=== network_step_scheduler ===
network_step_scheduler, cell density map:
Drawn at 4 px/um. 9 x 9 tiles, from white (low) to dark blue (high), 0 to 100% covered.
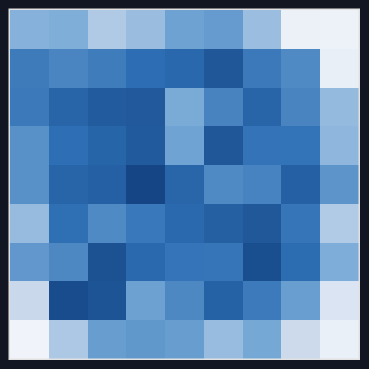

## config.mk

```make
export PLATFORM = sky130hd
export DESIGN_NAME = network_step_scheduler
export DESIGN_NICKNAME = d
export VERILOG_FILES = /design/src/rtl/network_step_scheduler.sv
export SDC_FILE = /design/constraint.sdc
export NUM_CORES = 1
export LEC_CHECK = 0
export ABC_AREA = 1
export ABC_CLOCK_PERIOD_IN_PS = 2500
export CORE_UTILIZATION = 50
export CTS_BUF_LIST = sky130_fd_sc_hd__clkbuf_16
export CTS_CLUSTER_DIAMETER = 150
export DETAILED_ROUTE_END_ITERATION = 7
export PLACE_DENSITY = 0.79
export SETUP_SLACK_MARGIN = 0.02
export SLEW_MARGIN = 20
export SYNTH_ARGS = -nofsm -noshare
export SYNTH_HDL_FRONTEND = slang
export SYNTH_SLANG_ARGS = --single-unit
```

## constraint.sdc

```tcl
create_clock -name clk -period 2.5 [get_ports clk]
set_input_delay 0.5 -clock clk [delete_from_list [all_inputs] [get_ports clk]]
set_output_delay 0.5 -clock clk [all_outputs]
set_load 0.1 [all_outputs]
```

## src/rtl/network_step_scheduler.sv

```systemverilog
// network_step_scheduler: issues network requests per step and hands captured spike events downstream
module network_step_scheduler #(
  parameter int TEN_DATA_WIDTH  = 2,
  parameter int NEURON_ID_WIDTH = 9,
  parameter int STEP_WIDTH      = 20,
  parameter int TIMEOUT         = 15
) (
  input  logic                                      clk,
  input  logic                                      reset_l,
  input  logic                                      start,
  input  logic                                      abort,
  input  logic [STEP_WIDTH-1:0]                     num_steps,
  input  logic [3:0]                                cfg_bits_active,
  output logic [3:0]                                bits_in_active_neuron,
  output logic                                      en_network,
  input  logic                                      networkDone,
  input  logic [TEN_DATA_WIDTH+NEURON_ID_WIDTH-1:0] spike_out,
  output logic                                      evt_valid,
  input  logic                                      evt_ready,
  output logic [TEN_DATA_WIDTH+NEURON_ID_WIDTH-1:0] evt_data,
  output logic [STEP_WIDTH-1:0]                     step_count,
  output logic                                      busy,
  output logic                                      done,
  output logic                                      error
);
  localparam int DW = TEN_DATA_WIDTH + NEURON_ID_WIDTH;
  localparam int CW = $clog2(TIMEOUT + 1);

  typedef enum logic [2:0] {IDLE, ISSUE, WAIT, SEND, DRAIN, FINISH} state_t;

  state_t          state_q, state_d;
  logic [STEP_WIDTH-1:0] steps_q, steps_d, count_q, count_d;
  logic [CW-1:0]   tmo_q, tmo_d;
  logic [3:0]      bits_q, bits_d;
  logic [DW-1:0]   data_q, data_d;
  logic            err_q, err_d, en_q, en_d, valid_q, valid_d, done_q, done_d, busy_q, busy_d;
  logic            tmo_hit;

  assign tmo_hit = (tmo_q + CW'(1)) == CW'(TIMEOUT);

  always_comb begin
    state_d = state_q;
    steps_d = steps_q;
    count_d = count_q;
    tmo_d   = tmo_q;
    bits_d  = bits_q;
    data_d  = data_q;
    err_d   = err_q;
    case (state_q)
      IDLE: if (start) begin
        steps_d = num_steps;
        count_d = '0;
        err_d   = 1'b0;
        bits_d  = cfg_bits_active < 4'd2 ? 4'd2 : cfg_bits_active > 4'd9 ? 4'd9 : cfg_bits_active;
        state_d = num_steps == '0 ? FINISH : ISSUE;
      end
      ISSUE: begin
        tmo_d   = '0;
        state_d = abort ? IDLE : WAIT;
      end
      WAIT: if (abort) begin
        tmo_d   = '0;
        state_d = DRAIN;
      end else if (networkDone) begin
        data_d  = spike_out;
        state_d = SEND;
      end else begin
        tmo_d   = tmo_q + CW'(1);
        err_d   = err_q | tmo_hit;
        state_d = tmo_hit ? IDLE : WAIT;
      end
      SEND: if (abort) begin
        state_d = IDLE;
      end else if (evt_ready) begin
        count_d = count_q + STEP_WIDTH'(1);
        state_d = count_d == steps_q ? FINISH : ISSUE;
      end
      DRAIN: begin
        tmo_d   = tmo_q + CW'(1);
        state_d = (networkDone || tmo_hit) ? IDLE : DRAIN;
      end
      default: state_d = IDLE;
    endcase
    en_d    = state_d == ISSUE;
    valid_d = state_d == SEND;
    done_d  = state_d == FINISH;
    busy_d  = state_d != IDLE;
  end

  always_ff @(posedge clk or negedge reset_l) begin
    if (!reset_l) begin
      state_q <= IDLE;
      steps_q <= '0;
      count_q <= '0;
      tmo_q   <= '0;
      bits_q  <= 4'd9;
      data_q  <= '0;
      err_q   <= 1'b0;
      en_q    <= 1'b0;
      valid_q <= 1'b0;
      done_q  <= 1'b0;
      busy_q  <= 1'b0;
    end else begin
      state_q <= state_d;
      steps_q <= steps_d;
      count_q <= count_d;
      tmo_q   <= tmo_d;
      bits_q  <= bits_d;
      data_q  <= data_d;
      err_q   <= err_d;
      en_q    <= en_d;
      valid_q <= valid_d;
      done_q  <= done_d;
      busy_q  <= busy_d;
    end
  end

  assign bits_in_active_neuron = bits_q;
  assign en_network            = en_q;
  assign evt_valid             = valid_q;
  assign evt_data              = data_q;
  assign step_count            = count_q;
  assign busy                  = busy_q;
  assign done                  = done_q;
  assign error                 = err_q;
endmodule

```

=== captura_jogada_flat ===
===== src/rtl/jogo_pkg.sv =====
// Shared definitions for the note/time game player-side capture path.
package jogo_pkg;

  typedef enum logic [2:0] {
    OCIOSO      = 3'd0,
    ESPERA      = 3'd1,
    DEB_PRESSAO = 3'd2,
    MEDINDO     = 3'd3,
    SOLTURA     = 3'd4,
    COMPARA     = 3'd5,
    FIM         = 3'd6
  } estado_t;

  localparam logic [3:0] NOTA_INVALIDA = 4'hF;
  localparam int         NUM_BOTOES    = 12;

  // Index of the single set bit; NOTA_INVALIDA for zero or several bits set.
  function automatic logic [3:0] onehot_para_indice(input logic [NUM_BOTOES-1:0] valor);
    logic [3:0] indice;
    int         ativos;
    indice = NOTA_INVALIDA;
    ativos = 0;
    for (int i = 0; i < NUM_BOTOES; i++) begin
      if (valor[i]) begin
        ativos = ativos + 1;
        indice = 4'(i);
      end
    end
    if (ativos != 1) begin
      indice = NOTA_INVALIDA;
    end
    return indice;
  endfunction

endpackage


===== src/rtl/captura_jogada_if.sv =====
// Bus between the main control FSM (master) and the capture block (slave).
interface captura_jogada_if #(parameter int LARGURA = 16) ();
  import jogo_pkg::*;

  logic                  habilitar;
  logic                  limpar;
  logic [NUM_BOTOES-1:0] botoes;
  logic [3:0]            nota_esperada;
  logic [3:0]            tempo_esperado;
  logic                  pronto;
  logic                  nota_correta;
  logic                  tempo_correto;
  logic                  timeout;
  logic [3:0]            nota_capturada;
  logic [LARGURA-1:0]    duracao;
  logic [2:0]            db_estado;

  modport master (
    output habilitar, limpar, botoes, nota_esperada, tempo_esperado,
    input  pronto, nota_correta, tempo_correto, timeout, nota_capturada, duracao, db_estado
  );

  modport slave (
    input  habilitar, limpar, botoes, nota_esperada, tempo_esperado,
    output pronto, nota_correta, tempo_correto, timeout, nota_capturada, duracao, db_estado
  );

endinterface


===== src/rtl/captura_jogada_debounce_contador.sv =====
// Saturating stable-sample counter: clear, load-one and increment controls.
module debounce_contador #(
  parameter int LARGURA = 16,
  parameter int LIMITE  = 5
) (
  input  logic               clock,
  input  logic               reset,
  input  logic               zerar,
  input  logic               carregar,
  input  logic               incrementar,
  output logic [LARGURA-1:0] contagem
);

  localparam logic [LARGURA-1:0] TETO = LARGURA'(LIMITE);
  localparam logic [LARGURA-1:0] UM   = LARGURA'(1);

  // Count consecutive samples, holding at LIMITE once reached.
  always_ff @(posedge clock or posedge reset) begin
    if (reset) begin
      contagem <= '0;
    end else if (zerar) begin
      contagem <= '0;
    end else if (carregar) begin
      contagem <= UM;
    end else if (incrementar && (contagem != TETO)) begin
      contagem <= contagem + UM;
    end
  end

endmodule


===== src/rtl/captura_jogada.sv =====
// Player-side receiver: debounces the note buttons, measures the hold time
// and grades note and duration against the expected word.
module captura_jogada
  import jogo_pkg::*;
#(
  parameter int CLOCK_FREQ = 5000,
  parameter int LARGURA    = 16,
  parameter int DEBOUNCE   = 5,
  parameter int TOLERANCIA = 1000,
  parameter int TIMEOUT    = 25000
) (
  input  logic             clock,
  input  logic             reset,
  captura_jogada_if.slave  bus
);

  localparam int                 LS        = $clog2(DEBOUNCE + 1);
  localparam int                 TW        = $clog2(TIMEOUT + 1);
  localparam logic [TW-1:0]      TIMER_MAX = TW'(TIMEOUT);
  localparam logic [TW-1:0]      TIMER_FIM = TW'(TIMEOUT - 1);
  localparam logic [LARGURA-1:0] DEB_CNT   = LARGURA'(DEBOUNCE);
  localparam logic [LS-1:0]      DEB_SOL   = LS'(DEBOUNCE);
  localparam logic [LARGURA:0]   QUARTO    = (LARGURA+1)'(CLOCK_FREQ / 4);
  localparam logic [LARGURA:0]   TOL       = (LARGURA+1)'(TOLERANCIA);

  estado_t               estado;
  logic [NUM_BOTOES-1:0] sinc1, sinc2, padrao;
  logic                  troca;
  logic [TW-1:0]         timer;
  logic                  pronto, nota_correta, tempo_correto, timeout;
  logic [3:0]            nota_capturada;
  logic [LARGURA-1:0]    duracao;
  logic [LARGURA-1:0]    contagem;
  logic [LS-1:0]         cont_sol;
  logic                  cnt_zerar, cnt_carregar, cnt_incr;
  logic                  sol_zerar, sol_carregar, sol_incr;
  logic                  tem_botao;
  logic [LARGURA:0]      esperado, dur_ext, diferenca;
  logic                  tempo_ok;

  assign tem_botao = |sinc2;

  // Press counter doubles as the hold-time counter, saturating at full scale.
  debounce_contador #(.LARGURA(LARGURA), .LIMITE((2**LARGURA) - 1)) u_pressao (
    .clock(clock), .reset(reset), .zerar(cnt_zerar), .carregar(cnt_carregar),
    .incrementar(cnt_incr), .contagem(contagem)
  );

  // Release counter confirms DEBOUNCE consecutive zero samples.
  debounce_contador #(.LARGURA(LS), .LIMITE(DEBOUNCE)) u_soltura (
    .clock(clock), .reset(reset), .zerar(sol_zerar), .carregar(sol_carregar),
    .incrementar(sol_incr), .contagem(cont_sol)
  );

  // Two-flop synchronizer; both edges see the same delay so duration is exact.
  always_ff @(posedge clock or posedge reset) begin
    if (reset) begin
      sinc1 <= '0;
      sinc2 <= '0;
    end else begin
      sinc1 <= bus.botoes;
      sinc2 <= sinc1;
    end
  end

  // Counter controls derived from the current state and synchronized buttons.
  always_comb begin
    cnt_zerar    = 1'b0;
    cnt_carregar = 1'b0;
    cnt_incr     = 1'b0;
    sol_zerar    = 1'b0;
    sol_carregar = 1'b0;
    sol_incr     = 1'b0;
    if (bus.limpar) begin
      cnt_zerar = 1'b1;
      sol_zerar = 1'b1;
    end else begin
      case (estado)
        OCIOSO: begin
          cnt_zerar = bus.habilitar;
          sol_zerar = bus.habilitar;
        end
        ESPERA:      cnt_carregar = tem_botao;
        DEB_PRESSAO: begin
          cnt_incr     = 1'b1;
          sol_carregar = !tem_botao;
        end
        MEDINDO: begin
          cnt_incr     = 1'b1;
          sol_carregar = !tem_botao;
        end
        SOLTURA: begin
          cnt_incr = 1'b1;
          sol_incr = !tem_botao;
        end
        default: cnt_incr = 1'b0;
      endcase
    end
  end

  // Duration grading: expected time in cycles and absolute difference.
  always_comb begin
    esperado  = QUARTO * (LARGURA+1)'(bus.tempo_esperado);
    dur_ext   = {1'b0, duracao};
    diferenca = (dur_ext >= esperado) ? (dur_ext - esperado) : (esperado - dur_ext);
    tempo_ok  = (diferenca <= TOL);
  end

  // Capture FSM with registered result outputs.
  always_ff @(posedge clock or posedge reset) begin
    if (reset) begin
      estado         <= OCIOSO;
      pronto         <= 1'b0;
      nota_correta   <= 1'b0;
      tempo_correto  <= 1'b0;
      timeout        <= 1'b0;
      nota_capturada <= NOTA_INVALIDA;
      duracao        <= '0;
      padrao         <= '0;
      troca          <= 1'b0;
      timer          <= '0;
    end else begin
      pronto <= 1'b0;
      if (bus.limpar) begin
        estado         <= OCIOSO;
        nota_correta   <= 1'b0;
        tempo_correto  <= 1'b0;
        timeout        <= 1'b0;
        nota_capturada <= NOTA_INVALIDA;
        duracao        <= '0;
        padrao         <= '0;
        troca          <= 1'b0;
        timer          <= '0;
      end else begin
        case (estado)
          OCIOSO: begin
            if (bus.habilitar) begin
              nota_correta   <= 1'b0;
              tempo_correto  <= 1'b0;
              timeout        <= 1'b0;
              nota_capturada <= NOTA_INVALIDA;
              duracao        <= '0;
              troca          <= 1'b0;
              timer          <= '0;
              estado         <= ESPERA;
            end
          end
          ESPERA: begin
            if (timer != TIMER_MAX) timer <= timer + TW'(1);
            if (tem_botao) begin
              padrao <= sinc2;
              estado <= DEB_PRESSAO;
            end else if (timer >= TIMER_FIM) begin
              timeout       <= 1'b1;
              nota_correta  <= 1'b0;
              tempo_correto <= 1'b0;
              pronto        <= 1'b1;
              estado        <= FIM;
            end
          end
          DEB_PRESSAO: begin
            // The wait timer keeps running so glitches cannot extend the window.
            if (timer != TIMER_MAX) timer <= timer + TW'(1);
            if (!tem_botao) begin
              if (contagem >= DEB_CNT) begin
                nota_capturada <= onehot_para_indice(padrao);
                duracao        <= contagem;
                estado         <= SOLTURA;
              end else begin
                estado <= ESPERA;
              end
            end else if (contagem >= DEB_CNT) begin
              nota_capturada <= onehot_para_indice(padrao);
              estado         <= MEDINDO;
            end
          end
          MEDINDO: begin
            if (!tem_botao) begin
              duracao <= contagem;
              estado  <= SOLTURA;
            end else if (sinc2 != padrao) begin
              troca <= 1'b1;
            end
          end
          SOLTURA: begin
            if (tem_botao) begin
              estado <= MEDINDO;
            end else if (cont_sol == DEB_SOL) begin
              estado <= COMPARA;
            end
          end
          COMPARA: begin
            nota_correta  <= (nota_capturada == bus.nota_esperada) && !troca;
            tempo_correto <= tempo_ok;
            pronto        <= 1'b1;
            estado        <= FIM;
          end
          FIM:     estado <= OCIOSO;
          default: estado <= OCIOSO;
        endcase
      end
    end
  end

  assign bus.pronto         = pronto;
  assign bus.nota_correta   = nota_correta;
  assign bus.tempo_correto  = tempo_correto;
  assign bus.timeout        = timeout;
  assign bus.nota_capturada = nota_capturada;
  assign bus.duracao        = duracao;
  assign bus.db_estado      = estado;

endmodule


===== src/flat_wrapper.sv =====
// flat-port wrapper written by rule: the top's interface ports become plain ports
module captura_jogada_flat import jogo_pkg::*;
#(
  parameter int CLOCK_FREQ = 5000,
  parameter int LARGURA    = 16,
  parameter int DEBOUNCE   = 5,
  parameter int TOLERANCIA = 1000,
  parameter int TIMEOUT    = 25000
)
  (clock, reset, bus_habilitar, bus_limpar, bus_botoes, bus_nota_esperada, bus_tempo_esperado, bus_pronto, bus_nota_correta, bus_tempo_correto, bus_timeout, bus_nota_capturada, bus_duracao, bus_db_estado);
  captura_jogada_if #(.LARGURA(LARGURA)) bus_i ();
  input  logic clock;
  input  logic reset;
  input wire logic [$bits(bus_i.habilitar)-1:0] bus_habilitar;
  input wire logic [$bits(bus_i.limpar)-1:0] bus_limpar;
  input wire logic [$bits(bus_i.botoes)-1:0] bus_botoes;
  input wire logic [$bits(bus_i.nota_esperada)-1:0] bus_nota_esperada;
  input wire logic [$bits(bus_i.tempo_esperado)-1:0] bus_tempo_esperado;
  output wire logic [$bits(bus_i.pronto)-1:0] bus_pronto;
  output wire logic [$bits(bus_i.nota_correta)-1:0] bus_nota_correta;
  output wire logic [$bits(bus_i.tempo_correto)-1:0] bus_tempo_correto;
  output wire logic [$bits(bus_i.timeout)-1:0] bus_timeout;
  output wire logic [$bits(bus_i.nota_capturada)-1:0] bus_nota_capturada;
  output wire logic [$bits(bus_i.duracao)-1:0] bus_duracao;
  output wire logic [$bits(bus_i.db_estado)-1:0] bus_db_estado;
  assign bus_i.habilitar = bus_habilitar;
  assign bus_i.limpar = bus_limpar;
  assign bus_i.botoes = bus_botoes;
  assign bus_i.nota_esperada = bus_nota_esperada;
  assign bus_i.tempo_esperado = bus_tempo_esperado;
  assign bus_pronto = bus_i.pronto;
  assign bus_nota_correta = bus_i.nota_correta;
  assign bus_tempo_correto = bus_i.tempo_correto;
  assign bus_timeout = bus_i.timeout;
  assign bus_nota_capturada = bus_i.nota_capturada;
  assign bus_duracao = bus_i.duracao;
  assign bus_db_estado = bus_i.db_estado;
  captura_jogada #(.CLOCK_FREQ(CLOCK_FREQ), .LARGURA(LARGURA), .DEBOUNCE(DEBOUNCE), .TOLERANCIA(TOLERANCIA), .TIMEOUT(TIMEOUT)) u_core (.clock(clock), .reset(reset), .bus(bus_i));
endmodule

===== config.mk =====
export PLATFORM = sky130hd
export DESIGN_NAME = captura_jogada_flat
export DESIGN_NICKNAME = d
export VERILOG_FILES = /design/src/rtl/jogo_pkg.sv /design/src/rtl/captura_jogada_if.sv /design/src/rtl/captura_jogada_debounce_contador.sv /design/src/rtl/captura_jogada.sv /design/src/flat_wrapper.sv
export SDC_FILE = /design/constraint.sdc
export NUM_CORES = 1
export LEC_CHECK = 0
export ABC_AREA = 0
export CORE_MARGIN = 3
export CORE_UTILIZATION = 35
export CTS_CLUSTER_DIAMETER = 150
export DETAILED_ROUTE_END_ITERATION = 16
export PLACE_DENSITY_LB_ADDON = 0.25
export SLEW_MARGIN = 5
export SYNTH_ARGS = -nofsm -noshare
export SYNTH_HDL_FRONTEND = slang
export SYNTH_SLANG_ARGS = --single-unit

===== constraint.sdc =====
create_clock -name clock -period 6.3 [get_ports clock]
set_clock_uncertainty 0.05 [all_clocks]
set_input_delay 0.945 -clock clock [delete_from_list [all_inputs] [get_ports clock]]
set_output_delay 0.945 -clock clock [all_outputs]
set_load 0.01 [all_outputs]

=== prbs_seq_ctrl ===
`src/rtl/prbs_seq_ctrl_pkg.sv`:
```
// Shared types for the PRBS link-test sequencer: FSM state encoding and the
// XNOR feedback primitive used by both pattern generators.
package prbs_seq_ctrl_pkg;

  typedef enum logic [2:0] {
    ST_IDLE = 3'd0,
    ST_LOAD = 3'd1,
    ST_RUN  = 3'd2,
    ST_WAIT = 3'd3,
    ST_FIN  = 3'd4
  } state_t;

  function automatic logic xnor_fb(input logic a, input logic b);
    return ~(a ^ b);
  endfunction

endpackage

```
`src/rtl/prbs_seq_ctrl_lfsr_core.sv`:
```
// XNOR-feedback LFSR, bits numbered N..1, feedback shifted in at bit 1.
// All-ones is the lockup state; the caller keeps it out of the seed.
module prbs_lfsr_core
  import prbs_seq_ctrl_pkg::*;
#(
  parameter int N      = 15,
  parameter int FB_TAP = 14
) (
  input  logic         i_clk,
  input  logic         i_rst_n,
  input  logic         i_load,
  input  logic [N:1]   i_seed,
  input  logic         i_shift,
  output logic         o_msb
);

  logic [N:1] r_lfsr;
  logic       w_fb;

  assign w_fb  = xnor_fb(r_lfsr[N], r_lfsr[FB_TAP]);
  assign o_msb = r_lfsr[N];

  always_ff @(posedge i_clk) begin
    if (!i_rst_n) begin
      r_lfsr <= '0;
    end else if (i_load) begin
      r_lfsr <= i_seed;
    end else if (i_shift) begin
      r_lfsr <= {r_lfsr[N-1:1], w_fb};
    end
  end

endmodule

```
`src/rtl/prbs_seq_ctrl.sv`:
```
// PRBS link-test sequencer: seeds tx/rx pattern generators, emits a burst,
// checks the returned stream and reports pass/fail/timeout.
//
// state | meaning
// IDLE  | waiting for START; results held
// LOAD  | generators seeded, counters cleared
// RUN   | emitting LEN pattern bits, checker active
// WAIT  | burst sent, checking remaining bits under timeout
// FIN   | one-cycle DONE with PASS/TIMED_OUT valid
module prbs_seq_ctrl
  import prbs_seq_ctrl_pkg::*;
#(
  parameter int N      = 15,
  parameter int FB_TAP = 14,
  parameter int LEN_W  = 16,
  parameter int ERR_W  = 16,
  parameter int TO_W   = 12
) (
  input  logic             CLK,
  input  logic             RST_N,
  input  logic             START,
  input  logic             ABORT,
  input  logic [N-1:0]     SEED,
  input  logic [LEN_W-1:0] LEN,
  input  logic [TO_W-1:0]  TIMEOUT,
  output logic             TX_BIT,
  output logic             TX_VALID,
  input  logic             RX_BIT,
  input  logic             RX_VALID,
  output logic             BUSY,
  output logic             DONE,
  output logic             PASS,
  output logic             TIMED_OUT,
  output logic             SEED_BAD,
  output logic [ERR_W-1:0] ERR_CNT,
  output logic [LEN_W-1:0] RX_CNT
);

  state_t           r_state, w_state_nxt;
  logic [LEN_W-1:0] r_tx_cnt, r_rx_cnt, w_rx_cnt_nxt;
  logic [ERR_W-1:0] r_err_cnt, w_err_cnt_nxt;
  logic [TO_W-1:0]  r_to_cnt;
  logic             r_pass, r_timed_out, r_seed_bad;
  logic             w_start, w_abort, w_rx_acc, w_tx_last, w_rx_full, w_to_fin;
  logic             w_tx_msb, w_rx_msb, w_tx_shift;
  logic [N:1]       w_seed_eff;
  logic             w_tx_valid, w_busy, w_done;

  assign w_start    = (r_state == ST_IDLE) & START & ~ABORT;
  assign w_abort    = ABORT & (r_state != ST_IDLE);
  assign w_tx_shift = (r_state == ST_RUN) & ~w_abort;
  // An all-ones seed would lock the generators, so substitute zero.
  assign w_seed_eff = (&SEED) ? '0 : SEED;

  assign w_rx_acc = ((r_state == ST_RUN) | (r_state == ST_WAIT)) & RX_VALID
                    & (r_rx_cnt < LEN) & ~w_abort;
  assign w_rx_cnt_nxt  = r_rx_cnt + LEN_W'(w_rx_acc);
  assign w_err_cnt_nxt = (w_rx_acc & (RX_BIT ^ w_rx_msb) & ~(&r_err_cnt))
                         ? r_err_cnt + ERR_W'(1) : r_err_cnt;
  assign w_tx_last = (r_tx_cnt == LEN - LEN_W'(1));
  assign w_rx_full = (w_rx_cnt_nxt == LEN);
  // Completion has priority over an expiring timeout in the same cycle.
  assign w_to_fin  = (r_state == ST_WAIT) & ~w_rx_acc & (r_to_cnt == TIMEOUT) & ~w_rx_full;

  prbs_lfsr_core #(.N(N), .FB_TAP(FB_TAP)) u_tx_lfsr (
    .i_clk   (CLK),
    .i_rst_n (RST_N),
    .i_load  (w_start),
    .i_seed  (w_seed_eff),
    .i_shift (w_tx_shift),
    .o_msb   (w_tx_msb)
  );

  prbs_lfsr_core #(.N(N), .FB_TAP(FB_TAP)) u_rx_lfsr (
    .i_clk   (CLK),
    .i_rst_n (RST_N),
    .i_load  (w_start),
    .i_seed  (w_seed_eff),
    .i_shift (w_rx_acc),
    .o_msb   (w_rx_msb)
  );

  always_comb begin
    w_state_nxt = r_state;
    w_tx_valid  = 1'b0;
    w_busy      = 1'b1;
    w_done      = 1'b0;
    case (r_state)
      ST_IDLE: begin
        w_busy = 1'b0;
        if (w_start) w_state_nxt = ST_LOAD;
      end
      ST_LOAD: w_state_nxt = (LEN == '0) ? ST_FIN : ST_RUN;
      ST_RUN: begin
        w_tx_valid = 1'b1;
        if (w_tx_last) w_state_nxt = ST_WAIT;
      end
      ST_WAIT: if (w_rx_full || w_to_fin) w_state_nxt = ST_FIN;
      ST_FIN: begin
        w_done      = 1'b1;
        w_state_nxt = ST_IDLE;
      end
      default: w_state_nxt = ST_IDLE;
    endcase
    if (w_abort) w_state_nxt = ST_IDLE;
  end

  always_ff @(posedge CLK) begin
    if (!RST_N) begin
      r_state     <= ST_IDLE;
      r_tx_cnt    <= '0;
      r_rx_cnt    <= '0;
      r_err_cnt   <= '0;
      r_to_cnt    <= '0;
      r_pass      <= 1'b0;
      r_timed_out <= 1'b0;
      r_seed_bad  <= 1'b0;
    end else begin
      r_state <= w_state_nxt;
      if (w_start) begin
        r_tx_cnt    <= '0;
        r_rx_cnt    <= '0;
        r_err_cnt   <= '0;
        r_to_cnt    <= '0;
        r_pass      <= 1'b0;
        r_timed_out <= 1'b0;
        r_seed_bad  <= &SEED;
      end else if (w_abort) begin
        r_pass      <= 1'b0;
        r_timed_out <= 1'b0;
      end else begin
        if (r_state == ST_RUN) r_tx_cnt <= r_tx_cnt + LEN_W'(1);
        r_rx_cnt  <= w_rx_cnt_nxt;
        r_err_cnt <= w_err_cnt_nxt;
        if (r_state == ST_WAIT) r_to_cnt <= w_rx_acc ? '0 : r_to_cnt + TO_W'(1);
        // Result is registered on FIN entry so it lines up with DONE.
        if (w_state_nxt == ST_FIN) begin
          r_timed_out <= w_to_fin;
          r_pass      <= (w_err_cnt_nxt == '0) & w_rx_full & ~w_to_fin;
        end
      end
    end
  end

  assign TX_VALID  = w_tx_valid;
  assign TX_BIT    = w_tx_valid & w_tx_msb;
  assign BUSY      = w_busy;
  assign DONE      = w_done;
  assign PASS      = r_pass;
  assign TIMED_OUT = r_timed_out;
  assign SEED_BAD  = r_seed_bad;
  assign ERR_CNT   = r_err_cnt;
  assign RX_CNT    = r_rx_cnt;

endmodule

```
`config.mk`:
```
export PLATFORM = sky130hd
export DESIGN_NAME = prbs_seq_ctrl
export DESIGN_NICKNAME = d
export VERILOG_FILES = /design/src/rtl/prbs_seq_ctrl_pkg.sv /design/src/rtl/prbs_seq_ctrl_lfsr_core.sv /design/src/rtl/prbs_seq_ctrl.sv
export SDC_FILE = /design/constraint.sdc
export NUM_CORES = 1
export LEC_CHECK = 0
export CORE_AREA = 2 2 143 103
export CTS_CLUSTER_DIAMETER = 150
export DETAILED_ROUTE_END_ITERATION = 7
export DIE_AREA = 0 0 145 105
export DONT_BUFFER_PORTS = 1
export GPL_ROUTABILITY_DRIVEN = 0
export PLACE_DENSITY_LB_ADDON = 0.12
export SLEW_MARGIN = 25
export SYNTH_ARGS = -nofsm -noshare
export SYNTH_HDL_FRONTEND = slang
export SYNTH_SLANG_ARGS = --single-unit
export TNS_END_PERCENT = 5
```
`constraint.sdc`:
```
create_clock -name CLK -period 8.7 [get_ports CLK]
set_input_delay 1.305 -clock CLK [delete_from_list [all_inputs] [get_ports CLK]]
set_output_delay 1.305 -clock CLK [all_outputs]
set_load 0.005 [all_outputs]
```
network_step_scheduler, metal 3:
Drawn at 6 px/um.
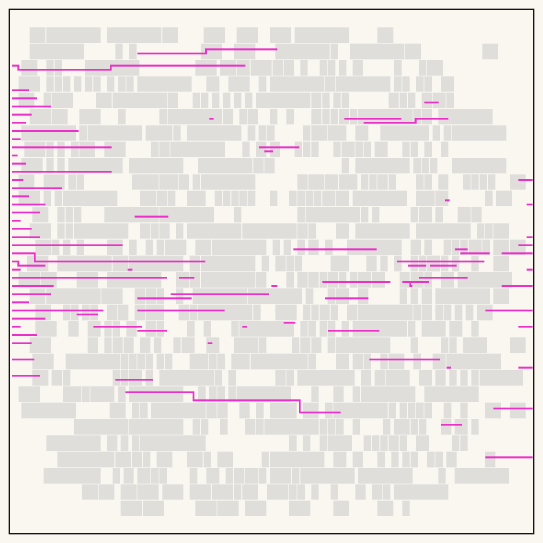
The layer holds 6.3% of the routed length. The wires run mostly horizontal.
Global Route met3 Usage: 7.30%
wirelength, routed: 9.18 mm

## Picture notes: 'cell density map' of network_step_scheduler
The densest ninth of the die: center. The mean over all tiles is 61%. The fullest tile reaches 91%. The emptiest ninth of the die: north-east.
fp_density: 52.5%
final core utilization: 68.6%
Core ar.: 0.00691 mm2

==> summary.txt, network_step_scheduler <==
status - finished, final reports clean
final period utilization - 85.1%
maximum vdd drop - 0.000876 V
most numerous cell in the Yosys netlist - nand2_1
initial antenna violation count - 0
first-pass GRT wire length - 15.4 mm
CTS Root Cell - clkbuf_16
Fin Setup TNS - 0 ps
GR peak layer - met2
dominant kind of cell by area - registers
Via density - 5.13
Gate Area - 0.00167 mm2
cells on worst reg2reg path - 14
routed wire length per instance - 13.5 um
Pwr Total - 0.00522 W
metal2 WL - 4.28 mm
sequential share of cell area - 35.5%
placed wire-length estimate - 6.84 mm
clk sinks - 67
ys async rst share - 100%
Placed Cells - 662
Final nets - 621
Yosys chip area - 0.00362 mm2
post-synth top area cell - dfrtp_1
critical path class - flop to flop
n_diodes - 0
share of power burned in registers - 31.6%
met3 wire length - 575 um
most used cell, CP - nand2_1
Via Count - 3479
Finished Cell Area - 0.00474 mm2
f_max - 0.470 GHz
Stages on worst setup path - 14
all-layer global routing usage - 26.8%
clock power share - 24.0%
Tap Count - 96
multiplexer area fraction after synthesis - 0%
min cycle time layout - 2130 ps
Port-buffer cells - 80
GP Congestion - 0.865
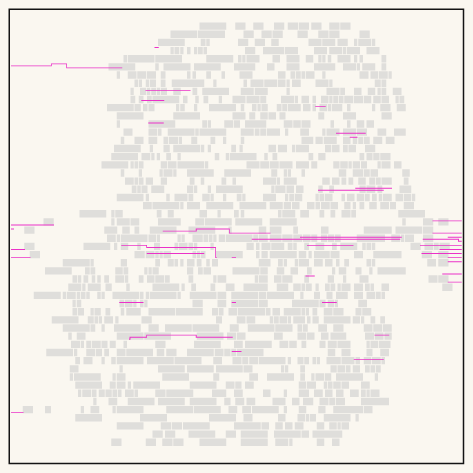
captura_jogada_flat: metal 3
Drawn at 3 px/um.
The layer holds 2.9% of the routed length. The longest straight run is 49.2 um. 34 nets have wire on it.
wirelength, routed: 17.2 mm
Via Count: 6096
Global Route met3 Usage: 1.94%

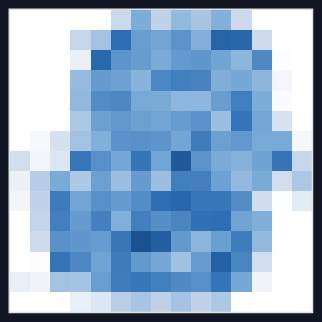
captura_jogada_flat: cell density map
Drawn at 2 px/um. 15 x 15 tiles, from white (low) to dark blue (high), 0 to 100% covered.
The emptiest ninth of the die: north-west. 23% of the tiles are nearly empty. The mean over all tiles is 38%. The fullest tile reaches 87%. 4.9% of the tiles are over 75% full.
final core utilization: 43.9%
fp_density: 36.0%

==> summary.txt, captura_jogada_flat <==
status - finished, final reports clean
Die X - 151 um
# DRC - 0
reg2reg start - u_core.padrao[1]$_DFFE_PP0P_
Fin Setup TNS - 0 ps
Non-Filler Instances - 1205
CP arrival - 6440 ps
tool warnings - 52
Synth Area in Adders - 11.3%
Final nets - 1018
top sig layer - met4
GR Util met1 - 22.3%
all-layer global routing usage - 15.3%
clk sinks - 98
P&R area growth vs syn - 22.0%
n_diodes - 0
Stages on worst setup path - 37
Hold Path Depth - 0
Insertion Delay late pin - 340 ps
f_max - 0.160 GHz
CP Buf/Inv Count - 5
H-tree Lvls - 3
Placed Cells - 1178
largest net degree at the start of global routing - 63
vias in the first global route - 5641
Port-buffer cells - 50
most numerous cell in the Yosys netlist - nand2_1
bufs w/o clock - 101
Top Layout Cells - 95 x nand2_1, 94 x dfrtp_1, 67 x nor2_1
register area share after synthesis - 33.4%
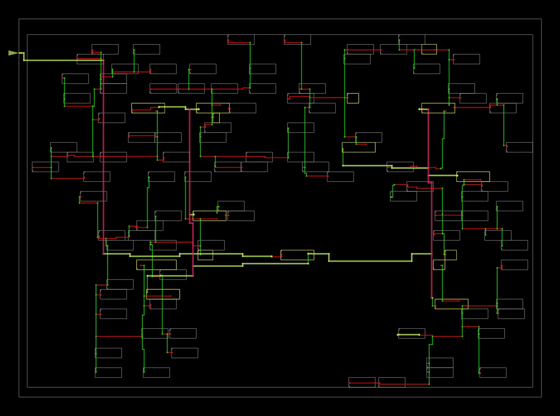
prbs_seq_ctrl: clock routing
clk sinks: 96
clock skew: 9.83 ps

==> summary.txt, prbs_seq_ctrl <==
status - finished, final reports clean
GRT met2 Usage - 31.2%
most numerous cell in the Yosys netlist - dfxtp_1
Final setup viols - 0
initial antenna violation count - 0
Detailed Routing Iterations Pass 1 - 5
min cycle time layout - 5630 ps
Hold Path Depth - 2
comb pwr - 0.0000798 W
vias in the first global route - 5040
wirelength, routed - 16.6 mm
Top cell area share - 31.6%
metal2 WL - 6.79 mm
reg2reg start - RX_CNT[14]$_SDFFE_PP0N_
min-delay src - TIMED_OUT$_SDFFE_PP0N_
CP max-delay cell - a2111oi_0
Stages on worst setup path - 18
Synth cell types - 68
Yosys chip area - 0.00609 mm2
share of power burned in registers - 47.9%
worst path cell trace - inv_1, ha_1, nand4_1, or3_1, a2111oi_0, or3_1, buf_4, inv_2, ha_1, ha_1, xnor2_1, o311ai_0, a311o_1, a2111o_1, and4bb_2, nand2b_1, a21oi_1, nor4b_1
ys async rst share - 0%
CP endpoint kind - flop
Reg area - 0.00192 mm2
Via density - 5.77
Synth Area in Adders - 4.52%
P&R area growth vs syn - 6.37%
Core ar. - 0.0137 mm2
placed wire-length estimate - 12.3 mm
Post-CTS Setup Inserts - 0
Switching Fraction - 25.9%
flip-flops with a built-in enable - 0
chip area - 0.0152 mm2
most frequent logic cell in the layout - dfxtp_1
CTS Root Cell - clkbuf_16
dpl cell area - 0.00616 mm2
most used flip-flop cell - dfxtp_1
CTS tree - yes
pins over their slew limit - 0
multiplexer area fraction after synthesis - 1.85%
Tap Count - 190
Inserted Clock Buffers - 9
FP Rows - 36
Hold Fails Final Rpt - 0

=== operand_collector ===
operand_collector, clock routing:
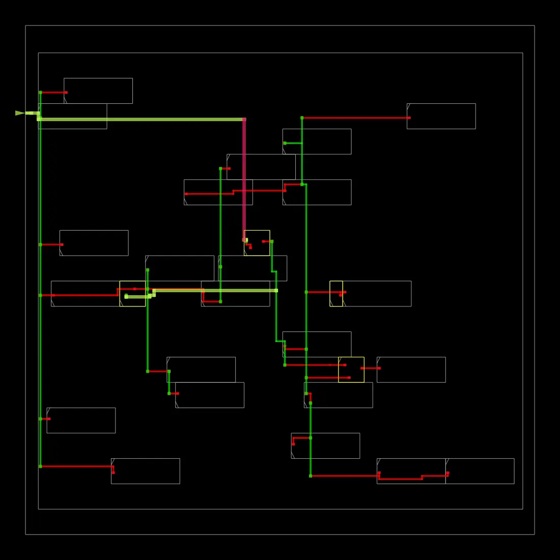

[config.mk]
export PLATFORM = sky130hd
export DESIGN_NAME = operand_collector
export DESIGN_NICKNAME = d
export VERILOG_FILES = /design/src/rtl/operand_collector.sv
export SDC_FILE = /design/constraint.sdc
export NUM_CORES = 1
export LEC_CHECK = 0
export ABC_AREA = 1
export CAP_MARGIN = 20
export CELL_PAD_IN_SITES_DETAIL_PLACEMENT = 0
export CELL_PAD_IN_SITES_GLOBAL_PLACEMENT = 1
export CORE_UTILIZATION = 31
export DETAILED_ROUTE_END_ITERATION = 7
export PLACE_DENSITY_LB_ADDON = 0.1
export SLEW_MARGIN = 25
export SYNTH_ARGS = -nofsm -noshare
export SYNTH_HDL_FRONTEND = slang
export SYNTH_SLANG_ARGS = --single-unit
export TNS_END_PERCENT = 30
[constraint.sdc]
create_clock -name clk -period 1.5 [get_ports clk]
set_input_delay 0.3 -clock clk [delete_from_list [all_inputs] [get_ports clk]]
set_output_delay 0.3 -clock clk [all_outputs]
set_load 0.05 [all_outputs]
[src/rtl/operand_collector.sv]
// operand_collector: registered operand capture for the ALU front end.
// Operands arrive one at a time on a shared din bus and land in NUM_OPS
// slots. Once every slot has been written, the set is presented with
// ops_valid and stays frozen until the consumer acks it.

// One operand slot: a WIDTH-bit register cleared by rst/clr.
module operand_slot #(
  parameter int WIDTH = 8
) (
  input  logic             clk,
  input  logic             rst,
  input  logic             clr,
  input  logic             we,
  input  logic [WIDTH-1:0] din,
  output logic [WIDTH-1:0] q
);

  // Clear has priority over a write landing in the same cycle.
  always_ff @(posedge clk) begin
    if (rst || clr) q <= '0;
    else if (we)    q <= din;
  end

endmodule

module operand_collector #(
  parameter int WIDTH    = 8,
  parameter int NUM_OPS  = 2,
  parameter int AUTO_ADV = 0,
  parameter int SEL_W    = (NUM_OPS > 1) ? $clog2(NUM_OPS) : 1,
  parameter int CNT_W    = $clog2(NUM_OPS + 1)
) (
  input  logic                     clk,
  input  logic                     rst,
  input  logic [WIDTH-1:0]         din,
  input  logic [SEL_W-1:0]         op_sel,
  input  logic                     load,
  input  logic                     clr,
  input  logic                     ops_ack,
  output logic [NUM_OPS*WIDTH-1:0] ops_bus,
  output logic                     ops_valid,
  output logic [CNT_W-1:0]         loaded_cnt,
  output logic                     load_err
);

  typedef enum logic {COLLECT, FULL} state_t;

  state_t                          state;
  logic [NUM_OPS-1:0]              mask;
  logic [NUM_OPS-1:0]              hit;
  logic [NUM_OPS-1:0]              we;
  logic [NUM_OPS-1:0][WIDTH-1:0]   slots;
  logic [SEL_W-1:0]                wr_ptr;
  logic [SEL_W-1:0]                tgt;
  logic                            sel_ok;
  logic                            acc;
  logic                            new_slot;
  logic                            set_done;

  // An out-of-range op_sel matches no slot, so sel_ok doubles as the range check.
  assign tgt      = (AUTO_ADV != 0) ? wr_ptr : op_sel;
  assign sel_ok   = |hit;
  assign acc      = load && !clr && (state == COLLECT) && sel_ok;
  assign new_slot = |(hit & ~mask);
  assign set_done = &(mask | hit);
  assign ops_bus  = slots;

  for (genvar i = 0; i < NUM_OPS; i++) begin : g_slot
    assign hit[i] = (tgt == SEL_W'(i));
    assign we[i]  = acc && hit[i];
    operand_slot #(.WIDTH(WIDTH)) u_slot (
      .clk (clk),
      .rst (rst),
      .clr (clr),
      .we  (we[i]),
      .din (din),
      .q   (slots[i])
    );
  end

  // Collect/full handshake: mask, count, write pointer, valid and error pulse.
  always_ff @(posedge clk) begin
    if (rst || clr) begin
      state      <= COLLECT;
      mask       <= '0;
      loaded_cnt <= '0;
      wr_ptr     <= '0;
      ops_valid  <= 1'b0;
      load_err   <= 1'b0;
    end else begin
      case (state)
        COLLECT: begin
          // ops_ack has no meaning here; a load in the same cycle proceeds.
          load_err <= load && !sel_ok;
          if (acc) begin
            mask <= mask | hit;
            if (new_slot) loaded_cnt <= loaded_cnt + CNT_W'(1);
            if (AUTO_ADV != 0)
              wr_ptr <= (wr_ptr == SEL_W'(NUM_OPS - 1)) ? '0 : wr_ptr + SEL_W'(1);
            if (set_done) begin
              state     <= FULL;
              ops_valid <= 1'b1;
            end
          end
        end
        FULL: begin
          // The set is frozen: every load is rejected, even alongside an ack.
          load_err <= load;
          if (ops_ack) begin
            state      <= COLLECT;
            ops_valid  <= 1'b0;
            mask       <= '0;
            loaded_cnt <= '0;
            wr_ptr     <= '0;
          end
        end
        default: state <= COLLECT;
      endcase
    end
  end

endmodule
=== ps2_device_transmitter ===
[src/rtl/ps2_device_transmitter.sv]
// Device-side PS/2 transmitter: frames bytes (start, 8 data LSB first, odd
// parity, stop), drives the open-drain PS2_CLK/PS2_DAT lines itself, and
// retransmits the whole frame whenever the host inhibits mid-frame.
module ps2_device_transmitter #(
    parameter int CLK_HALF    = 2000,
    parameter int IDLE_CYCLES = 2500,
    parameter int SETTLE      = 4
) (
    input  logic       clk,
    input  logic       reset,
    input  logic [7:0] in_data,
    input  logic       in_valid,
    output logic       in_ready,
    input  logic       ps2_clk_in,
    input  logic       ps2_dat_in,
    output logic       ps2_clk_oe,
    output logic       ps2_dat_oe,
    output logic       busy,
    output logic       done,
    output logic       aborted,
    output logic       host_request
);

    localparam int CNT_MAX = (CLK_HALF > IDLE_CYCLES) ? CLK_HALF : IDLE_CYCLES;
    localparam int CW      = $clog2(CNT_MAX + 1);

    typedef enum logic [2:0] {
        ST_IDLE,
        ST_WAIT_BUS,
        ST_BIT_HIGH,
        ST_BIT_LOW,
        ST_TAIL
    } state_t;

    state_t        state_q, state_d;
    logic [CW-1:0] cnt_q, cnt_d;
    logic [3:0]    idx_q, idx_d;
    logic [7:0]    data_q, data_d;
    logic          clk_meta_q, clk_meta_d, clk_sync_q, clk_sync_d;
    logic          dat_meta_q, dat_meta_d, dat_sync_q, dat_sync_d;
    logic          clk_oe_q, clk_oe_d, dat_oe_q, dat_oe_d;
    logic          in_ready_q, in_ready_d, busy_q, busy_d;
    logic          done_q, done_d, aborted_q, aborted_d;
    logic          host_request_q, host_request_d;
    logic [10:0]   frame;

    // Frame bit i is what the line carries in bit slot i (0 = drive low).
    assign frame = {1'b1, ~^data_q, data_q, 1'b0};

    assign in_ready     = in_ready_q;
    assign ps2_clk_oe   = clk_oe_q;
    assign ps2_dat_oe   = dat_oe_q;
    assign busy         = busy_q;
    assign done         = done_q;
    assign aborted      = aborted_q;
    assign host_request = host_request_q;

    // State register, synchronizers and registered outputs.
    always_ff @(posedge clk) begin
        if (reset) begin
            state_q        <= ST_IDLE;
            cnt_q          <= '0;
            idx_q          <= '0;
            data_q         <= '0;
            clk_meta_q     <= 1'b1;
            clk_sync_q     <= 1'b1;
            dat_meta_q     <= 1'b1;
            dat_sync_q     <= 1'b1;
            clk_oe_q       <= 1'b0;
            dat_oe_q       <= 1'b0;
            in_ready_q     <= 1'b0;
            busy_q         <= 1'b0;
            done_q         <= 1'b0;
            aborted_q      <= 1'b0;
            host_request_q <= 1'b0;
        end else begin
            state_q        <= state_d;
            cnt_q          <= cnt_d;
            idx_q          <= idx_d;
            data_q         <= data_d;
            clk_meta_q     <= clk_meta_d;
            clk_sync_q     <= clk_sync_d;
            dat_meta_q     <= dat_meta_d;
            dat_sync_q     <= dat_sync_d;
            clk_oe_q       <= clk_oe_d;
            dat_oe_q       <= dat_oe_d;
            in_ready_q     <= in_ready_d;
            busy_q         <= busy_d;
            done_q         <= done_d;
            aborted_q      <= aborted_d;
            host_request_q <= host_request_d;
        end
    end

    // Next-state logic; line enables are computed for the state being entered
    // so every pad output comes straight from a flop.
    always_comb begin
        state_d        = state_q;
        cnt_d          = cnt_q;
        idx_d          = idx_q;
        data_d         = data_q;
        clk_meta_d     = ps2_clk_in;
        clk_sync_d     = clk_meta_q;
        dat_meta_d     = ps2_dat_in;
        dat_sync_d     = dat_meta_q;
        clk_oe_d       = clk_oe_q;
        dat_oe_d       = dat_oe_q;
        in_ready_d     = in_ready_q;
        busy_d         = busy_q;
        done_d         = 1'b0;
        aborted_d      = 1'b0;
        host_request_d = 1'b0;

        case (state_q)
            ST_IDLE: begin
                clk_oe_d       = 1'b0;
                dat_oe_d       = 1'b0;
                in_ready_d     = 1'b1;
                host_request_d = clk_sync_q & ~dat_sync_q;
                if (in_valid && in_ready_q) begin
                    data_d     = in_data;
                    busy_d     = 1'b1;
                    in_ready_d = 1'b0;
                    cnt_d      = '0;
                    state_d    = ST_WAIT_BUS;
                end
            end
            ST_WAIT_BUS: begin
                clk_oe_d       = 1'b0;
                dat_oe_d       = 1'b0;
                host_request_d = clk_sync_q & ~dat_sync_q;
                if (clk_sync_q && dat_sync_q) begin
                    if (cnt_q == CW'(IDLE_CYCLES)) begin
                        cnt_d    = '0;
                        idx_d    = '0;
                        dat_oe_d = ~frame[0];
                        state_d  = ST_BIT_HIGH;
                    end else begin
                        cnt_d = cnt_q + CW'(1);
                    end
                end else begin
                    cnt_d = '0;
                end
            end
            ST_BIT_HIGH: begin
                // The first SETTLE cycles are skipped because the synchronizer
                // still shows our own low clock after release.
                if (cnt_q >= CW'(SETTLE) && !clk_sync_q) begin
                    aborted_d = 1'b1;
                    clk_oe_d  = 1'b0;
                    dat_oe_d  = 1'b0;
                    cnt_d     = '0;
                    state_d   = ST_WAIT_BUS;
                end else if (cnt_q == CW'(CLK_HALF - 1)) begin
                    cnt_d    = '0;
                    clk_oe_d = 1'b1;
                    state_d  = ST_BIT_LOW;
                end else begin
                    cnt_d = cnt_q + CW'(1);
                end
            end
            ST_BIT_LOW: begin
                if (cnt_q == CW'(CLK_HALF - 1)) begin
                    cnt_d    = '0;
                    clk_oe_d = 1'b0;
                    if (idx_q == 4'd10) begin
                        dat_oe_d = 1'b0;
                        state_d  = ST_TAIL;
                    end else begin
                        idx_d    = idx_q + 4'd1;
                        dat_oe_d = ~frame[idx_q + 4'd1];
                        state_d  = ST_BIT_HIGH;
                    end
                end else begin
                    cnt_d = cnt_q + CW'(1);
                end
            end
            ST_TAIL: begin
                clk_oe_d = 1'b0;
                dat_oe_d = 1'b0;
                if (cnt_q == CW'(CLK_HALF - 1)) begin
                    cnt_d      = '0;
                    done_d     = 1'b1;
                    busy_d     = 1'b0;
                    in_ready_d = 1'b1;
                    state_d    = ST_IDLE;
                end else begin
                    cnt_d = cnt_q + CW'(1);
                end
            end
            default: begin
                clk_oe_d = 1'b0;
                dat_oe_d = 1'b0;
                state_d  = ST_IDLE;
            end
        endcase
    end

endmodule
[config.mk]
export PLATFORM = sky130hd
export DESIGN_NAME = ps2_device_transmitter
export DESIGN_NICKNAME = d
export VERILOG_FILES = /design/src/rtl/ps2_device_transmitter.sv
export SDC_FILE = /design/constraint.sdc
export NUM_CORES = 1
export LEC_CHECK = 0
export CAP_MARGIN = 5
export CORE_MARGIN = 2
export CORE_UTILIZATION = 50
export DETAILED_ROUTE_END_ITERATION = 10
export PLACE_DENSITY_LB_ADDON = 0.05
export SLEW_MARGIN = 20
export SYNTH_ARGS = -nofsm -noshare
export SYNTH_HDL_FRONTEND = slang
export SYNTH_SLANG_ARGS = --single-unit
[constraint.sdc]
create_clock -name clk -period 1.9 [get_ports clk]
set_clock_uncertainty 0.05 [all_clocks]
set_input_delay 0.38 -clock clk [delete_from_list [all_inputs] [get_ports clk]]
set_output_delay 0.38 -clock clk [all_outputs]
set_load 0.02 [all_outputs]
=== seq_detector_multi_flat ===
## src/rtl/seq_det_pkg.sv

```systemverilog
// Shared types, default sizes and width helpers for the multi-pattern serial detector.
package seq_det_pkg;

    localparam int DEF_MAX_LEN = 8;
    localparam int DEF_NUM_PAT = 4;
    localparam int DEF_CNT_W   = 16;

    // ST_FILL: not enough fresh bits yet (or slot disabled); ST_RUN: comparing every bit
    typedef enum logic {
        ST_FILL = 1'b0,
        ST_RUN  = 1'b1
    } det_state_t;

    // Width needed to hold a pattern length 0..max_len
    function automatic int len_w(input int max_len);
        return $clog2(max_len + 1);
    endfunction

    // Width needed to select one of num_pat slots
    function automatic int idx_w(input int num_pat);
        return (num_pat > 1) ? $clog2(num_pat) : 1;
    endfunction

endpackage

```

## src/rtl/seq_detector_multi_if.sv

```systemverilog
// Control/status bundle of the programmable pattern detector.
// Optional feature macro: SEQDET_TIMESTAMP_EN adds last_match_idx.
interface seq_detector_multi_if
    import seq_det_pkg::*;
#(
    parameter int MAX_LEN = DEF_MAX_LEN,
    parameter int NUM_PAT = DEF_NUM_PAT,
    parameter int CNT_W   = DEF_CNT_W
) ();

    localparam int LEN_W = len_w(MAX_LEN);
    localparam int IDX_W = idx_w(NUM_PAT);

    logic               input_valid;
    logic               input_seq;
    logic [IDX_W-1:0]   lookfor_seq;
    logic               overlap_en;
    logic               pat_wr_en;
    logic [IDX_W-1:0]   pat_wr_idx;
    logic [MAX_LEN-1:0] pat_wr_data;
    logic [LEN_W-1:0]   pat_wr_len;
    logic               count_clr;
    logic               seq_detected;
    logic [CNT_W-1:0]   seq_count;
    logic               count_sat;
`ifdef SEQDET_TIMESTAMP_EN
    logic [31:0]        last_match_idx;

    modport master (
        output input_valid, input_seq, lookfor_seq, overlap_en,
               pat_wr_en, pat_wr_idx, pat_wr_data, pat_wr_len, count_clr,
        input  seq_detected, seq_count, count_sat, last_match_idx
    );

    modport slave (
        input  input_valid, input_seq, lookfor_seq, overlap_en,
               pat_wr_en, pat_wr_idx, pat_wr_data, pat_wr_len, count_clr,
        output seq_detected, seq_count, count_sat, last_match_idx
    );
`else
    modport master (
        output input_valid, input_seq, lookfor_seq, overlap_en,
               pat_wr_en, pat_wr_idx, pat_wr_data, pat_wr_len, count_clr,
        input  seq_detected, seq_count, count_sat
    );

    modport slave (
        input  input_valid, input_seq, lookfor_seq, overlap_en,
               pat_wr_en, pat_wr_idx, pat_wr_data, pat_wr_len, count_clr,
        output seq_detected, seq_count, count_sat
    );
`endif

endinterface

```

## src/rtl/seq_det_slot_bank.sv

```systemverilog
// Pattern slot register file: one clamped write port, one asynchronous read port.
module seq_det_slot_bank
    import seq_det_pkg::*;
#(
    parameter int MAX_LEN = DEF_MAX_LEN,
    parameter int NUM_PAT = DEF_NUM_PAT,
    localparam int LEN_W  = len_w(MAX_LEN),
    localparam int IDX_W  = idx_w(NUM_PAT)
) (
    input  logic               clk,
    input  logic               reset,
    input  logic               wr_en,
    input  logic [IDX_W-1:0]   wr_idx,
    input  logic [MAX_LEN-1:0] wr_data,
    input  logic [LEN_W-1:0]   wr_len,
    input  logic [IDX_W-1:0]   rd_idx,
    output logic [MAX_LEN-1:0] rd_data,
    output logic [LEN_W-1:0]   rd_len
);

    localparam logic [LEN_W-1:0] LEN_MAX = LEN_W'(MAX_LEN);

    logic [MAX_LEN-1:0] data_mem [NUM_PAT];
    logic [LEN_W-1:0]   len_mem  [NUM_PAT];
    logic [LEN_W-1:0]   wr_len_clamped;

    // Lengths beyond the slot capacity are stored as the full capacity
    always_comb begin
        wr_len_clamped = (wr_len > LEN_MAX) ? LEN_MAX : wr_len;
    end

    // Slot storage; reset leaves every slot disabled (len 0)
    always_ff @(posedge clk or negedge reset) begin
        if (!reset) begin
            for (int i = 0; i < NUM_PAT; i++) begin
                data_mem[i] <= '0;
                len_mem[i]  <= '0;
            end
        end else if (wr_en) begin
            data_mem[wr_idx] <= wr_data;
            len_mem[wr_idx]  <= wr_len_clamped;
        end
    end

    assign rd_data = data_mem[rd_idx];
    assign rd_len  = len_mem[rd_idx];

endmodule

```

## src/rtl/seq_detector_multi.sv

```systemverilog
// Programmable serial pattern detector with NUM_PAT runtime-writable slots,
// overlap control, input qualifier and saturating match counter.
// Optional feature macro: SEQDET_TIMESTAMP_EN (accepted-bit index of the last match).
// A bit arriving in the same cycle as a flush is not accepted: history and
// the accepted-bit index are left untouched that cycle.
module seq_detector_multi
    import seq_det_pkg::*;
#(
    parameter int MAX_LEN = DEF_MAX_LEN,
    parameter int NUM_PAT = DEF_NUM_PAT,
    parameter int CNT_W   = DEF_CNT_W
) (
    input logic               clk,
    input logic               reset,
    seq_detector_multi_if.slave bus
);

    localparam int LEN_W = len_w(MAX_LEN);
    localparam int IDX_W = idx_w(NUM_PAT);
    localparam int BIT_W = (MAX_LEN > 2) ? $clog2(MAX_LEN) : 1;
    localparam logic [LEN_W-1:0] LEN_MAX = LEN_W'(MAX_LEN);
    localparam logic [CNT_W-1:0] CNT_MAX = '1;

    logic [MAX_LEN-1:0] cur_data;
    logic [LEN_W-1:0]   cur_len;

    logic [MAX_LEN-1:0] hist;
    logic [LEN_W-1:0]   fill;
    det_state_t         state;
    logic [IDX_W-1:0]   lookfor_q;
    logic               seq_detected_q;
    logic [CNT_W-1:0]   count_q;
    logic               sat_q;

    logic               flush;
    logic               accept;
    logic [MAX_LEN-1:0] hist_next;
    logic [LEN_W-1:0]   fill_next;
    logic [LEN_W-1:0]   fill_upd;
    logic               bits_ok;
    logic [BIT_W-1:0]   pos;
    logic               match;

    seq_det_slot_bank #(
        .MAX_LEN (MAX_LEN),
        .NUM_PAT (NUM_PAT)
    ) u_slots (
        .clk     (clk),
        .reset   (reset),
        .wr_en   (bus.pat_wr_en),
        .wr_idx  (bus.pat_wr_idx),
        .wr_data (bus.pat_wr_data),
        .wr_len  (bus.pat_wr_len),
        .rd_idx  (bus.lookfor_seq),
        .rd_data (cur_data),
        .rd_len  (cur_len)
    );

    // Post-shift history/fill and the match decision against the active slot
    always_comb begin
        flush     = (bus.lookfor_seq != lookfor_q) ||
                    (bus.pat_wr_en && (bus.pat_wr_idx == bus.lookfor_seq));
        accept    = bus.input_valid && !flush;
        hist_next = accept ? {hist[MAX_LEN-2:0], bus.input_seq} : hist;
        fill_next = (accept && (fill != LEN_MAX)) ? fill + LEN_W'(1) : fill;
        bits_ok   = 1'b1;
        pos       = '0;
        for (int k = 0; k < MAX_LEN; k++) begin
            if (k < int'(cur_len)) begin
                pos = BIT_W'(int'(cur_len) - 1 - k);
                if (cur_data[k] != hist_next[pos]) begin
                    bits_ok = 1'b0;
                end
            end
        end
        match     = accept && (cur_len != '0) && (fill_next >= cur_len) && bits_ok;
        if (flush || (match && !bus.overlap_en)) begin
            fill_upd = '0;
        end else begin
            fill_upd = fill_next;
        end
    end

    // Detector FSM with history, fill and the registered match pulse
    always_ff @(posedge clk or negedge reset) begin
        if (!reset) begin
            state          <= ST_FILL;
            hist           <= '0;
            fill           <= '0;
            lookfor_q      <= '0;
            seq_detected_q <= 1'b0;
        end else begin
            lookfor_q      <= bus.lookfor_seq;
            hist           <= hist_next;
            fill           <= fill_upd;
            seq_detected_q <= match;
            case (state)
                ST_FILL: begin
                    if ((cur_len != '0) && (fill_upd >= cur_len)) begin
                        state <= ST_RUN;
                    end
                end
                ST_RUN: begin
                    if (flush || (match && !bus.overlap_en) || (cur_len == '0)) begin
                        state <= ST_FILL;
                    end
                end
                default: state <= ST_FILL;
            endcase
        end
    end

    // Saturating match counter; a clear beats a simultaneous match
    always_ff @(posedge clk or negedge reset) begin
        if (!reset) begin
            count_q <= '0;
            sat_q   <= 1'b0;
        end else if (bus.count_clr) begin
            count_q <= '0;
            sat_q   <= 1'b0;
        end else if (match && (count_q != CNT_MAX)) begin
            count_q <= count_q + CNT_W'(1);
            if (count_q == (CNT_MAX - CNT_W'(1))) begin
                sat_q <= 1'b1;
            end
        end
    end

    assign bus.seq_detected = seq_detected_q;
    assign bus.seq_count    = count_q;
    assign bus.count_sat    = sat_q;

`ifdef SEQDET_TIMESTAMP_EN
    logic [31:0] bit_idx;
    logic [31:0] last_idx;

    // Free-running accepted-bit index and the index of the last matching bit
    always_ff @(posedge clk or negedge reset) begin
        if (!reset) begin
            bit_idx  <= '0;
            last_idx <= '0;
        end else begin
            if (accept) begin
                bit_idx <= bit_idx + 32'd1;
            end
            if (match) begin
                last_idx <= bit_idx;
            end
        end
    end

    assign bus.last_match_idx = last_idx;
`endif

endmodule
```

## src/flat_wrapper.sv

```systemverilog
// flat-port wrapper written by rule: the top's interface ports become plain ports
module seq_detector_multi_flat import seq_det_pkg::*;
#(
    parameter int MAX_LEN = DEF_MAX_LEN,
    parameter int NUM_PAT = DEF_NUM_PAT,
    parameter int CNT_W   = DEF_CNT_W
)
  (clk, reset, bus_input_valid, bus_input_seq, bus_lookfor_seq, bus_overlap_en, bus_pat_wr_en, bus_pat_wr_idx, bus_pat_wr_data, bus_pat_wr_len, bus_count_clr, bus_seq_detected, bus_seq_count, bus_count_sat);
  seq_detector_multi_if #(.MAX_LEN(MAX_LEN), .NUM_PAT(NUM_PAT), .CNT_W(CNT_W)) bus_i ();
  input logic clk;
  input logic reset;
  input wire logic [$bits(bus_i.input_valid)-1:0] bus_input_valid;
  input wire logic [$bits(bus_i.input_seq)-1:0] bus_input_seq;
  input wire logic [$bits(bus_i.lookfor_seq)-1:0] bus_lookfor_seq;
  input wire logic [$bits(bus_i.overlap_en)-1:0] bus_overlap_en;
  input wire logic [$bits(bus_i.pat_wr_en)-1:0] bus_pat_wr_en;
  input wire logic [$bits(bus_i.pat_wr_idx)-1:0] bus_pat_wr_idx;
  input wire logic [$bits(bus_i.pat_wr_data)-1:0] bus_pat_wr_data;
  input wire logic [$bits(bus_i.pat_wr_len)-1:0] bus_pat_wr_len;
  input wire logic [$bits(bus_i.count_clr)-1:0] bus_count_clr;
  output wire logic [$bits(bus_i.seq_detected)-1:0] bus_seq_detected;
  output wire logic [$bits(bus_i.seq_count)-1:0] bus_seq_count;
  output wire logic [$bits(bus_i.count_sat)-1:0] bus_count_sat;
  assign bus_i.input_valid = bus_input_valid;
  assign bus_i.input_seq = bus_input_seq;
  assign bus_i.lookfor_seq = bus_lookfor_seq;
  assign bus_i.overlap_en = bus_overlap_en;
  assign bus_i.pat_wr_en = bus_pat_wr_en;
  assign bus_i.pat_wr_idx = bus_pat_wr_idx;
  assign bus_i.pat_wr_data = bus_pat_wr_data;
  assign bus_i.pat_wr_len = bus_pat_wr_len;
  assign bus_i.count_clr = bus_count_clr;
  assign bus_seq_detected = bus_i.seq_detected;
  assign bus_seq_count = bus_i.seq_count;
  assign bus_count_sat = bus_i.count_sat;
  seq_detector_multi #(.MAX_LEN(MAX_LEN), .NUM_PAT(NUM_PAT), .CNT_W(CNT_W)) u_core (.clk(clk), .reset(reset), .bus(bus_i));
endmodule
```

## config.mk

```make
export PLATFORM = sky130hd
export DESIGN_NAME = seq_detector_multi_flat
export DESIGN_NICKNAME = d
export VERILOG_FILES = /design/src/rtl/seq_det_pkg.sv /design/src/rtl/seq_detector_multi_if.sv /design/src/rtl/seq_det_slot_bank.sv /design/src/rtl/seq_detector_multi.sv /design/src/flat_wrapper.sv
export SDC_FILE = /design/constraint.sdc
export NUM_CORES = 1
export LEC_CHECK = 0
export ABC_CLOCK_PERIOD_IN_PS = 3400
export CAP_MARGIN = 20
export CORE_MARGIN = 2
export CORE_UTILIZATION = 45
export CTS_CLUSTER_SIZE = 10
export DETAILED_ROUTE_END_ITERATION = 16
export MAX_ROUTING_LAYER = met4
export PLACE_DENSITY = 0.74
export RECOVER_POWER = 50
export SLEW_MARGIN = 10
export SYNTH_ARGS = -nofsm -noshare
export SYNTH_HDL_FRONTEND = slang
export SYNTH_SLANG_ARGS = --single-unit
```

## constraint.sdc

```tcl
create_clock -name clk -period 3.4 [get_ports clk]
set_input_delay 0.85 -clock clk [delete_from_list [all_inputs] [get_ports clk]]
set_output_delay 0.85 -clock clk [all_outputs]
set_load 0.02 [all_outputs]
```


==> gallery <==
Metal 3.
shot_01.png
Drawn at 8 px/um.
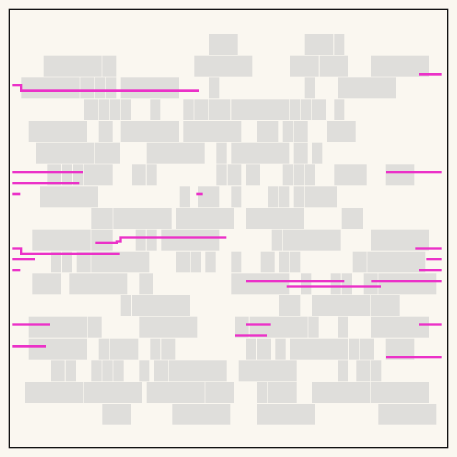
shot_02.png
Drawn at 6 px/um.
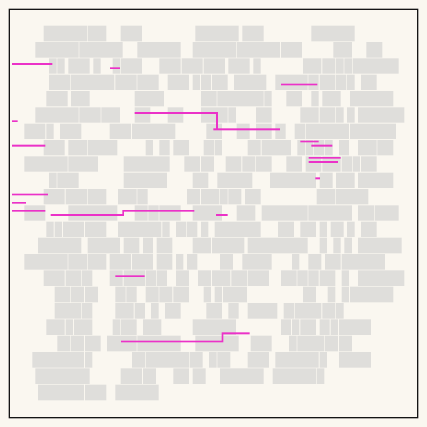
shot_03.png
Drawn at 4 px/um.
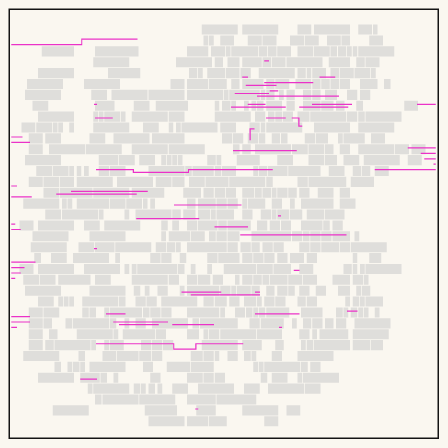
shot_01.png -> operand_collector
shot_03.png -> seq_detector_multi_flat
shot_02.png -> ps2_device_transmitter

Key to shot_03.png:
The wires run mostly horizontal. 47 nets have wire on it.

operand_collector, cell density map:
Drawn at 6 px/um. 11 x 11 tiles, from white (low) to dark blue (high), 0 to 100% covered.
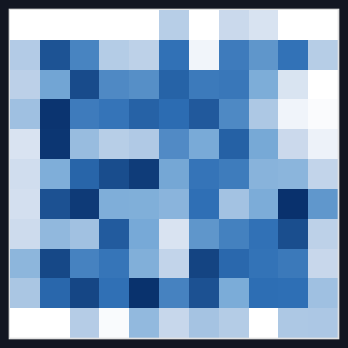
The mean over all tiles is 49%. The fullest tile reaches 99%. 21% of the tiles are over 75% full. 9.9% of the tiles are nearly empty. The emptiest ninth of the die: north-east.
final core utilization: 58.4%
fp_density: 33.7%
Core ar.: 0.00254 mm2

## Picture notes: 'clock routing' of operand_collector
clock skew: 2.59 ps
Inserted Clock Buffers: 3

==> summary.txt, operand_collector <==
unrepaired setup endpoints after global routing - false
worst path cell trace - buf_12
delay-heaviest family, CP - flip-flops
Post-CTS Setup Inserts - 0
Reg with most FFs - g_slot.u_slot.q
# DRC - 0
metal2 WL - 975 um
status - finished, final reports clean
min cycle time layout - 1230 ps
post-CTS resize count - 0
Pwr Total - 0.00111 W
CTS tree - yes
Crit path largest cell delay - 450 ps
Fin Setup TNS - 0 ps
Worst Setup SP - loaded_cnt[0]$_SDFFE_PP0P_
Synth cell types - 15
CP max-delay cell - dfxtp_1
GP Congestion - 0.676
Syn Std Cell Area - 858 um2
Non-Filler Instances - 181
required time worst endpoint - 1200 ps
GR peak layer - met2
top sig layer - met4
pwr/cell area - 744 mW/mm2
Finished Cell Area - 0.00149 mm2
Detailed Routing Iterations Pass 1 - 4
chip area - 0.00298 mm2
Post-Synthesis Cells - 112
Top Registers - g_slot.u_slot.q x16, loaded_cnt x2, mask x2
Stages on worst setup path - 1
bufs w/o clock - 37
ys flops - 23
GRT met2 Usage - 26.9%
yosys warns - 0
CP startpoint kind - flop
Tightest Pin Transition - 239 ps
hold_buf cts - 0
Data buffer area share - 38.6%
Placed Cells - 177
reg2reg end - g_slot[0].u_slot.q[6]$_SDFFE_PP0P_
most numerous cell in the Yosys netlist - nor2_1
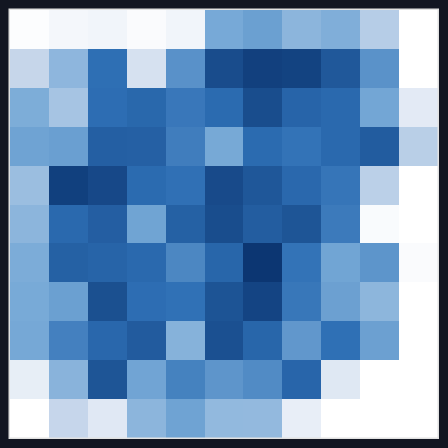
seq_detector_multi_flat: cell density map
Drawn at 4 px/um. 11 x 11 tiles, from white (low) to dark blue (high), 0 to 100% covered.
The densest ninth of the die: center. The mean over all tiles is 54%. The fullest tile reaches 98%. 35% of the tiles are over 75% full. 11% of the tiles are nearly empty.
Core ar.: 0.0103 mm2
fp_density: 46.2%
final core utilization: 60.9%

==> summary.txt, seq_detector_multi_flat <==
min-delay src - u_core.u_slots.data_mem[27]$_DFFE_PN0P_
metal2 WL - 6.00 mm
Final setup viols - 22
Detailed Routing Iterations Pass 1 - 4
Hold Path Depth - 2
Finished Cell Area - 0.00629 mm2
routed wire length per instance - 17.1 um
unrepaired setup endpoints after global routing - true
status - finished with violations
pins over their slew limit - 31
worst path cell trace - buf_8, buf_6, xor2_4, a311o_4, buf_12, nor3_4, or2b_1, and2_4, mux4_2, xnor2_4, o2111ai_4, or4b_4, mux2_4
Fin Setup TNS - -10830 ps
Global Route met3 Usage - 3.83%
failing checks - max-capacitance violations, max-slew violations, negative setup slack
final period utilization - 118%
Worst Setup SP - bus_lookfor_seq[0]
most frequent cells after synthesis - 80 x dfrtp_1, 61 x nand2_1, 37 x mux2_2
chip area - 0.0114 mm2
vias in the first global route - 4005
Max Root-Sink Buffers - 2
Cell Int Power - 0.00219 W
clock skew - 7.57 ps
clk sinks - 80
setup ws final - -624 ps
CP arrival - 4290 ps
ys cells - 449
total grt overflow - 0
top sig layer - met4
n_diodes - 0
CP startpoint kind - input pin
Top cell area share - 42.0%
CP endpoint kind - flop
max-cap check violation count - 1
GR peak layer - met2
maximum vdd drop - 0.000331 V
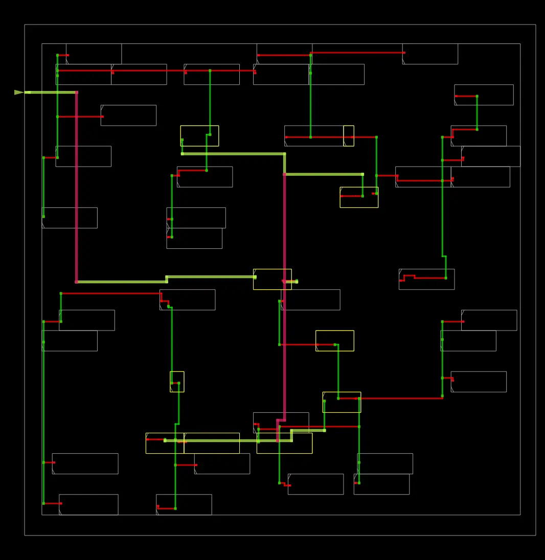
ps2_device_transmitter: clock routing
Inserted Clock Buffers: 5
clk sinks: 38

==> summary.txt, ps2_device_transmitter <==
AND-OR/OR-AND Cells, Area Fraction - 16.0%
f_max - 0.539 GHz
max reg flops - 12
Hold Fails Final Rpt - 0
Non-Filler Instances - 327
wirelength, routed - 4.76 mm
maximum vdd drop - 0.000500 V
clock power share - 32.8%
hold_buf cts - 0
Port-buffer cells - 19
Crit path largest cell delay - 450 ps
yosys warns - 0
CP max-delay cell - mux4_2
chip area - 0.00460 mm2
metal2 WL - 2.64 mm
sequential power - 0.000858 W
Finished Cell Area - 0.00269 mm2
CP endpoint kind - flop
largest net degree at the start of global routing - 13
Psw - 0.000479 W
status - finished, final reports clean
CP Buf/Inv Count - 1
final core utilization - 67.8%
flip-flops with a built-in enable - 0
max_slew headroom - 65.0%
Top Registers - cnt_q x12, data_q x8, idx_q x4
ys flops - 38
Worst Setup SP - idx_q[0]$_SDFFE_PP0P_
comb pwr - 0.000330 W
Worst Path Max Fanout - 5
n_diodes - 0
IO Pins - 20
first-pass GRT wire length - 7.88 mm
routed wire length per instance - 14.6 um
Clock transition at path regs - 70 ps
bufs w/o clock - 52
most frequent cells after synthesis - 38 x dfxtp_1, 27 x nor2_1, 16 x nand2_1
H-tree Lvls - 2
unrepaired setup endpoints after global routing - true
Dominant comb cell - simple AND/OR/NAND/NOR gates

=== id_bj_resolve ===
id_bj_resolve, metal 3:
Drawn at 3 px/um.
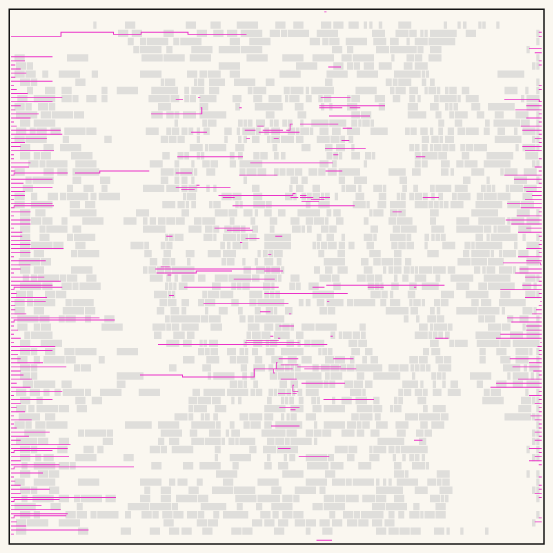

**src/rtl/id_bj_resolve.sv**
```systemverilog
// rtl/id_bj_resolve.sv - IF/ID register with ID-stage branch/JAL/JALR resolution and operand-wait replay; BJ_STATS_EN adds redirect counters
module id_bj_resolve #(
    parameter logic [31:0] NOP_INSN = 32'h00000013,  // word loaded for bubbles and at reset
    parameter logic [31:0] RESET_IA = 32'h00000000   // id_ia / id_ia_add4 after reset
) (
    input  logic        clk,         // rising-edge clock
    input  logic        reset,       // synchronous, active-high
    input  logic [31:0] ia,          // fetch address
    input  logic [31:0] ia_add4,     // fetch address + 4
    input  logic [31:0] ir,          // fetched word
    input  logic        rs_ready,    // rs1_data/rs2_data valid for the ID instruction
    input  logic [31:0] rs1_data,    // register read data for rs1_addr
    input  logic [31:0] rs2_data,    // register read data for rs2_addr
    output logic        id_valid,    // ID holds a real instruction
    output logic [31:0] id_ia,       // address of ID instruction
    output logic [31:0] id_ia_add4,  // link value
    output logic [31:0] id_ir,       // ID instruction word
    output logic [4:0]  rs1_addr,    // id_ir[19:15]
    output logic [4:0]  rs2_addr,    // id_ir[24:20]
    output logic        is_bj,       // redirect fetch this cycle
    output logic [31:0] bj_addr,     // redirect target
    output logic [31:0] taken_cnt,   // taken redirects (0 without BJ_STATS_EN)
    output logic [31:0] replay_cnt   // replays (0 without BJ_STATS_EN)
);

    localparam logic [6:0] OP_JAL    = 7'b1101111;
    localparam logic [6:0] OP_JALR   = 7'b1100111;
    localparam logic [6:0] OP_BRANCH = 7'b1100011;

    // IF/ID register; a redirect turns the wrong-path word into a bubble
    always_ff @(posedge clk) begin
        if (reset) begin
            id_valid   <= 1'b0;
            id_ir      <= NOP_INSN;
            id_ia      <= RESET_IA;
            id_ia_add4 <= RESET_IA;
        end else if (is_bj) begin
            id_valid   <= 1'b0;
            id_ir      <= NOP_INSN;
            id_ia      <= ia;
            id_ia_add4 <= ia_add4;
        end else begin
            id_valid   <= 1'b1;
            id_ir      <= ir;
            id_ia      <= ia;
            id_ia_add4 <= ia_add4;
        end
    end

    logic [6:0]  opcode;
    logic [2:0]  funct3;
    logic [31:0] imm_i;
    logic [31:0] imm_b;
    logic [31:0] imm_j;
    logic        br_taken;

    assign opcode   = id_ir[6:0];
    assign funct3   = id_ir[14:12];
    assign rs1_addr = id_ir[19:15];
    assign rs2_addr = id_ir[24:20];
    assign imm_i    = {{20{id_ir[31]}}, id_ir[31:20]};
    assign imm_b    = {{20{id_ir[31]}}, id_ir[7], id_ir[30:25], id_ir[11:8], 1'b0};
    assign imm_j    = {{12{id_ir[31]}}, id_ir[19:12], id_ir[20], id_ir[30:21], 1'b0};

    always_comb begin
        br_taken = 1'b0;
        case (funct3)
            3'b000:  br_taken = (rs1_data == rs2_data);
            3'b001:  br_taken = (rs1_data != rs2_data);
            3'b100:  br_taken = ($signed(rs1_data) <  $signed(rs2_data));
            3'b101:  br_taken = ($signed(rs1_data) >= $signed(rs2_data));
            3'b110:  br_taken = (rs1_data <  rs2_data);
            3'b111:  br_taken = (rs1_data >= rs2_data);
            default: br_taken = 1'b0;
        endcase
    end

    // Operand not ready: redirect fetch back to this instruction so it
    // re-enters ID after the bubble, since fetch cannot be stalled.
    always_comb begin
        is_bj   = 1'b0;
        bj_addr = 32'h0;
        if (id_valid) begin
            case (opcode)
                OP_JAL: begin
                    is_bj   = 1'b1;
                    bj_addr = id_ia + imm_j;
                end
                OP_JALR: begin
                    is_bj   = 1'b1;
                    bj_addr = rs_ready ? ((rs1_data + imm_i) & ~32'h1) : id_ia;
                end
                OP_BRANCH: begin
                    if (!rs_ready) begin
                        is_bj   = 1'b1;
                        bj_addr = id_ia;
                    end else if (br_taken) begin
                        is_bj   = 1'b1;
                        bj_addr = id_ia + imm_b;
                    end
                end
                default: ;
            endcase
        end
    end

`ifdef BJ_STATS_EN
    logic        replay;
    logic [31:0] taken_q;
    logic [31:0] replay_q;

    assign replay = id_valid && !rs_ready && (opcode == OP_JALR || opcode == OP_BRANCH);

    always_ff @(posedge clk) begin
        if (reset) begin
            taken_q  <= 32'h0;
            replay_q <= 32'h0;
        end else begin
            if (is_bj && !replay) taken_q  <= taken_q + 32'h1;
            if (replay)           replay_q <= replay_q + 32'h1;
        end
    end

    assign taken_cnt  = taken_q;
    assign replay_cnt = replay_q;
`else
    assign taken_cnt  = 32'h0;
    assign replay_cnt = 32'h0;
`endif

endmodule

```
**config.mk**
```make
export PLATFORM = sky130hd
export DESIGN_NAME = id_bj_resolve
export DESIGN_NICKNAME = d
export VERILOG_FILES = /design/src/rtl/id_bj_resolve.sv
export SDC_FILE = /design/constraint.sdc
export NUM_CORES = 1
export LEC_CHECK = 0
export CORE_MARGIN = 1
export CORE_UTILIZATION = 30
export DETAILED_ROUTE_END_ITERATION = 10
export PLACE_DENSITY_LB_ADDON = 0.12
export SETUP_SLACK_MARGIN = 0.3
export SYNTH_ARGS = -nofsm -noshare
export SYNTH_HDL_FRONTEND = slang
export SYNTH_SLANG_ARGS = --single-unit
```
**constraint.sdc**
```tcl
create_clock -name clk -period 4.4 [get_ports clk]
set_input_delay 0.44 -clock clk [delete_from_list [all_inputs] [get_ports clk]]
set_output_delay 0.44 -clock clk [all_outputs]
set_load 0.05 [all_outputs]
```
=== mem_stage ===
**src/rtl/mem_stage_pkg.sv**
```systemverilog
// Shared definitions for the memory stage: datapath width, FSM encoding and
// the doubleword alignment mask.
package mem_stage_pkg;

    localparam int unsigned WORD_W = 64;

    // Low address bits that must be zero for a doubleword access.
    localparam logic [2:0] ALIGN_MASK = 3'b111;

    typedef enum logic [1:0] {
        StIdle   = 2'd0,
        StReq    = 2'd1,
        StWaitRd = 2'd2
    } state_e;

    function automatic logic misaligned(input logic [2:0] addr_lsb);
        return (addr_lsb & ALIGN_MASK) != 3'b000;
    endfunction

endpackage

```
**src/rtl/mem_stage.sv**
```systemverilog
// Pipeline MEM stage: EX handshake, data-memory request/grant/rvalid sequencing,
// writeback and branch-redirect pulses. All outputs except ex_ready are registered.
module mem_stage
    import mem_stage_pkg::*;
#(
    parameter int unsigned WORD = WORD_W
) (
    input  logic            clk,
    input  logic            rst_n,
    input  logic            ex_valid,
    output logic            ex_ready,
    input  logic [WORD-1:0] ex_alu_result,
    input  logic            ex_zero,
    input  logic [WORD-1:0] ex_store_data,
    input  logic [WORD-1:0] ex_branch_target,
    input  logic [4:0]      ex_rd,
    input  logic            ex_mem_read,
    input  logic            ex_mem_write,
    input  logic            ex_branch,
    input  logic            ex_uncond,
    input  logic            ex_reg_write,
    input  logic            ex_mem_to_reg,
    output logic            dm_req,
    output logic            dm_we,
    output logic [WORD-1:0] dm_addr,
    output logic [WORD-1:0] dm_wdata,
    input  logic            dm_gnt,
    input  logic            dm_rvalid,
    input  logic [WORD-1:0] dm_rdata,
    output logic            wb_valid,
    output logic [WORD-1:0] wb_data,
    output logic [4:0]      wb_rd,
    output logic            wb_reg_write,
    output logic            pc_src,
    output logic [WORD-1:0] pc_target,
    output logic            flush,
    output logic            mem_err
);

    state_e            state_q, state_d;
    logic              dm_req_q, dm_req_d, dm_we_q, dm_we_d;
    logic [WORD-1:0]   dm_addr_q, dm_addr_d, dm_wdata_q, dm_wdata_d;
    logic              wb_valid_q, wb_valid_d, wb_reg_write_q, wb_reg_write_d;
    logic [WORD-1:0]   wb_data_q, wb_data_d, pc_target_q, pc_target_d;
    logic [4:0]        wb_rd_q, wb_rd_d, rd_q, rd_d;
    logic              pc_src_q, pc_src_d, flush_q, flush_d, mem_err_q, mem_err_d;
    logic              reg_write_q, reg_write_d, mem_to_reg_q, mem_to_reg_d;

    always_comb begin
        state_d        = state_q;
        dm_req_d       = dm_req_q;
        dm_we_d        = dm_we_q;
        dm_addr_d      = dm_addr_q;
        dm_wdata_d     = dm_wdata_q;
        wb_valid_d     = 1'b0;
        wb_data_d      = wb_data_q;
        wb_rd_d        = wb_rd_q;
        wb_reg_write_d = 1'b0;
        pc_src_d       = 1'b0;
        flush_d        = 1'b0;
        pc_target_d    = pc_target_q;
        mem_err_d      = 1'b0;
        rd_d           = rd_q;
        reg_write_d    = reg_write_q;
        mem_to_reg_d   = mem_to_reg_q;

        unique case (state_q)
            StIdle: begin
                if (ex_valid) begin
                    if (ex_mem_read || ex_mem_write) begin
                        if ((ex_mem_read && ex_mem_write) || misaligned(ex_alu_result[2:0])) begin
                            // Illegal access: retire without touching memory or the register file.
                            mem_err_d  = 1'b1;
                            wb_valid_d = 1'b1;
                            wb_data_d  = ex_alu_result;
                            wb_rd_d    = ex_rd;
                        end else begin
                            state_d      = StReq;
                            dm_req_d     = 1'b1;
                            dm_we_d      = ex_mem_write;
                            dm_addr_d    = ex_alu_result;
                            dm_wdata_d   = ex_store_data;
                            rd_d         = ex_rd;
                            reg_write_d  = ex_reg_write;
                            mem_to_reg_d = ex_mem_to_reg;
                        end
                    end else begin
                        wb_valid_d     = 1'b1;
                        wb_data_d      = ex_alu_result;
                        wb_rd_d        = ex_rd;
                        wb_reg_write_d = ex_reg_write;
                        if (ex_uncond || (ex_branch && ex_zero)) begin
                            pc_src_d    = 1'b1;
                            flush_d     = 1'b1;
                            pc_target_d = ex_branch_target;
                        end
                    end
                end
            end
            StReq: begin
                if (dm_gnt) begin
                    dm_req_d = 1'b0;
                    dm_we_d  = 1'b0;
                    if (dm_we_q) begin
                        state_d    = StIdle;
                        wb_valid_d = 1'b1;
                        wb_data_d  = dm_addr_q;
                        wb_rd_d    = rd_q;
                    end else if (dm_rvalid) begin
                        state_d        = StIdle;
                        wb_valid_d     = 1'b1;
                        wb_data_d      = mem_to_reg_q ? dm_rdata : dm_addr_q;
                        wb_rd_d        = rd_q;
                        wb_reg_write_d = reg_write_q;
                    end else begin
                        state_d = StWaitRd;
                    end
                end
            end
            StWaitRd: begin
                if (dm_rvalid) begin
                    state_d        = StIdle;
                    wb_valid_d     = 1'b1;
                    // dm_addr_q still holds the captured ALU result.
                    wb_data_d      = mem_to_reg_q ? dm_rdata : dm_addr_q;
                    wb_rd_d        = rd_q;
                    wb_reg_write_d = reg_write_q;
                end
            end
            default: state_d = StIdle;
        endcase
    end

    always_ff @(posedge clk) begin
        if (!rst_n) begin
            state_q        <= StIdle;
            dm_req_q       <= 1'b0;
            dm_we_q        <= 1'b0;
            dm_addr_q      <= '0;
            dm_wdata_q     <= '0;
            wb_valid_q     <= 1'b0;
            wb_data_q      <= '0;
            wb_rd_q        <= '0;
            wb_reg_write_q <= 1'b0;
            pc_src_q       <= 1'b0;
            flush_q        <= 1'b0;
            pc_target_q    <= '0;
            mem_err_q      <= 1'b0;
            rd_q           <= '0;
            reg_write_q    <= 1'b0;
            mem_to_reg_q   <= 1'b0;
        end else begin
            state_q        <= state_d;
            dm_req_q       <= dm_req_d;
            dm_we_q        <= dm_we_d;
            dm_addr_q      <= dm_addr_d;
            dm_wdata_q     <= dm_wdata_d;
            wb_valid_q     <= wb_valid_d;
            wb_data_q      <= wb_data_d;
            wb_rd_q        <= wb_rd_d;
            wb_reg_write_q <= wb_reg_write_d;
            pc_src_q       <= pc_src_d;
            flush_q        <= flush_d;
            pc_target_q    <= pc_target_d;
            mem_err_q      <= mem_err_d;
            rd_q           <= rd_d;
            reg_write_q    <= reg_write_d;
            mem_to_reg_q   <= mem_to_reg_d;
        end
    end

    assign ex_ready     = rst_n && (state_q == StIdle);
    assign dm_req       = dm_req_q;
    assign dm_we        = dm_we_q;
    assign dm_addr      = dm_addr_q;
    assign dm_wdata     = dm_wdata_q;
    assign wb_valid     = wb_valid_q;
    assign wb_data      = wb_data_q;
    assign wb_rd        = wb_rd_q;
    assign wb_reg_write = wb_reg_write_q;
    assign pc_src       = pc_src_q;
    assign flush        = flush_q;
    assign pc_target    = pc_target_q;
    assign mem_err      = mem_err_q;

endmodule

```
**config.mk**
```make
export PLATFORM = sky130hd
export DESIGN_NAME = mem_stage
export DESIGN_NICKNAME = d
export VERILOG_FILES = /design/src/rtl/mem_stage_pkg.sv /design/src/rtl/mem_stage.sv
export SDC_FILE = /design/constraint.sdc
export NUM_CORES = 1
export LEC_CHECK = 0
export ABC_AREA = 0
export CAP_MARGIN = 20
export CELL_PAD_IN_SITES_DETAIL_PLACEMENT = 2
export CELL_PAD_IN_SITES_GLOBAL_PLACEMENT = 2
export CORE_UTILIZATION = 27
export CTS_CLUSTER_DIAMETER = 150
export DETAILED_ROUTE_END_ITERATION = 7
export PLACE_DENSITY_LB_ADDON = 0.08
export SYNTH_ARGS = -nofsm -noshare
export SYNTH_HDL_FRONTEND = slang
export SYNTH_SLANG_ARGS = --single-unit
```
**constraint.sdc**
```tcl
create_clock -name clk -period 4.2 [get_ports clk]
set_input_delay 0.42 -clock clk [delete_from_list [all_inputs] [get_ports clk]]
set_output_delay 0.42 -clock clk [all_outputs]
set_load 0.01 [all_outputs]
```
=== neuron_sequencer ===
<file path="src/rtl/neuron_sequencer.sv">
// Binary-input neuron: N_IN signed weights held in a register file, evaluated
// one multiply-add per cycle through a single shared accumulator.
module neuron_sequencer #(
  parameter int N_IN  = 5,
  parameter int W_W   = 10,
  parameter int ACC_W = 24,
  localparam int AW   = (N_IN > 1) ? $clog2(N_IN) : 1
) (
  input  logic                    clk,
  input  logic                    rst_n,
  input  logic                    w_we,
  input  logic [AW-1:0]           w_addr,
  input  logic signed [W_W-1:0]   w_data,
  input  logic                    start,
  input  logic [N_IN-1:0]         in_vec,
  output logic                    busy,
  output logic                    done,
  output logic                    out_val,
  output logic signed [ACC_W-1:0] acc_out
);

  typedef enum logic {IDLE, MAC} state_t;

  state_t                  state_q, state_d;
  logic [AW-1:0]           idx_q, idx_d;
  logic [N_IN-1:0]         vec_q, vec_d;
  logic signed [ACC_W-1:0] acc_q, acc_d;
  logic signed [ACC_W-1:0] acc_out_q, acc_out_d;
  logic                    done_q, done_d;
  logic                    out_val_q, out_val_d;

  logic signed [W_W-1:0]   weight_q [N_IN];
  logic signed [W_W-1:0]   w_sel;
  logic signed [ACC_W-1:0] addend;
  logic signed [ACC_W-1:0] sum;

  // Writes are only honoured while idle so a running evaluation sees a frozen weight set.
  for (genvar gi = 0; gi < N_IN; gi++) begin : g_weight
    always_ff @(posedge clk or negedge rst_n) begin
      if (!rst_n) begin
        weight_q[gi] <= '0;
      end else if (w_we && (state_q == IDLE) && (w_addr == AW'(gi))) begin
        weight_q[gi] <= w_data;
      end
    end
  end

  assign w_sel  = weight_q[idx_q];
  assign addend = vec_q[idx_q] ? {{(ACC_W-W_W){w_sel[W_W-1]}}, w_sel} : '0;
  assign sum    = acc_q + addend;

  always_comb begin
    state_d   = state_q;
    idx_d     = idx_q;
    vec_d     = vec_q;
    acc_d     = acc_q;
    acc_out_d = acc_out_q;
    out_val_d = out_val_q;
    done_d    = 1'b0;
    case (state_q)
      IDLE: begin
        if (start) begin
          vec_d   = in_vec;
          acc_d   = '0;
          idx_d   = '0;
          state_d = MAC;
        end
      end
      MAC: begin
        acc_d = sum;
        idx_d = idx_q + AW'(1);
        if (idx_q == AW'(N_IN - 1)) begin
          idx_d     = '0;
          state_d   = IDLE;
          acc_out_d = sum;
          out_val_d = (sum > 0);
          done_d    = 1'b1;
        end
      end
      default: state_d = IDLE;
    endcase
  end

  always_ff @(posedge clk or negedge rst_n) begin
    if (!rst_n) begin
      state_q   <= IDLE;
      idx_q     <= '0;
      vec_q     <= '0;
      acc_q     <= '0;
      acc_out_q <= '0;
      out_val_q <= 1'b0;
      done_q    <= 1'b0;
    end else begin
      state_q   <= state_d;
      idx_q     <= idx_d;
      vec_q     <= vec_d;
      acc_q     <= acc_d;
      acc_out_q <= acc_out_d;
      out_val_q <= out_val_d;
      done_q    <= done_d;
    end
  end

  assign busy    = (state_q == MAC);
  assign done    = done_q;
  assign out_val = out_val_q;
  assign acc_out = acc_out_q;

endmodule

</file>
<file path="config.mk">
export PLATFORM = sky130hd
export DESIGN_NAME = neuron_sequencer
export DESIGN_NICKNAME = d
export VERILOG_FILES = /design/src/rtl/neuron_sequencer.sv
export SDC_FILE = /design/constraint.sdc
export NUM_CORES = 1
export LEC_CHECK = 0
export ABC_AREA = 1
export CELL_PAD_IN_SITES_DETAIL_PLACEMENT = 1
export CELL_PAD_IN_SITES_GLOBAL_PLACEMENT = 2
export CORE_MARGIN = 1
export CORE_UTILIZATION = 37
export CTS_CLUSTER_DIAMETER = 150
export CTS_CLUSTER_SIZE = 28
export DETAILED_ROUTE_END_ITERATION = 7
export GPL_ROUTABILITY_DRIVEN = 0
export GPL_TIMING_DRIVEN = 0
export PLACE_DENSITY_LB_ADDON = 0.1
export SETUP_SLACK_MARGIN = 0.3
export SLEW_MARGIN = 20
export SYNTH_ARGS = -nofsm -noshare
export SYNTH_HDL_FRONTEND = slang
export SYNTH_SLANG_ARGS = --single-unit
</file>
<file path="constraint.sdc">
create_clock -name clk -period 8.85 [get_ports clk]
set_input_delay 0.885 -clock clk [delete_from_list [all_inputs] [get_ports clk]]
set_output_delay 0.885 -clock clk [all_outputs]
set_load 0.01 [all_outputs]
</file>
neuron_sequencer, clock routing:
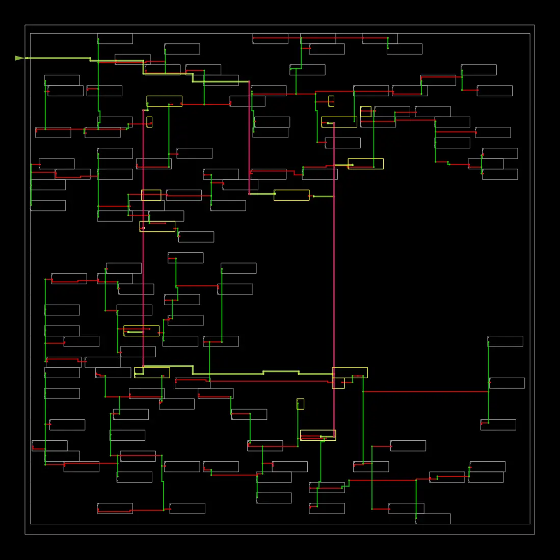
Insertion Delay late pin: 360 ps
seq_cells: 109

==> summary.txt, neuron_sequencer <==
Dominant comb cell - simple AND/OR/NAND/NOR gates
most used cell, CP - nand2_1
flop-to-flop setup slack - 4810 ps
Pwr Total - 0.00256 W
reg2reg end - out_val$_DFFE_PN0P_
f_max - 0.248 GHz
Psw - 0.00115 W
Inserted Clock Buffers - 9
layout cells sized above 1 - 6.39%
Clock group - 0.000393 W
Max Root-Sink Buffers - 2
share of power burned in registers - 33.7%
Hold WS - 413 ps
max_slew headroom - 55.7%
pins over their slew limit - 0
Final setup viols - 0
AND-OR/OR-AND Cells, Area Fraction - 13.1%
1st-iter DRT viols - 181
hold_buf cts - 0
Via Count - 5782
Port-buffer cells - 48
sequential share of cell area - 37.0%
Worst Hold Class - input pin to async pin
maximum vdd drop - 0.000135 V
Setup WS pre-CTS - 4770 ps
crit path to - out_val$_DFFE_PN0P_
GR Util met1 - 27.5%
status - finished, final reports clean
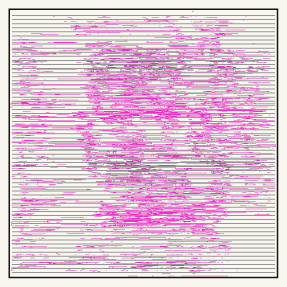
id_bj_resolve: met1 routing
Drawn at 1.5 px/um. Supply wires on this layer in gray.
The longest straight run is 62.6 um. The layer holds 45% of the routed length. 1523 nets have wire on it. The wires run mostly horizontal.
wirelength, routed: 35.7 mm
Via Count: 9558

About 'metal 3' of id_bj_resolve:
292 nets have wire on it. The layer holds 6.7% of the routed length. The longest straight run is 56.1 um.
Global Route met3 Usage: 4.35%

==> summary.txt, id_bj_resolve <==
status - finished, final reports clean
Detailed Routing Iterations Pass 1 - 6
Mean Syn Cell Area - 7.91 um2
Worst Hold Class - input pin to flop
# DRC - 0
initial antenna violation count - 0
Fin Setup TNS - 0 ps
met3 wire length - 2.40 mm
delay-heaviest family, CP - AND-OR/OR-AND gates
GR Util met1 - 28.6%
Tap Count - 390
Comb pwr share - 43.7%
Clock transition at path regs - 80 ps
pins over their slew limit - 0
Clock group - 0.000828 W
Non-Filler Instances - 1890
sequential share of cell area - 13.5%
CP max-delay cell - a2111o_1
Top Layout Cells - 219 x clkdlybuf4s50_1, 91 x dfxtp_1, 78 x a21oi_1
critical path class - flop to output port
metal2 WL - 16.7 mm
Hold Path Depth - 2
Switching Fraction - 40.6%
min cycle time layout - 4080 ps
IO Pins - 367
Worst Setup SP - id_ia[1]$_SDFF_PP0_
Core ar. - 0.0300 mm2
Top Consumer - combinational logic
Stages on worst setup path - 13
dominant kind of cell by area - combinational gates
multiplexer area fraction after synthesis - 2.82%
DRT met1 WL - 16.0 mm
AND/OR/NAND/NOR Cells, Area Fraction - 19.5%
worst path cell trace - ha_2, fa_2, a211oi_2, nor4_1, a2111o_1, o31ai_4, o21a_2, o21ai_4, a41oi_2, mux2i_1, o221ai_1, a22o_1, buf_12
maximum vdd drop - 0.000185 V
total grt overflow - 0
tool warnings - 30
CP endpoint kind - output port
Post-Synthesis Cells - 1172
CLK BUF - 9
final period utilization - 92.7%
Die X - 178 um
antenna-violating nets left - 0
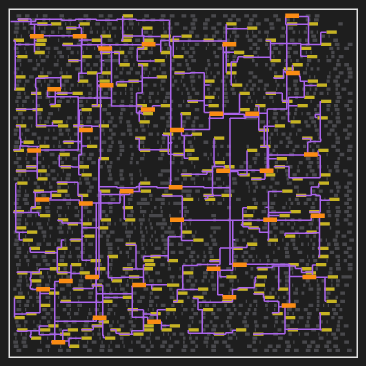
mem_stage: clock network drawn from the DEF
Drawn at 1.5 px/um.
Key: purple = clock wires [length 5040 um]; orange = clock drivers [count 37]; yellow = flip-flops [count 276]
Position of the flops: widely spread.
clock power share: 44.5%
Clock group: 0.00310 W

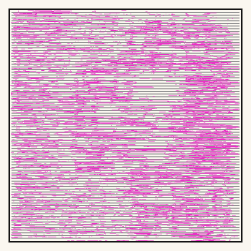
mem_stage: met1 routing
Drawn at 1 px/um. Supply wires on this layer in gray.
The longest straight run is 69.5 um. The layer holds 41% of the routed length.
wirelength, routed: 67.9 mm
GR Util met1: 28.8%

==> summary.txt, mem_stage <==
clock skew - 9.28 ps
AND/OR/NAND/NOR Cells, Area Fraction - 22.2%
P&R area growth vs syn - 50.0%
logic share of the area - 37.5%
reg2reg start - state_q[1]$_SDFFE_PN0P_
most used flip-flop cell - dfxtp_1
reg2reg end - wb_data[11]$_SDFFE_PN0P_
worst path cell trace - inv_1, ha_1, a221oi_4, and2_2, buf_4, o221ai_1
Reg area - 0.00553 mm2
status - finished, final reports clean
all-layer global routing usage - 24.8%
CTS tree - yes
Inverters - 6
ys async rst share - 0%
crit path to - wb_data[11]$_SDFFE_PN0P_
Via density - 5.30
cells on worst reg2reg path - 6
tool warnings - 36
CP Buf/Inv Count - 2
chip area - 0.0533 mm2
Hold Path End - dm_wdata[13]$_SDFFE_PN0P_

=== dest_pipe ===
$ cat src/rtl/dest_pipe_pkg.sv
// rtl/dest_pipe_pkg.sv - shared encodings, field defaults and stage record for the destination pipeline
package dest_pipe_pkg;

    typedef enum logic [1:0] {
        REGDST_RT   = 2'd0,
        REGDST_RD   = 2'd1,
        REGDST_LINK = 2'd2,
        REGDST_NONE = 2'd3
    } regdst_e;

    localparam int RS_LSB_DEF = 4;
    localparam int RT_LSB_DEF = 2;
    localparam int RD_LSB_DEF = 0;

    // Widest register address a stage can carry; narrower addresses are zero-extended.
    localparam int DEST_MAX_W = 8;

    typedef struct packed {
        logic                  valid;
        logic                  we;
        logic [DEST_MAX_W-1:0] dest;
    } stage_t;

endpackage

$ cat src/rtl/dest_pipe_decode.sv
// rtl/dest_pipe_decode.sv - destination field/mode select and write-enable qualification
module dest_decode
    import dest_pipe_pkg::*;
#(
    parameter int REG_W    = 2,
    parameter int LINK_REG = 3,
    parameter int ZERO_HW  = 0
) (
    input  logic [REG_W-1:0] rt_field,
    input  logic [REG_W-1:0] rd_field,
    input  logic [1:0]       regdst,
    input  logic             reg_write,
    output logic [REG_W-1:0] dest,
    output logic             we
);

    // Pick the destination by mode, then drop the write for "no destination" or a hardwired zero register.
    always_comb begin
        dest = '0;
        case (regdst_e'(regdst))
            REGDST_RT:   dest = rt_field;
            REGDST_RD:   dest = rd_field;
            REGDST_LINK: dest = REG_W'(LINK_REG);
            REGDST_NONE: dest = '0;
            default:     dest = '0;
        endcase
        we = reg_write && (regdst != REGDST_NONE) && !((ZERO_HW != 0) && (dest == '0));
    end

endmodule

$ cat src/rtl/dest_pipe.sv
// rtl/dest_pipe.sv - in-flight destination pipeline with stall/flush, write-back output and RAW hazard flags
module dest_pipe
    import dest_pipe_pkg::*;
#(
    parameter int INSTR_W  = 8,
    parameter int REG_W    = 2,
    parameter int RS_LSB   = RS_LSB_DEF,
    parameter int RT_LSB   = RT_LSB_DEF,
    parameter int RD_LSB   = RD_LSB_DEF,
    parameter int LINK_REG = 3,
    parameter int DEPTH    = 3,
    parameter int ZERO_HW  = 0
) (
    input  logic               Clk,
    input  logic               Clear_n,
    input  logic               In_Valid,
    input  logic               Stall,
    input  logic               Flush,
    input  logic [1:0]         RegDst,
    input  logic               Reg_Write,
    input  logic [INSTR_W-1:0] Instruction,
    output logic [REG_W-1:0]   Write_Register,
    output logic               Write_Enable,
    output logic               Hazard_Rs,
    output logic               Hazard_Rt,
    output logic               Busy
);

    logic [REG_W-1:0] rs_f;
    logic [REG_W-1:0] rt_f;
    logic [REG_W-1:0] rd_f;
    logic [REG_W-1:0] dec_dest;
    logic             dec_we;
    logic             accept;
    stage_t           in_stage;
    stage_t           stg [DEPTH];
    logic             match_rs;
    logic             match_rt;

    assign rs_f = Instruction[RS_LSB +: REG_W];
    assign rt_f = Instruction[RT_LSB +: REG_W];
    assign rd_f = Instruction[RD_LSB +: REG_W];

    dest_decode #(
        .REG_W    (REG_W),
        .LINK_REG (LINK_REG),
        .ZERO_HW  (ZERO_HW)
    ) u_decode (
        .rt_field  (rt_f),
        .rd_field  (rd_f),
        .regdst    (RegDst),
        .reg_write (Reg_Write),
        .dest      (dec_dest),
        .we        (dec_we)
    );

    // Flush outranks In_Valid: a flushed or stalled instruction never enters stage 0.
    always_comb begin
        accept         = In_Valid && !Stall && !Flush;
        in_stage       = '0;
        in_stage.valid = 1'b1;
        in_stage.we    = dec_we;
        in_stage.dest  = DEST_MAX_W'(dec_dest);
    end

    // Stage shift register: stall freezes every stage; flush bubbles all but the committed last stage.
    always_ff @(posedge Clk or negedge Clear_n) begin
        if (!Clear_n) begin
            for (int i = 0; i < DEPTH; i++) begin
                stg[i] <= '0;
            end
        end else if (!Stall) begin
            stg[0] <= accept ? in_stage : '0;
            for (int i = 1; i < DEPTH; i++) begin
                stg[i] <= (Flush && (i < DEPTH - 1)) ? '0 : stg[i-1];
            end
        end
    end

    // Compare source fields against pending writes; the last stage is excluded since the register file forwards it.
    always_comb begin
        match_rs = 1'b0;
        match_rt = 1'b0;
        Busy     = 1'b0;
        for (int i = 0; i < DEPTH - 1; i++) begin
            if (stg[i].valid && stg[i].we) begin
                if (stg[i].dest == DEST_MAX_W'(rs_f)) match_rs = 1'b1;
                if (stg[i].dest == DEST_MAX_W'(rt_f)) match_rt = 1'b1;
            end
        end
        for (int i = 0; i < DEPTH; i++) begin
            if (stg[i].valid && stg[i].we) Busy = 1'b1;
        end
        Hazard_Rs = In_Valid && match_rs && !((ZERO_HW != 0) && (rs_f == '0));
        Hazard_Rt = In_Valid && match_rt && !((ZERO_HW != 0) && (rt_f == '0));
    end

    assign Write_Register = stg[DEPTH-1].dest[REG_W-1:0];
    assign Write_Enable   = stg[DEPTH-1].we;

endmodule

$ cat config.mk
export PLATFORM = sky130hd
export DESIGN_NAME = dest_pipe
export DESIGN_NICKNAME = d
export VERILOG_FILES = /design/src/rtl/dest_pipe_pkg.sv /design/src/rtl/dest_pipe_decode.sv /design/src/rtl/dest_pipe.sv
export SDC_FILE = /design/constraint.sdc
export NUM_CORES = 1
export LEC_CHECK = 0
export CAP_MARGIN = 40
export CORE_MARGIN = 2
export CORE_UTILIZATION = 45
export CTS_BUF_LIST = sky130_fd_sc_hd__clkbuf_2 sky130_fd_sc_hd__clkbuf_4 sky130_fd_sc_hd__clkbuf_8
export CTS_CLUSTER_SIZE = 40
export DETAILED_ROUTE_END_ITERATION = 8
export PLACE_DENSITY_LB_ADDON = 0.1
export SLEW_MARGIN = 25
export SYNTH_ARGS = -nofsm -noshare
export SYNTH_HDL_FRONTEND = slang
export SYNTH_SLANG_ARGS = --single-unit
export TNS_END_PERCENT = 100
$ cat constraint.sdc
create_clock -name Clk -period 2.14 [get_ports Clk]
set_clock_uncertainty 0.1 [all_clocks]
set_input_delay 0.642 -clock Clk [delete_from_list [all_inputs] [get_ports Clk]]
set_output_delay 0.642 -clock Clk [all_outputs]
set_load 0.01 [all_outputs]
=== tdc_pulse_gen ===
===== config.mk =====
export PLATFORM = sky130hd
export DESIGN_NAME = tdc_pulse_gen
export DESIGN_NICKNAME = d
export VERILOG_FILES = /design/src/rtl/tdc_pulse_gen.sv
export SDC_FILE = /design/constraint.sdc
export NUM_CORES = 1
export LEC_CHECK = 0
export ABC_CLOCK_PERIOD_IN_PS = 15200
export CORE_MARGIN = 2
export CORE_UTILIZATION = 55
export CTS_CLUSTER_SIZE = 25
export DETAILED_ROUTE_END_ITERATION = 8
export PLACE_DENSITY_LB_ADDON = 0.08
export SETUP_SLACK_MARGIN = 0.1
export SLEW_MARGIN = 20
export SYNTH_ARGS = -nofsm -noshare
export SYNTH_HDL_FRONTEND = slang
export SYNTH_SLANG_ARGS = --single-unit

===== constraint.sdc =====
create_clock -name clk -period 15.2 [get_ports clk]
set_input_delay 3.04 -clock clk [delete_from_list [all_inputs] [get_ports clk]]
set_output_delay 3.04 -clock clk [all_outputs]
set_load 0.02 [all_outputs]

===== src/rtl/tdc_pulse_gen.sv =====
// Burst generator of start/stop pulse pairs for TDC calibration and self-test.
// Programmable start-to-stop delay, pulse width, inter-pair gap and pair count.
module tdc_pulse_gen #(
  parameter int CNT_W  = 8,
  parameter int SHOT_W = 8
) (
  input  logic              clk,
  input  logic              rst_n,
  input  logic              trig,
  input  logic              abort,
  input  logic [CNT_W-1:0]  delay_cfg,
  input  logic [CNT_W-1:0]  width_cfg,
  input  logic [CNT_W-1:0]  gap_cfg,
  input  logic [SHOT_W-1:0] shots_cfg,
  output logic              start_out,
  output logic              stop_out,
  output logic              busy,
  output logic              done,
  output logic [SHOT_W-1:0] shot_cnt
);

  localparam int TW = CNT_W + 1;

  localparam logic [1:0] S_IDLE  = 2'd0;
  localparam logic [1:0] S_PULSE = 2'd1;
  localparam logic [1:0] S_GAP   = 2'd2;
  localparam logic [1:0] S_DONE  = 2'd3;

  logic [1:0]        state_q, state_d;
  logic [TW-1:0]     t_q, t_d;
  logic [CNT_W-1:0]  gcnt_q, gcnt_d;
  logic [SHOT_W-1:0] shot_q, shot_d, shot_inc;
  logic              start_q, start_d, stop_q, stop_d;
  logic              busy_q, busy_d, done_q, done_d;

  logic [CNT_W-1:0]  d_q, w_q, g_q, d_nx, w_nx, g_nx;
  logic [SHOT_W-1:0] n_q, n_nx;
  logic              load;
  logic [TW-1:0]     last_t, dw_nx;

  function automatic logic [CNT_W-1:0] at_least_one(input logic [CNT_W-1:0] v);
    return (v == '0) ? CNT_W'(1) : v;
  endfunction

  always_comb begin
    load     = (state_q == S_IDLE) && trig && !abort;
    d_nx     = load ? at_least_one(delay_cfg) : d_q;
    w_nx     = load ? at_least_one(width_cfg) : w_q;
    g_nx     = load ? gap_cfg : g_q;
    n_nx     = load ? shots_cfg : n_q;
    last_t   = {1'b0, d_q} + {1'b0, w_q} - TW'(1);
    shot_inc = shot_q + SHOT_W'(1);

    state_d = state_q;
    t_d     = t_q;
    gcnt_d  = gcnt_q;
    shot_d  = shot_q;

    case (state_q)
      S_IDLE: begin
        if (load) begin
          shot_d  = '0;
          t_d     = '0;
          state_d = (n_nx == '0) ? S_DONE : S_PULSE;
        end
      end
      S_PULSE: begin
        if (t_q == last_t) begin
          shot_d = shot_inc;
          t_d    = '0;
          if (shot_inc == n_q) begin
            state_d = S_DONE;
          end else if (g_q != '0) begin
            state_d = S_GAP;
            gcnt_d  = g_q - CNT_W'(1);
          end
        end else begin
          t_d = t_q + TW'(1);
        end
      end
      S_GAP: begin
        if (gcnt_q == '0) begin
          state_d = S_PULSE;
          t_d     = '0;
        end else begin
          gcnt_d = gcnt_q - CNT_W'(1);
        end
      end
      default: state_d = S_IDLE;
    endcase

    // Abort wins over every transition but keeps the completed-pair count.
    if (abort) begin
      state_d = S_IDLE;
      shot_d  = shot_q;
    end

    // Outputs are decoded from next-state values so they can be registered
    // without adding a cycle of latency after the trigger.
    dw_nx   = {1'b0, d_nx} + {1'b0, w_nx};
    start_d = (state_d == S_PULSE) && (t_d < {1'b0, w_nx});
    stop_d  = (state_d == S_PULSE) && (t_d >= {1'b0, d_nx}) && (t_d < dw_nx);
    busy_d  = (state_d == S_PULSE) || (state_d == S_GAP);
    done_d  = (state_d == S_DONE);
  end

  always_ff @(posedge clk or posedge rst_n) begin
    if (rst_n) begin
      state_q <= S_IDLE;
      t_q     <= '0;
      gcnt_q  <= '0;
      shot_q  <= '0;
      start_q <= 1'b0;
      stop_q  <= 1'b0;
      busy_q  <= 1'b0;
      done_q  <= 1'b0;
    end else begin
      state_q <= state_d;
      t_q     <= t_d;
      gcnt_q  <= gcnt_d;
      shot_q  <= shot_d;
      start_q <= start_d;
      stop_q  <= stop_d;
      busy_q  <= busy_d;
      done_q  <= done_d;
    end
  end

  // Configuration snapshot is pure data and is only ever read after a load.
  always_ff @(posedge clk) begin
    if (load) begin
      d_q <= d_nx;
      w_q <= w_nx;
      g_q <= g_nx;
      n_q <= n_nx;
    end
  end

  assign start_out = start_q;
  assign stop_out  = stop_q;
  assign busy      = busy_q;
  assign done      = done_q;
  assign shot_cnt  = shot_q;

endmodule


dest_pipe, clock routing:
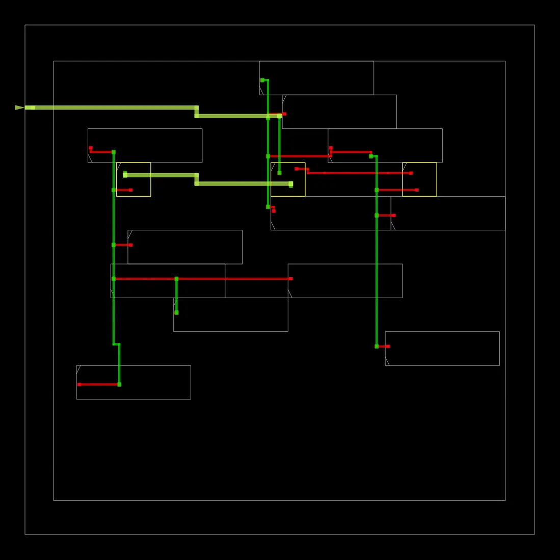
CLK BUF: 3
Clock group: 0.000131 W
seq_cells: 12
Inserted Clock Buffers: 3
Insertion Delay late pin: 260 ps

==> summary.txt, dest_pipe <==
status - finished with violations
failing checks - negative setup slack
Mean Syn Cell Area - 10.4 um2
ys async rst share - 100%
Post-CTS Setup Inserts - 2
CTS tree - yes
Final setup viols - 1
Reg area - 302 um2
Die X - 41.0 um
clock power share - 26.5%
# DRC - 0
GP Congestion - 0.724
Psw - 0.000125 W
fp_density - 47.9%
syn nets - 75
ys cells - 59
MI comb cells - 41
setup ws final - -241 ps
Tightest Pin Transition - 592 ps
Top Consumer - sequential cells
Dominant comb cell - AND-OR/OR-AND gates
Yosys chip area - 616 um2
met3 wire length - 101 um
Area contributors post-synth - dfrtp_1 49%, a22o_1 8.5%, mux2_2 7.3%
crit path to - Hazard_Rt
Global Route met3 Usage - 8.15%
max-cap check violation count - 0
FP Rows - 13
comb pwr - 0.000112 W
Reg with most FFs - stg
AND/OR/NAND/NOR Cells, Area Fraction - 13.6%
Syn Std Cell Area - 616 um2
register area share after synthesis - 48.8%
final core utilization - 79.2%
placed wire-length estimate - 1.25 mm
Cell Int Power - 0.000369 W
Placed Cells - 102
post-CTS resize count - 47
unrepaired setup endpoints after global routing - true
H-tree Lvls - 1
Setup WS pre-CTS - -1100 ps
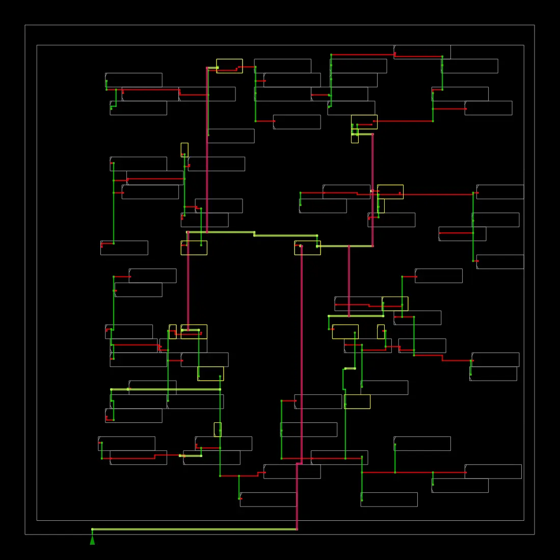
tdc_pulse_gen: clock routing
Inserted Clock Buffers: 9
Clock group: 0.000124 W
clk sinks: 63

==> summary.txt, tdc_pulse_gen <==
post-CTS resize count - 0
Pwr Total - 0.000469 W
IO Pins - 48
yosys warns - 0
met3 wire length - 489 um
antenna-violating nets left - 0
routed wire length per instance - 16.8 um
Area contributors post-synth - edfxtp_1 19%, dfrtp_1 16%, ha_1 13%
GRT met2 Usage - 41.9%
Lkg Pwr - 2.49 nW
Clock-cell share - 2.80%
dominant kind of cell by area - combinational gates
MI comb cells - 390
yosys xor share - 4.93%
hold_buf cts - 0
AND/OR/NAND/NOR Cells, Area Fraction - 16.1%
Top Consumer - sequential cells
Hold Fails Final Rpt - 0
placed wire-length estimate - 8.98 mm
Final setup viols - 0
required time worst endpoint - 15440 ps
flip-flops with a built-in enable - 32
top sig layer - met4
final core utilization - 65.3%
# DRC - 0
clock power share - 26.4%
Max Root-Sink Buffers - 2
AND-OR/OR-AND Cells, Area Fraction - 19.5%
Tap Count - 108
Setup WS pre-CTS - 8160 ps
Fin Setup TNS - 0 ps
status - finished, final reports clean
Global Route met3 Usage - 2.81%
post-synth top area cell - edfxtp_1
Synth Area in Adders - 13.8%
worst path cell trace - clkdlybuf4s50_1, nor4b_2, buf_4, buf_4, nor2_1, a21oi_1, inv_1, ha_1, inv_1, o21bai_1, a21oi_1, xnor2_1, ha_1, nand2_1, nor2_1, a2111oi_0, o21ai_0, a211oi_1
total grt overflow - 0
most frequent cells after synthesis - 64 x inv_1, 51 x ha_1, 40 x a21oi_1
Non-Filler Instances - 693
Post-CTS Setup Inserts - 0
Syn Std Cell Area - 0.00498 mm2
initial antenna violation count - 0
unrepaired setup endpoints after global routing - false
setup ws final - 8470 ps
1st-iter DRT viols - 183

=== seg_capture ===
## config.mk

```make
export PLATFORM = sky130hd
export DESIGN_NAME = seg_capture
export DESIGN_NICKNAME = d
export VERILOG_FILES = /design/src/rtl/seg_capture.sv
export SDC_FILE = /design/constraint.sdc
export NUM_CORES = 1
export LEC_CHECK = 0
export CAP_MARGIN = 20
export CORE_MARGIN = 5
export CORE_UTILIZATION = 35
export CTS_CLUSTER_SIZE = 12
export DETAILED_ROUTE_END_ITERATION = 10
export GPL_TIMING_DRIVEN = 0
export HOLD_SLACK_MARGIN = 0.06
export PLACE_DENSITY = 0.53
export SETUP_SLACK_MARGIN = 0.1
export SLEW_MARGIN = 20
export SYNTH_ARGS = -nofsm -noshare
export SYNTH_HDL_FRONTEND = slang
export SYNTH_SLANG_ARGS = --single-unit
export TNS_END_PERCENT = 10
```

## constraint.sdc

```tcl
create_clock -name clk -period 5 [get_ports clk]
set_input_delay 1 -clock clk [delete_from_list [all_inputs] [get_ports clk]]
set_output_delay 1 -clock clk [all_outputs]
set_load 0.05 [all_outputs]
```

## src/rtl/seg_capture.sv

```systemverilog
// seg_capture: recovers hex digits from a multiplexed active-low 7-segment display bus.
// Optional macro SEG_CAPTURE_BLANK_EN makes an all-off digit (seg=7F) a valid blank sample.
module seg_capture #(
  parameter int unsigned SETTLE = 4
) (
  input  logic        clk,
  input  logic        rst,
  input  logic [6:0]  seg,
  input  logic [3:0]  an,
  output logic [15:0] digits,
  output logic [3:0]  digit_valid,
  output logic        frame_valid,
  output logic        err,
  output logic [3:0]  blank
);

  localparam logic [7:0] SETTLE_CNT = 8'(SETTLE);

  typedef enum logic [1:0] {
    S_IDLE,
    S_SETTLE,
    S_HOLD
  } state_t;

  state_t      r_state;
  logic [7:0]  r_count;
  logic [3:0]  r_an;
  logic [6:0]  r_seg;
  logic [3:0]  r_an_p;
  logic [6:0]  r_seg_p;
  logic [15:0] r_digits;
  logic [3:0]  r_digit_valid;
  logic        r_frame_valid;
  logic        r_err;

  logic        w_one_hot;
  logic        w_changed;
  logic        w_sample;
  logic [1:0]  w_idx;
  logic [3:0]  w_dv_set;
  logic        w_dec_ok;
  logic [3:0]  w_dec_nib;
`ifdef SEG_CAPTURE_BLANK_EN
  logic        w_dec_blank;
  logic [3:0]  r_blank;
`endif

  // Digit select: exactly one anode driven low; index of that anode.
  // NOTE: every signal written in always_comb gets a default first so no latch is inferred.
  always_comb begin
    w_one_hot = 1'b0;
    w_idx     = 2'd0;
    case (r_an)
      4'b1110: begin w_one_hot = 1'b1; w_idx = 2'd0; end
      4'b1101: begin w_one_hot = 1'b1; w_idx = 2'd1; end
      4'b1011: begin w_one_hot = 1'b1; w_idx = 2'd2; end
      4'b0111: begin w_one_hot = 1'b1; w_idx = 2'd3; end
      default: begin w_one_hot = 1'b0; w_idx = 2'd0; end
    endcase
  end

  always_comb begin
    w_dec_ok  = 1'b1;
    w_dec_nib = 4'h0;
`ifdef SEG_CAPTURE_BLANK_EN
    w_dec_blank = 1'b0;
`endif
    case (r_seg)
      7'h40: w_dec_nib = 4'h0;
      7'h79: w_dec_nib = 4'h1;
      7'h24: w_dec_nib = 4'h2;
      7'h30: w_dec_nib = 4'h3;
      7'h19: w_dec_nib = 4'h4;
      7'h12: w_dec_nib = 4'h5;
      7'h02: w_dec_nib = 4'h6;
      7'h78: w_dec_nib = 4'h7;
      7'h00: w_dec_nib = 4'h8;
      7'h10: w_dec_nib = 4'h9;
      7'h08: w_dec_nib = 4'hA;
      7'h03: w_dec_nib = 4'hB;
      7'h46: w_dec_nib = 4'hC;
      7'h21: w_dec_nib = 4'hD;
      7'h06: w_dec_nib = 4'hE;
      7'h0E: w_dec_nib = 4'hF;
`ifdef SEG_CAPTURE_BLANK_EN
      7'h7F: w_dec_blank = 1'b1;
`endif
      default: w_dec_ok = 1'b0;
    endcase
  end

  assign w_changed = {r_an, r_seg} != {r_an_p, r_seg_p};
  assign w_sample  = (r_state == S_SETTLE) && !w_changed && (r_count >= SETTLE_CNT);
  assign w_dv_set  = r_digit_valid | (4'b0001 << w_idx);

  // NOTE: the input stage is reset to "no digit selected" so that after reset the
  // first sample always needs a full settle window of fresh input.
  always_ff @(posedge clk or posedge rst) begin
    if (rst) begin
      r_state       <= S_IDLE;
      r_count       <= 8'd0;
      r_an          <= 4'hF;
      r_seg         <= 7'h7F;
      r_an_p        <= 4'hF;
      r_seg_p       <= 7'h7F;
      r_digits      <= 16'h0000;
      r_digit_valid <= 4'b0000;
      r_frame_valid <= 1'b0;
      r_err         <= 1'b0;
`ifdef SEG_CAPTURE_BLANK_EN
      r_blank       <= 4'b0000;
`endif
    end else begin
      // NOTE: non-blocking assignments so every register sees pre-edge values.
      r_an          <= an;
      r_seg         <= seg;
      r_an_p        <= r_an;
      r_seg_p       <= r_seg;
      r_frame_valid <= 1'b0;
      r_err         <= 1'b0;

      case (r_state)
        S_IDLE: begin
          if (w_one_hot) begin
            r_state <= S_SETTLE;
            r_count <= 8'd1;
          end
        end
        S_SETTLE, S_HOLD: begin
          if (w_changed) begin
            if (w_one_hot) begin
              r_state <= S_SETTLE;
              r_count <= 8'd1;
            end else begin
              r_state <= S_IDLE;
              r_count <= 8'd0;
            end
          end else if (w_sample) begin
            r_state <= S_HOLD;
          end else if (r_state == S_SETTLE) begin
            r_count <= r_count + 8'd1;
          end
        end
        default: begin
          r_state <= S_IDLE;
          r_count <= 8'd0;
        end
      endcase

      if (w_sample) begin
        if (!w_dec_ok) begin
          r_err <= 1'b1;
        end else begin
          r_digits[{w_idx, 2'b00} +: 4] <= w_dec_nib;
`ifdef SEG_CAPTURE_BLANK_EN
          r_blank[w_idx] <= w_dec_blank;
`endif
          if (w_dv_set == 4'b1111) begin
            r_frame_valid <= 1'b1;
            r_digit_valid <= 4'b0000;
          end else begin
            r_digit_valid <= w_dv_set;
          end
        end
      end
    end
  end

  assign digits      = r_digits;
  assign digit_valid = r_digit_valid;
  assign frame_valid = r_frame_valid;
  assign err         = r_err;
`ifdef SEG_CAPTURE_BLANK_EN
  assign blank       = r_blank;
`else
  assign blank       = 4'b0000;
`endif

endmodule

```

=== elevador_descida ===
==> src/rtl/elevador_descida.sv <==
// Return car controller: boards at floor B, descends, unloads at A, climbs back.
// Optional trip counter enabled by ELEVADOR_CONTADOR_EN.
module elevador_descida #(
  parameter int DIV_BITS   = 3,
  parameter int CAPACIDADE = 2,
  parameter int MAX_ESPERA = 2,
  parameter int T_VIAGEM   = 2
) (
  input  logic       clk_2,
  input  logic       reset_n,
  input  logic       pessoa,
  output logic       andar,
  output logic       porta,
  output logic [3:0] ocupantes,
  output logic [1:0] estado,
  output logic       tick,
  output logic [7:0] viagens
);

  typedef enum logic [1:0] {
    EMBARQUE_B    = 2'd0,
    DESCENDO      = 2'd1,
    DESEMBARQUE_A = 2'd2,
    SUBINDO       = 2'd3
  } estado_t;

  localparam logic [3:0] CAP     = 4'(CAPACIDADE);
  localparam logic [3:0] ESP_MAX = 4'(MAX_ESPERA);
  localparam logic [3:0] VIA_FIM = 4'(T_VIAGEM - 1);

  estado_t    est_q, est_d;
  logic [3:0] ocup_q, ocup_d;
  logic [3:0] esp_q, esp_d;
  logic       saida_fim;

  generate
    if (DIV_BITS == 0) begin : g_sem_div
      assign tick = 1'b1;
    end else begin : g_div
      logic [DIV_BITS-1:0] div_q;
      always_ff @(posedge clk_2 or negedge reset_n) begin
        if (!reset_n) div_q <= '0;
        else          div_q <= div_q + 1'b1;
      end
      assign tick = &div_q;
    end
  endgenerate

  // last unload tick: one tick per occupant
  assign saida_fim = (esp_q == ocup_q - 4'd1);

  always_ff @(posedge clk_2 or negedge reset_n) begin
    if (!reset_n) begin
      est_q  <= EMBARQUE_B;
      ocup_q <= '0;
      esp_q  <= '0;
    end else begin
      est_q  <= est_d;
      ocup_q <= ocup_d;
      esp_q  <= esp_d;
    end
  end

  always_comb begin
    est_d  = est_q;
    ocup_d = ocup_q;
    esp_d  = esp_q;
    if (tick) begin
      unique case (est_q)
        EMBARQUE_B: begin
          if (ocup_q == CAP ||
              (ocup_q != '0 && esp_q == ESP_MAX)) begin
            est_d = DESCENDO;
            esp_d = '0;
          end else if (pessoa) begin
            ocup_d = ocup_q + 4'd1;
            esp_d  = '0;
          end else if (ocup_q != '0) begin
            esp_d = esp_q + 4'd1;
          end
        end
        DESCENDO, SUBINDO: begin
          if (esp_q == VIA_FIM) begin
            est_d = (est_q == DESCENDO) ?
                    DESEMBARQUE_A : EMBARQUE_B;
            esp_d = '0;
          end else begin
            esp_d = esp_q + 4'd1;
          end
        end
        DESEMBARQUE_A: begin
          if (saida_fim) begin
            est_d  = SUBINDO;
            ocup_d = '0;
            esp_d  = '0;
          end else begin
            esp_d = esp_q + 4'd1;
          end
        end
        default: ;
      endcase
    end
  end

`ifdef ELEVADOR_CONTADOR_EN
  logic [7:0] viag_q;
  always_ff @(posedge clk_2 or negedge reset_n) begin
    if (!reset_n)
      viag_q <= '0;
    else if (tick && est_q == DESEMBARQUE_A && saida_fim)
      viag_q <= viag_q + 8'd1;
  end
  assign viagens = viag_q;
`else
  assign viagens = 8'h00;
`endif

  assign estado    = est_q;
  assign ocupantes = ocup_q;
  assign porta     = (est_q == EMBARQUE_B) ||
                     (est_q == DESEMBARQUE_A);
  assign andar     = (est_q == EMBARQUE_B) ||
                     (est_q == DESCENDO);

endmodule
==> config.mk <==
export PLATFORM = sky130hd
export DESIGN_NAME = elevador_descida
export DESIGN_NICKNAME = d
export VERILOG_FILES = /design/src/rtl/elevador_descida.sv
export SDC_FILE = /design/constraint.sdc
export NUM_CORES = 1
export LEC_CHECK = 0
export CAP_MARGIN = 10
export CORE_AREA = 2 2 55 57
export DETAILED_ROUTE_END_ITERATION = 8
export DIE_AREA = 0 0 57 59
export PLACE_DENSITY = 0.73
export SLEW_MARGIN = 20
export SYNTH_ARGS = -nofsm -noshare
export SYNTH_HDL_FRONTEND = slang
export SYNTH_SLANG_ARGS = --single-unit
==> constraint.sdc <==
create_clock -name clk_2 -period 3.4 [get_ports clk_2]
set_input_delay 0.68 -clock clk_2 [delete_from_list [all_inputs] [get_ports clk_2]]
set_output_delay 0.68 -clock clk_2 [all_outputs]
set_load 0.005 [all_outputs]
elevador_descida, clock routing:
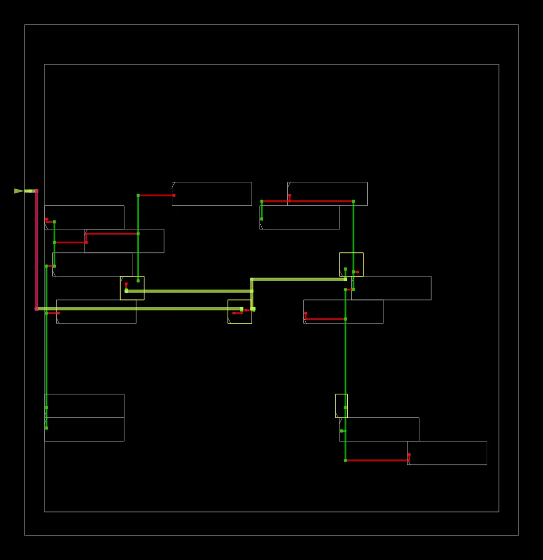
seq_cells: 13
Clock group: 0.0000948 W
CLK BUF: 4

==> summary.txt, elevador_descida <==
final core utilization - 42.8%
clock skew - 7.04 ps
Psw - 0.000378 W
fp_density - 38.6%
required time worst endpoint - 2720 ps
chip area - 0.00336 mm2
Fin Setup TNS - 0 ps
Port-buffer cells - 11
Max Root-Sink Buffers - 2
Post-Synthesis Cells - 105
ys flops - 13
Mean Syn Cell Area - 9.95 um2
P&R area growth vs syn - 10.9%
status - finished, final reports clean
wirelength, routed - 1.87 mm
Pwr Total - 0.000880 W
Detailed Routing Iterations Pass 1 - 4
share of power burned in registers - 30.2%
1st-iter DRT viols - 10
post-CTS resize count - 0
routed wire length per instance - 12.7 um
Cell Int Power - 0.000503 W
AND-OR/OR-AND Cells, Area Fraction - 14.5%
yosys xor share - 5.63%
# DRC - 0
Non-Filler Instances - 147
Lkg Pwr - 0.530 nW
FP Rows - 19
sequential power - 0.000266 W
Gate Area - 613 um2
Die X - 57 um
hold_buf cts - 0
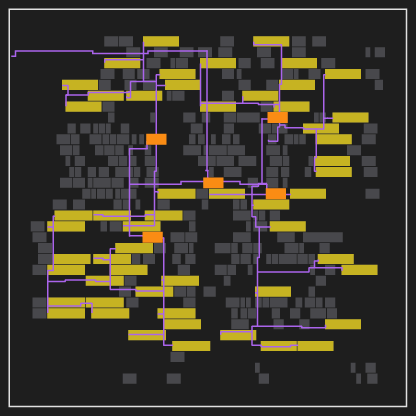
seg_capture: clock network drawn from the DEF
Drawn at 4 px/um.
Key: orange = clock drivers [count 5]; purple = clock wires [length 672 um]; yellow = flip-flops [count 54]
There are 6 routed clock nets.
Clock group: 0.000254 W
Insertion Delay late pin: 310 ps
clock power share: 28.3%

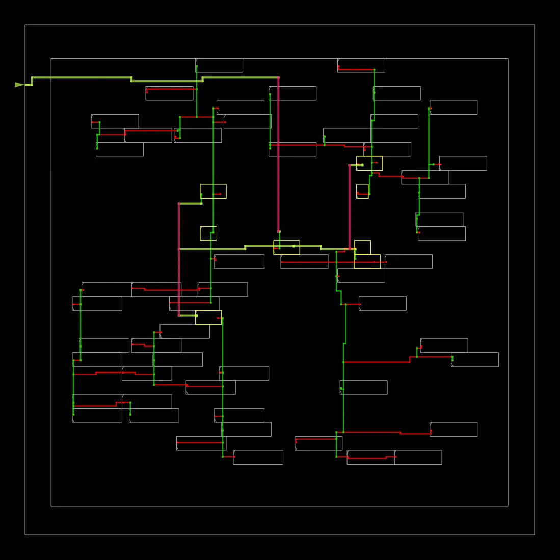
seg_capture: clock routing
clock skew: 7.09 ps
CLK BUF: 5
clk sinks: 54

==> summary.txt, seg_capture <==
status - finished, final reports clean
FP Rows - 32
dominant kind of cell by area - registers
bufs w/o clock - 48
Yosys chip area - 0.00277 mm2
seq_cells - 54
CP endpoint kind - output port
CP max-delay cell - clkdlybuf4s50_1
Stages on worst setup path - 1
Hold Fails Final Rpt - 0
Max Root-Sink Buffers - 2
GP Congestion - 0.794
most used flip-flop cell - dfrtp_1
Area contributors post-synth - dfrtp_1 29%, dfstp_2 21%, ha_1 5.4%
Top Layout Cells - 34 x clkdlybuf4s50_1, 32 x dfrtp_1, 22 x dfstp_2
MI comb cells - 166
CP arrival - 1520 ps
P&R area growth vs syn - 20.7%
cells on worst reg2reg path - 7
H-tree Lvls - 2
DRT met1 WL - 2.76 mm
all-layer global routing usage - 12.1%
Die X - 99.0 um
flop-to-flop setup slack - 2480 ps
metal2 WL - 2.59 mm
Finished Cell Area - 0.00334 mm2

==> notes/layouts.md <==
Pictures saved along the way, in no particular order.

Metal 3.
picture 1
Drawn at 4 px/um.
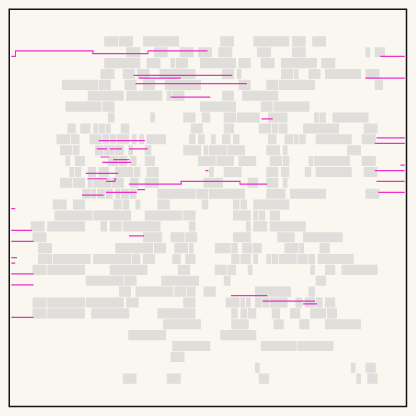
picture 2
Drawn at 8 px/um.
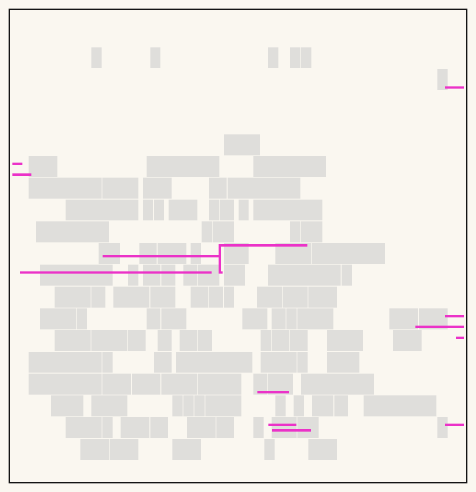
| picture | from |
|---|---|
| picture 1 | seg_capture |
| picture 2 | elevador_descida |
The one with the largest die is picture 1.


=== blink_rtc_flat ===
blink_rtc_flat, clock network drawn from the DEF:
Drawn at 4 px/um.
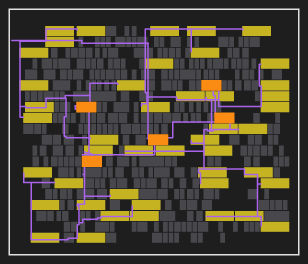

<file path="src/rtl/blink_rtc_if.sv">
// Register-side bus of the blink real-time clock: acknowledge/mask strobes,
// their shared 3-bit write data, and the status/mask/interrupt readback.
//
// Handshake: tack_wr and tmk_wr are single-cycle write strobes with no
// ready/acknowledge; the slave accepts a strobe on every rising mck edge at
// which it is high, and both strobes may be high in the same cycle.
interface blink_rtc_if;
  logic       tack_wr;
  logic       tmk_wr;
  logic [2:0] wdat;
  logic [2:0] tsta;
  logic [2:0] tmk;
  logic       tirq;

  modport master (
    output tack_wr, tmk_wr, wdat,
    input  tsta, tmk, tirq
  );

  modport slave (
    input  tack_wr, tmk_wr, wdat,
    output tsta, tmk, tirq
  );
endinterface

</file>
<file path="src/rtl/blink_rtc.sv">
// Blink real-time clock: counts synchronized 5 ms ticks into 5 ms / second /
// minute counters, keeps sticky event flags with a write-1-to-clear
// acknowledge, an interrupt mask and a registered interrupt request.
module blink_rtc (
  input  logic               mck,
  input  logic               rst,
  input  logic               tick,
  input  logic               restim,
  output logic [7:0]         tim0,
  output logic [5:0]         tim1,
  output logic [20:0]        timm,
  blink_rtc_if.slave         bus
);

  logic        r_sync1;
  logic        r_sync2;
  logic        r_sync3;
  logic [7:0]  r_tim0;
  logic [5:0]  r_tim1;
  logic [20:0] r_timm;
  logic [2:0]  r_tsta;
  logic [2:0]  r_tmk;
  logic        r_tirq;

  logic        w_tev;
  logic        w_count;
  logic        w_sec;
  logic        w_min;
  logic [2:0]  w_set;
  logic [2:0]  w_clr;

  // Two flops resynchronize the asynchronous tick; the third remembers the
  // previous synchronized level for rising-edge detection.
  always_ff @(posedge mck) begin
    if (rst) begin
      r_sync1 <= 1'b0;
      r_sync2 <= 1'b0;
      r_sync3 <= 1'b0;
    end else begin
      r_sync1 <= tick;
      r_sync2 <= r_sync1;
      r_sync3 <= r_sync2;
    end
  end

  // One-cycle tick event, suppressed while the clock is held in restim.
  // The >= compares keep the counters in range even from a corrupted value.
  assign w_tev   = r_sync2 & ~r_sync3;
  assign w_count = w_tev & ~restim;
  assign w_sec   = w_count & (r_tim0 >= 8'd199);
  assign w_min   = w_sec & (r_tim1 >= 6'd59);

  // Cascaded 5 ms / second / minute counters; restim clears and holds them.
  always_ff @(posedge mck) begin
    if (rst || restim) begin
      r_tim0 <= '0;
      r_tim1 <= '0;
      r_timm <= '0;
    end else if (w_count) begin
      r_tim0 <= w_sec ? 8'd0 : r_tim0 + 8'd1;
      if (w_sec) begin
        r_tim1 <= w_min ? 6'd0 : r_tim1 + 6'd1;
      end
      if (w_min) begin
        r_timm <= r_timm + 21'd1;
      end
    end
  end

  // Event set vector and acknowledge clear vector for the status flags.
  assign w_set = {w_min, w_sec, w_count};
  assign w_clr = bus.tack_wr ? bus.wdat : 3'b000;

  // Sticky status flags: clear first, then set, so a simultaneous event wins.
  always_ff @(posedge mck) begin
    if (rst) begin
      r_tsta <= '0;
    end else begin
      r_tsta <= (r_tsta & ~w_clr) | w_set;
    end
  end

  // Interrupt mask register, loaded whole on a mask write.
  always_ff @(posedge mck) begin
    if (rst) begin
      r_tmk <= '0;
    end else if (bus.tmk_wr) begin
      r_tmk <= bus.wdat;
    end
  end

  // Registered interrupt request from the masked status flags.
  always_ff @(posedge mck) begin
    if (rst) begin
      r_tirq <= 1'b0;
    end else begin
      r_tirq <= |(r_tsta & r_tmk);
    end
  end

  assign tim0     = r_tim0;
  assign tim1     = r_tim1;
  assign timm     = r_timm;
  assign bus.tsta = r_tsta;
  assign bus.tmk  = r_tmk;
  assign bus.tirq = r_tirq;

endmodule
</file>
<file path="src/flat_wrapper.sv">
// flat-port wrapper written by rule: the top's interface ports become plain ports
module blink_rtc_flat 
  (mck, rst, tick, restim, tim0, tim1, timm, bus_tack_wr, bus_tmk_wr, bus_wdat, bus_tsta, bus_tmk, bus_tirq);
  blink_rtc_if bus_i ();
  input  logic mck;
  input  logic rst;
  input  logic tick;
  input  logic restim;
  output logic [7:0] tim0;
  output logic [5:0] tim1;
  output logic [20:0] timm;
  input wire logic [$bits(bus_i.tack_wr)-1:0] bus_tack_wr;
  input wire logic [$bits(bus_i.tmk_wr)-1:0] bus_tmk_wr;
  input wire logic [$bits(bus_i.wdat)-1:0] bus_wdat;
  output wire logic [$bits(bus_i.tsta)-1:0] bus_tsta;
  output wire logic [$bits(bus_i.tmk)-1:0] bus_tmk;
  output wire logic [$bits(bus_i.tirq)-1:0] bus_tirq;
  assign bus_i.tack_wr = bus_tack_wr;
  assign bus_i.tmk_wr = bus_tmk_wr;
  assign bus_i.wdat = bus_wdat;
  assign bus_tsta = bus_i.tsta;
  assign bus_tmk = bus_i.tmk;
  assign bus_tirq = bus_i.tirq;
  blink_rtc u_core (.mck(mck), .rst(rst), .tick(tick), .restim(restim), .tim0(tim0), .tim1(tim1), .timm(timm), .bus(bus_i));
endmodule
</file>
<file path="config.mk">
export PLATFORM = sky130hd
export DESIGN_NAME = blink_rtc_flat
export DESIGN_NICKNAME = d
export VERILOG_FILES = /design/src/rtl/blink_rtc_if.sv /design/src/rtl/blink_rtc.sv /design/src/flat_wrapper.sv
export SDC_FILE = /design/constraint.sdc
export NUM_CORES = 1
export LEC_CHECK = 0
export ABC_AREA = 1
export CORE_AREA = 2 2 70 59
export DETAILED_ROUTE_END_ITERATION = 7
export DIE_AREA = 0 0 72 61
export DONT_BUFFER_PORTS = 1
export GPL_ROUTABILITY_DRIVEN = 0
export PLACE_DENSITY = 0.77
export SLEW_MARGIN = 10
export SYNTH_ARGS = -nofsm -noshare
export SYNTH_HDL_FRONTEND = slang
export SYNTH_SLANG_ARGS = --single-unit
</file>
<file path="constraint.sdc">
create_clock -name mck -period 1.75 [get_ports mck]
set_input_delay 0.35 -clock mck [delete_from_list [all_inputs] [get_ports mck]]
set_output_delay 0.35 -clock mck [all_outputs]
set_load 0.03 [all_outputs]
</file>
=== pipe_skid_stage ===
File: src/rtl/pipe_skid_stage.sv
// pipe_skid_stage: two-entry skid buffer with registered ready; optional counters under PIPE_SKID_STAGE_PERF_EN
module pipe_skid_stage #(
  parameter int          PAYLOAD_W = 104,
  parameter logic [31:0] NOP_INSN  = 32'h00000013,
  parameter int          CNT_W     = 16
) (
  input  logic                 i_clk,
  input  logic                 i_rst_n,
  input  logic                 i_flush,
  input  logic                 i_vld,
  output logic                 o_rdy,
  input  logic [31:0]          i_insn,
  input  logic [PAYLOAD_W-1:0] i_payload,
  output logic                 o_vld,
  input  logic                 i_rdy,
  output logic [31:0]          o_insn,
  output logic [PAYLOAD_W-1:0] o_payload,
  output logic [1:0]           o_count,
  output logic [CNT_W-1:0]     o_stall_cnt,
  output logic [CNT_W-1:0]     o_flush_cnt
);
  typedef enum logic [1:0] {EMPTY = 2'd0, ONE = 2'd1, FULL = 2'd2} state_t;
  state_t                 state_q, state_d;
  logic                   rdy_q, rdy_d;
  logic [31:0]            head_insn_q, head_insn_d, skid_insn_q, skid_insn_d;
  logic [PAYLOAD_W-1:0]   head_pay_q, head_pay_d, skid_pay_q, skid_pay_d;
  logic                   push, pop;
  assign o_vld     = state_q != EMPTY;
  assign o_rdy     = rdy_q;
  assign push      = i_vld & rdy_q;
  assign pop       = o_vld & i_rdy;
  assign o_count   = state_q;
  assign o_insn    = o_vld ? head_insn_q : NOP_INSN;
  assign o_payload = o_vld ? head_pay_q : '0;
  // next state and entry movement; flush wins over push/pop, ready follows the next state
  always_comb begin
    state_d     = state_q;
    head_insn_d = head_insn_q;
    head_pay_d  = head_pay_q;
    skid_insn_d = skid_insn_q;
    skid_pay_d  = skid_pay_q;
    if (i_flush) begin
      state_d     = EMPTY;
      head_insn_d = NOP_INSN;
      head_pay_d  = '0;
      skid_insn_d = NOP_INSN;
      skid_pay_d  = '0;
    end else begin
      case (state_q)
        EMPTY: if (push) begin
          state_d     = ONE;
          head_insn_d = i_insn;
          head_pay_d  = i_payload;
        end
        ONE: if (push && pop) begin
          head_insn_d = i_insn;
          head_pay_d  = i_payload;
        end else if (push) begin
          state_d     = FULL;
          skid_insn_d = i_insn;
          skid_pay_d  = i_payload;
        end else if (pop) begin
          state_d     = EMPTY;
          head_insn_d = NOP_INSN;
          head_pay_d  = '0;
        end
        FULL: if (pop) begin
          state_d     = ONE;
          head_insn_d = skid_insn_q;
          head_pay_d  = skid_pay_q;
          skid_insn_d = NOP_INSN;
          skid_pay_d  = '0;
        end
        default: state_d = EMPTY;
      endcase
    end
    rdy_d = state_d != FULL;
  end
  // state, ready and entry registers
  always_ff @(posedge i_clk) begin
    if (!i_rst_n) begin
      state_q     <= EMPTY;
      rdy_q       <= 1'b1;
      head_insn_q <= NOP_INSN;
      head_pay_q  <= '0;
      skid_insn_q <= NOP_INSN;
      skid_pay_q  <= '0;
    end else begin
      state_q     <= state_d;
      rdy_q       <= rdy_d;
      head_insn_q <= head_insn_d;
      head_pay_q  <= head_pay_d;
      skid_insn_q <= skid_insn_d;
      skid_pay_q  <= skid_pay_d;
    end
  end
`ifdef PIPE_SKID_STAGE_PERF_EN
  logic [CNT_W-1:0] stall_cnt_q, stall_cnt_d, flush_cnt_q, flush_cnt_d;
  assign o_stall_cnt = stall_cnt_q;
  assign o_flush_cnt = flush_cnt_q;
  // saturating counts of stalled cycles and of flushes that discarded entries
  always_comb begin
    stall_cnt_d = (o_vld && !i_rdy && stall_cnt_q != '1) ? stall_cnt_q + CNT_W'(1) : stall_cnt_q;
    flush_cnt_d = (i_flush && o_vld && flush_cnt_q != '1) ? flush_cnt_q + CNT_W'(1) : flush_cnt_q;
  end
  // counter registers
  always_ff @(posedge i_clk) begin
    if (!i_rst_n) begin
      stall_cnt_q <= '0;
      flush_cnt_q <= '0;
    end else begin
      stall_cnt_q <= stall_cnt_d;
      flush_cnt_q <= flush_cnt_d;
    end
  end
`else
  assign o_stall_cnt = '0;
  assign o_flush_cnt = '0;
`endif
endmodule

File: config.mk
export PLATFORM = sky130hd
export DESIGN_NAME = pipe_skid_stage
export DESIGN_NICKNAME = d
export VERILOG_FILES = /design/src/rtl/pipe_skid_stage.sv
export SDC_FILE = /design/constraint.sdc
export NUM_CORES = 1
export LEC_CHECK = 0
export ABC_CLOCK_PERIOD_IN_PS = 2300
export CAP_MARGIN = 25
export CORE_ASPECT_RATIO = 1.4
export CORE_MARGIN = 4
export CORE_UTILIZATION = 52
export CTS_BUF_LIST = sky130_fd_sc_hd__clkbuf_2 sky130_fd_sc_hd__clkbuf_4 sky130_fd_sc_hd__clkbuf_8
export DETAILED_ROUTE_END_ITERATION = 10
export GPL_TIMING_DRIVEN = 0
export PLACE_DENSITY_LB_ADDON = 0.08
export RECOVER_POWER = 50
export SYNTH_ARGS = -nofsm -noshare
export SYNTH_HDL_FRONTEND = slang
export SYNTH_SLANG_ARGS = --single-unit
File: constraint.sdc
create_clock -name i_clk -period 2.3 [get_ports i_clk]
set_input_delay 0.23 -clock i_clk [delete_from_list [all_inputs] [get_ports i_clk]]
set_output_delay 0.23 -clock i_clk [all_outputs]
set_load 0.005 [all_outputs]
=== rtc_calendar_core ===
<file path="src/rtl/rtc_calendar_core.sv">
// rtc_calendar_core
// Real-time clock/calendar core. A prescaler divides the input clock down to
// a once-per-second tick that advances a leap-year-aware calendar covering
// 2000-2099. A valid/ready handshake loads a new time after validating every
// field. There is a daily alarm with a configurable pulse width, and the
// core produces BCD display digits in 12- or 24-hour form.
//
// Ports
//   clk, rst           rising-edge clock, asynchronous active-low reset
//   run                1 = prescaler counts and time advances
//   mode_12h           1 = hour digits in 12-hour form
//   set_valid/ready    time-load handshake; set_* carry the new fields
//   set_err            one-cycle pulse when an accepted load was invalid
//   alarm_en/hour/min  daily alarm configuration (24-hour form)
//   alarm_fire         high for ALARM_PULSE seconds after the alarm matches
//   tick_1hz           one-cycle pulse on every second advance
//   year..second       binary time fields
//   hour_10..sec1, pm  BCD display digits and the afternoon flag
module rtc_calendar_core #(
  parameter int unsigned CLK_HZ      = 50_000_000,
  parameter int unsigned ALARM_PULSE = 1
) (
  input  logic       clk,
  input  logic       rst,
  input  logic       run,
  input  logic       mode_12h,
  input  logic       set_valid,
  output logic       set_ready,
  input  logic [6:0] set_year,
  input  logic [3:0] set_month,
  input  logic [4:0] set_day,
  input  logic [4:0] set_hour,
  input  logic [5:0] set_min,
  input  logic [5:0] set_sec,
  output logic       set_err,
  input  logic       alarm_en,
  input  logic [4:0] alarm_hour,
  input  logic [5:0] alarm_min,
  output logic       alarm_fire,
  output logic       tick_1hz,
  output logic [6:0] year,
  output logic [3:0] month,
  output logic [4:0] day,
  output logic [4:0] hour,
  output logic [5:0] minute,
  output logic [5:0] second,
  output logic [3:0] hour_10,
  output logic [3:0] hour1,
  output logic [3:0] min_10,
  output logic [3:0] min1,
  output logic [3:0] sec_10,
  output logic [3:0] sec1,
  output logic       pm
);

  localparam int unsigned     PW        = (CLK_HZ > 1) ? $clog2(CLK_HZ) : 1;
  localparam logic [PW-1:0]   PRESC_MAX = PW'(CLK_HZ - 1);
  localparam logic [7:0]      PULSE_LEN = 8'(ALARM_PULSE);

  // February leap rule (year[1:0] == 0) is exact for 2000-2099.
  function automatic logic [4:0] days_in_month(input logic [6:0] y, input logic [3:0] m);
    logic [4:0] d;
    case (m)
      4'd4, 4'd6, 4'd9, 4'd11: d = 5'd30;
      4'd2:                    d = (y[1:0] == 2'd0) ? 5'd29 : 5'd28;
      default:                 d = 5'd31;
    endcase
    return d;
  endfunction

  // Binary 0..59 to {tens, ones} BCD.
  function automatic logic [7:0] to_bcd(input logic [5:0] v);
    logic [3:0] t;
    logic [5:0] r;
    if (v >= 6'd50) begin
      t = 4'd5; r = v - 6'd50;
    end else if (v >= 6'd40) begin
      t = 4'd4; r = v - 6'd40;
    end else if (v >= 6'd30) begin
      t = 4'd3; r = v - 6'd30;
    end else if (v >= 6'd20) begin
      t = 4'd2; r = v - 6'd20;
    end else if (v >= 6'd10) begin
      t = 4'd1; r = v - 6'd10;
    end else begin
      t = 4'd0; r = v;
    end
    return {t, r[3:0]};
  endfunction

  logic [PW-1:0] presc_q, presc_d;
  logic [6:0]    year_q, year_d;
  logic [3:0]    month_q, month_d;
  logic [4:0]    day_q, day_d;
  logic [4:0]    hour_q, hour_d;
  logic [5:0]    min_q, min_d;
  logic [5:0]    sec_q, sec_d;
  logic          set_ready_q, set_ready_d;
  logic          set_err_q, set_err_d;
  logic          tick_q, tick_d;
  logic          fire_q, fire_d;
  logic [7:0]    fire_cnt_q, fire_cnt_d;

  logic          tick_s;
  logic          accept_s;
  logic          set_ok_s;
  logic          load_s;
  logic [4:0]    hour_disp_s;
  logic [7:0]    hour_bcd_s, min_bcd_s, sec_bcd_s;

  // Next-state logic: prescaler, load/tick arbitration, calendar ripple, alarm.
  always_comb begin
    presc_d     = presc_q;
    year_d      = year_q;
    month_d     = month_q;
    day_d       = day_q;
    hour_d      = hour_q;
    min_d       = min_q;
    sec_d       = sec_q;
    fire_d      = fire_q;
    fire_cnt_d  = fire_cnt_q;

    tick_s   = run && (presc_q == PRESC_MAX);
    accept_s = set_valid && set_ready_q;
    set_ok_s = (set_month >= 4'd1) && (set_month <= 4'd12) &&
               (set_day >= 5'd1) && (set_day <= days_in_month(set_year, set_month)) &&
               (set_hour < 5'd24) && (set_min < 6'd60) && (set_sec < 6'd60);
    load_s   = accept_s && set_ok_s;

    if (run) begin
      presc_d = (presc_q == PRESC_MAX) ? '0 : presc_q + PW'(1);
    end else begin
      presc_d = presc_q;
    end

    // A valid load overrides a coincident tick and restarts the second.
    if (load_s) begin
      presc_d = '0;
      year_d  = set_year;
      month_d = set_month;
      day_d   = set_day;
      hour_d  = set_hour;
      min_d   = set_min;
      sec_d   = set_sec;
    end else if (tick_s) begin
      if (sec_q >= 6'd59) begin
        sec_d = 6'd0;
        if (min_q >= 6'd59) begin
          min_d = 6'd0;
          if (hour_q >= 5'd23) begin
            hour_d = 5'd0;
            if (day_q >= days_in_month(year_q, month_q)) begin
              day_d = 5'd1;
              if (month_q >= 4'd12) begin
                month_d = 4'd1;
                if (year_q >= 7'd99) begin
                  year_d = 7'd0;
                end else begin
                  year_d = year_q + 7'd1;
                end
              end else begin
                month_d = month_q + 4'd1;
              end
            end else begin
              day_d = day_q + 5'd1;
            end
          end else begin
            hour_d = hour_q + 5'd1;
          end
        end else begin
          min_d = min_q + 6'd1;
        end
      end else begin
        sec_d = sec_q + 6'd1;
      end
    end else begin
      sec_d = sec_q;
    end

    tick_d      = tick_s && !load_s;
    set_err_d   = accept_s && !set_ok_s;
    set_ready_d = !accept_s;

    // Alarm only reacts to real ticks, so loading the alarm time never fires it.
    if (!alarm_en) begin
      fire_d     = 1'b0;
      fire_cnt_d = 8'd0;
    end else if (tick_d) begin
      if ((hour_d == alarm_hour) && (min_d == alarm_min) && (sec_d == 6'd0)) begin
        fire_d     = 1'b1;
        fire_cnt_d = PULSE_LEN;
      end else if (fire_q) begin
        if (fire_cnt_q <= 8'd1) begin
          fire_d     = 1'b0;
          fire_cnt_d = 8'd0;
        end else begin
          fire_cnt_d = fire_cnt_q - 8'd1;
        end
      end else begin
        fire_d = 1'b0;
      end
    end else begin
      fire_d = fire_q;
    end
  end

  // State registers with asynchronous active-low reset to 2000-01-01 00:00:00.
  always_ff @(posedge clk or negedge rst) begin
    if (!rst) begin
      presc_q     <= '0;
      year_q      <= 7'd0;
      month_q     <= 4'd1;
      day_q       <= 5'd1;
      hour_q      <= 5'd0;
      min_q       <= 6'd0;
      sec_q       <= 6'd0;
      set_ready_q <= 1'b1;
      set_err_q   <= 1'b0;
      tick_q      <= 1'b0;
      fire_q      <= 1'b0;
      fire_cnt_q  <= 8'd0;
    end else begin
      presc_q     <= presc_d;
      year_q      <= year_d;
      month_q     <= month_d;
      day_q       <= day_d;
      hour_q      <= hour_d;
      min_q       <= min_d;
      sec_q       <= sec_d;
      set_ready_q <= set_ready_d;
      set_err_q   <= set_err_d;
      tick_q      <= tick_d;
      fire_q      <= fire_d;
      fire_cnt_q  <= fire_cnt_d;
    end
  end

  // Display digits: 12-hour form maps 0 -> 12 and 13..23 -> 1..11.
  always_comb begin
    if (mode_12h) begin
      if (hour_q == 5'd0) begin
        hour_disp_s = 5'd12;
      end else if (hour_q > 5'd12) begin
        hour_disp_s = hour_q - 5'd12;
      end else begin
        hour_disp_s = hour_q;
      end
    end else begin
      hour_disp_s = hour_q;
    end
    hour_bcd_s = to_bcd({1'b0, hour_disp_s});
    min_bcd_s  = to_bcd(min_q);
    sec_bcd_s  = to_bcd(sec_q);
  end

  assign set_ready  = set_ready_q;
  assign set_err    = set_err_q;
  assign tick_1hz   = tick_q;
  assign alarm_fire = fire_q;
  assign year       = year_q;
  assign month      = month_q;
  assign day        = day_q;
  assign hour       = hour_q;
  assign minute     = min_q;
  assign second     = sec_q;
  assign hour_10    = hour_bcd_s[7:4];
  assign hour1      = hour_bcd_s[3:0];
  assign min_10     = min_bcd_s[7:4];
  assign min1       = min_bcd_s[3:0];
  assign sec_10     = sec_bcd_s[7:4];
  assign sec1       = sec_bcd_s[3:0];
  assign pm         = (hour_q >= 5'd12);

endmodule

</file>
<file path="config.mk">
export PLATFORM = sky130hd
export DESIGN_NAME = rtc_calendar_core
export DESIGN_NICKNAME = d
export VERILOG_FILES = /design/src/rtl/rtc_calendar_core.sv
export SDC_FILE = /design/constraint.sdc
export NUM_CORES = 1
export LEC_CHECK = 0
export CAP_MARGIN = 20
export CORE_MARGIN = 1
export CORE_UTILIZATION = 53
export DETAILED_ROUTE_END_ITERATION = 7
export PLACE_DENSITY = 0.78
export SYNTH_ARGS = -nofsm -noshare
export SYNTH_HDL_FRONTEND = slang
export SYNTH_SLANG_ARGS = --single-unit
</file>
<file path="constraint.sdc">
create_clock -name clk -period 3.6 [get_ports clk]
set_clock_uncertainty 0.05 [all_clocks]
set_input_delay 0.54 -clock clk [delete_from_list [all_inputs] [get_ports clk]]
set_output_delay 0.54 -clock clk [all_outputs]
set_load 0.05 [all_outputs]
</file>

==> screenshots <==
Met1 routing.
image #1
Drawn at 1.5 px/um. Supply wires on this layer in gray.
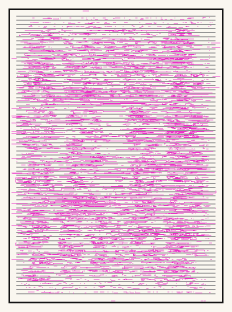
image #2
Drawn at 4 px/um. Supply wires on this layer in gray.
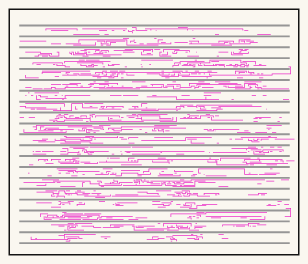
image #3
Drawn at 2 px/um. Supply wires on this layer in gray.
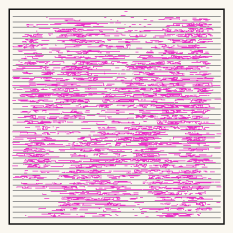
- image #2 = blink_rtc_flat
- image #3 = rtc_calendar_core
- image #1 = pipe_skid_stage
Of these, largest die: image #1

rtc_calendar_core, clock network drawn from the DEF:
Drawn at 4 px/um.
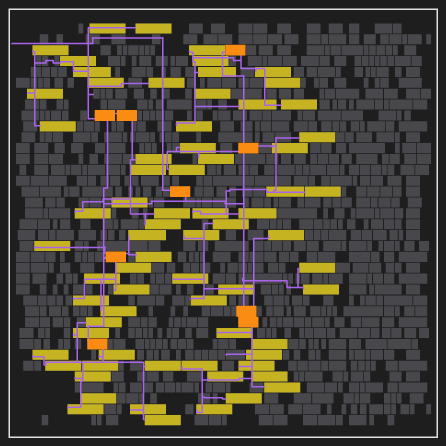
Key: purple = clock wires [length 910 um]; yellow = flip-flops [count 71]; orange = clock drivers [count 9]
There are 10 routed clock nets.
Insertion Delay late pin: 360 ps
Clock group: 0.000717 W

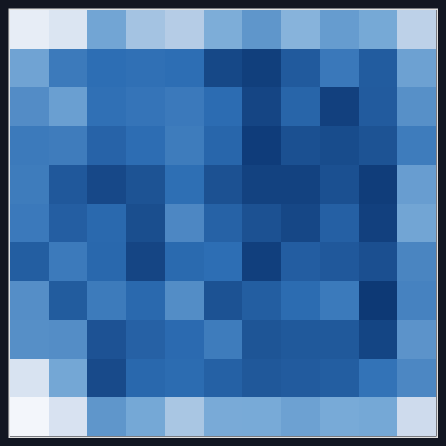
rtc_calendar_core: cell density map
Drawn at 4 px/um. 11 x 11 tiles, from white (low) to dark blue (high), 0 to 100% covered.
The fullest tile reaches 97%. The mean over all tiles is 70%. 51% of the tiles are over 75% full.
final core utilization: 77.8%
Core ar.: 0.0105 mm2
fp_density: 55.4%

==> summary.txt, rtc_calendar_core <==
# DRC - 0
1st-iter DRT viols - 465
Finished Cell Area - 0.00814 mm2
Cell Int Power - 0.00269 W
status - finished with violations
top sig layer - met4
Lkg Pwr - 3.67 nW
Via Count - 6205
CLK BUF - 10
CP max-delay cell - dfrtp_2
clock power share - 13.8%
failing checks - negative setup slack
max reg flops - 26
min cycle time layout - 3630 ps
antenna-violating nets left - 0
delay-heaviest family, CP - simple AND/OR/NAND/NOR gates
comb pwr - 0.00333 W
Global Route met3 Usage - 3.22%
Detailed Routing Iterations Pass 1 - 5
Fin Setup TNS - -60.7 ps
Switching Fraction - 48.3%
bufs w/o clock - 192
Worst Hold Class - input pin to async pin
Inserted Clock Buffers - 9
Final setup viols - 4
reg2reg start - presc_q[8]$_DFFE_PN0P_
initial antenna violation count - 0
Via density - 5.98
setup ws final - -30.7 ps
Syn Std Cell Area - 0.00580 mm2
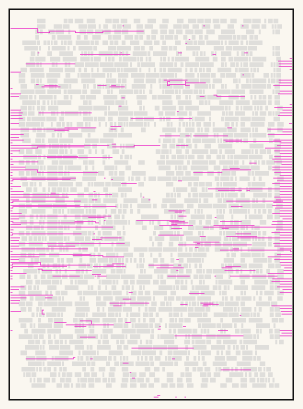
pipe_skid_stage: metal 3
Drawn at 2 px/um.
The longest straight run is 56.8 um. 237 nets have wire on it.
wirelength, routed: 37.6 mm
Via Count: 11783

==> summary.txt, pipe_skid_stage <==
status - finished, final reports clean
layout cells sized above 1 - 18.4%
Worst Hold Class - input pin to flop
final core utilization - 70.9%
Final nets - 1954
min-delay src - i_insn[13]
clock power share - 38.4%
routed wire length per instance - 17.5 um
maximum vdd drop - 0.000526 V
first-pass GRT wire length - 59.5 mm
Dominant comb cell - AND-OR/OR-AND gates
cells on worst reg2reg path - 9
required time worst endpoint - 2070 ps
clk sinks - 275
tool warnings - 32
CLK BUF - 69
# DRC - 0
Inverters - 4
Psw - 0.00278 W
Insertion Delay late pin - 530 ps
seq_cells - 275
f_max - 0.443 GHz
Hold Fails Final Rpt - 0
Gate Area - 0.00662 mm2
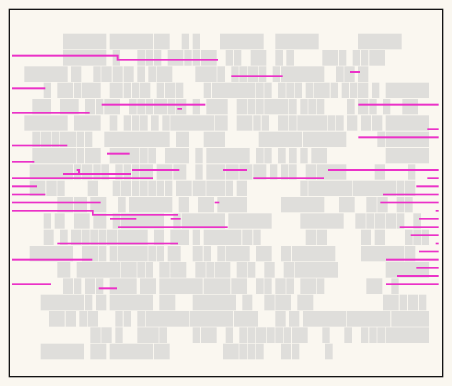
blink_rtc_flat: metal 3
Drawn at 6 px/um.
40 nets have wire on it. The layer carries 384 um of wire. The wires run mostly horizontal. The layer holds 7.8% of the routed length.
Via Count: 2059
wirelength, routed: 4.91 mm

## Picture notes: 'clock network drawn from the DEF' of blink_rtc_flat
Key: yellow = flip-flops [count 45]; orange = clock drivers [count 5]; purple = clock wires [length 513 um]
There are 6 routed clock nets. Position of the flops: widely spread.
clock power share: 42.1%
Clock group: 0.000798 W

==> summary.txt, blink_rtc_flat <==
status - finished, final reports clean
fp_density - 59.8%
ys cells - 314
Tap Count - 44
reg2reg end - u_core.timm[2]$_SDFFE_PP0P_
post-synth top area cell - dfxtp_1
CP endpoint kind - flop
max reg flops - 21
most frequent cells after synthesis - 71 x nand2_1, 51 x nor2_1, 45 x dfxtp_1
Die X - 72 um
layout cells sized above 1 - 19.4%
initial antenna violation count - 0
H-tree Lvls - 2
Post-Synthesis Cells - 314
P&R area growth vs syn - 19.3%
min cycle time layout - 1630 ps
vias in the first global route - 1863
GRT met2 Usage - 41.0%
first-pass GRT wire length - 8.07 mm
pins over their slew limit - 0
Yosys chip area - 0.00220 mm2
metal2 WL - 2.26 mm
f_max - 0.612 GHz
AND-OR/OR-AND Cells, Area Fraction - 10.2%
Inserted Clock Buffers - 5
CTS tree - yes
seq_cells - 45
critical path class - flop to flop
Core ar. - 0.00368 mm2
Setup WS pre-CTS - 126 ps
Area contributors post-synth - dfxtp_1 41%, nand2_1 12%, nor2_1 8.7%
Top Consumer - sequential cells
final period utilization - 93.4%
Fin Setup TNS - 0 ps
Cell Int Power - 0.00151 W
GR peak layer - met2

=== vga_fetch_arbiter ===
`src/rtl/vga_fetch_arbiter.sv`:
```
// Framebuffer RAM arbiter: VGA line prefetch (priority) vs. single-word host port.
// Optional HOST_INTERLEAVE_EN gives the host one slot every SLICE line reads.
module vga_fetch_arbiter #(
  parameter int AW         = 16,
  parameter int DW         = 16,
  parameter int LINE_WORDS = 100,
  parameter int LB_AW      = 7,
  parameter int SLICE      = 8
) (
  input  logic             i_clock,
  input  logic             i_resetn,
  input  logic             i_line_req,
  input  logic [AW-1:0]    i_line_base,
  output logic             o_line_busy,
  output logic             o_line_overrun,
  output logic             o_lb_we,
  output logic [LB_AW-1:0] o_lb_addr,
  output logic [DW-1:0]    o_lb_data,
  input  logic             i_host_req,
  input  logic             i_host_we,
  input  logic [AW-1:0]    i_host_addr,
  input  logic [DW-1:0]    i_host_wdata,
  output logic             o_host_ack,
  output logic [DW-1:0]    o_host_rdata,
  output logic             o_mem_en,
  output logic             o_mem_we,
  output logic [AW-1:0]    o_mem_addr,
  output logic [DW-1:0]    o_mem_wdata,
  input  logic [DW-1:0]    i_mem_rdata
);

  // state names the owner of the RAM access issued in the current cycle
  typedef enum logic [1:0] {IDLE, LINE, HOST} state_t;

  state_t           state_q, state_d;
  logic [AW-1:0]    base_q, base_d;
  logic [LB_AW-1:0] idx_q, idx_d;
  logic             pend_q, pend_d;
  logic             host_rd_q, host_rd_d;
  logic             busy_d, ovr_d, lb_we_d, ack_d;
  logic [LB_AW-1:0] lb_addr_d;
  logic             mem_en_d, mem_we_d;
  logic [AW-1:0]    mem_addr_d;
  logic [DW-1:0]    mem_wdata_d;
  logic             line_ok, host_ok, host_go, last;

`ifdef HOST_INTERLEAVE_EN
  localparam int SLW = (SLICE > 1) ? $clog2(SLICE + 1) : 1;
  logic [SLW-1:0] sl_q, sl_d;
  logic           resume_q, resume_d, slice_hit;
  assign slice_hit = (sl_q == SLW'(SLICE - 1));
`else
  logic unused_slice;
  assign unused_slice = |SLICE;
`endif

  assign line_ok = i_line_req && !o_line_busy && !pend_q;
  // ack cycle may still see the old request held high; never re-issue it
  assign host_ok = i_host_req && !o_host_ack;
  assign last    = (idx_q == LB_AW'(LINE_WORDS - 1));

  always_comb begin
    state_d     = state_q;
    base_d      = base_q;
    idx_d       = idx_q;
    pend_d      = pend_q;
    host_rd_d   = 1'b0;
    ovr_d       = i_line_req && (o_line_busy || pend_q);
    lb_we_d     = 1'b0;
    lb_addr_d   = '0;
    ack_d       = 1'b0;
    mem_en_d    = 1'b0;
    mem_we_d    = 1'b0;
    mem_addr_d  = '0;
    mem_wdata_d = '0;
    host_go     = 1'b0;
`ifdef HOST_INTERLEAVE_EN
    resume_d    = resume_q;
    sl_d        = sl_q;
`endif
    case (state_q)
      IDLE: begin
        if (pend_q || line_ok) begin
          state_d    = LINE;
          base_d     = pend_q ? base_q : i_line_base;
          idx_d      = '0;
          pend_d     = 1'b0;
          mem_en_d   = 1'b1;
          mem_addr_d = pend_q ? base_q : i_line_base;
`ifdef HOST_INTERLEAVE_EN
          sl_d       = '0;
`endif
        end else if (host_ok) begin
          host_go = 1'b1;
        end
      end
      LINE: begin
        lb_we_d   = 1'b1;
        lb_addr_d = idx_q;
        if (last) begin
          state_d = IDLE;
          host_go = host_ok;
        end else begin
          idx_d = idx_q + 1'b1;
`ifdef HOST_INTERLEAVE_EN
          sl_d  = slice_hit ? sl_q : sl_q + 1'b1;
          if (slice_hit && host_ok) begin
            host_go  = 1'b1;
            resume_d = 1'b1;
            sl_d     = '0;
          end else begin
            mem_en_d   = 1'b1;
            mem_addr_d = base_q + AW'(idx_q + 1'b1);
          end
`else
          mem_en_d   = 1'b1;
          mem_addr_d = base_q + AW'(idx_q + 1'b1);
`endif
        end
      end
      HOST: begin
        ack_d     = 1'b1;
        host_rd_d = !o_mem_we;
        state_d   = IDLE;
`ifdef HOST_INTERLEAVE_EN
        if (resume_q) begin
          state_d    = LINE;
          resume_d   = 1'b0;
          mem_en_d   = 1'b1;
          mem_addr_d = base_q + AW'(idx_q);
        end else if (line_ok) begin
          pend_d = 1'b1;
          base_d = i_line_base;
        end
`else
        if (line_ok) begin
          pend_d = 1'b1;
          base_d = i_line_base;
        end
`endif
      end
      default: state_d = IDLE;
    endcase
    if (host_go) begin
      state_d     = HOST;
      mem_en_d    = 1'b1;
      mem_we_d    = i_host_we;
      mem_addr_d  = i_host_addr;
      mem_wdata_d = i_host_wdata;
    end
`ifdef HOST_INTERLEAVE_EN
    busy_d = (state_d == LINE) || lb_we_d || pend_d || resume_d;
`else
    busy_d = (state_d == LINE) || lb_we_d || pend_d;
`endif
  end

  always_ff @(posedge i_clock or negedge i_resetn) begin
    if (!i_resetn) begin
      state_q        <= IDLE;
      base_q         <= '0;
      idx_q          <= '0;
      pend_q         <= 1'b0;
      host_rd_q      <= 1'b0;
      o_line_busy    <= 1'b0;
      o_line_overrun <= 1'b0;
      o_lb_we        <= 1'b0;
      o_lb_addr      <= '0;
      o_host_ack     <= 1'b0;
      o_mem_en       <= 1'b0;
      o_mem_we       <= 1'b0;
      o_mem_addr     <= '0;
      o_mem_wdata    <= '0;
`ifdef HOST_INTERLEAVE_EN
      resume_q       <= 1'b0;
      sl_q           <= '0;
`endif
    end else begin
      state_q        <= state_d;
      base_q         <= base_d;
      idx_q          <= idx_d;
      pend_q         <= pend_d;
      host_rd_q      <= host_rd_d;
      o_line_busy    <= busy_d;
      o_line_overrun <= ovr_d;
      o_lb_we        <= lb_we_d;
      o_lb_addr      <= lb_addr_d;
      o_host_ack     <= ack_d;
      o_mem_en       <= mem_en_d;
      o_mem_we       <= mem_we_d;
      o_mem_addr     <= mem_addr_d;
      o_mem_wdata    <= mem_wdata_d;
`ifdef HOST_INTERLEAVE_EN
      resume_q       <= resume_d;
      sl_q           <= sl_d;
`endif
    end
  end

  // RAM output register is the data stage; qualify it so idle/reset reads as 0
  assign o_lb_data    = o_lb_we ? i_mem_rdata : '0;
  assign o_host_rdata = (o_host_ack && host_rd_q) ? i_mem_rdata : '0;

endmodule
```
`config.mk`:
```
export PLATFORM = sky130hd
export DESIGN_NAME = vga_fetch_arbiter
export DESIGN_NICKNAME = d
export VERILOG_FILES = /design/src/rtl/vga_fetch_arbiter.sv
export SDC_FILE = /design/constraint.sdc
export NUM_CORES = 1
export LEC_CHECK = 0
export ABC_AREA = 1
export ABC_CLOCK_PERIOD_IN_PS = 2500
export CAP_MARGIN = 20
export CORE_ASPECT_RATIO = 0.8
export CORE_UTILIZATION = 46
export CTS_BUF_LIST = sky130_fd_sc_hd__clkbuf_4 sky130_fd_sc_hd__clkbuf_8
export DETAILED_ROUTE_END_ITERATION = 10
export PLACE_DENSITY = 0.8
export SLEW_MARGIN = 20
export SYNTH_ARGS = -nofsm -noshare
export SYNTH_HDL_FRONTEND = slang
export SYNTH_SLANG_ARGS = --single-unit
```
`constraint.sdc`:
```
create_clock -name i_clock -period 2.5 [get_ports i_clock]
set_clock_uncertainty 0.1 [all_clocks]
set_input_delay 0.5 -clock i_clock [delete_from_list [all_inputs] [get_ports i_clock]]
set_output_delay 0.5 -clock i_clock [all_outputs]
set_load 0.05 [all_outputs]
```
=== block_fetch_flat ===
File: src/rtl/block_fetch_if.sv
// block_fetch_if: request, memory-read and tile-output signals of block_fetch.
// Optional macro: BLOCK_FETCH_PAD_MASK_EN adds pad_mask (one bit per slot, 1 = zero-padded).
// Signals:
//   start/start_row/start_col : tile request and origin (master -> slave)
//   busy                      : block is reading or holding a tile (slave -> master)
//   mem_rd_en/mem_rd_addr     : memory read strobe and address (slave -> master)
//   mem_rd_data               : read data, one cycle after the strobe (master -> slave)
//   block_out/block_valid     : flat tile and its valid flag (slave -> master)
//   block_ready               : consumer accepts the tile (master -> slave)
interface block_fetch_if #(
  parameter int unsigned DATA_W = 32,
  parameter int unsigned J      = 2,
  parameter int unsigned K      = 2,
  parameter int unsigned ADDR_W = 16
);
  logic                  start;
  logic [9:0]            start_row;
  logic [9:0]            start_col;
  logic                  busy;
  logic                  mem_rd_en;
  logic [ADDR_W-1:0]     mem_rd_addr;
  logic [DATA_W-1:0]     mem_rd_data;
  logic [DATA_W*J*K-1:0] block_out;
  logic                  block_valid;
  logic                  block_ready;
`ifdef BLOCK_FETCH_PAD_MASK_EN
  logic [J*K-1:0]        pad_mask;

  modport slave (
    input  start, start_row, start_col, mem_rd_data, block_ready,
    output busy, mem_rd_en, mem_rd_addr, block_out, block_valid, pad_mask
  );
  modport master (
    output start, start_row, start_col, mem_rd_data, block_ready,
    input  busy, mem_rd_en, mem_rd_addr, block_out, block_valid, pad_mask
  );
`else
  modport slave (
    input  start, start_row, start_col, mem_rd_data, block_ready,
    output busy, mem_rd_en, mem_rd_addr, block_out, block_valid
  );
  modport master (
    output start, start_row, start_col, mem_rd_data, block_ready,
    input  busy, mem_rd_en, mem_rd_addr, block_out, block_valid
  );
`endif
endinterface

File: src/rtl/block_fetch.sv
// block_fetch: reads a J x K tile at (start_row, start_col) from a row-major M x N matrix
// memory, one element per cycle, zero-padding elements outside the matrix, then presents the
// tile on a flat bus with a valid/ready handshake.
// Optional macro: BLOCK_FETCH_PAD_MASK_EN adds bus.pad_mask (slot e padded when bit e = 1).
// Ports:
//   clk   : clock, rising edge
//   rst_n : asynchronous active-low reset
//   bus   : block_fetch_if.slave (request, memory read, tile output)
module block_fetch #(
  parameter int unsigned DATA_W = 32,
  parameter int unsigned J      = 2,
  parameter int unsigned K      = 2,
  parameter int unsigned M      = 4,
  parameter int unsigned N      = 4,
  parameter int unsigned ADDR_W = 16
) (
  input  logic          clk,
  input  logic          rst_n,
  block_fetch_if.slave  bus
);

  localparam int unsigned NumEl = J * K;
  localparam int unsigned EW    = (NumEl > 1) ? $clog2(NumEl) : 1;

  typedef enum logic [1:0] {StIdle, StRead, StDrain, StValid} state_e;

  state_e              r_state;
  state_e              w_state_d;
  logic [9:0]          r_r0;
  logic [9:0]          r_c0;
  logic [EW-1:0]       r_e;
  logic                r_pend;
  logic [EW-1:0]       r_pend_slot;
  logic [DATA_W-1:0]   r_slot [NumEl];
`ifdef BLOCK_FETCH_PAD_MASK_EN
  logic [NumEl-1:0]    r_pad;
`endif

  int unsigned         w_row;
  int unsigned         w_col;
  logic                w_in_range;
  logic                w_last;
  logic                w_load;
  logic                w_rd_en;
  logic [ADDR_W-1:0]   w_rd_addr;
  logic [DATA_W*NumEl-1:0] w_block;

  // Matrix coordinates of the current element.
  always_comb begin
    w_row      = 32'(r_r0) + 32'(r_e) / K;
    w_col      = 32'(r_c0) + 32'(r_e) % K;
    w_in_range = (w_row < M) && (w_col < N);
    w_last     = (32'(r_e) == NumEl - 1);
  end

  always_comb begin
    w_state_d = r_state;
    w_load    = 1'b0;
    w_rd_en   = 1'b0;
    w_rd_addr = '0;
    unique case (r_state)
      StIdle: begin
        if (bus.start) begin
          w_load    = 1'b1;
          w_state_d = StRead;
        end
      end
      StRead: begin
        if (w_in_range) begin
          w_rd_en   = 1'b1;
          w_rd_addr = ADDR_W'(w_row * N + w_col);
        end
        if (w_last) w_state_d = StDrain;
      end
      StDrain: begin
        w_state_d = StValid;
      end
      StValid: begin
        if (bus.block_ready) begin
          // A start on the handshake edge chains straight into the next tile.
          if (bus.start) begin
            w_load    = 1'b1;
            w_state_d = StRead;
          end else begin
            w_state_d = StIdle;
          end
        end
      end
      default: w_state_d = StIdle;
    endcase
  end

  always_ff @(posedge clk or negedge rst_n) begin
    if (!rst_n) begin
      r_state     <= StIdle;
      r_r0        <= '0;
      r_c0        <= '0;
      r_e         <= '0;
      r_pend      <= 1'b0;
      r_pend_slot <= '0;
      for (int k = 0; k < int'(NumEl); k++) r_slot[k] <= '0;
`ifdef BLOCK_FETCH_PAD_MASK_EN
      r_pad       <= '0;
`endif
    end else begin
      r_state <= w_state_d;

      if (w_load) begin
        r_r0 <= bus.start_row;
        r_c0 <= bus.start_col;
        r_e  <= '0;
      end else if (r_state == StRead) begin
        r_e  <= r_e + EW'(1);
      end

      // Data of the read issued last cycle lands now; its slot differs from r_e.
      if (r_pend) r_slot[r_pend_slot] <= bus.mem_rd_data;

      if (r_state == StRead) begin
        r_pend      <= w_in_range;
        r_pend_slot <= r_e;
        if (!w_in_range) r_slot[r_e] <= '0;
`ifdef BLOCK_FETCH_PAD_MASK_EN
        r_pad[r_e]  <= ~w_in_range;
`endif
      end else begin
        r_pend <= 1'b0;
      end
    end
  end

  always_comb begin
    w_block = '0;
    for (int k = 0; k < int'(NumEl); k++) w_block[k*DATA_W +: DATA_W] = r_slot[k];
  end

  assign bus.busy        = (r_state != StIdle);
  assign bus.mem_rd_en   = w_rd_en;
  assign bus.mem_rd_addr = w_rd_addr;
  assign bus.block_out   = w_block;
  assign bus.block_valid = (r_state == StValid);
`ifdef BLOCK_FETCH_PAD_MASK_EN
  assign bus.pad_mask    = r_pad;
`endif

endmodule

File: src/flat_wrapper.sv
// flat-port wrapper written by rule: the top's interface ports become plain ports
module block_fetch_flat 
#(
  parameter int unsigned DATA_W = 32,
  parameter int unsigned J      = 2,
  parameter int unsigned K      = 2,
  parameter int unsigned M      = 4,
  parameter int unsigned N      = 4,
  parameter int unsigned ADDR_W = 16
)
  (clk, rst_n, bus_start, bus_start_row, bus_start_col, bus_mem_rd_data, bus_block_ready, bus_busy, bus_mem_rd_en, bus_mem_rd_addr, bus_block_out, bus_block_valid);
  block_fetch_if #(.DATA_W(DATA_W), .J(J), .K(K), .ADDR_W(ADDR_W)) bus_i ();
  input  logic clk;
  input  logic rst_n;
  input wire logic [$bits(bus_i.start)-1:0] bus_start;
  input wire logic [$bits(bus_i.start_row)-1:0] bus_start_row;
  input wire logic [$bits(bus_i.start_col)-1:0] bus_start_col;
  input wire logic [$bits(bus_i.mem_rd_data)-1:0] bus_mem_rd_data;
  input wire logic [$bits(bus_i.block_ready)-1:0] bus_block_ready;
  output wire logic [$bits(bus_i.busy)-1:0] bus_busy;
  output wire logic [$bits(bus_i.mem_rd_en)-1:0] bus_mem_rd_en;
  output wire logic [$bits(bus_i.mem_rd_addr)-1:0] bus_mem_rd_addr;
  output wire logic [$bits(bus_i.block_out)-1:0] bus_block_out;
  output wire logic [$bits(bus_i.block_valid)-1:0] bus_block_valid;
  assign bus_i.start = bus_start;
  assign bus_i.start_row = bus_start_row;
  assign bus_i.start_col = bus_start_col;
  assign bus_i.mem_rd_data = bus_mem_rd_data;
  assign bus_i.block_ready = bus_block_ready;
  assign bus_busy = bus_i.busy;
  assign bus_mem_rd_en = bus_i.mem_rd_en;
  assign bus_mem_rd_addr = bus_i.mem_rd_addr;
  assign bus_block_out = bus_i.block_out;
  assign bus_block_valid = bus_i.block_valid;
  block_fetch #(.DATA_W(DATA_W), .J(J), .K(K), .M(M), .N(N), .ADDR_W(ADDR_W)) u_core (.clk(clk), .rst_n(rst_n), .bus(bus_i));
endmodule
File: config.mk
export PLATFORM = sky130hd
export DESIGN_NAME = block_fetch_flat
export DESIGN_NICKNAME = d
export VERILOG_FILES = /design/src/rtl/block_fetch_if.sv /design/src/rtl/block_fetch.sv /design/src/flat_wrapper.sv
export SDC_FILE = /design/constraint.sdc
export NUM_CORES = 1
export LEC_CHECK = 0
export CAP_MARGIN = 10
export CORE_AREA = 4 4 158 99
export DETAILED_ROUTE_END_ITERATION = 10
export DIE_AREA = 0 0 162 103
export GPL_TIMING_DRIVEN = 1
export PLACE_DENSITY = 0.83
export SLEW_MARGIN = 20
export SYNTH_ARGS = -nofsm -noshare
export SYNTH_HDL_FRONTEND = slang
export SYNTH_SLANG_ARGS = --single-unit
File: constraint.sdc
create_clock -name clk -period 3.9 [get_ports clk]
set_clock_uncertainty 0.05 [all_clocks]
set_input_delay 0.39 -clock clk [delete_from_list [all_inputs] [get_ports clk]]
set_output_delay 0.39 -clock clk [all_outputs]
set_load 0.1 [all_outputs]

==> screenshots <==
Clock network drawn from the DEF.
(a)
Drawn at 2 px/um.
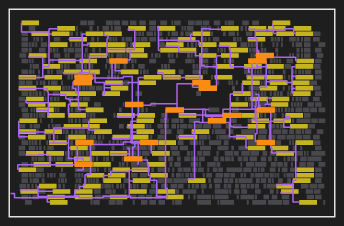
(b)
Drawn at 4 px/um.
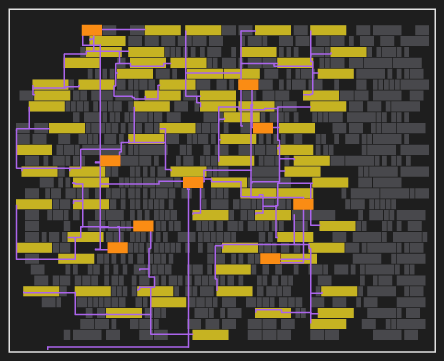
vga_fetch_arbiter -> (b)
block_fetch_flat -> (a)

Block_fetch_flat, clock routing:
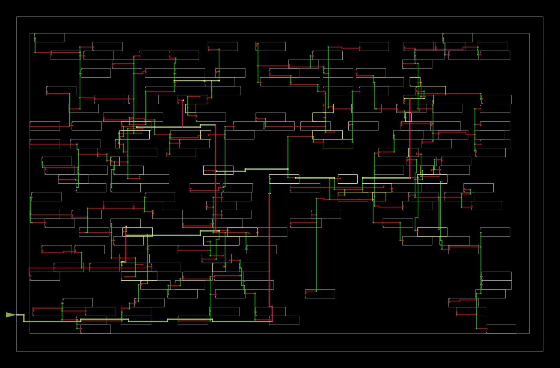
Insertion Delay late pin: 420 ps
seq_cells: 155

==> summary.txt, block_fetch_flat <==
Global Route met3 Usage - 9.07%
share of power burned in registers - 27.0%
Lkg Pwr - 4.32 nW
Tap Count - 198
Yosys chip area - 0.00725 mm2
Dominant comb cell - simple AND/OR/NAND/NOR gates
Syn Std Cell Area - 0.00725 mm2
post-synth top area cell - dfrtp_1
# DRC - 0
register area share after synthesis - 53.5%
Hold WS - 469 ps
Stages on worst setup path - 11
met3 wire length - 2.09 mm
routed wire length per instance - 18.3 um
all-layer global routing usage - 26.1%
Non-Filler Instances - 1185
status - finished, final reports clean
min-delay src - u_core.bus.block_out[40]$_DFF_PN0_
Comb pwr share - 54.2%
multiplexer area fraction after synthesis - 3.71%
Top Layout Cells - 273 x nand2_1, 184 x clkdlybuf4s50_1, 154 x dfrtp_1
final core utilization - 71.6%
placed wire-length estimate - 15.1 mm
min cycle time layout - 3670 ps
Hold Fails Final Rpt - 0
CP max-delay cell - dfrtp_1
Placed Cells - 1151
post-CTS resize count - 1
tool warnings - 35
Inverters - 13
first-pass GRT wire length - 33.7 mm
setup ws final - 227 ps
Reg area - 0.00388 mm2
Crit path largest cell delay - 470 ps
critical path class - flop to output port
antenna-violating nets left - 0
most frequent logic cell in the layout - nand2_1
pins over their slew limit - 0
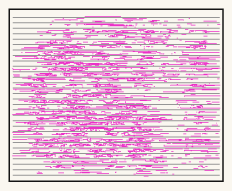
vga_fetch_arbiter: met1 routing
Drawn at 2 px/um. Supply wires on this layer in gray.
The layer carries 4720 um of wire. The layer holds 40% of the routed length. The longest straight run is 28.1 um. The wires run mostly horizontal. 682 nets have wire on it.
wirelength, routed: 11.8 mm
GR Util met1: 34.0%
Via Count: 4040

==> summary.txt, vga_fetch_arbiter <==
status - finished, final reports clean
Final nets - 756
most frequent cells after synthesis - 132 x nand2_1, 97 x inv_1, 72 x dfrtp_1
bufs w/o clock - 151
most used flip-flop cell - dfrtp_1
Pwr Total - 0.00289 W
CP arrival - 1610 ps
Clock group - 0.00116 W
Lkg Pwr - 3.09 nW
yosys warns - 0
Top Registers - base_q x16, o_mem_addr x16, o_mem_wdata x16
Finished Cell Area - 0.00608 mm2
setup ws final - 287 ps
pins over their slew limit - 0
Worst Path Max Fanout - 16

=== pl_mem_arbiter ===
pl_mem_arbiter, met1 routing:
Drawn at 2 px/um. Supply wires on this layer in gray.
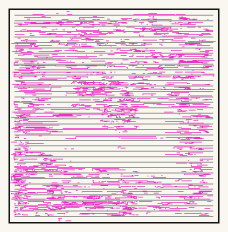

`config.mk`:
```
export PLATFORM = sky130hd
export DESIGN_NAME = pl_mem_arbiter
export DESIGN_NICKNAME = d
export VERILOG_FILES = /design/src/rtl/pl_arb_pkg.sv /design/src/rtl/pl_lat_counter.sv /design/src/rtl/pl_mem_arbiter.sv
export SDC_FILE = /design/constraint.sdc
export NUM_CORES = 1
export LEC_CHECK = 0
export CAP_MARGIN = 10
export CORE_AREA = 2 2 102 104
export CTS_BUF_LIST = sky130_fd_sc_hd__clkbuf_8
export DETAILED_ROUTE_END_ITERATION = 16
export DIE_AREA = 0 0 104 106
export DONT_BUFFER_PORTS = 1
export PLACE_DENSITY = 0.84
export SYNTH_ARGS = -nofsm -noshare
export SYNTH_HDL_FRONTEND = slang
export SYNTH_SLANG_ARGS = --single-unit
```
`constraint.sdc`:
```
create_clock -name clock -period 15.4 [get_ports clock]
set_clock_uncertainty 0.05 [all_clocks]
set_input_delay 3.08 -clock clock [delete_from_list [all_inputs] [get_ports clock]]
set_output_delay 3.08 -clock clock [all_outputs]
set_load 0.01 [all_outputs]
```
`src/rtl/pl_arb_pkg.sv`:
```
// Shared types and constants for the pipelined-CPU memory arbiter.
package pl_arb_pkg;

    // Arbiter sequencing: one outstanding memory transaction at a time.
    typedef enum logic [1:0] {
        IDLE  = 2'd0,
        ISSUE = 2'd1,
        WAIT  = 2'd2,
        ACK   = 2'd3
    } arb_state_e;

    // Which requester owns the transaction currently in flight.
    typedef enum logic {
        OWN_I = 1'b0,
        OWN_D = 1'b1
    } owner_e;

    // Width of the latency and starvation counters (covers 1..15).
    localparam int CNT_W = 4;

endpackage

```
`src/rtl/pl_lat_counter.sv`:
```
// Loadable down-counter that flags zero; it times the memory read latency.
module pl_lat_counter
    import pl_arb_pkg::*;
#(
    parameter int W = CNT_W
) (
    input  logic         clock,
    input  logic         reset,
    input  logic         load_i,
    input  logic         en_i,
    input  logic [W-1:0] value_i,
    output logic         zero_o
);

    logic [W-1:0] cnt_q;
    logic [W-1:0] cnt_d;

    // Load wins over counting; counting stops at zero so the flag stays stable.
    always_comb begin
        cnt_d = cnt_q;
        if (load_i) begin
            cnt_d = value_i;
        end else if (en_i && (cnt_q != '0)) begin
            cnt_d = cnt_q - 1'b1;
        end
    end

    // Counter register, cleared by the asynchronous reset.
    always_ff @(posedge clock or posedge reset) begin
        if (reset) begin
            cnt_q <= '0;
        end else begin
            cnt_q <= cnt_d;
        end
    end

    assign zero_o = (cnt_q == '0);

endmodule

```
`src/rtl/pl_mem_arbiter.sv`:
```
// Arbitrates the CPU fetch (I) and data (D) ports onto one single-port memory.
module pl_mem_arbiter
    import pl_arb_pkg::*;
#(
    parameter int AW         = 32,
    parameter int DW         = 32,
    parameter int MEM_LAT    = 2,
    parameter int STARVE_MAX = 4
) (
    input  logic          clock,
    input  logic          reset,
    input  logic          i_req,
    input  logic [AW-1:0] i_addr,
    output logic          i_ack,
    output logic [DW-1:0] i_rdata,
    input  logic          d_req,
    input  logic          d_we,
    input  logic [AW-1:0] d_addr,
    input  logic [DW-1:0] d_wdata,
    output logic          d_ack,
    output logic [DW-1:0] d_rdata,
    output logic          mem_en,
    output logic          mem_we,
    output logic [AW-1:0] mem_addr,
    output logic [DW-1:0] mem_wdata,
    input  logic [DW-1:0] mem_rdata,
    output logic          busy,
    output logic          stall
);

    localparam logic [CNT_W-1:0] LAT_LOAD   = CNT_W'(MEM_LAT - 1);
    localparam logic [CNT_W-1:0] STARVE_LIM = CNT_W'(STARVE_MAX);

    arb_state_e       state_q;
    owner_e           owner_q;
    logic [CNT_W-1:0] starve_q;
    logic             i_ack_q;
    logic             d_ack_q;
    logic             mem_en_q;
    logic             mem_we_q;
    logic [AW-1:0]    mem_addr_q;
    logic [DW-1:0]    mem_wdata_q;
    logic [DW-1:0]    i_rdata_q;
    logic [DW-1:0]    d_rdata_q;

    logic             grant_d;
    logic             lat_zero;

    // D normally wins a tie; once it has starved I for STARVE_MAX grants, I goes first.
    always_comb begin
        grant_d = d_req & (~i_req | (starve_q != STARVE_LIM));
    end

    pl_lat_counter #(
        .W (CNT_W)
    ) u_lat (
        .clock   (clock),
        .reset   (reset),
        .load_i  (state_q == ISSUE),
        .en_i    (state_q == WAIT),
        .value_i (LAT_LOAD),
        .zero_o  (lat_zero)
    );

    // Transaction sequencer: grant in IDLE, strobe in ISSUE, wait out latency, ack.
    always_ff @(posedge clock or posedge reset) begin
        if (reset) begin
            state_q     <= IDLE;
            owner_q     <= OWN_I;
            starve_q    <= '0;
            i_ack_q     <= 1'b0;
            d_ack_q     <= 1'b0;
            mem_en_q    <= 1'b0;
            mem_we_q    <= 1'b0;
            mem_addr_q  <= '0;
            mem_wdata_q <= '0;
            i_rdata_q   <= '0;
            d_rdata_q   <= '0;
        end else begin
            i_ack_q  <= 1'b0;
            d_ack_q  <= 1'b0;
            mem_en_q <= 1'b0;
            case (state_q)
                IDLE: begin
                    if (i_req || d_req) begin
                        state_q  <= ISSUE;
                        mem_en_q <= 1'b1;
                        if (grant_d) begin
                            owner_q     <= OWN_D;
                            mem_addr_q  <= d_addr;
                            mem_wdata_q <= d_wdata;
                            mem_we_q    <= d_we;
                            if (i_req && (starve_q != STARVE_LIM)) begin
                                starve_q <= starve_q + 1'b1;
                            end
                        end else begin
                            owner_q    <= OWN_I;
                            mem_addr_q <= i_addr;
                            mem_we_q   <= 1'b0;
                            starve_q   <= '0;
                        end
                    end
                end
                ISSUE: begin
                    if (mem_we_q) begin
                        state_q <= ACK;
                        i_ack_q <= (owner_q == OWN_I);
                        d_ack_q <= (owner_q == OWN_D);
                    end else begin
                        state_q <= WAIT;
                    end
                end
                WAIT: begin
                    if (lat_zero) begin
                        state_q <= ACK;
                        i_ack_q <= (owner_q == OWN_I);
                        d_ack_q <= (owner_q == OWN_D);
                        if (owner_q == OWN_I) begin
                            i_rdata_q <= mem_rdata;
                        end else begin
                            d_rdata_q <= mem_rdata;
                        end
                    end
                end
                ACK: begin
                    state_q <= IDLE;
                end
                default: begin
                    state_q <= IDLE;
                end
            endcase
        end
    end

    assign i_ack     = i_ack_q;
    assign d_ack     = d_ack_q;
    assign i_rdata   = i_rdata_q;
    assign d_rdata   = d_rdata_q;
    assign mem_en    = mem_en_q;
    assign mem_we    = mem_we_q;
    assign mem_addr  = mem_addr_q;
    assign mem_wdata = mem_wdata_q;
    assign busy      = (state_q != IDLE);
    assign stall     = (i_req & ~i_ack_q) | (d_req & ~d_ack_q);

endmodule

```
=== cntr_seq ===
===== src/rtl/cntr_seq_pkg.sv =====
// Shared types for the counter sequencer: FSM states and run modes.
package cntr_seq_pkg;

    typedef enum logic [1:0] {
        IDLE  = 2'd0,
        RUN   = 2'd1,
        PAUSE = 2'd2,
        DONE  = 2'd3
    } state_t;

    typedef enum logic {
        ONE_SHOT = 1'b0,
        PERIODIC = 1'b1
    } mode_t;

endpackage


===== src/rtl/cntr_core.sv =====
// Counter datapath: synchronous up-counter with clear (priority) and enable.
module cntr_core #(
    parameter int WIDTH = 4
) (
    input  logic             clk,
    input  logic             rst,
    input  logic             clr,
    input  logic             en,
    output logic [WIDTH-1:0] count
);

    always_ff @(posedge clk) begin
        if (rst) begin
            count <= '0;
        end else if (clr) begin
            count <= '0;
        end else if (en) begin
            count <= count + WIDTH'(1);
        end
    end

endmodule


===== src/rtl/cntr_seq.sv =====
// Programmable timer sequencer around cntr_core: prescaled ticks, terminal
// compare, one-shot/periodic operation with start/pause/stop commands.
//
// state | meaning
// IDLE  | count held at 0, waiting for start
// RUN   | prescaler running, count advances on each tick
// PAUSE | count and prescaler frozen, still busy
// DONE  | one-shot finished, count held at limit_q
module cntr_seq
    import cntr_seq_pkg::*;
#(
    parameter int WIDTH    = 4,
    parameter int PRESCALE = 4
) (
    input  logic             clk,
    input  logic             rst,
    input  logic             start,
    input  logic             stop,
    input  logic             pause,
    input  logic             mode,
    input  logic [WIDTH-1:0] limit,
    output logic [WIDTH-1:0] count,
    output logic             busy,
    output logic             done,
    output logic             err
);

    localparam int PW = (PRESCALE > 1) ? $clog2(PRESCALE) : 1;
    localparam logic [PW-1:0] PS_MAX = PW'(PRESCALE - 1);

    state_t           state, state_n;
    logic [PW-1:0]    prescaler, prescaler_n;
    logic [WIDTH-1:0] limit_q, limit_n;
    mode_t            mode_q, mode_n;
    logic             done_n, err_n;
    logic             clr, en, tick;

    assign tick = (prescaler == PS_MAX);
    assign busy = (state == RUN) || (state == PAUSE);

    always_ff @(posedge clk) begin
        if (rst) begin
            state     <= IDLE;
            prescaler <= '0;
            limit_q   <= '0;
            mode_q    <= ONE_SHOT;
            done      <= 1'b0;
            err       <= 1'b0;
        end else begin
            state     <= state_n;
            prescaler <= prescaler_n;
            limit_q   <= limit_n;
            mode_q    <= mode_n;
            done      <= done_n;
            err       <= err_n;
        end
    end

    always_comb begin
        state_n     = state;
        prescaler_n = prescaler;
        limit_n     = limit_q;
        mode_n      = mode_q;
        done_n      = 1'b0;
        err_n       = 1'b0;
        clr         = 1'b0;
        en          = 1'b0;
        case (state)
            IDLE, DONE: begin
                if (state == IDLE) begin
                    clr = 1'b1;
                end
                if (stop) begin
                    state_n     = IDLE;
                    prescaler_n = '0;
                    clr         = 1'b1;
                end else if (start) begin
                    if (limit != '0) begin
                        state_n     = RUN;
                        prescaler_n = '0;
                        limit_n     = limit;
                        mode_n      = mode_t'(mode);
                        clr         = 1'b1;
                    end else begin
                        err_n = 1'b1;
                    end
                end
            end
            RUN: begin
                if (stop) begin
                    state_n     = IDLE;
                    prescaler_n = '0;
                    clr         = 1'b1;
                end else if (pause) begin
                    state_n = PAUSE;
                end else if (tick) begin
                    prescaler_n = '0;
                    if (count == limit_q) begin
                        done_n = 1'b1;
                        if (mode_q == PERIODIC) begin
                            clr = 1'b1;
                        end else begin
                            state_n = DONE;
                        end
                    end else begin
                        en = 1'b1;
                    end
                end else begin
                    prescaler_n = prescaler + PW'(1);
                end
            end
            PAUSE: begin
                if (stop) begin
                    state_n     = IDLE;
                    prescaler_n = '0;
                    clr         = 1'b1;
                end else if (!pause) begin
                    state_n = RUN;
                end
            end
            default: begin
                state_n = IDLE;
            end
        endcase
    end

    cntr_core #(
        .WIDTH(WIDTH)
    ) u_core (
        .clk  (clk),
        .rst  (rst),
        .clr  (clr),
        .en   (en),
        .count(count)
    );

endmodule


===== config.mk =====
export PLATFORM = sky130hd
export DESIGN_NAME = cntr_seq
export DESIGN_NICKNAME = d
export VERILOG_FILES = /design/src/rtl/cntr_seq_pkg.sv /design/src/rtl/cntr_core.sv /design/src/rtl/cntr_seq.sv
export SDC_FILE = /design/constraint.sdc
export NUM_CORES = 1
export LEC_CHECK = 0
export ABC_AREA = 0
export CAP_MARGIN = 30
export CORE_ASPECT_RATIO = 1.1
export CORE_MARGIN = 1
export CORE_UTILIZATION = 52
export CTS_CLUSTER_SIZE = 28
export DETAILED_ROUTE_END_ITERATION = 8
export PLACE_DENSITY = 0.82
export SLEW_MARGIN = 20
export SYNTH_ARGS = -nofsm -noshare
export SYNTH_HDL_FRONTEND = slang
export SYNTH_SLANG_ARGS = --single-unit
export TNS_END_PERCENT = 20

===== constraint.sdc =====
create_clock -name clk -period 5.1 [get_ports clk]
set_clock_uncertainty 0.1 [all_clocks]
set_input_delay 1.02 -clock clk [delete_from_list [all_inputs] [get_ports clk]]
set_output_delay 1.02 -clock clk [all_outputs]
set_load 0.05 [all_outputs]

=== ones_pattern_tx ===
### src/rtl/ones_pattern_tx.sv
// Bit-serial thermometer generator: accepts a ones count and shifts out an
// 8-bit LSB-aligned pattern with that many ones. ONES_PATTERN_TX_PARITY_EN adds an even-parity bit.
module ones_pattern_tx #(
  parameter int FRAME_W = 8
) (
  input  logic               clk,
  input  logic               rst,
  input  logic [3:0]         cnt_in,
  input  logic               cnt_valid,
  output logic               cnt_ready,
  output logic               ser_out,
  output logic               ser_valid,
  output logic [FRAME_W-1:0] dat_out,
  output logic               done,
  output logic               err_sat
);

  typedef enum logic [1:0] {
    S_IDLE  = 2'd0,
    S_SHIFT = 2'd1,
    S_DONE  = 2'd2
`ifdef ONES_PATTERN_TX_PARITY_EN
    , S_PAR = 2'd3
`endif
  } state_t;

  state_t             state;
  logic [2:0]         idx;
  logic [FRAME_W-1:0] sr;
  logic [3:0]         n_clamp;
  logic               clamped;
  logic [FRAME_W-1:0] pat;
`ifdef ONES_PATTERN_TX_PARITY_EN
  logic               par_bit;
`endif

  assign clamped = (cnt_in > 4'd8);
  assign n_clamp = clamped ? 4'd8 : cnt_in;

  // Thermometer: bit i is set when i < n, same as (1<<n)-1 truncated to 8 bits.
  always_comb begin
    pat = '0;
    for (int i = 0; i < FRAME_W; i++)
      pat[i] = (4'(i) < n_clamp);
  end

  always_ff @(posedge clk) begin
    if (rst) begin
      state     <= S_IDLE;
      cnt_ready <= 1'b1;
      ser_out   <= 1'b0;
      ser_valid <= 1'b0;
      dat_out   <= '0;
      done      <= 1'b0;
      err_sat   <= 1'b0;
      idx       <= 3'd0;
      sr        <= '0;
`ifdef ONES_PATTERN_TX_PARITY_EN
      par_bit   <= 1'b0;
`endif
    end else begin
      done    <= 1'b0;
      err_sat <= 1'b0;
      case (state)
        S_IDLE: begin
          if (cnt_valid && cnt_ready) begin
            // Bit 0 goes straight to the output register; sr keeps the remainder.
            sr        <= pat >> 1;
            dat_out   <= pat;
            ser_out   <= pat[0];
            ser_valid <= 1'b1;
            cnt_ready <= 1'b0;
            err_sat   <= clamped;
            idx       <= 3'd0;
            state     <= S_SHIFT;
`ifdef ONES_PATTERN_TX_PARITY_EN
            par_bit   <= n_clamp[0];
`endif
          end
        end
        S_SHIFT: begin
          idx <= idx + 3'd1;
          if (idx == 3'd7) begin
`ifdef ONES_PATTERN_TX_PARITY_EN
            ser_out <= par_bit;
            state   <= S_PAR;
`else
            ser_out   <= 1'b0;
            ser_valid <= 1'b0;
            done      <= 1'b1;
            state     <= S_DONE;
`endif
          end else begin
            ser_out <= sr[0];
            sr      <= sr >> 1;
          end
        end
`ifdef ONES_PATTERN_TX_PARITY_EN
        S_PAR: begin
          ser_out   <= 1'b0;
          ser_valid <= 1'b0;
          done      <= 1'b1;
          state     <= S_DONE;
        end
`endif
        S_DONE: begin
          cnt_ready <= 1'b1;
          state     <= S_IDLE;
        end
        default: state <= S_IDLE;
      endcase
    end
  end

endmodule

### config.mk
export PLATFORM = sky130hd
export DESIGN_NAME = ones_pattern_tx
export DESIGN_NICKNAME = d
export VERILOG_FILES = /design/src/rtl/ones_pattern_tx.sv
export SDC_FILE = /design/constraint.sdc
export NUM_CORES = 1
export LEC_CHECK = 0
export CAP_MARGIN = 15
export CORE_MARGIN = 2
export CORE_UTILIZATION = 45
export DETAILED_ROUTE_END_ITERATION = 10
export GPL_TIMING_DRIVEN = 0
export HOLD_SLACK_MARGIN = 0.03
export PLACE_DENSITY = 0.85
export SYNTH_ARGS = -nofsm -noshare
export SYNTH_HDL_FRONTEND = slang
export SYNTH_SLANG_ARGS = --single-unit
### constraint.sdc
create_clock -name clk -period 1.8 [get_ports clk]
set_clock_uncertainty 0.15 [all_clocks]
set_input_delay 0.36 -clock clk [delete_from_list [all_inputs] [get_ports clk]]
set_output_delay 0.36 -clock clk [all_outputs]
set_load 0.01 [all_outputs]
pl_mem_arbiter, clock routing:
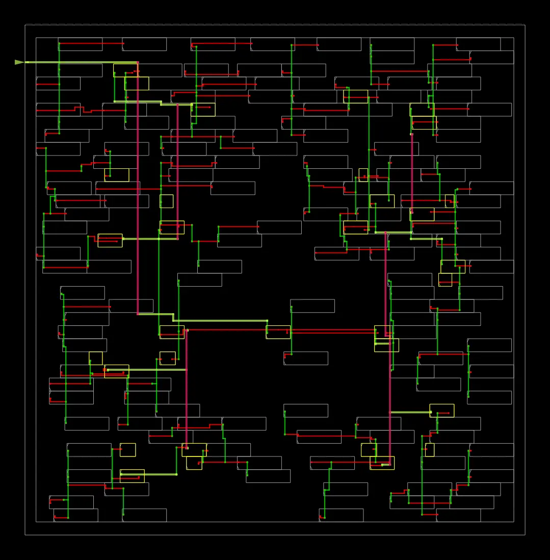
Clock group: 0.000270 W
clk sinks: 143

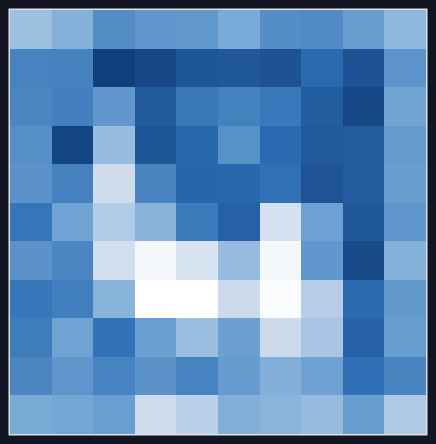
pl_mem_arbiter: cell density map
Drawn at 4 px/um. 10 x 11 tiles, from white (low) to dark blue (high), 0 to 100% covered.
2.7% of the tiles are nearly empty. The emptiest ninth of the die: south. The fullest tile reaches 94%.
Core ar.: 0.0100 mm2
final core utilization: 65.2%
fp_density: 60.6%

About 'met1 routing' of pl_mem_arbiter:
The wires run mostly horizontal. 526 nets have wire on it.
Via Count: 3758
wirelength, routed: 13.1 mm
GR Util met1: 27.2%

==> summary.txt, pl_mem_arbiter <==
Die X - 104 um
tool warnings - 30
Max Root-Sink Buffers - 2
sequential power - 0.000789 W
f_max - 0.153 GHz
Via density - 6.09
max_slew headroom - 33.8%
Synth cell types - 39
critical path class - input pin to output port
routed wire length per instance - 21.3 um
syn nets - 615
Area contributors post-synth - dfrtp_1 59%, mux2_2 14%, mux2_4 5.0%
ys cells - 475
CP endpoint kind - output port
IO Pins - 267
Top Layout Cells - 143 x dfrtp_1, 76 x mux2_2, 72 x nand2_1
Worst Setup SP - i_req
Stages on worst setup path - 2
status - finished, final reports clean
unrepaired setup endpoints after global routing - false
multiplexer area fraction after synthesis - 19.4%
DRT met1 WL - 4.91 mm
flop-to-flop setup slack - 12840 ps
Hold Path Depth - 1
comb pwr - 0.000366 W
Final setup viols - 0
min-delay src - starve_q[2]$_DFFE_PP0P_
Comb pwr share - 25.7%
reg2reg start - state_q[0]$_DFFE_PP0P_
layout filler cell count - 729
Worst Path Max Fanout - 8
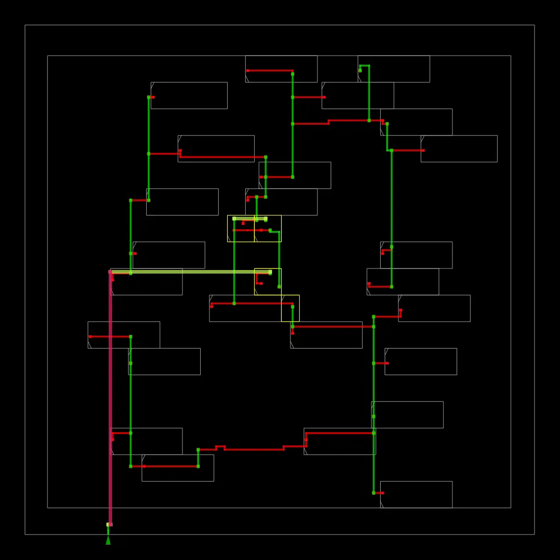
ones_pattern_tx: clock routing
clk sinks: 25
Inserted Clock Buffers: 3

==> summary.txt, ones_pattern_tx <==
status - finished, final reports clean
flip-flops with a built-in enable - 0
Yosys chip area - 0.00104 mm2
metal2 WL - 1.27 mm
clock power share - 21.7%
Max Root-Sink Buffers - 2
wirelength, routed - 2.50 mm
Via density - 5.87
Clock transition at path regs - 140 ps
required time worst endpoint - 1850 ps
CP startpoint kind - input pin
post-CTS resize count - 10
delay-heaviest family, CP - buffers and inverters
Clock-cell share - 2.00%
Finished Cell Area - 0.00138 mm2
GP Congestion - 0.797
top sig layer - met4
final period utilization - 99.9%
AND-OR/OR-AND Cells, Area Fraction - 15.5%
sequential power - 0.000634 W
# DRC - 0
CP arrival - 1850 ps
Dominant comb cell - simple AND/OR/NAND/NOR gates
all-layer global routing usage - 19.8%
Psw - 0.000328 W
f_max - 0.556 GHz
first-pass GRT wire length - 4.04 mm
Reg area - 504 um2
MI comb cells - 85
CP Buf/Inv Count - 2
layout filler cell count - 170
ys cells - 120
bufs w/o clock - 29
Area contributors post-synth - dfxtp_1 48%, nor2_1 6.1%, nor3_1 5.8%
Final setup viols - 0
Post-CTS Setup Inserts - 3
worst path cell trace - clkdlybuf4s50_1, or2_2, clkbuf_1, a211oi_1, o32ai_2
CLK BUF - 3
CP endpoint kind - flop
Top Consumer - sequential cells
chip area - 0.00271 mm2
Synth cell types - 30
Tightest Pin Transition - 445 ps
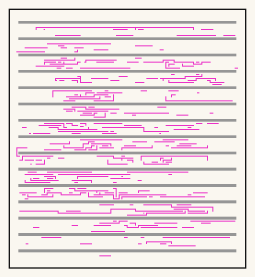
cntr_seq: met1 routing
Drawn at 6 px/um. Supply wires on this layer in gray.
The layer carries 714 um of wire. 104 nets have wire on it. The layer holds 45% of the routed length. The longest straight run is 26.2 um. The wires run mostly horizontal.
Via Count: 690
wirelength, routed: 1.59 mm

==> summary.txt, cntr_seq <==
Clock transition at path regs - 80 ps
Finished Cell Area - 992 um2
Inverters - 4
CP arrival - 1960 ps
Top Layout Cells - 16 x clkdlybuf4s50_1, 15 x dfxtp_1, 10 x nor2_1
sequential power - 0.000122 W
post-CTS resize count - 0
Final nets - 120
Stages on worst setup path - 3
reg2reg end - u_core.count[3]$_SDFFE_PP0P_
Tap Count - 16
Area contributors post-synth - dfxtp_1 38%, mux2i_1 8.9%, ha_1 7.9%
min cycle time layout - 3080 ps
fp_density - 57.1%
min-delay src - mode_q$_SDFFE_PP0P_
status - finished, final reports clean
crit path to - busy
chip area - 0.00168 mm2
register area share after synthesis - 38.0%
most frequent logic cell in the layout - clkdlybuf4s50_1
maximum vdd drop - 0.000124 V
flop-to-flop setup slack - 3040 ps
Die X - 39.2 um
dominant kind of cell by area - combinational gates
total grt overflow - 0
pins over their slew limit - 0
Cell Int Power - 0.000168 W
share of power burned in registers - 54.8%
Fin Setup TNS - 0 ps
yosys warns - 0
Max Root-Sink Buffers - 2
Hold Path Depth - 2
Top Registers - limit_q x4, u_core.count x4
n_diodes - 0
delay-heaviest family, CP - buffers and inverters

=== uart_tx_sched_flat ===
uart_tx_sched_flat, clock network drawn from the DEF:
Drawn at 4 px/um.
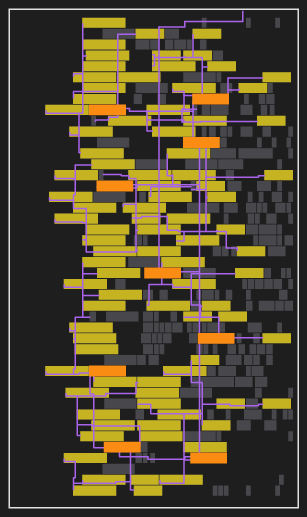

<file path="src/rtl/uart_tx_sched_if.sv">
// Register-bus interface for uart_tx_sched: select, write strobe, word
// address, write data and the combinational read-data return path.
interface uart_tx_sched_if;
    logic        sel;
    logic        we;
    logic [1:0]  addr;
    logic [31:0] wdata;
    logic [31:0] rdata;

    modport master (output sel, output we, output addr, output wdata, input rdata);
    modport slave  (input sel, input we, input addr, input wdata, output rdata);
endinterface

</file>
<file path="src/rtl/uart_tx_sched.sv">
// UART transmit scheduler: a small byte FIFO written over the register bus,
// drained one byte at a time into an external UART transmitter via a
// start pulse / busy handshake, with status, control and an idle interrupt.
module uart_tx_sched #(
    parameter int DEPTH = 8
) (
    input  logic                   clk,
    input  logic                   reset,
    uart_tx_sched_if.slave         bus,
    output logic                   tx_start,
    output logic [7:0]             tx_data,
    input  logic                   tx_busy,
    output logic                   irq
);

    localparam int AW = $clog2(DEPTH);
    localparam int CW = AW + 1;

    localparam logic [1:0] ADDR_DATA   = 2'd0;
    localparam logic [1:0] ADDR_STATUS = 2'd1;
    localparam logic [1:0] ADDR_CTRL   = 2'd2;

    typedef enum logic [1:0] {
        IDLE,
        START,
        WAIT_ACK,
        WAIT_DONE
    } state_t;

    state_t          state;
    state_t          state_nxt;
    logic            ack_wait;
    logic            ack_wait_nxt;

    logic [7:0]      mem [DEPTH];
    logic [AW-1:0]   wr_ptr;
    logic [AW-1:0]   rd_ptr;
    logic [CW-1:0]   count;

    logic            overflow;
    logic            enable;
    logic            irq_en;

    logic            bus_wr;
    logic            push_req;
    logic            push_ok;
    logic            pop;
    logic            fifo_empty;
    logic            fifo_full;
    logic [4:0]      count_rd;
    logic            unused_wdata;

    assign fifo_empty = (count == '0);
    assign fifo_full  = (count == CW'(DEPTH));

    assign bus_wr   = bus.sel & bus.we;
    assign push_req = bus_wr && (bus.addr == ADDR_DATA);
    // A push into a full FIFO is dropped even if a pop frees a slot this cycle.
    assign push_ok  = push_req & ~fifo_full;
    // The head byte leaves the FIFO on the IDLE -> START transition only.
    assign pop      = (state == IDLE) & enable & ~fifo_empty & ~tx_busy;

    // Start pulse is the START state itself, suppressed while reset is held.
    assign tx_start = (state == START) & ~reset;

    assign count_rd     = 5'(count);
    assign unused_wdata = &{1'b0, bus.wdata[31:8]};

    // FIFO storage: written on accepted pushes only.
    // NOTE: the storage array has no reset; entries are only read after being written, and leaving it unreset lets it map onto RAM.
    always_ff @(posedge clk) begin
        if (push_ok) begin
            mem[wr_ptr] <= bus.wdata[7:0];
        end
    end

    // FIFO pointers and occupancy; pointers wrap naturally at DEPTH.
    // NOTE: sequential state uses non-blocking assignments so every flop samples pre-edge values regardless of block ordering.
    always_ff @(posedge clk) begin
        if (reset) begin
            wr_ptr <= '0;
            rd_ptr <= '0;
            count  <= '0;
        end else begin
            if (push_ok) begin
                wr_ptr <= wr_ptr + 1'b1;
            end
            if (pop) begin
                rd_ptr <= rd_ptr + 1'b1;
            end
            case ({push_ok, pop})
                2'b10:   count <= count + 1'b1;
                2'b01:   count <= count - 1'b1;
                default: count <= count;
            endcase
        end
    end

    // Output byte register: loaded with the FIFO head when it is popped.
    always_ff @(posedge clk) begin
        if (reset) begin
            tx_data <= 8'h00;
        end else if (pop) begin
            tx_data <= mem[rd_ptr];
        end
    end

    // Control/status registers: sticky overflow with write-one-to-clear, CTRL bits.
    always_ff @(posedge clk) begin
        if (reset) begin
            overflow <= 1'b0;
            enable   <= 1'b1;
            irq_en   <= 1'b0;
        end else begin
            if (push_req && fifo_full) begin
                overflow <= 1'b1;
            end else if (bus_wr && (bus.addr == ADDR_STATUS) && bus.wdata[2]) begin
                overflow <= 1'b0;
            end
            if (bus_wr && (bus.addr == ADDR_CTRL)) begin
                enable <= bus.wdata[0];
                irq_en <= bus.wdata[1];
            end
        end
    end

    // Interrupt flop: scheduler idle with nothing left to send.
    always_ff @(posedge clk) begin
        if (reset) begin
            irq <= 1'b0;
        end else begin
            irq <= irq_en & fifo_empty & (state == IDLE);
        end
    end

    // FSM state register and the two-cycle no-ack timer bit.
    always_ff @(posedge clk) begin
        if (reset) begin
            state    <= IDLE;
            ack_wait <= 1'b0;
        end else begin
            state    <= state_nxt;
            ack_wait <= ack_wait_nxt;
        end
    end

    // FSM next-state logic; a silent transmitter times out after two WAIT_ACK cycles.
    // NOTE: every combinational output gets a default first so no path can infer a latch.
    always_comb begin
        state_nxt    = state;
        ack_wait_nxt = 1'b0;
        case (state)
            IDLE: begin
                if (pop) begin
                    state_nxt = START;
                end
            end
            START: begin
                state_nxt = WAIT_ACK;
            end
            WAIT_ACK: begin
                if (tx_busy) begin
                    state_nxt = WAIT_DONE;
                end else if (ack_wait) begin
                    state_nxt = IDLE;
                end else begin
                    ack_wait_nxt = 1'b1;
                end
            end
            WAIT_DONE: begin
                if (!tx_busy) begin
                    state_nxt = IDLE;
                end
            end
            default: begin
                state_nxt = IDLE;
            end
        endcase
    end

    // Register read mux; unselected or reserved reads return zero.
    always_comb begin
        bus.rdata = '0;
        if (bus.sel) begin
            case (bus.addr)
                ADDR_STATUS: begin
                    bus.rdata[0]    = fifo_empty;
                    bus.rdata[1]    = fifo_full;
                    bus.rdata[2]    = overflow;
                    bus.rdata[3]    = (state != IDLE);
                    bus.rdata[12:8] = count_rd;
                end
                ADDR_CTRL: begin
                    bus.rdata[0] = enable;
                    bus.rdata[1] = irq_en;
                end
                default: begin
                    bus.rdata = '0;
                end
            endcase
        end
    end

endmodule

</file>
<file path="src/flat_wrapper.sv">
// flat-port wrapper written by rule: the top's interface ports become plain ports
module uart_tx_sched_flat 
#(
    parameter int DEPTH = 8
)
  (clk, reset, tx_start, tx_data, tx_busy, irq, bus_sel, bus_we, bus_addr, bus_wdata, bus_rdata);
  uart_tx_sched_if bus_i ();
  input  logic clk;
  input  logic reset;
  output logic tx_start;
  output logic [7:0] tx_data;
  input  logic tx_busy;
  output logic irq;
  input wire logic [$bits(bus_i.sel)-1:0] bus_sel;
  input wire logic [$bits(bus_i.we)-1:0] bus_we;
  input wire logic [$bits(bus_i.addr)-1:0] bus_addr;
  input wire logic [$bits(bus_i.wdata)-1:0] bus_wdata;
  output wire logic [$bits(bus_i.rdata)-1:0] bus_rdata;
  assign bus_i.sel = bus_sel;
  assign bus_i.we = bus_we;
  assign bus_i.addr = bus_addr;
  assign bus_i.wdata = bus_wdata;
  assign bus_rdata = bus_i.rdata;
  uart_tx_sched #(.DEPTH(DEPTH)) u_core (.clk(clk), .reset(reset), .bus(bus_i), .tx_start(tx_start), .tx_data(tx_data), .tx_busy(tx_busy), .irq(irq));
endmodule
</file>
<file path="config.mk">
export PLATFORM = sky130hd
export DESIGN_NAME = uart_tx_sched_flat
export DESIGN_NICKNAME = d
export VERILOG_FILES = /design/src/rtl/uart_tx_sched_if.sv /design/src/rtl/uart_tx_sched.sv /design/src/flat_wrapper.sv
export SDC_FILE = /design/constraint.sdc
export NUM_CORES = 1
export LEC_CHECK = 0
export CORE_ASPECT_RATIO = 1.75
export CORE_UTILIZATION = 45
export DETAILED_ROUTE_END_ITERATION = 16
export DONT_BUFFER_PORTS = 1
export PLACE_DENSITY = 0.65
export SETUP_SLACK_MARGIN = 0.15
export SKIP_CTS_REPAIR_TIMING = 1
export SYNTH_ARGS = -nofsm -noshare
export SYNTH_HDL_FRONTEND = slang
export SYNTH_SLANG_ARGS = --single-unit
</file>
<file path="constraint.sdc">
create_clock -name clk -period 3.5 [get_ports clk]
set_input_delay 0.7 -clock clk [delete_from_list [all_inputs] [get_ports clk]]
set_output_delay 0.7 -clock clk [all_outputs]
set_load 0.05 [all_outputs]
</file>
=== muldiv_ctrl ===
`config.mk`:
```
export PLATFORM = sky130hd
export DESIGN_NAME = muldiv_ctrl
export DESIGN_NICKNAME = d
export VERILOG_FILES = /design/src/rtl/muldiv_ctrl_pkg.sv /design/src/rtl/muldiv_iter.sv /design/src/rtl/muldiv_ctrl.sv
export SDC_FILE = /design/constraint.sdc
export NUM_CORES = 1
export LEC_CHECK = 0
export ABC_CLOCK_PERIOD_IN_PS = 9600
export CELL_PAD_IN_SITES_DETAIL_PLACEMENT = 1
export CELL_PAD_IN_SITES_GLOBAL_PLACEMENT = 1
export CORE_UTILIZATION = 44
export DETAILED_ROUTE_END_ITERATION = 10
export PLACE_DENSITY_LB_ADDON = 0.08
export SLEW_MARGIN = 20
export SYNTH_ARGS = -nofsm -noshare
export SYNTH_HDL_FRONTEND = slang
export SYNTH_HIERARCHICAL = 1
export SYNTH_SLANG_ARGS = --single-unit
```
`constraint.sdc`:
```
create_clock -name clk -period 9.6 [get_ports clk]
set_input_delay 2.4 -clock clk [delete_from_list [all_inputs] [get_ports clk]]
set_output_delay 2.4 -clock clk [all_outputs]
set_load 0.02 [all_outputs]
```
`src/rtl/muldiv_ctrl_pkg.sv`:
```
// Shared types and constants for the mult/div sequencer.
package muldiv_ctrl_pkg;

    localparam int MD_WORD = 32;
    localparam int W_DATA  = MD_WORD;
    localparam int W_FUNC  = 4;

    localparam logic [W_FUNC-1:0] FUNC_MUL = 4'h1;
    localparam logic [W_FUNC-1:0] FUNC_DIV = 4'h2;

    localparam logic [MD_WORD-1:0] MD_DIV0_Q = 32'hFFFFFFFF;

    typedef enum logic [1:0] {
        MD_IDLE,
        MD_BUSY,
        MD_DONE
    } md_state_t;

    function automatic logic [MD_WORD-1:0] md_mag(input logic neg, input logic [MD_WORD-1:0] v);
        return neg ? (~v + 1'b1) : v;
    endfunction

endpackage

```
`src/rtl/muldiv_iter.sv`:
```
// Combinational BITS_PER_CYC steps of shift-add multiply or restoring divide
// on a 64-bit {upper, lower} accumulator.
module muldiv_iter
    import muldiv_ctrl_pkg::*;
#(
    parameter int BITS_PER_CYC = 1
) (
    input  logic                   is_div,
    input  logic [MD_WORD-1:0]     opd,
    input  logic [2*MD_WORD-1:0]   acc_i,
    output logic [2*MD_WORD-1:0]   acc_o
);

    logic [2*MD_WORD-1:0] acc;
    logic [MD_WORD:0]     sum;
    logic [MD_WORD+1:0]   diff;

    always_comb begin
        acc  = acc_i;
        sum  = '0;
        diff = '0;
        for (int k = 0; k < BITS_PER_CYC; k++) begin
            if (is_div) begin
                // Trial subtract of the divisor from the remainder shifted by one bit.
                diff = {1'b0, acc[2*MD_WORD-1:MD_WORD-1]} - {2'b00, opd};
                if (!diff[MD_WORD+1])
                    acc = {diff[MD_WORD-1:0], acc[MD_WORD-2:0], 1'b1};
                else
                    acc = {acc[2*MD_WORD-2:0], 1'b0};
            end else begin
                sum = {1'b0, acc[2*MD_WORD-1:MD_WORD]} + (acc[0] ? {1'b0, opd} : '0);
                acc = {sum, acc[MD_WORD-1:1]};
            end
        end
        acc_o = acc;
    end

endmodule

```
`src/rtl/muldiv_ctrl.sv`:
```
// mult/multu/div/divu sequencer and HI/LO owner.
// Optional MULDIV_FAST_MUL_EN: multiplies complete in one cycle via `*`.
module muldiv_ctrl
    import muldiv_ctrl_pkg::*;
#(
    parameter int BITS_PER_CYC = 1
) (
    input  logic              clk,
    input  logic              rst,
    input  logic              start_i,
    input  logic              sign_i,
    input  logic [W_FUNC-1:0] func_i,
    input  logic [W_DATA-1:0] opa_i,
    input  logic [W_DATA-1:0] opb_i,
    input  logic              flush_i,
    input  logic              mthi_i,
    input  logic              mtlo_i,
    input  logic [W_DATA-1:0] mtdata_i,
    output logic              stall_o,
    output logic              busy_o,
    output logic [W_DATA-1:0] hi_o,
    output logic [W_DATA-1:0] lo_o
);

    localparam int N     = MD_WORD / BITS_PER_CYC;
    localparam int CNT_W = $clog2(N);

`ifdef MULDIV_FAST_MUL_EN
    localparam bit FAST_MUL = 1'b1;
`else
    localparam bit FAST_MUL = 1'b0;
`endif

    md_state_t            state, state_nx;
    logic [CNT_W-1:0]     cnt;
    logic                 is_div, res_neg, rem_neg, div0;
    logic [MD_WORD-1:0]   opd, opa_raw, a_mag, b_mag;
    logic [2*MD_WORD-1:0] acc, acc_nx, prod;
    logic [MD_WORD-1:0]   hi_res, lo_res;
    logic                 func_ok, go, start_div;

    assign func_ok   = (func_i == FUNC_MUL) || (func_i == FUNC_DIV);
    assign go        = start_i & func_ok & ~flush_i;
    assign start_div = (func_i == FUNC_DIV);
    assign stall_o   = go & (state != MD_DONE);
    assign a_mag     = md_mag(sign_i & opa_i[MD_WORD-1], opa_i);
    assign b_mag     = md_mag(sign_i & opb_i[MD_WORD-1], opb_i);

    muldiv_iter #(.BITS_PER_CYC(BITS_PER_CYC)) u_iter (
        .is_div (is_div),
        .opd    (opd),
        .acc_i  (acc),
        .acc_o  (acc_nx)
    );

    always_comb begin
        state_nx = state;
        case (state)
            MD_IDLE: if (go) state_nx = (FAST_MUL && !start_div) ? MD_DONE : MD_BUSY;
            MD_BUSY: begin
                if (flush_i)                       state_nx = MD_IDLE;
                else if (cnt == CNT_W'(N - 1))     state_nx = MD_DONE;
            end
            default: state_nx = MD_IDLE;
        endcase
    end

    // Sign fix-up of the raw magnitude result; divide-by-zero bypasses it.
    always_comb begin
        prod   = res_neg ? (64'd0 - acc) : acc;
        hi_res = prod[2*MD_WORD-1:MD_WORD];
        lo_res = prod[MD_WORD-1:0];
        if (is_div) begin
            if (div0) begin
                hi_res = opa_raw;
                lo_res = MD_DIV0_Q;
            end else begin
                hi_res = md_mag(rem_neg, acc[2*MD_WORD-1:MD_WORD]);
                lo_res = md_mag(res_neg, acc[MD_WORD-1:0]);
            end
        end
    end

    always_ff @(posedge clk or posedge rst) begin
        if (rst) begin
            state   <= MD_IDLE;
            busy_o  <= 1'b0;
            cnt     <= '0;
            hi_o    <= '0;
            lo_o    <= '0;
            is_div  <= 1'b0;
            res_neg <= 1'b0;
            rem_neg <= 1'b0;
            div0    <= 1'b0;
            opd     <= '0;
            opa_raw <= '0;
            acc     <= '0;
        end else begin
            state  <= state_nx;
            busy_o <= (state_nx != MD_IDLE);
            cnt    <= (state == MD_BUSY && state_nx == MD_BUSY) ? cnt + 1'b1 : '0;
            if (state == MD_IDLE && go) begin
                is_div  <= start_div;
                res_neg <= sign_i & (opa_i[MD_WORD-1] ^ opb_i[MD_WORD-1]);
                rem_neg <= sign_i & opa_i[MD_WORD-1];
                div0    <= start_div && (opb_i == '0);
                opa_raw <= opa_i;
                opd     <= start_div ? b_mag : a_mag;
                if (FAST_MUL && !start_div)
                    acc <= {32'd0, a_mag} * {32'd0, b_mag};
                else
                    acc <= {32'd0, start_div ? a_mag : b_mag};
            end else if (state == MD_BUSY) begin
                acc <= acc_nx;
            end
            if (state == MD_DONE && !flush_i) begin
                hi_o <= hi_res;
                lo_o <= lo_res;
            end
            if (state == MD_IDLE && !start_i) begin
                if (mthi_i) hi_o <= mtdata_i;
                if (mtlo_i) lo_o <= mtdata_i;
            end
        end
    end

endmodule

```
=== risc_div_core_flat ===
<file path="config.mk">
export PLATFORM = sky130hd
export DESIGN_NAME = risc_div_core_flat
export DESIGN_NICKNAME = d
export VERILOG_FILES = /design/src/rtl/risc_div_core_if.sv /design/src/rtl/risc_div_core.sv /design/src/flat_wrapper.sv
export SDC_FILE = /design/constraint.sdc
export NUM_CORES = 1
export LEC_CHECK = 0
export CORE_MARGIN = 2
export CORE_UTILIZATION = 50
export DETAILED_ROUTE_END_ITERATION = 12
export PLACE_DENSITY = 0.72
export SLEW_MARGIN = 20
export SYNTH_ARGS = -nofsm -noshare
export SYNTH_HDL_FRONTEND = slang
export SYNTH_SLANG_ARGS = --single-unit
</file>
<file path="constraint.sdc">
create_clock -name clk -period 2.8 [get_ports clk]
set_input_delay 0.7 -clock clk [delete_from_list [all_inputs] [get_ports clk]]
set_output_delay 0.7 -clock clk [all_outputs]
set_load 0.03 [all_outputs]
</file>
<file path="src/rtl/risc_div_core_if.sv">
// Request/result bundle for the iterative divider.
// The master issues operands; the slave returns tagged results.
interface risc_div_core_if #(
  parameter int WIDTH = 16,
  parameter int TAG_W = 5
);
  logic             start;
  logic [WIDTH-1:0] dividend;
  logic [WIDTH-1:0] divisor;
  logic [TAG_W-1:0] rd_in;
  logic             busy;
  logic             done;
  logic [WIDTH-1:0] quotient;
  logic [WIDTH-1:0] remainder;
  logic [TAG_W-1:0] rd_out;
  logic             div_by_zero;

  modport master (
    output start, dividend, divisor, rd_in,
    input  busy, done, quotient, remainder,
    input  rd_out, div_by_zero
  );

  modport slave (
    input  start, dividend, divisor, rd_in,
    output busy, done, quotient, remainder,
    output rd_out, div_by_zero
  );
endinterface

</file>
<file path="src/rtl/risc_div_core.sv">
// Iterative unsigned restoring divider, one quotient bit per cycle.
// Results and tag are registered so a negedge consumer sees stable data.
module risc_div_core #(
  parameter int WIDTH = 16,
  parameter int TAG_W = 5
) (
  input logic          clk,
  input logic          rst_n,
  risc_div_core_if.slave bus
);
  localparam int CW = (WIDTH > 2) ? $clog2(WIDTH) : 1;

  typedef enum logic [1:0] {
    IDLE,
    RUN,
    DONE
  } state_t;

  state_t           state;
  logic [WIDTH-1:0] r;
  logic [WIDTH-1:0] q;
  logic [WIDTH-1:0] d;
  logic [TAG_W-1:0] tag;
  logic [CW-1:0]    cnt;

  logic [WIDTH:0]   t;
  logic [WIDTH-1:0] r_nxt;
  logic [WIDTH-1:0] q_nxt;

  // One restoring step; the extra top bit keeps large divisors exact.
  always_comb begin
    t     = {r, q[WIDTH-1]};
    r_nxt = t[WIDTH-1:0];
    q_nxt = {q[WIDTH-2:0], 1'b0};
    if (t >= {1'b0, d}) begin
      r_nxt = WIDTH'(t - {1'b0, d});
      q_nxt = {q[WIDTH-2:0], 1'b1};
    end
  end

  always_ff @(posedge clk or negedge rst_n) begin
    if (!rst_n) begin
      state           <= IDLE;
      r               <= '0;
      q               <= '0;
      d               <= '0;
      tag             <= '0;
      cnt             <= '0;
      bus.busy        <= 1'b0;
      bus.done        <= 1'b0;
      bus.quotient    <= '0;
      bus.remainder   <= '0;
      bus.rd_out      <= '0;
      bus.div_by_zero <= 1'b0;
    end else begin
      unique case (state)
        IDLE, DONE: begin
          bus.done <= 1'b0;
          state    <= IDLE;
          if (bus.start) begin
            if (bus.divisor != '0) begin
              state    <= RUN;
              bus.busy <= 1'b1;
              r        <= '0;
              q        <= bus.dividend;
              d        <= bus.divisor;
              tag      <= bus.rd_in;
              cnt      <= CW'(WIDTH - 1);
            end else begin
              state           <= DONE;
              bus.done        <= 1'b1;
              bus.quotient    <= '1;
              bus.remainder   <= bus.dividend;
              bus.rd_out      <= bus.rd_in;
              bus.div_by_zero <= 1'b1;
            end
          end
        end
        RUN: begin
          r <= r_nxt;
          q <= q_nxt;
          if (cnt == '0) begin
            state           <= DONE;
            bus.busy        <= 1'b0;
            bus.done        <= 1'b1;
            bus.quotient    <= q_nxt;
            bus.remainder   <= r_nxt;
            bus.rd_out      <= tag;
            bus.div_by_zero <= 1'b0;
          end else begin
            cnt <= cnt - 1'b1;
          end
        end
        default: begin
          state    <= IDLE;
          bus.busy <= 1'b0;
          bus.done <= 1'b0;
        end
      endcase
    end
  end
endmodule
</file>
<file path="src/flat_wrapper.sv">
// flat-port wrapper written by rule: the top's interface ports become plain ports
module risc_div_core_flat 
#(
  parameter int WIDTH = 16,
  parameter int TAG_W = 5
)
  (clk, rst_n, bus_start, bus_dividend, bus_divisor, bus_rd_in, bus_busy, bus_done, bus_quotient, bus_remainder, bus_rd_out, bus_div_by_zero);
  risc_div_core_if #(.WIDTH(WIDTH), .TAG_W(TAG_W)) bus_i ();
  input logic clk;
  input logic rst_n;
  input wire logic [$bits(bus_i.start)-1:0] bus_start;
  input wire logic [$bits(bus_i.dividend)-1:0] bus_dividend;
  input wire logic [$bits(bus_i.divisor)-1:0] bus_divisor;
  input wire logic [$bits(bus_i.rd_in)-1:0] bus_rd_in;
  output wire logic [$bits(bus_i.busy)-1:0] bus_busy;
  output wire logic [$bits(bus_i.done)-1:0] bus_done;
  output wire logic [$bits(bus_i.quotient)-1:0] bus_quotient;
  output wire logic [$bits(bus_i.remainder)-1:0] bus_remainder;
  output wire logic [$bits(bus_i.rd_out)-1:0] bus_rd_out;
  output wire logic [$bits(bus_i.div_by_zero)-1:0] bus_div_by_zero;
  assign bus_i.start = bus_start;
  assign bus_i.dividend = bus_dividend;
  assign bus_i.divisor = bus_divisor;
  assign bus_i.rd_in = bus_rd_in;
  assign bus_busy = bus_i.busy;
  assign bus_done = bus_i.done;
  assign bus_quotient = bus_i.quotient;
  assign bus_remainder = bus_i.remainder;
  assign bus_rd_out = bus_i.rd_out;
  assign bus_div_by_zero = bus_i.div_by_zero;
  risc_div_core #(.WIDTH(WIDTH), .TAG_W(TAG_W)) u_core (.clk(clk), .rst_n(rst_n), .bus(bus_i));
endmodule
</file>
=== mult_16_seq ===
### config.mk
export PLATFORM = sky130hd
export DESIGN_NAME = mult_16_seq
export DESIGN_NICKNAME = d
export VERILOG_FILES = /design/src/rtl/mult_16_seq.sv
export SDC_FILE = /design/constraint.sdc
export NUM_CORES = 1
export LEC_CHECK = 0
export ABC_CLOCK_PERIOD_IN_PS = 2900
export CAP_MARGIN = 30
export CORE_UTILIZATION = 50
export CTS_CLUSTER_SIZE = 24
export DETAILED_ROUTE_END_ITERATION = 6
export PLACE_DENSITY_LB_ADDON = 0.05
export SYNTH_ARGS = -nofsm -noshare
export SYNTH_HDL_FRONTEND = slang
export SYNTH_SLANG_ARGS = --single-unit
export TNS_END_PERCENT = 5
### constraint.sdc
create_clock -name Clk -period 2.9 [get_ports Clk]
set_input_delay 0.435 -clock Clk [delete_from_list [all_inputs] [get_ports Clk]]
set_output_delay 0.435 -clock Clk [all_outputs]
set_load 0.01 [all_outputs]
### src/rtl/mult_16_seq.sv
// mult_16_seq: iterative 16x16 shift-add multiplier with valid/ready handshakes.
// adder_16 is the single partial-product adder used once per CALC cycle.
module adder_16 (
    input  logic [15:0] a,
    input  logic [15:0] b,
    input  logic        cin,
    output logic [15:0] s,
    output logic        cout
);
    assign {cout, s} = {1'b0, a} + {1'b0, b} + {16'b0, cin};
endmodule

module mult_16_seq #(
    parameter bit SIGNED = 1'b0
) (
    input  logic        Clk,
    input  logic        Reset_n,
    input  logic        in_valid,
    output logic        in_ready,
    input  logic [15:0] mcand,
    input  logic [15:0] mplier,
    output logic        out_valid,
    input  logic        out_ready,
    output logic [31:0] product
);
    typedef enum logic [1:0] {IDLE, CALC, DONE} state_t;

    state_t      r_state, w_next;
    logic [15:0] r_m, r_acc_hi, r_acc_lo;
    logic [3:0]  r_cnt;
    logic [31:0] r_product;
    logic        r_out_valid;
    logic        w_sub, w_cin, w_cout, w_msb;
    logic [15:0] w_b, w_s;
    logic [31:0] w_shift;

    // The last signed step weighs the multiplier sign bit negatively, so it subtracts M.
    assign w_sub   = SIGNED && r_cnt == 4'd15 && r_acc_lo[0];
    assign w_b     = w_sub ? ~r_m : (r_acc_lo[0] ? r_m : 16'd0);
    assign w_cin   = w_sub;
    assign w_msb   = SIGNED ? (r_acc_hi[15] ^ w_b[15] ^ w_cout) : w_cout;
    assign w_shift = {w_msb, w_s, r_acc_lo[15:1]};

    adder_16 u_add (
        .a    (r_acc_hi),
        .b    (w_b),
        .cin  (w_cin),
        .s    (w_s),
        .cout (w_cout)
    );

    always_comb begin
        w_next = r_state;
        case (r_state)
            IDLE:    w_next = in_valid ? CALC : IDLE;
            CALC:    w_next = (r_cnt == 4'd15) ? DONE : CALC;
            DONE:    w_next = out_ready ? IDLE : DONE;
            default: w_next = IDLE;
        endcase
    end

    always_ff @(posedge Clk or negedge Reset_n) begin
        if (!Reset_n) begin
            r_state     <= IDLE;
            r_m         <= '0;
            r_acc_hi    <= '0;
            r_acc_lo    <= '0;
            r_cnt       <= '0;
            r_product   <= '0;
            r_out_valid <= 1'b0;
        end else begin
            r_state <= w_next;
            if (r_state == IDLE && in_valid) begin
                r_m      <= mcand;
                r_acc_hi <= '0;
                r_acc_lo <= mplier;
                r_cnt    <= '0;
            end
            if (r_state == CALC) begin
                {r_acc_hi, r_acc_lo} <= w_shift;
                r_cnt                <= r_cnt + 4'd1;
                if (r_cnt == 4'd15) begin
                    r_product   <= w_shift;
                    r_out_valid <= 1'b1;
                end
            end
            if (r_state == DONE && out_ready)
                r_out_valid <= 1'b0;
        end
    end

    assign in_ready  = r_state == IDLE;
    assign out_valid = r_out_valid;
    assign product   = r_product;
endmodule

=== load_store_unit ===
## config.mk

```make
export PLATFORM = sky130hd
export DESIGN_NAME = load_store_unit
export DESIGN_NICKNAME = d
export VERILOG_FILES = /design/src/rtl/load_store_unit.sv
export SDC_FILE = /design/constraint.sdc
export NUM_CORES = 1
export LEC_CHECK = 0
export ABC_AREA = 1
export CAP_MARGIN = 25
export CORE_MARGIN = 5
export CORE_UTILIZATION = 40
export CTS_CLUSTER_DIAMETER = 60
export DETAILED_ROUTE_END_ITERATION = 8
export DONT_BUFFER_PORTS = 1
export PLACE_DENSITY_LB_ADDON = 0.3
export REMOVE_ABC_BUFFERS = 1
export SYNTH_ARGS = -nofsm -noshare
export SYNTH_HDL_FRONTEND = slang
export SYNTH_SLANG_ARGS = --single-unit
```

## constraint.sdc

```tcl
create_clock -name Clk -period 3.6 [get_ports Clk]
set_input_delay 1.08 -clock Clk [delete_from_list [all_inputs] [get_ports Clk]]
set_output_delay 1.08 -clock Clk [all_outputs]
set_load 0.02 [all_outputs]
```

## src/rtl/load_store_unit.sv

```systemverilog
// Load/store unit for the 64-bit data memory: sized, extended loads and
// read-modify-write sub-doubleword stores behind a valid/ready handshake.
module load_store_unit #(
    parameter int RD_LAT = 1
) (
    input  logic        Clk,
    input  logic        Reset,
    input  logic        req_valid,
    output logic        req_ready,
    input  logic        req_write,
    input  logic [1:0]  req_size,
    input  logic        req_signed,
    input  logic [63:0] req_addr,
    input  logic [63:0] req_wdata,
    output logic        resp_valid,
    output logic [63:0] resp_rdata,
    output logic [63:0] mem_raddress,
    output logic [63:0] mem_waddress,
    output logic [63:0] mem_datain,
    output logic        mem_wr,
    input  logic [63:0] mem_dataout
);

    typedef enum logic [1:0] {
        IDLE,
        READ,
        WRITE,
        RESP
    } stateT;

    stateT       state;
    stateT       nextState;
    logic [2:0]  waitCnt;
    logic        isWrite;
    logic [1:0]  opSize;
    logic        isSigned;
    logic [63:0] wdataReg;
    logic        accept;
    logic        fullStore;

    function automatic logic [63:0] extendLoad(
        input logic [63:0] d,
        input logic [1:0]  size,
        input logic        sgn
    );
        logic [63:0] r;
        unique case (size)
            2'b00:   r = {{56{sgn & d[7]}}, d[7:0]};
            2'b01:   r = {{48{sgn & d[15]}}, d[15:0]};
            2'b10:   r = {{32{sgn & d[31]}}, d[31:0]};
            default: r = d;
        endcase
        return r;
    endfunction

    // Bytes above the store size keep the value just read back.
    function automatic logic [63:0] mergeStore(
        input logic [63:0] old,
        input logic [63:0] wd,
        input logic [1:0]  size
    );
        logic [63:0] r;
        unique case (size)
            2'b00:   r = {old[63:8], wd[7:0]};
            2'b01:   r = {old[63:16], wd[15:0]};
            2'b10:   r = {old[63:32], wd[31:0]};
            default: r = wd;
        endcase
        return r;
    endfunction

    assign req_ready  = (state == IDLE) & ~Reset;
    assign accept     = req_valid & req_ready;
    assign fullStore  = req_write & (req_size == 2'b11);
    assign mem_wr     = (state == WRITE) & ~Reset;
    assign resp_valid = (state == RESP) & ~Reset;

    always_comb begin
        nextState = state;
        unique case (state)
            IDLE: begin
                if (accept) nextState = fullStore ? WRITE : READ;
            end
            READ: begin
                if (waitCnt == 3'd0) nextState = isWrite ? WRITE : RESP;
            end
            WRITE:   nextState = RESP;
            default: nextState = IDLE;
        endcase
    end

    always_ff @(posedge Clk) begin
        if (Reset) begin
            state        <= IDLE;
            waitCnt      <= 3'd0;
            isWrite      <= 1'b0;
            opSize       <= 2'b00;
            isSigned     <= 1'b0;
            wdataReg     <= 64'd0;
            resp_rdata   <= 64'd0;
            mem_raddress <= 64'd0;
            mem_waddress <= 64'd0;
            mem_datain   <= 64'd0;
        end else begin
            state <= nextState;
            if (accept) begin
                isWrite      <= req_write;
                opSize       <= req_size;
                isSigned     <= req_signed;
                wdataReg     <= req_wdata;
                mem_raddress <= req_addr;
                mem_waddress <= req_addr;
                waitCnt      <= 3'(RD_LAT);
                if (fullStore) mem_datain <= req_wdata;
            end
            // Final read cycle: memory data is valid, capture it sized.
            if (state == READ) begin
                if (waitCnt != 3'd0) begin
                    waitCnt <= waitCnt - 3'd1;
                end else if (isWrite) begin
                    mem_datain <= mergeStore(mem_dataout, wdataReg, opSize);
                end else begin
                    resp_rdata <= extendLoad(mem_dataout, opSize, isSigned);
                end
            end
            if (state == WRITE) resp_rdata <= 64'd0;
        end
    end

endmodule
```

load_store_unit, metal 3:
Drawn at 2 px/um.
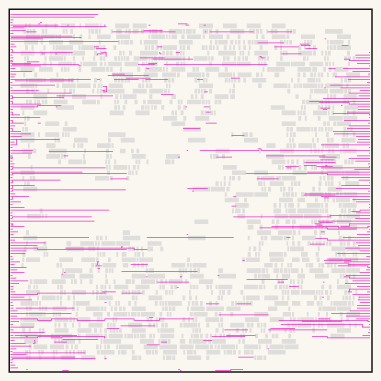
The layer holds 11% of the routed length. 254 nets have wire on it. The layer carries 4330 um of wire. The wires run mostly horizontal.
Global Route met3 Usage: 8.09%
wirelength, routed: 39.2 mm
Via Count: 10225

==> summary.txt, load_store_unit <==
post-CTS resize count - 0
register area share after synthesis - 45.5%
clock skew - 11.1 ps
placed wire-length estimate - 26.2 mm
Setup WS pre-CTS - 920 ps
hold_buf cts - 0
Top Layout Cells - 424 x nand2_1, 265 x dfxtp_1, 189 x nand3_1
max-cap check violation count - 0
layout cells sized above 1 - 8.33%
Stages on worst setup path - 4
vias in the first global route - 9370
post-synth top area cell - dfxtp_1
Clock group - 0.00300 W
tool warnings - 31
Die Ht - 181 um
clock power share - 31.2%
Synth Area in Adders - 0.644%
top sig layer - met4
Inserted Clock Buffers - 31
Placed Cells - 1816
worst path cell trace - inv_1, ha_1, inv_1, nor2_1
delay-heaviest family, CP - flip-flops
crit path to - mem_wr
min cycle time layout - 2690 ps
Cell Int Power - 0.00584 W
Worst Hold Class - flop to flop
min-delay src - wdataReg[24]$_SDFFE_PP0N_
Hold Fails Final Rpt - 0
Fin Setup TNS - 0 ps
status - finished, final reports clean
ys cells - 1601
sequential power - 0.00476 W
n_diodes - 2
Synth cell types - 29
Hold Path Depth - 2
most frequent cells after synthesis - 424 x nand2_1, 265 x dfxtp_1, 190 x nand3_1
Non-Filler Instances - 1874
Post-CTS Setup Inserts - 0
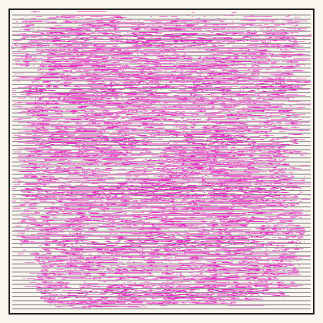
muldiv_ctrl: met1 routing
Drawn at 1.5 px/um. Supply wires on this layer in gray.
The longest straight run is 73.6 um. The layer holds 44% of the routed length. The wires run mostly horizontal. The layer carries 33.3 mm of wire. 2256 nets have wire on it.
wirelength, routed: 76.3 mm
GR Util met1: 51.4%

==> summary.txt, muldiv_ctrl <==
logic share of the area - 56.6%
Yosys chip area - 0.0176 mm2
Syn Std Cell Area - 0.0176 mm2
final core utilization - 52.5%
largest net degree at the start of global routing - 86
Port-buffer cells - 172
Final setup viols - 0
max reg flops - 64
first-pass GRT wire length - 116 mm
total grt overflow - 0
Psw - 0.00309 W
min-delay src - cnt[0]$_DFF_PP0_
fp_density - 45.1%
CP startpoint kind - input pin
ys cells - 2196
maximum vdd drop - 0.000147 V
GRT met2 Usage - 56.5%
most frequent cells after synthesis - 239 x nand2_1, 204 x dfrtp_1, 156 x a21oi_1, 156 x nor2_1, 154 x o21ai_0
unrepaired setup endpoints after global routing - false
status - finished, final reports clean
hold_buf cts - 0
AND/OR/NAND/NOR Cells, Area Fraction - 19.4%
Reg area - 0.00511 mm2
P&R area growth vs syn - 16.5%
Cell Int Power - 0.00312 W
metal2 WL - 33.3 mm
CP arrival - 4250 ps
MI comb cells - 1760
met3 wire length - 6.23 mm
setup ws final - 2950 ps
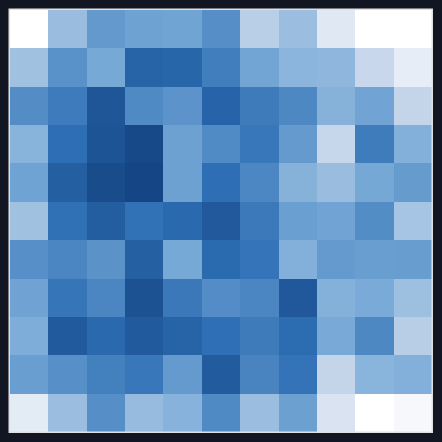
risc_div_core_flat: cell density map
Drawn at 4 px/um. 11 x 11 tiles, from white (low) to dark blue (high), 0 to 100% covered.
The fullest tile reaches 91%. The mean over all tiles is 56%. The emptiest ninth of the die: north-east. 19% of the tiles are over 75% full. 3.3% of the tiles are nearly empty.
fp_density: 50.7%
Core ar.: 0.0101 mm2
final core utilization: 63.2%

==> summary.txt, risc_div_core_flat <==
syn nets - 596
hold_buf cts - 0
status - finished, final reports clean
ys async rst share - 100%
Die X - 105 um
Hold Fails Final Rpt - 0
met3 wire length - 666 um
CLK BUF - 10
Hold WS - 275 ps
GP Congestion - 0.902
Pwr Total - 0.00814 W
setup ws final - 211 ps
Top cell area share - 47.7%
CTS Root Cell - clkbuf_8
min cycle time layout - 2590 ps
CTS tree - yes
Detailed Routing Iterations Pass 1 - 5
# DRC - 0
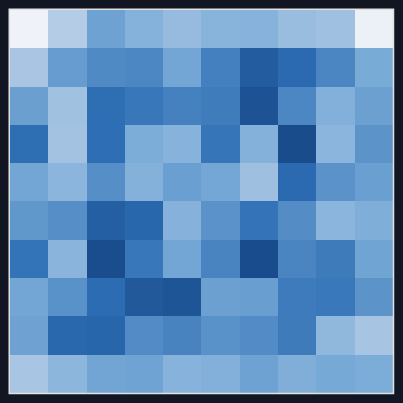
mult_16_seq: cell density map
Drawn at 4 px/um. 10 x 10 tiles, from white (low) to dark blue (high), 0 to 100% covered.
15% of the tiles are over 75% full. The fullest tile reaches 89%. The mean over all tiles is 57%.
fp_density: 52.6%
Core ar.: 0.00834 mm2
final core utilization: 64.7%

==> summary.txt, mult_16_seq <==
placed wire-length estimate - 7.45 mm
layout filler cell count - 726
dominant kind of cell by area - registers
Worst Setup SP - r_acc_lo[0]$_DFFE_PN0P_
Non-Filler Instances - 673
sequential power - 0.00213 W
met3 wire length - 413 um
post-CTS resize count - 0
Top cell area share - 49.6%
Final setup viols - 0
f_max - 0.380 GHz
Via density - 5.51
AND-OR/OR-AND Cells, Area Fraction - 16.2%
CP Buf/Inv Count - 1
status - finished, final reports clean
reg2reg end - r_acc_hi[15]$_DFFE_PN0P_
Via Count - 3709
Clock-cell share - 3.59%
Max Root-Sink Buffers - 2
Worst Hold Class - input pin to async pin
comb pwr - 0.00319 W
largest net degree at the start of global routing - 46
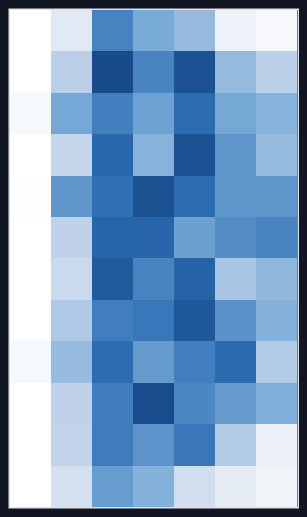
uart_tx_sched_flat: cell density map
Drawn at 4 px/um. 7 x 12 tiles, from white (low) to dark blue (high), 0 to 100% covered.
The densest ninth of the die: center. 18% of the tiles are over 75% full. 12% of the tiles are nearly empty. The fullest tile reaches 89%. The mean over all tiles is 45%.
Core ar.: 0.00831 mm2
fp_density: 46.2%
final core utilization: 50.5%

## Picture notes: 'clock network drawn from the DEF' of uart_tx_sched_flat
Key: purple = clock wires [length 1030 um]; yellow = flip-flops [count 89]; orange = clock drivers [count 9]
There are 10 routed clock nets.
Clock group: 0.000919 W
clock power share: 38.7%
Insertion Delay late pin: 340 ps
clock skew: 6.81 ps

==> summary.txt, uart_tx_sched_flat <==
metal2 WL - 3.75 mm
status - finished, final reports clean
wirelength, routed - 6.75 mm
Clock-cell share - 6.74%
# DRC - 0
MI comb cells - 162
sequential power - 0.00122 W
GR Util met1 - 17.8%
max-cap check violation count - 0
Comb pwr share - 10.0%
Setup WS pre-CTS - 655 ps
pins over their slew limit - 0
layout filler cell count - 698
pwr/cell area - 566 mW/mm2
antenna-violating nets left - 0
CTS tree - yes
CP max-delay cell - or4_4
most used flip-flop cell - edfxtp_1
Lkg Pwr - 1.47 nW
Synth Area in Adders - 2.61%
seq_cells - 89
Mean Syn Cell Area - 14.3 um2
Clock transition at path regs - 60 ps
logic share of the area - 29.5%
flop-to-flop setup slack - 860 ps

=== alu ===
alu, cell density map:
Drawn at 6 px/um. 7 x 7 tiles, from white (low) to dark blue (high), 0 to 100% covered.
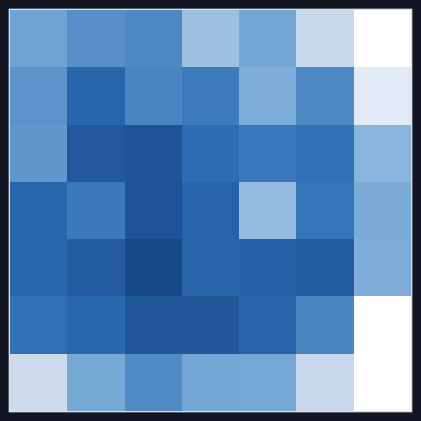

[config.mk]
export PLATFORM = sky130hd
export DESIGN_NAME = alu
export DESIGN_NICKNAME = d
export VERILOG_FILES = /design/src/rtl/alu_pkg.sv /design/src/rtl/alu_core.sv /design/src/rtl/alu.sv
export SDC_FILE = /design/constraint.sdc
export NUM_CORES = 1
export LEC_CHECK = 0
export CORE_UTILIZATION = 60
export DETAILED_ROUTE_END_ITERATION = 10
export PLACE_DENSITY = 0.94
export SETUP_SLACK_MARGIN = 0.5
export SLEW_MARGIN = 5
export SYNTH_ARGS = -nofsm -noshare
export SYNTH_HDL_FRONTEND = slang
export SYNTH_HIERARCHICAL = 1
export SYNTH_SLANG_ARGS = --single-unit
[constraint.sdc]
create_clock -name i_clock -period 5.2 [get_ports i_clock]
set_input_delay 1.04 -clock i_clock [delete_from_list [all_inputs] [get_ports i_clock]]
set_output_delay 1.04 -clock i_clock [all_outputs]
set_load 0.02 [all_outputs]
[src/rtl/alu_pkg.sv]
// Shared widths and opcode encodings for the button-loaded demo ALU.
package alu_pkg;

  localparam int BUS_SIZE = 8;
  localparam int OP_SIZE  = 6;

  localparam logic [OP_SIZE-1:0] OP_ADD = 6'b100000;
  localparam logic [OP_SIZE-1:0] OP_SUB = 6'b100010;
  localparam logic [OP_SIZE-1:0] OP_AND = 6'b100100;
  localparam logic [OP_SIZE-1:0] OP_OR  = 6'b100101;
  localparam logic [OP_SIZE-1:0] OP_XOR = 6'b100110;
  localparam logic [OP_SIZE-1:0] OP_NOR = 6'b100111;
  localparam logic [OP_SIZE-1:0] OP_SRL = 6'b000010;
  localparam logic [OP_SIZE-1:0] OP_SRA = 6'b000011;

endpackage

[src/rtl/alu_core.sv]
// Purely combinational ALU datapath: (a, b, op) -> (result, carry/borrow).
module alu_core #(
  parameter int BUS_SIZE = alu_pkg::BUS_SIZE,
  parameter int OP_SIZE  = alu_pkg::OP_SIZE
) (
  input  logic [BUS_SIZE-1:0] a_i,
  input  logic [BUS_SIZE-1:0] b_i,
  input  logic [OP_SIZE-1:0]  op_i,
  output logic [BUS_SIZE-1:0] result_o,
  output logic                carry_o
);
  import alu_pkg::*;

  logic [BUS_SIZE:0] wideResult;

  // Add/sub run one bit wider so the top bit is the carry (or borrow for SUB).
  // Shifts use the full unsigned B, so oversized amounts flush to 0 / sign.
  always_comb begin
    wideResult = '0;
    result_o   = '0;
    carry_o    = 1'b0;
    case (op_i)
      OP_ADD: begin
        wideResult = {1'b0, a_i} + {1'b0, b_i};
        result_o   = wideResult[BUS_SIZE-1:0];
        carry_o    = wideResult[BUS_SIZE];
      end
      OP_SUB: begin
        wideResult = {1'b0, a_i} - {1'b0, b_i};
        result_o   = wideResult[BUS_SIZE-1:0];
        carry_o    = wideResult[BUS_SIZE];
      end
      OP_AND:  result_o = a_i & b_i;
      OP_OR:   result_o = a_i | b_i;
      OP_XOR:  result_o = a_i ^ b_i;
      OP_NOR:  result_o = ~(a_i | b_i);
      OP_SRL:  result_o = a_i >> b_i;
      OP_SRA:  result_o = $signed(a_i) >>> b_i;
      default: ;
    endcase
  end

endmodule

[src/rtl/alu.sv]
// Switch/button-loaded ALU top. Define ALU_OUT_REG_EN to register o_ALUout/o_carry.
module alu #(
  parameter int BUS_SIZE = alu_pkg::BUS_SIZE,
  parameter int OP_SIZE  = alu_pkg::OP_SIZE
) (
  input  logic                i_clock,
  input  logic                i_reset,
  input  logic [BUS_SIZE-1:0] i_swiches,
  input  logic                i_boton1,
  input  logic                i_boton2,
  input  logic                i_boton3,
  output logic [BUS_SIZE-1:0] o_ALUout,
  output logic                o_carry
);
  import alu_pkg::*;

  logic [BUS_SIZE-1:0] regA_q, regA_d;
  logic [BUS_SIZE-1:0] regB_q, regB_d;
  logic [OP_SIZE-1:0]  regOp_q, regOp_d;
  logic [BUS_SIZE-1:0] coreResult;
  logic                coreCarry;

  // Each strobe independently reloads its register from the shared bus.
  always_comb begin
    regA_d  = regA_q;
    regB_d  = regB_q;
    regOp_d = regOp_q;
    if (i_boton1) regA_d  = i_swiches;
    if (i_boton2) regB_d  = i_swiches;
    if (i_boton3) regOp_d = i_swiches[OP_SIZE-1:0];
  end

  always_ff @(posedge i_clock) begin
    if (i_reset) begin
      regA_q  <= '0;
      regB_q  <= '0;
      regOp_q <= '0;
    end else begin
      regA_q  <= regA_d;
      regB_q  <= regB_d;
      regOp_q <= regOp_d;
    end
  end

  alu_core #(
    .BUS_SIZE(BUS_SIZE),
    .OP_SIZE (OP_SIZE)
  ) u_core (
    .a_i     (regA_q),
    .b_i     (regB_q),
    .op_i    (regOp_q),
    .result_o(coreResult),
    .carry_o (coreCarry)
  );

`ifdef ALU_OUT_REG_EN
  logic [BUS_SIZE-1:0] aluOut_q;
  logic                carry_q;

  always_ff @(posedge i_clock) begin
    if (i_reset) begin
      aluOut_q <= '0;
      carry_q  <= 1'b0;
    end else begin
      aluOut_q <= coreResult;
      carry_q  <= coreCarry;
    end
  end

  assign o_ALUout = aluOut_q;
  assign o_carry  = carry_q;
`else
  assign o_ALUout = coreResult;
  assign o_carry  = coreCarry;
`endif

endmodule

=== mux ===
<file path="src/rtl/mux.sv">
// N_IN:1 bit multiplexer with a registered output copy and select-change detection.
// Optional MUX_SEL_COUNT_EN adds a 16-bit saturating count of select changes.
module mux #(
   parameter int N_IN  = 4,
   parameter int SEL_W = $clog2(N_IN)
) (
   input  logic             clk,
   input  logic             rst,
   input  logic [SEL_W-1:0] s,
   input  logic [N_IN-1:0]  d,
   output logic             y,
   output logic             y_q,
   output logic             sel_chg,
   output logic [15:0]      chg_cnt
);

   logic [SEL_W-1:0] sel_q;
   logic             sel_diff;

   // N_IN is a power of two, so every select value addresses a real channel.
   assign y        = d[s];
   assign sel_diff = (s != sel_q);

   // NOTE: sequential state uses non-blocking assignments so every register
   // samples pre-edge values regardless of statement order.
   always_ff @(posedge clk) begin
      if (rst) begin
         y_q     <= 1'b0;
         sel_q   <= '0;
         sel_chg <= 1'b0;
      end else begin
         y_q     <= y;
         sel_q   <= s;
         sel_chg <= sel_diff;
      end
   end

`ifdef MUX_SEL_COUNT_EN
   logic [15:0] cnt_q;

   always_ff @(posedge clk) begin
      if (rst) begin
         cnt_q <= '0;
      end else if (sel_diff && (cnt_q != 16'hFFFF)) begin
         cnt_q <= cnt_q + 16'd1;
      end
   end

   assign chg_cnt = cnt_q;
`else
   assign chg_cnt = '0;
`endif

endmodule

</file>
<file path="config.mk">
export PLATFORM = sky130hd
export DESIGN_NAME = mux
export DESIGN_NICKNAME = d
export VERILOG_FILES = /design/src/rtl/mux.sv
export SDC_FILE = /design/constraint.sdc
export NUM_CORES = 1
export LEC_CHECK = 0
export CAP_MARGIN = 20
export CORE_AREA = 2 2 39 41
export DETAILED_ROUTE_END_ITERATION = 10
export DIE_AREA = 0 0 41 43
export PLACE_DENSITY = 0.59
export SYNTH_ARGS = -nofsm -noshare
export SYNTH_HDL_FRONTEND = slang
export SYNTH_SLANG_ARGS = --single-unit
export TNS_END_PERCENT = 30
</file>
<file path="constraint.sdc">
create_clock -name clk -period 1.4 [get_ports clk]
set_clock_uncertainty 0.05 [all_clocks]
set_input_delay 0.28 -clock clk [delete_from_list [all_inputs] [get_ports clk]]
set_output_delay 0.28 -clock clk [all_outputs]
set_load 0.02 [all_outputs]
</file>

==> layout pictures side by side <==
Met1 routing.
Plate I
Drawn at 4 px/um. Supply wires on this layer in gray.
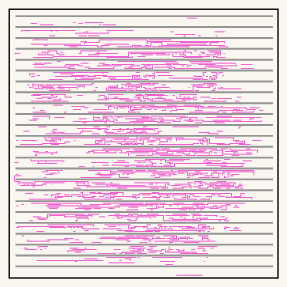
Plate II
Drawn at 6 px/um. Supply wires on this layer in gray.
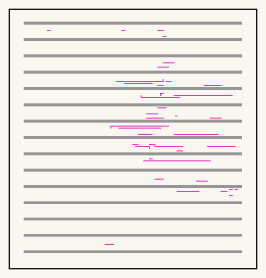
Plate II: mux
Plate I: alu
Of these, largest die: Plate I

alu, clock routing:
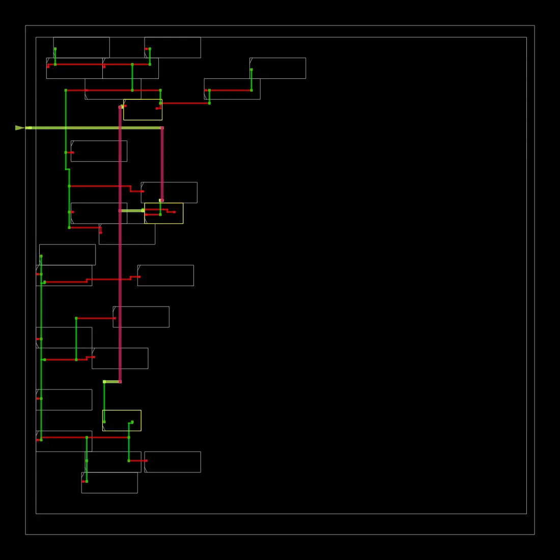
Inserted Clock Buffers: 3
CLK BUF: 3
Insertion Delay late pin: 260 ps
Clock group: 0.000104 W
seq_cells: 22

Notes on 'cell density map' of alu above:
The mean over all tiles is 60%. 35% of the tiles are over 75% full. The fullest tile reaches 90%. 6.1% of the tiles are nearly empty.
Core ar.: 0.00403 mm2
fp_density: 62.6%
final core utilization: 67.7%

==> summary.txt, alu <==
CP arrival - 3380 ps
H-tree Lvls - 1
chip area - 0.00446 mm2
Switching Fraction - 37.0%
yosys xor share - 4.17%
Setup WS pre-CTS - 1130 ps
wirelength, routed - 6.52 mm
worst path cell trace - inv_2, ha_1, o21bai_1, a2111oi_0, o211ai_1, o31a_1, nand3_1, clkdlybuf4s50_1
max-cap check violation count - 0
Area contributors post-synth - dfxtp_1 17%, mux2i_1 14%, ha_1 12%
final period utilization - 85.0%
dpl cell area - 0.00269 mm2
CP endpoint kind - output port
Tightest Pin Transition - 967 ps
crit path to - o_ALUout[7]
MI comb cells - 248
tool warnings - 43
FP Rows - 23
Yosys chip area - 0.00252 mm2
Hold Path End - regOp_q[4]$_SDFFE_PP0P_
logic share of the area - 69.2%
DRT met1 WL - 2.77 mm
register area share after synthesis - 17.5%
Mean Syn Cell Area - 8.08 um2
yosys warns - 6
ys async rst share - 0%
CTS tree - yes
GR peak layer - met2
status - finished, final reports clean
placed wire-length estimate - 5.04 mm
largest net degree at the start of global routing - 24
pins over their slew limit - 0
GP Congestion - 1.04
share of power burned in registers - 41.6%
CP max-delay cell - dfxtp_1
Die Ht - 66.8 um
cells on worst reg2reg path - 3
antenna-violating nets left - 0
setup ws final - 779 ps
Syn Std Cell Area - 0.00252 mm2
clock skew - 0 ps
layout cells sized above 1 - 4.75%
f_max - 0.226 GHz
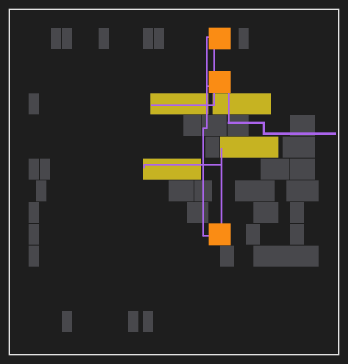
mux: clock network drawn from the DEF
Drawn at 8 px/um.
Key: purple = clock wires [length 87.1 um]; orange = clock drivers [count 3]; yellow = flip-flops [count 4]
There are 4 routed clock nets.
Insertion Delay late pin: 230 ps
clock power share: 38.8%

==> summary.txt, mux <==
Hold Path End - sel_q[0]$_SDFF_PP0_
min-delay src - s[0]
max reg flops - 2
Die Ht - 43 um
post-synth top area cell - buf_4
CLK BUF - 3
Worst Path Max Fanout - 2
Area contributors post-synth - buf_4 44%, dfxtp_1 29%, mux4_2 8.2%
Final setup viols - 0
Inserted Clock Buffers - 3
Cell Int Power - 0.000257 W
1st-iter DRT viols - 0
# DRC - 0
AND-OR/OR-AND Cells, Area Fraction - 1.82%
Synth cell types - 8
Non-Filler Instances - 58
Clock group - 0.000143 W
seq_cells - 4
CP startpoint kind - input pin
largest net degree at the start of global routing - 5
Max Root-Sink Buffers - 2
most used cell, CP - buf_6
status - finished, final reports clean
all-layer global routing usage - 4.92%
P&R area growth vs syn - 26.4%
placed wire-length estimate - 306 um
CTS tree - yes
delay-heaviest family, CP - multiplexers
critical path class - input pin to output port
Clock transition at path regs - 40 ps
routed wire length per instance - 6.74 um
CP arrival - 1020 ps
Data buffer area share - 27.0%
final core utilization - 25.1%
worst path cell trace - buf_6, mux4_2, buf_6
reg2reg end - sel_chg$_SDFF_PP0_
Dominant comb cell - buffers and inverters
Stages on worst setup path - 3
post-CTS resize count - 20
Inverters - 0

=== wb_cmd_master ===
wb_cmd_master, metal 3:
Drawn at 4 px/um.
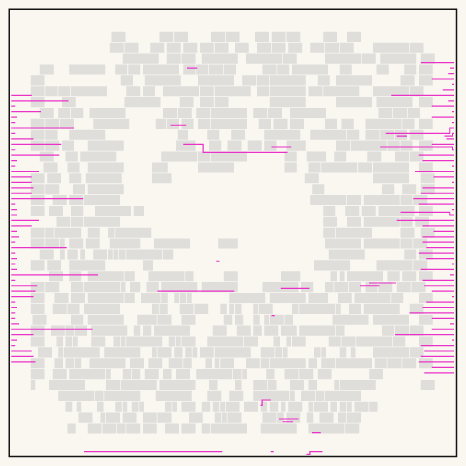
wb_cmd_master, clock routing:
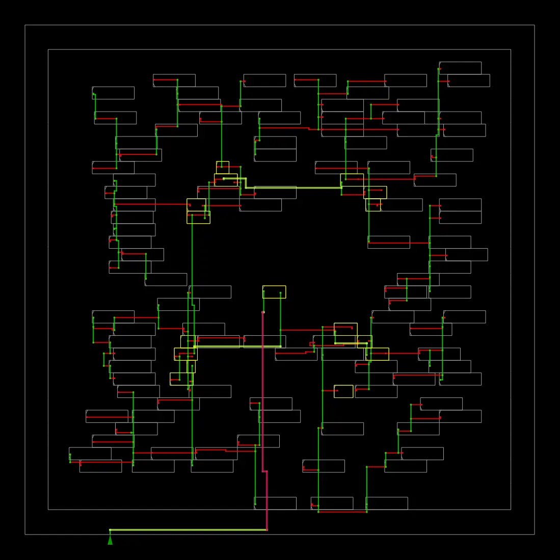
wb_cmd_master, met1 routing:
Drawn at 2 px/um. Supply wires on this layer in gray.
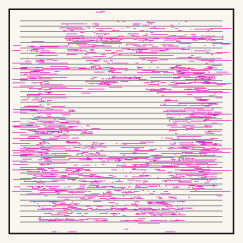
**config.mk**
```make
export PLATFORM = sky130hd
export DESIGN_NAME = wb_cmd_master
export DESIGN_NICKNAME = d
export VERILOG_FILES = /design/src/rtl/wb_cmd_master.sv
export SDC_FILE = /design/constraint.sdc
export NUM_CORES = 1
export LEC_CHECK = 0
export CAP_MARGIN = 5
export CORE_MARGIN = 5
export CORE_UTILIZATION = 39
export CTS_CLUSTER_DIAMETER = 60
export DETAILED_ROUTE_END_ITERATION = 8
export GPL_TIMING_DRIVEN = 1
export PLACE_DENSITY = 0.79
export SYNTH_ARGS = -nofsm -noshare
export SYNTH_HDL_FRONTEND = slang
export SYNTH_SLANG_ARGS = --single-unit
```
**constraint.sdc**
```tcl
create_clock -name wb_clk_i -period 4.9 [get_ports wb_clk_i]
set_input_delay 0.98 -clock wb_clk_i [delete_from_list [all_inputs] [get_ports wb_clk_i]]
set_output_delay 0.98 -clock wb_clk_i [all_outputs]
set_load 0.01 [all_outputs]
```
**src/rtl/wb_cmd_master.sv**
```systemverilog
// Command/response to Wishbone classic master bridge with one outstanding access.
// Optional bus timeout is enabled by defining WB_CMD_MASTER_TIMEOUT_EN.
module wb_cmd_master #(
  parameter int unsigned TIMEOUT_CYCLES = 256
) (
  input  logic        wb_clk_i,
  input  logic        wb_rst_i,
  input  logic        cmd_valid,
  output logic        cmd_ready,
  input  logic        cmd_we,
  input  logic [3:0]  cmd_sel,
  input  logic [31:0] cmd_adr,
  input  logic [31:0] cmd_dat,
  output logic        rsp_valid,
  input  logic        rsp_ready,
  output logic [31:0] rsp_dat,
  output logic        rsp_err,
  output logic        wbm_cyc_o,
  output logic        wbm_stb_o,
  output logic        wbm_we_o,
  output logic [3:0]  wbm_sel_o,
  output logic [31:0] wbm_adr_o,
  output logic [31:0] wbm_dat_o,
  input  logic [31:0] wbm_dat_i,
  input  logic        wbm_ack_i
);

  typedef enum logic [1:0] {IDLE, BUS, RESP} state_t;

  if (TIMEOUT_CYCLES < 2 || TIMEOUT_CYCLES > 65535) begin : g_bad_timeout
    $error("wb_cmd_master: TIMEOUT_CYCLES must be in 2..65535");
  end

  state_t      state_q;
  logic        cyc_q;
  logic        we_q;
  logic [3:0]  sel_q;
  logic [31:0] adr_q;
  logic [31:0] dat_q;
  logic        rsp_valid_q;
  logic [31:0] rsp_dat_q;

`ifdef WB_CMD_MASTER_TIMEOUT_EN
  localparam logic [15:0] TimeoutLast = 16'(TIMEOUT_CYCLES - 1);
  logic [15:0] cnt_q;
  logic        rsp_err_q;
`endif

  // Bus address/data registers are zeroed whenever cyc is low, so a read never drives write data.
  always_ff @(posedge wb_clk_i or posedge wb_rst_i) begin
    if (wb_rst_i) begin
      state_q     <= IDLE;
      cyc_q       <= 1'b0;
      we_q        <= 1'b0;
      sel_q       <= '0;
      adr_q       <= '0;
      dat_q       <= '0;
      rsp_valid_q <= 1'b0;
      rsp_dat_q   <= '0;
`ifdef WB_CMD_MASTER_TIMEOUT_EN
      cnt_q       <= '0;
      rsp_err_q   <= 1'b0;
`endif
    end else begin
      case (state_q)
        IDLE: begin
          if (cmd_valid) begin
            state_q <= BUS;
            cyc_q   <= 1'b1;
            we_q    <= cmd_we;
            sel_q   <= cmd_sel;
            adr_q   <= cmd_adr;
            dat_q   <= cmd_we ? cmd_dat : '0;
`ifdef WB_CMD_MASTER_TIMEOUT_EN
            cnt_q   <= '0;
`endif
          end
        end
        BUS: begin
          if (wbm_ack_i) begin
            state_q     <= RESP;
            cyc_q       <= 1'b0;
            we_q        <= 1'b0;
            sel_q       <= '0;
            adr_q       <= '0;
            dat_q       <= '0;
            rsp_valid_q <= 1'b1;
            rsp_dat_q   <= we_q ? '0 : wbm_dat_i;
`ifdef WB_CMD_MASTER_TIMEOUT_EN
            rsp_err_q   <= 1'b0;
          end else if (cnt_q == TimeoutLast) begin
            state_q     <= RESP;
            cyc_q       <= 1'b0;
            we_q        <= 1'b0;
            sel_q       <= '0;
            adr_q       <= '0;
            dat_q       <= '0;
            rsp_valid_q <= 1'b1;
            rsp_dat_q   <= '0;
            rsp_err_q   <= 1'b1;
          end else begin
            cnt_q <= cnt_q + 16'd1;
`endif
          end
        end
        RESP: begin
          if (rsp_ready) begin
            state_q     <= IDLE;
            rsp_valid_q <= 1'b0;
          end
        end
        default: state_q <= IDLE;
      endcase
    end
  end

  assign cmd_ready = (state_q == IDLE);
  assign rsp_valid = rsp_valid_q;
  assign rsp_dat   = rsp_dat_q;
  assign wbm_cyc_o = cyc_q;
  assign wbm_stb_o = cyc_q;
  assign wbm_we_o  = we_q;
  assign wbm_sel_o = sel_q;
  assign wbm_adr_o = adr_q;
  assign wbm_dat_o = dat_q;
`ifdef WB_CMD_MASTER_TIMEOUT_EN
  assign rsp_err   = rsp_err_q;
`else
  assign rsp_err   = 1'b0;
`endif

endmodule
```
==> summary.txt <==
FP Rows - 37
most numerous cell in the Yosys netlist - dfrtp_1
seq_cells - 105
min cycle time layout - 2920 ps
# DRC - 0
Hold Fails Final Rpt - 0
H-tree Lvls - 3
first-pass GRT wire length - 18.0 mm
GR peak layer - met2
Max Root-Sink Buffers - 2
Via density - 4.81
bufs w/o clock - 214
sequential share of cell area - 41.6%
DRT met1 WL - 4.68 mm
final core utilization - 62.1%
crit path to - wbm_we_o
Crit path largest cell delay - 900 ps
sequential power - 0.00140 W
Data buffer area share - 33.7%
status - finished, final reports clean
Placed Cells - 637
Top Consumer - combinational logic
Post-Synthesis Cells - 315
Psw - 0.00109 W
top sig layer - met4
chip area - 0.0124 mm2
comb pwr - 0.00141 W
Non-Filler Instances - 653
yosys xor share - 0%
multiplexer area fraction after synthesis - 0.249%
Cell Int Power - 0.00222 W
syn nets - 421
f_max - 0.343 GHz
max_slew headroom - 21.6%
Worst Hold Class - flop to flop
Finished Cell Area - 0.00632 mm2
CP startpoint kind - flop
## Picture notes: 'metal 3' of wb_cmd_master
The longest straight run is 34.3 um. 121 nets have wire on it. The layer carries 731 um of wire. The wires run mostly horizontal. The layer holds 6.6% of the routed length.
wirelength, routed: 11.1 mm
Global Route met3 Usage: 5.60%

## Picture notes: 'clock routing' of wb_cmd_master
Clock group: 0.000504 W
CLK BUF: 9
clk sinks: 105
Inserted Clock Buffers: 9

## Picture notes: 'met1 routing' of wb_cmd_master
548 nets have wire on it. The layer carries 4680 um of wire. The longest straight run is 35.9 um. The layer holds 42% of the routed length.
Via Count: 3139
GR Util met1: 23.1%



## Gallery

Cell density map.
panel A
Drawn at 1.5 px/um. 23 x 23 tiles, from white (low) to dark blue (high), 0 to 100% covered.
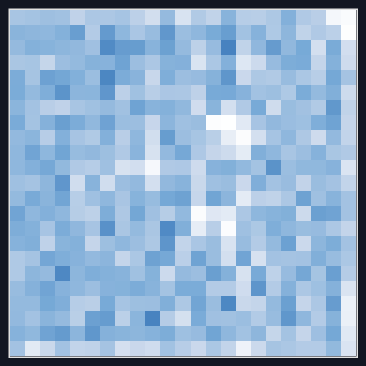
panel B
Drawn at 6 px/um. 7 x 7 tiles, from white (low) to dark blue (high), 0 to 100% covered.
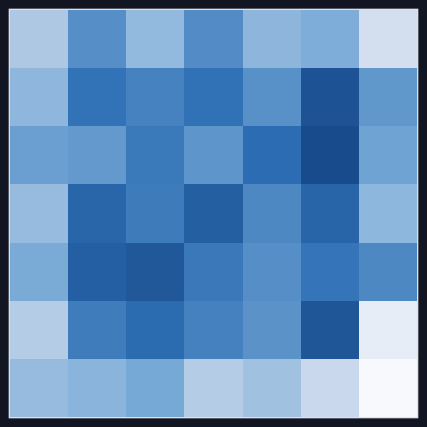
panel C
Drawn at 4 px/um. 7 x 6 tiles, from white (low) to dark blue (high), 0 to 100% covered.
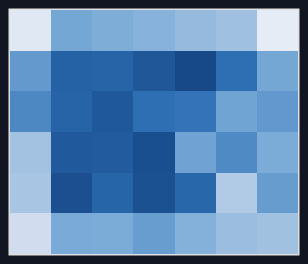
panel D
Drawn at 2 px/um. 14 x 10 tiles, from white (low) to dark blue (high), 0 to 100% covered.
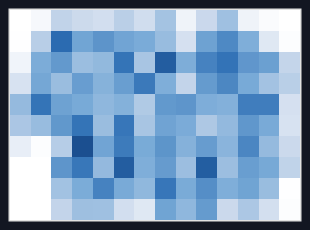
panel E
Drawn at 2 px/um. 16 x 10 tiles, from white (low) to dark blue (high), 0 to 100% covered.
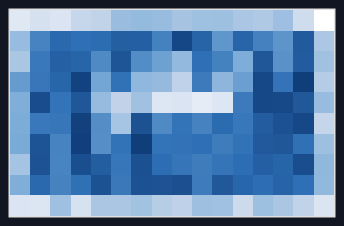
panel F
Drawn at 8 px/um. 8 x 9 tiles, from white (low) to dark blue (high), 0 to 100% covered.
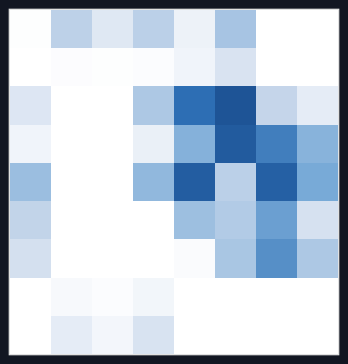
panel A: mem_stage
panel B: ps2_device_transmitter
panel F: mux
panel C: blink_rtc_flat
panel E: block_fetch_flat
panel D: prbs_seq_ctrl
- lowest utilization: panel F
- largest die: panel A


==> screenshots <==
Metal 3.
(a)
Drawn at 4 px/um.
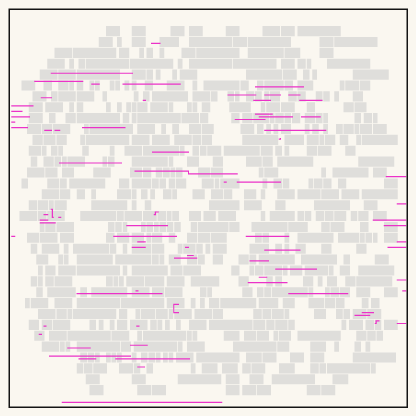
(b)
Drawn at 4 px/um.
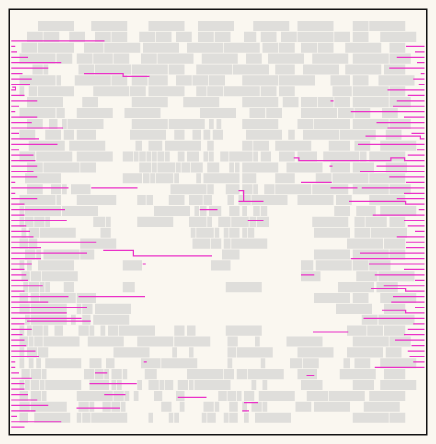
(c)
Drawn at 4 px/um.
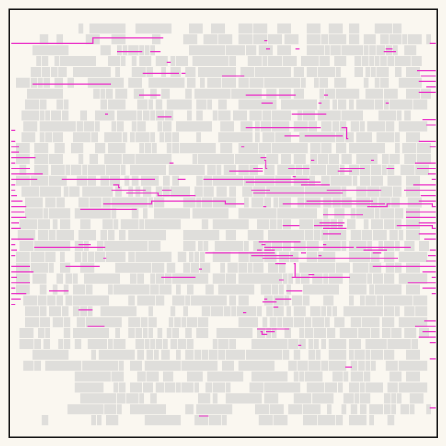
(d)
Drawn at 3 px/um.
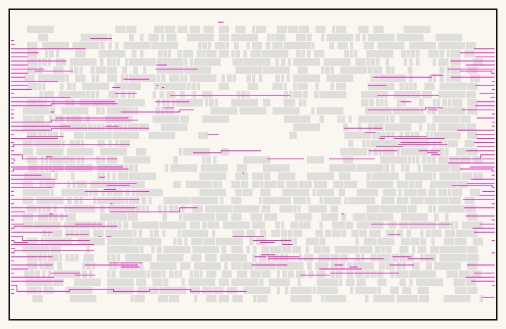
(e)
Drawn at 4 px/um.
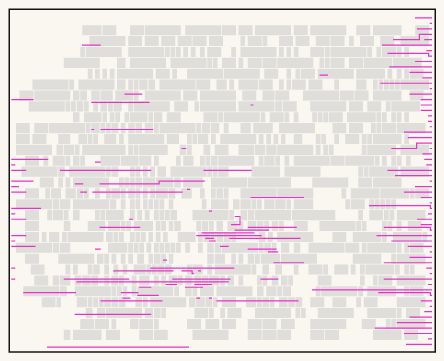
(f)
Drawn at 4 px/um.
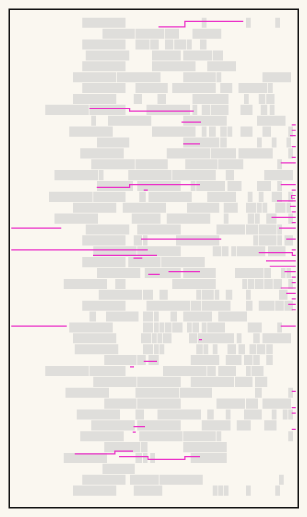
For uart_tx_sched_flat, see (f).
For tdc_pulse_gen, see (a).
For pl_mem_arbiter, see (b).
For vga_fetch_arbiter, see (e).
For rtc_calendar_core, see (c).
For block_fetch_flat, see (d).

Power figures rest on the tool's default switching activity, not on a simulated workload.
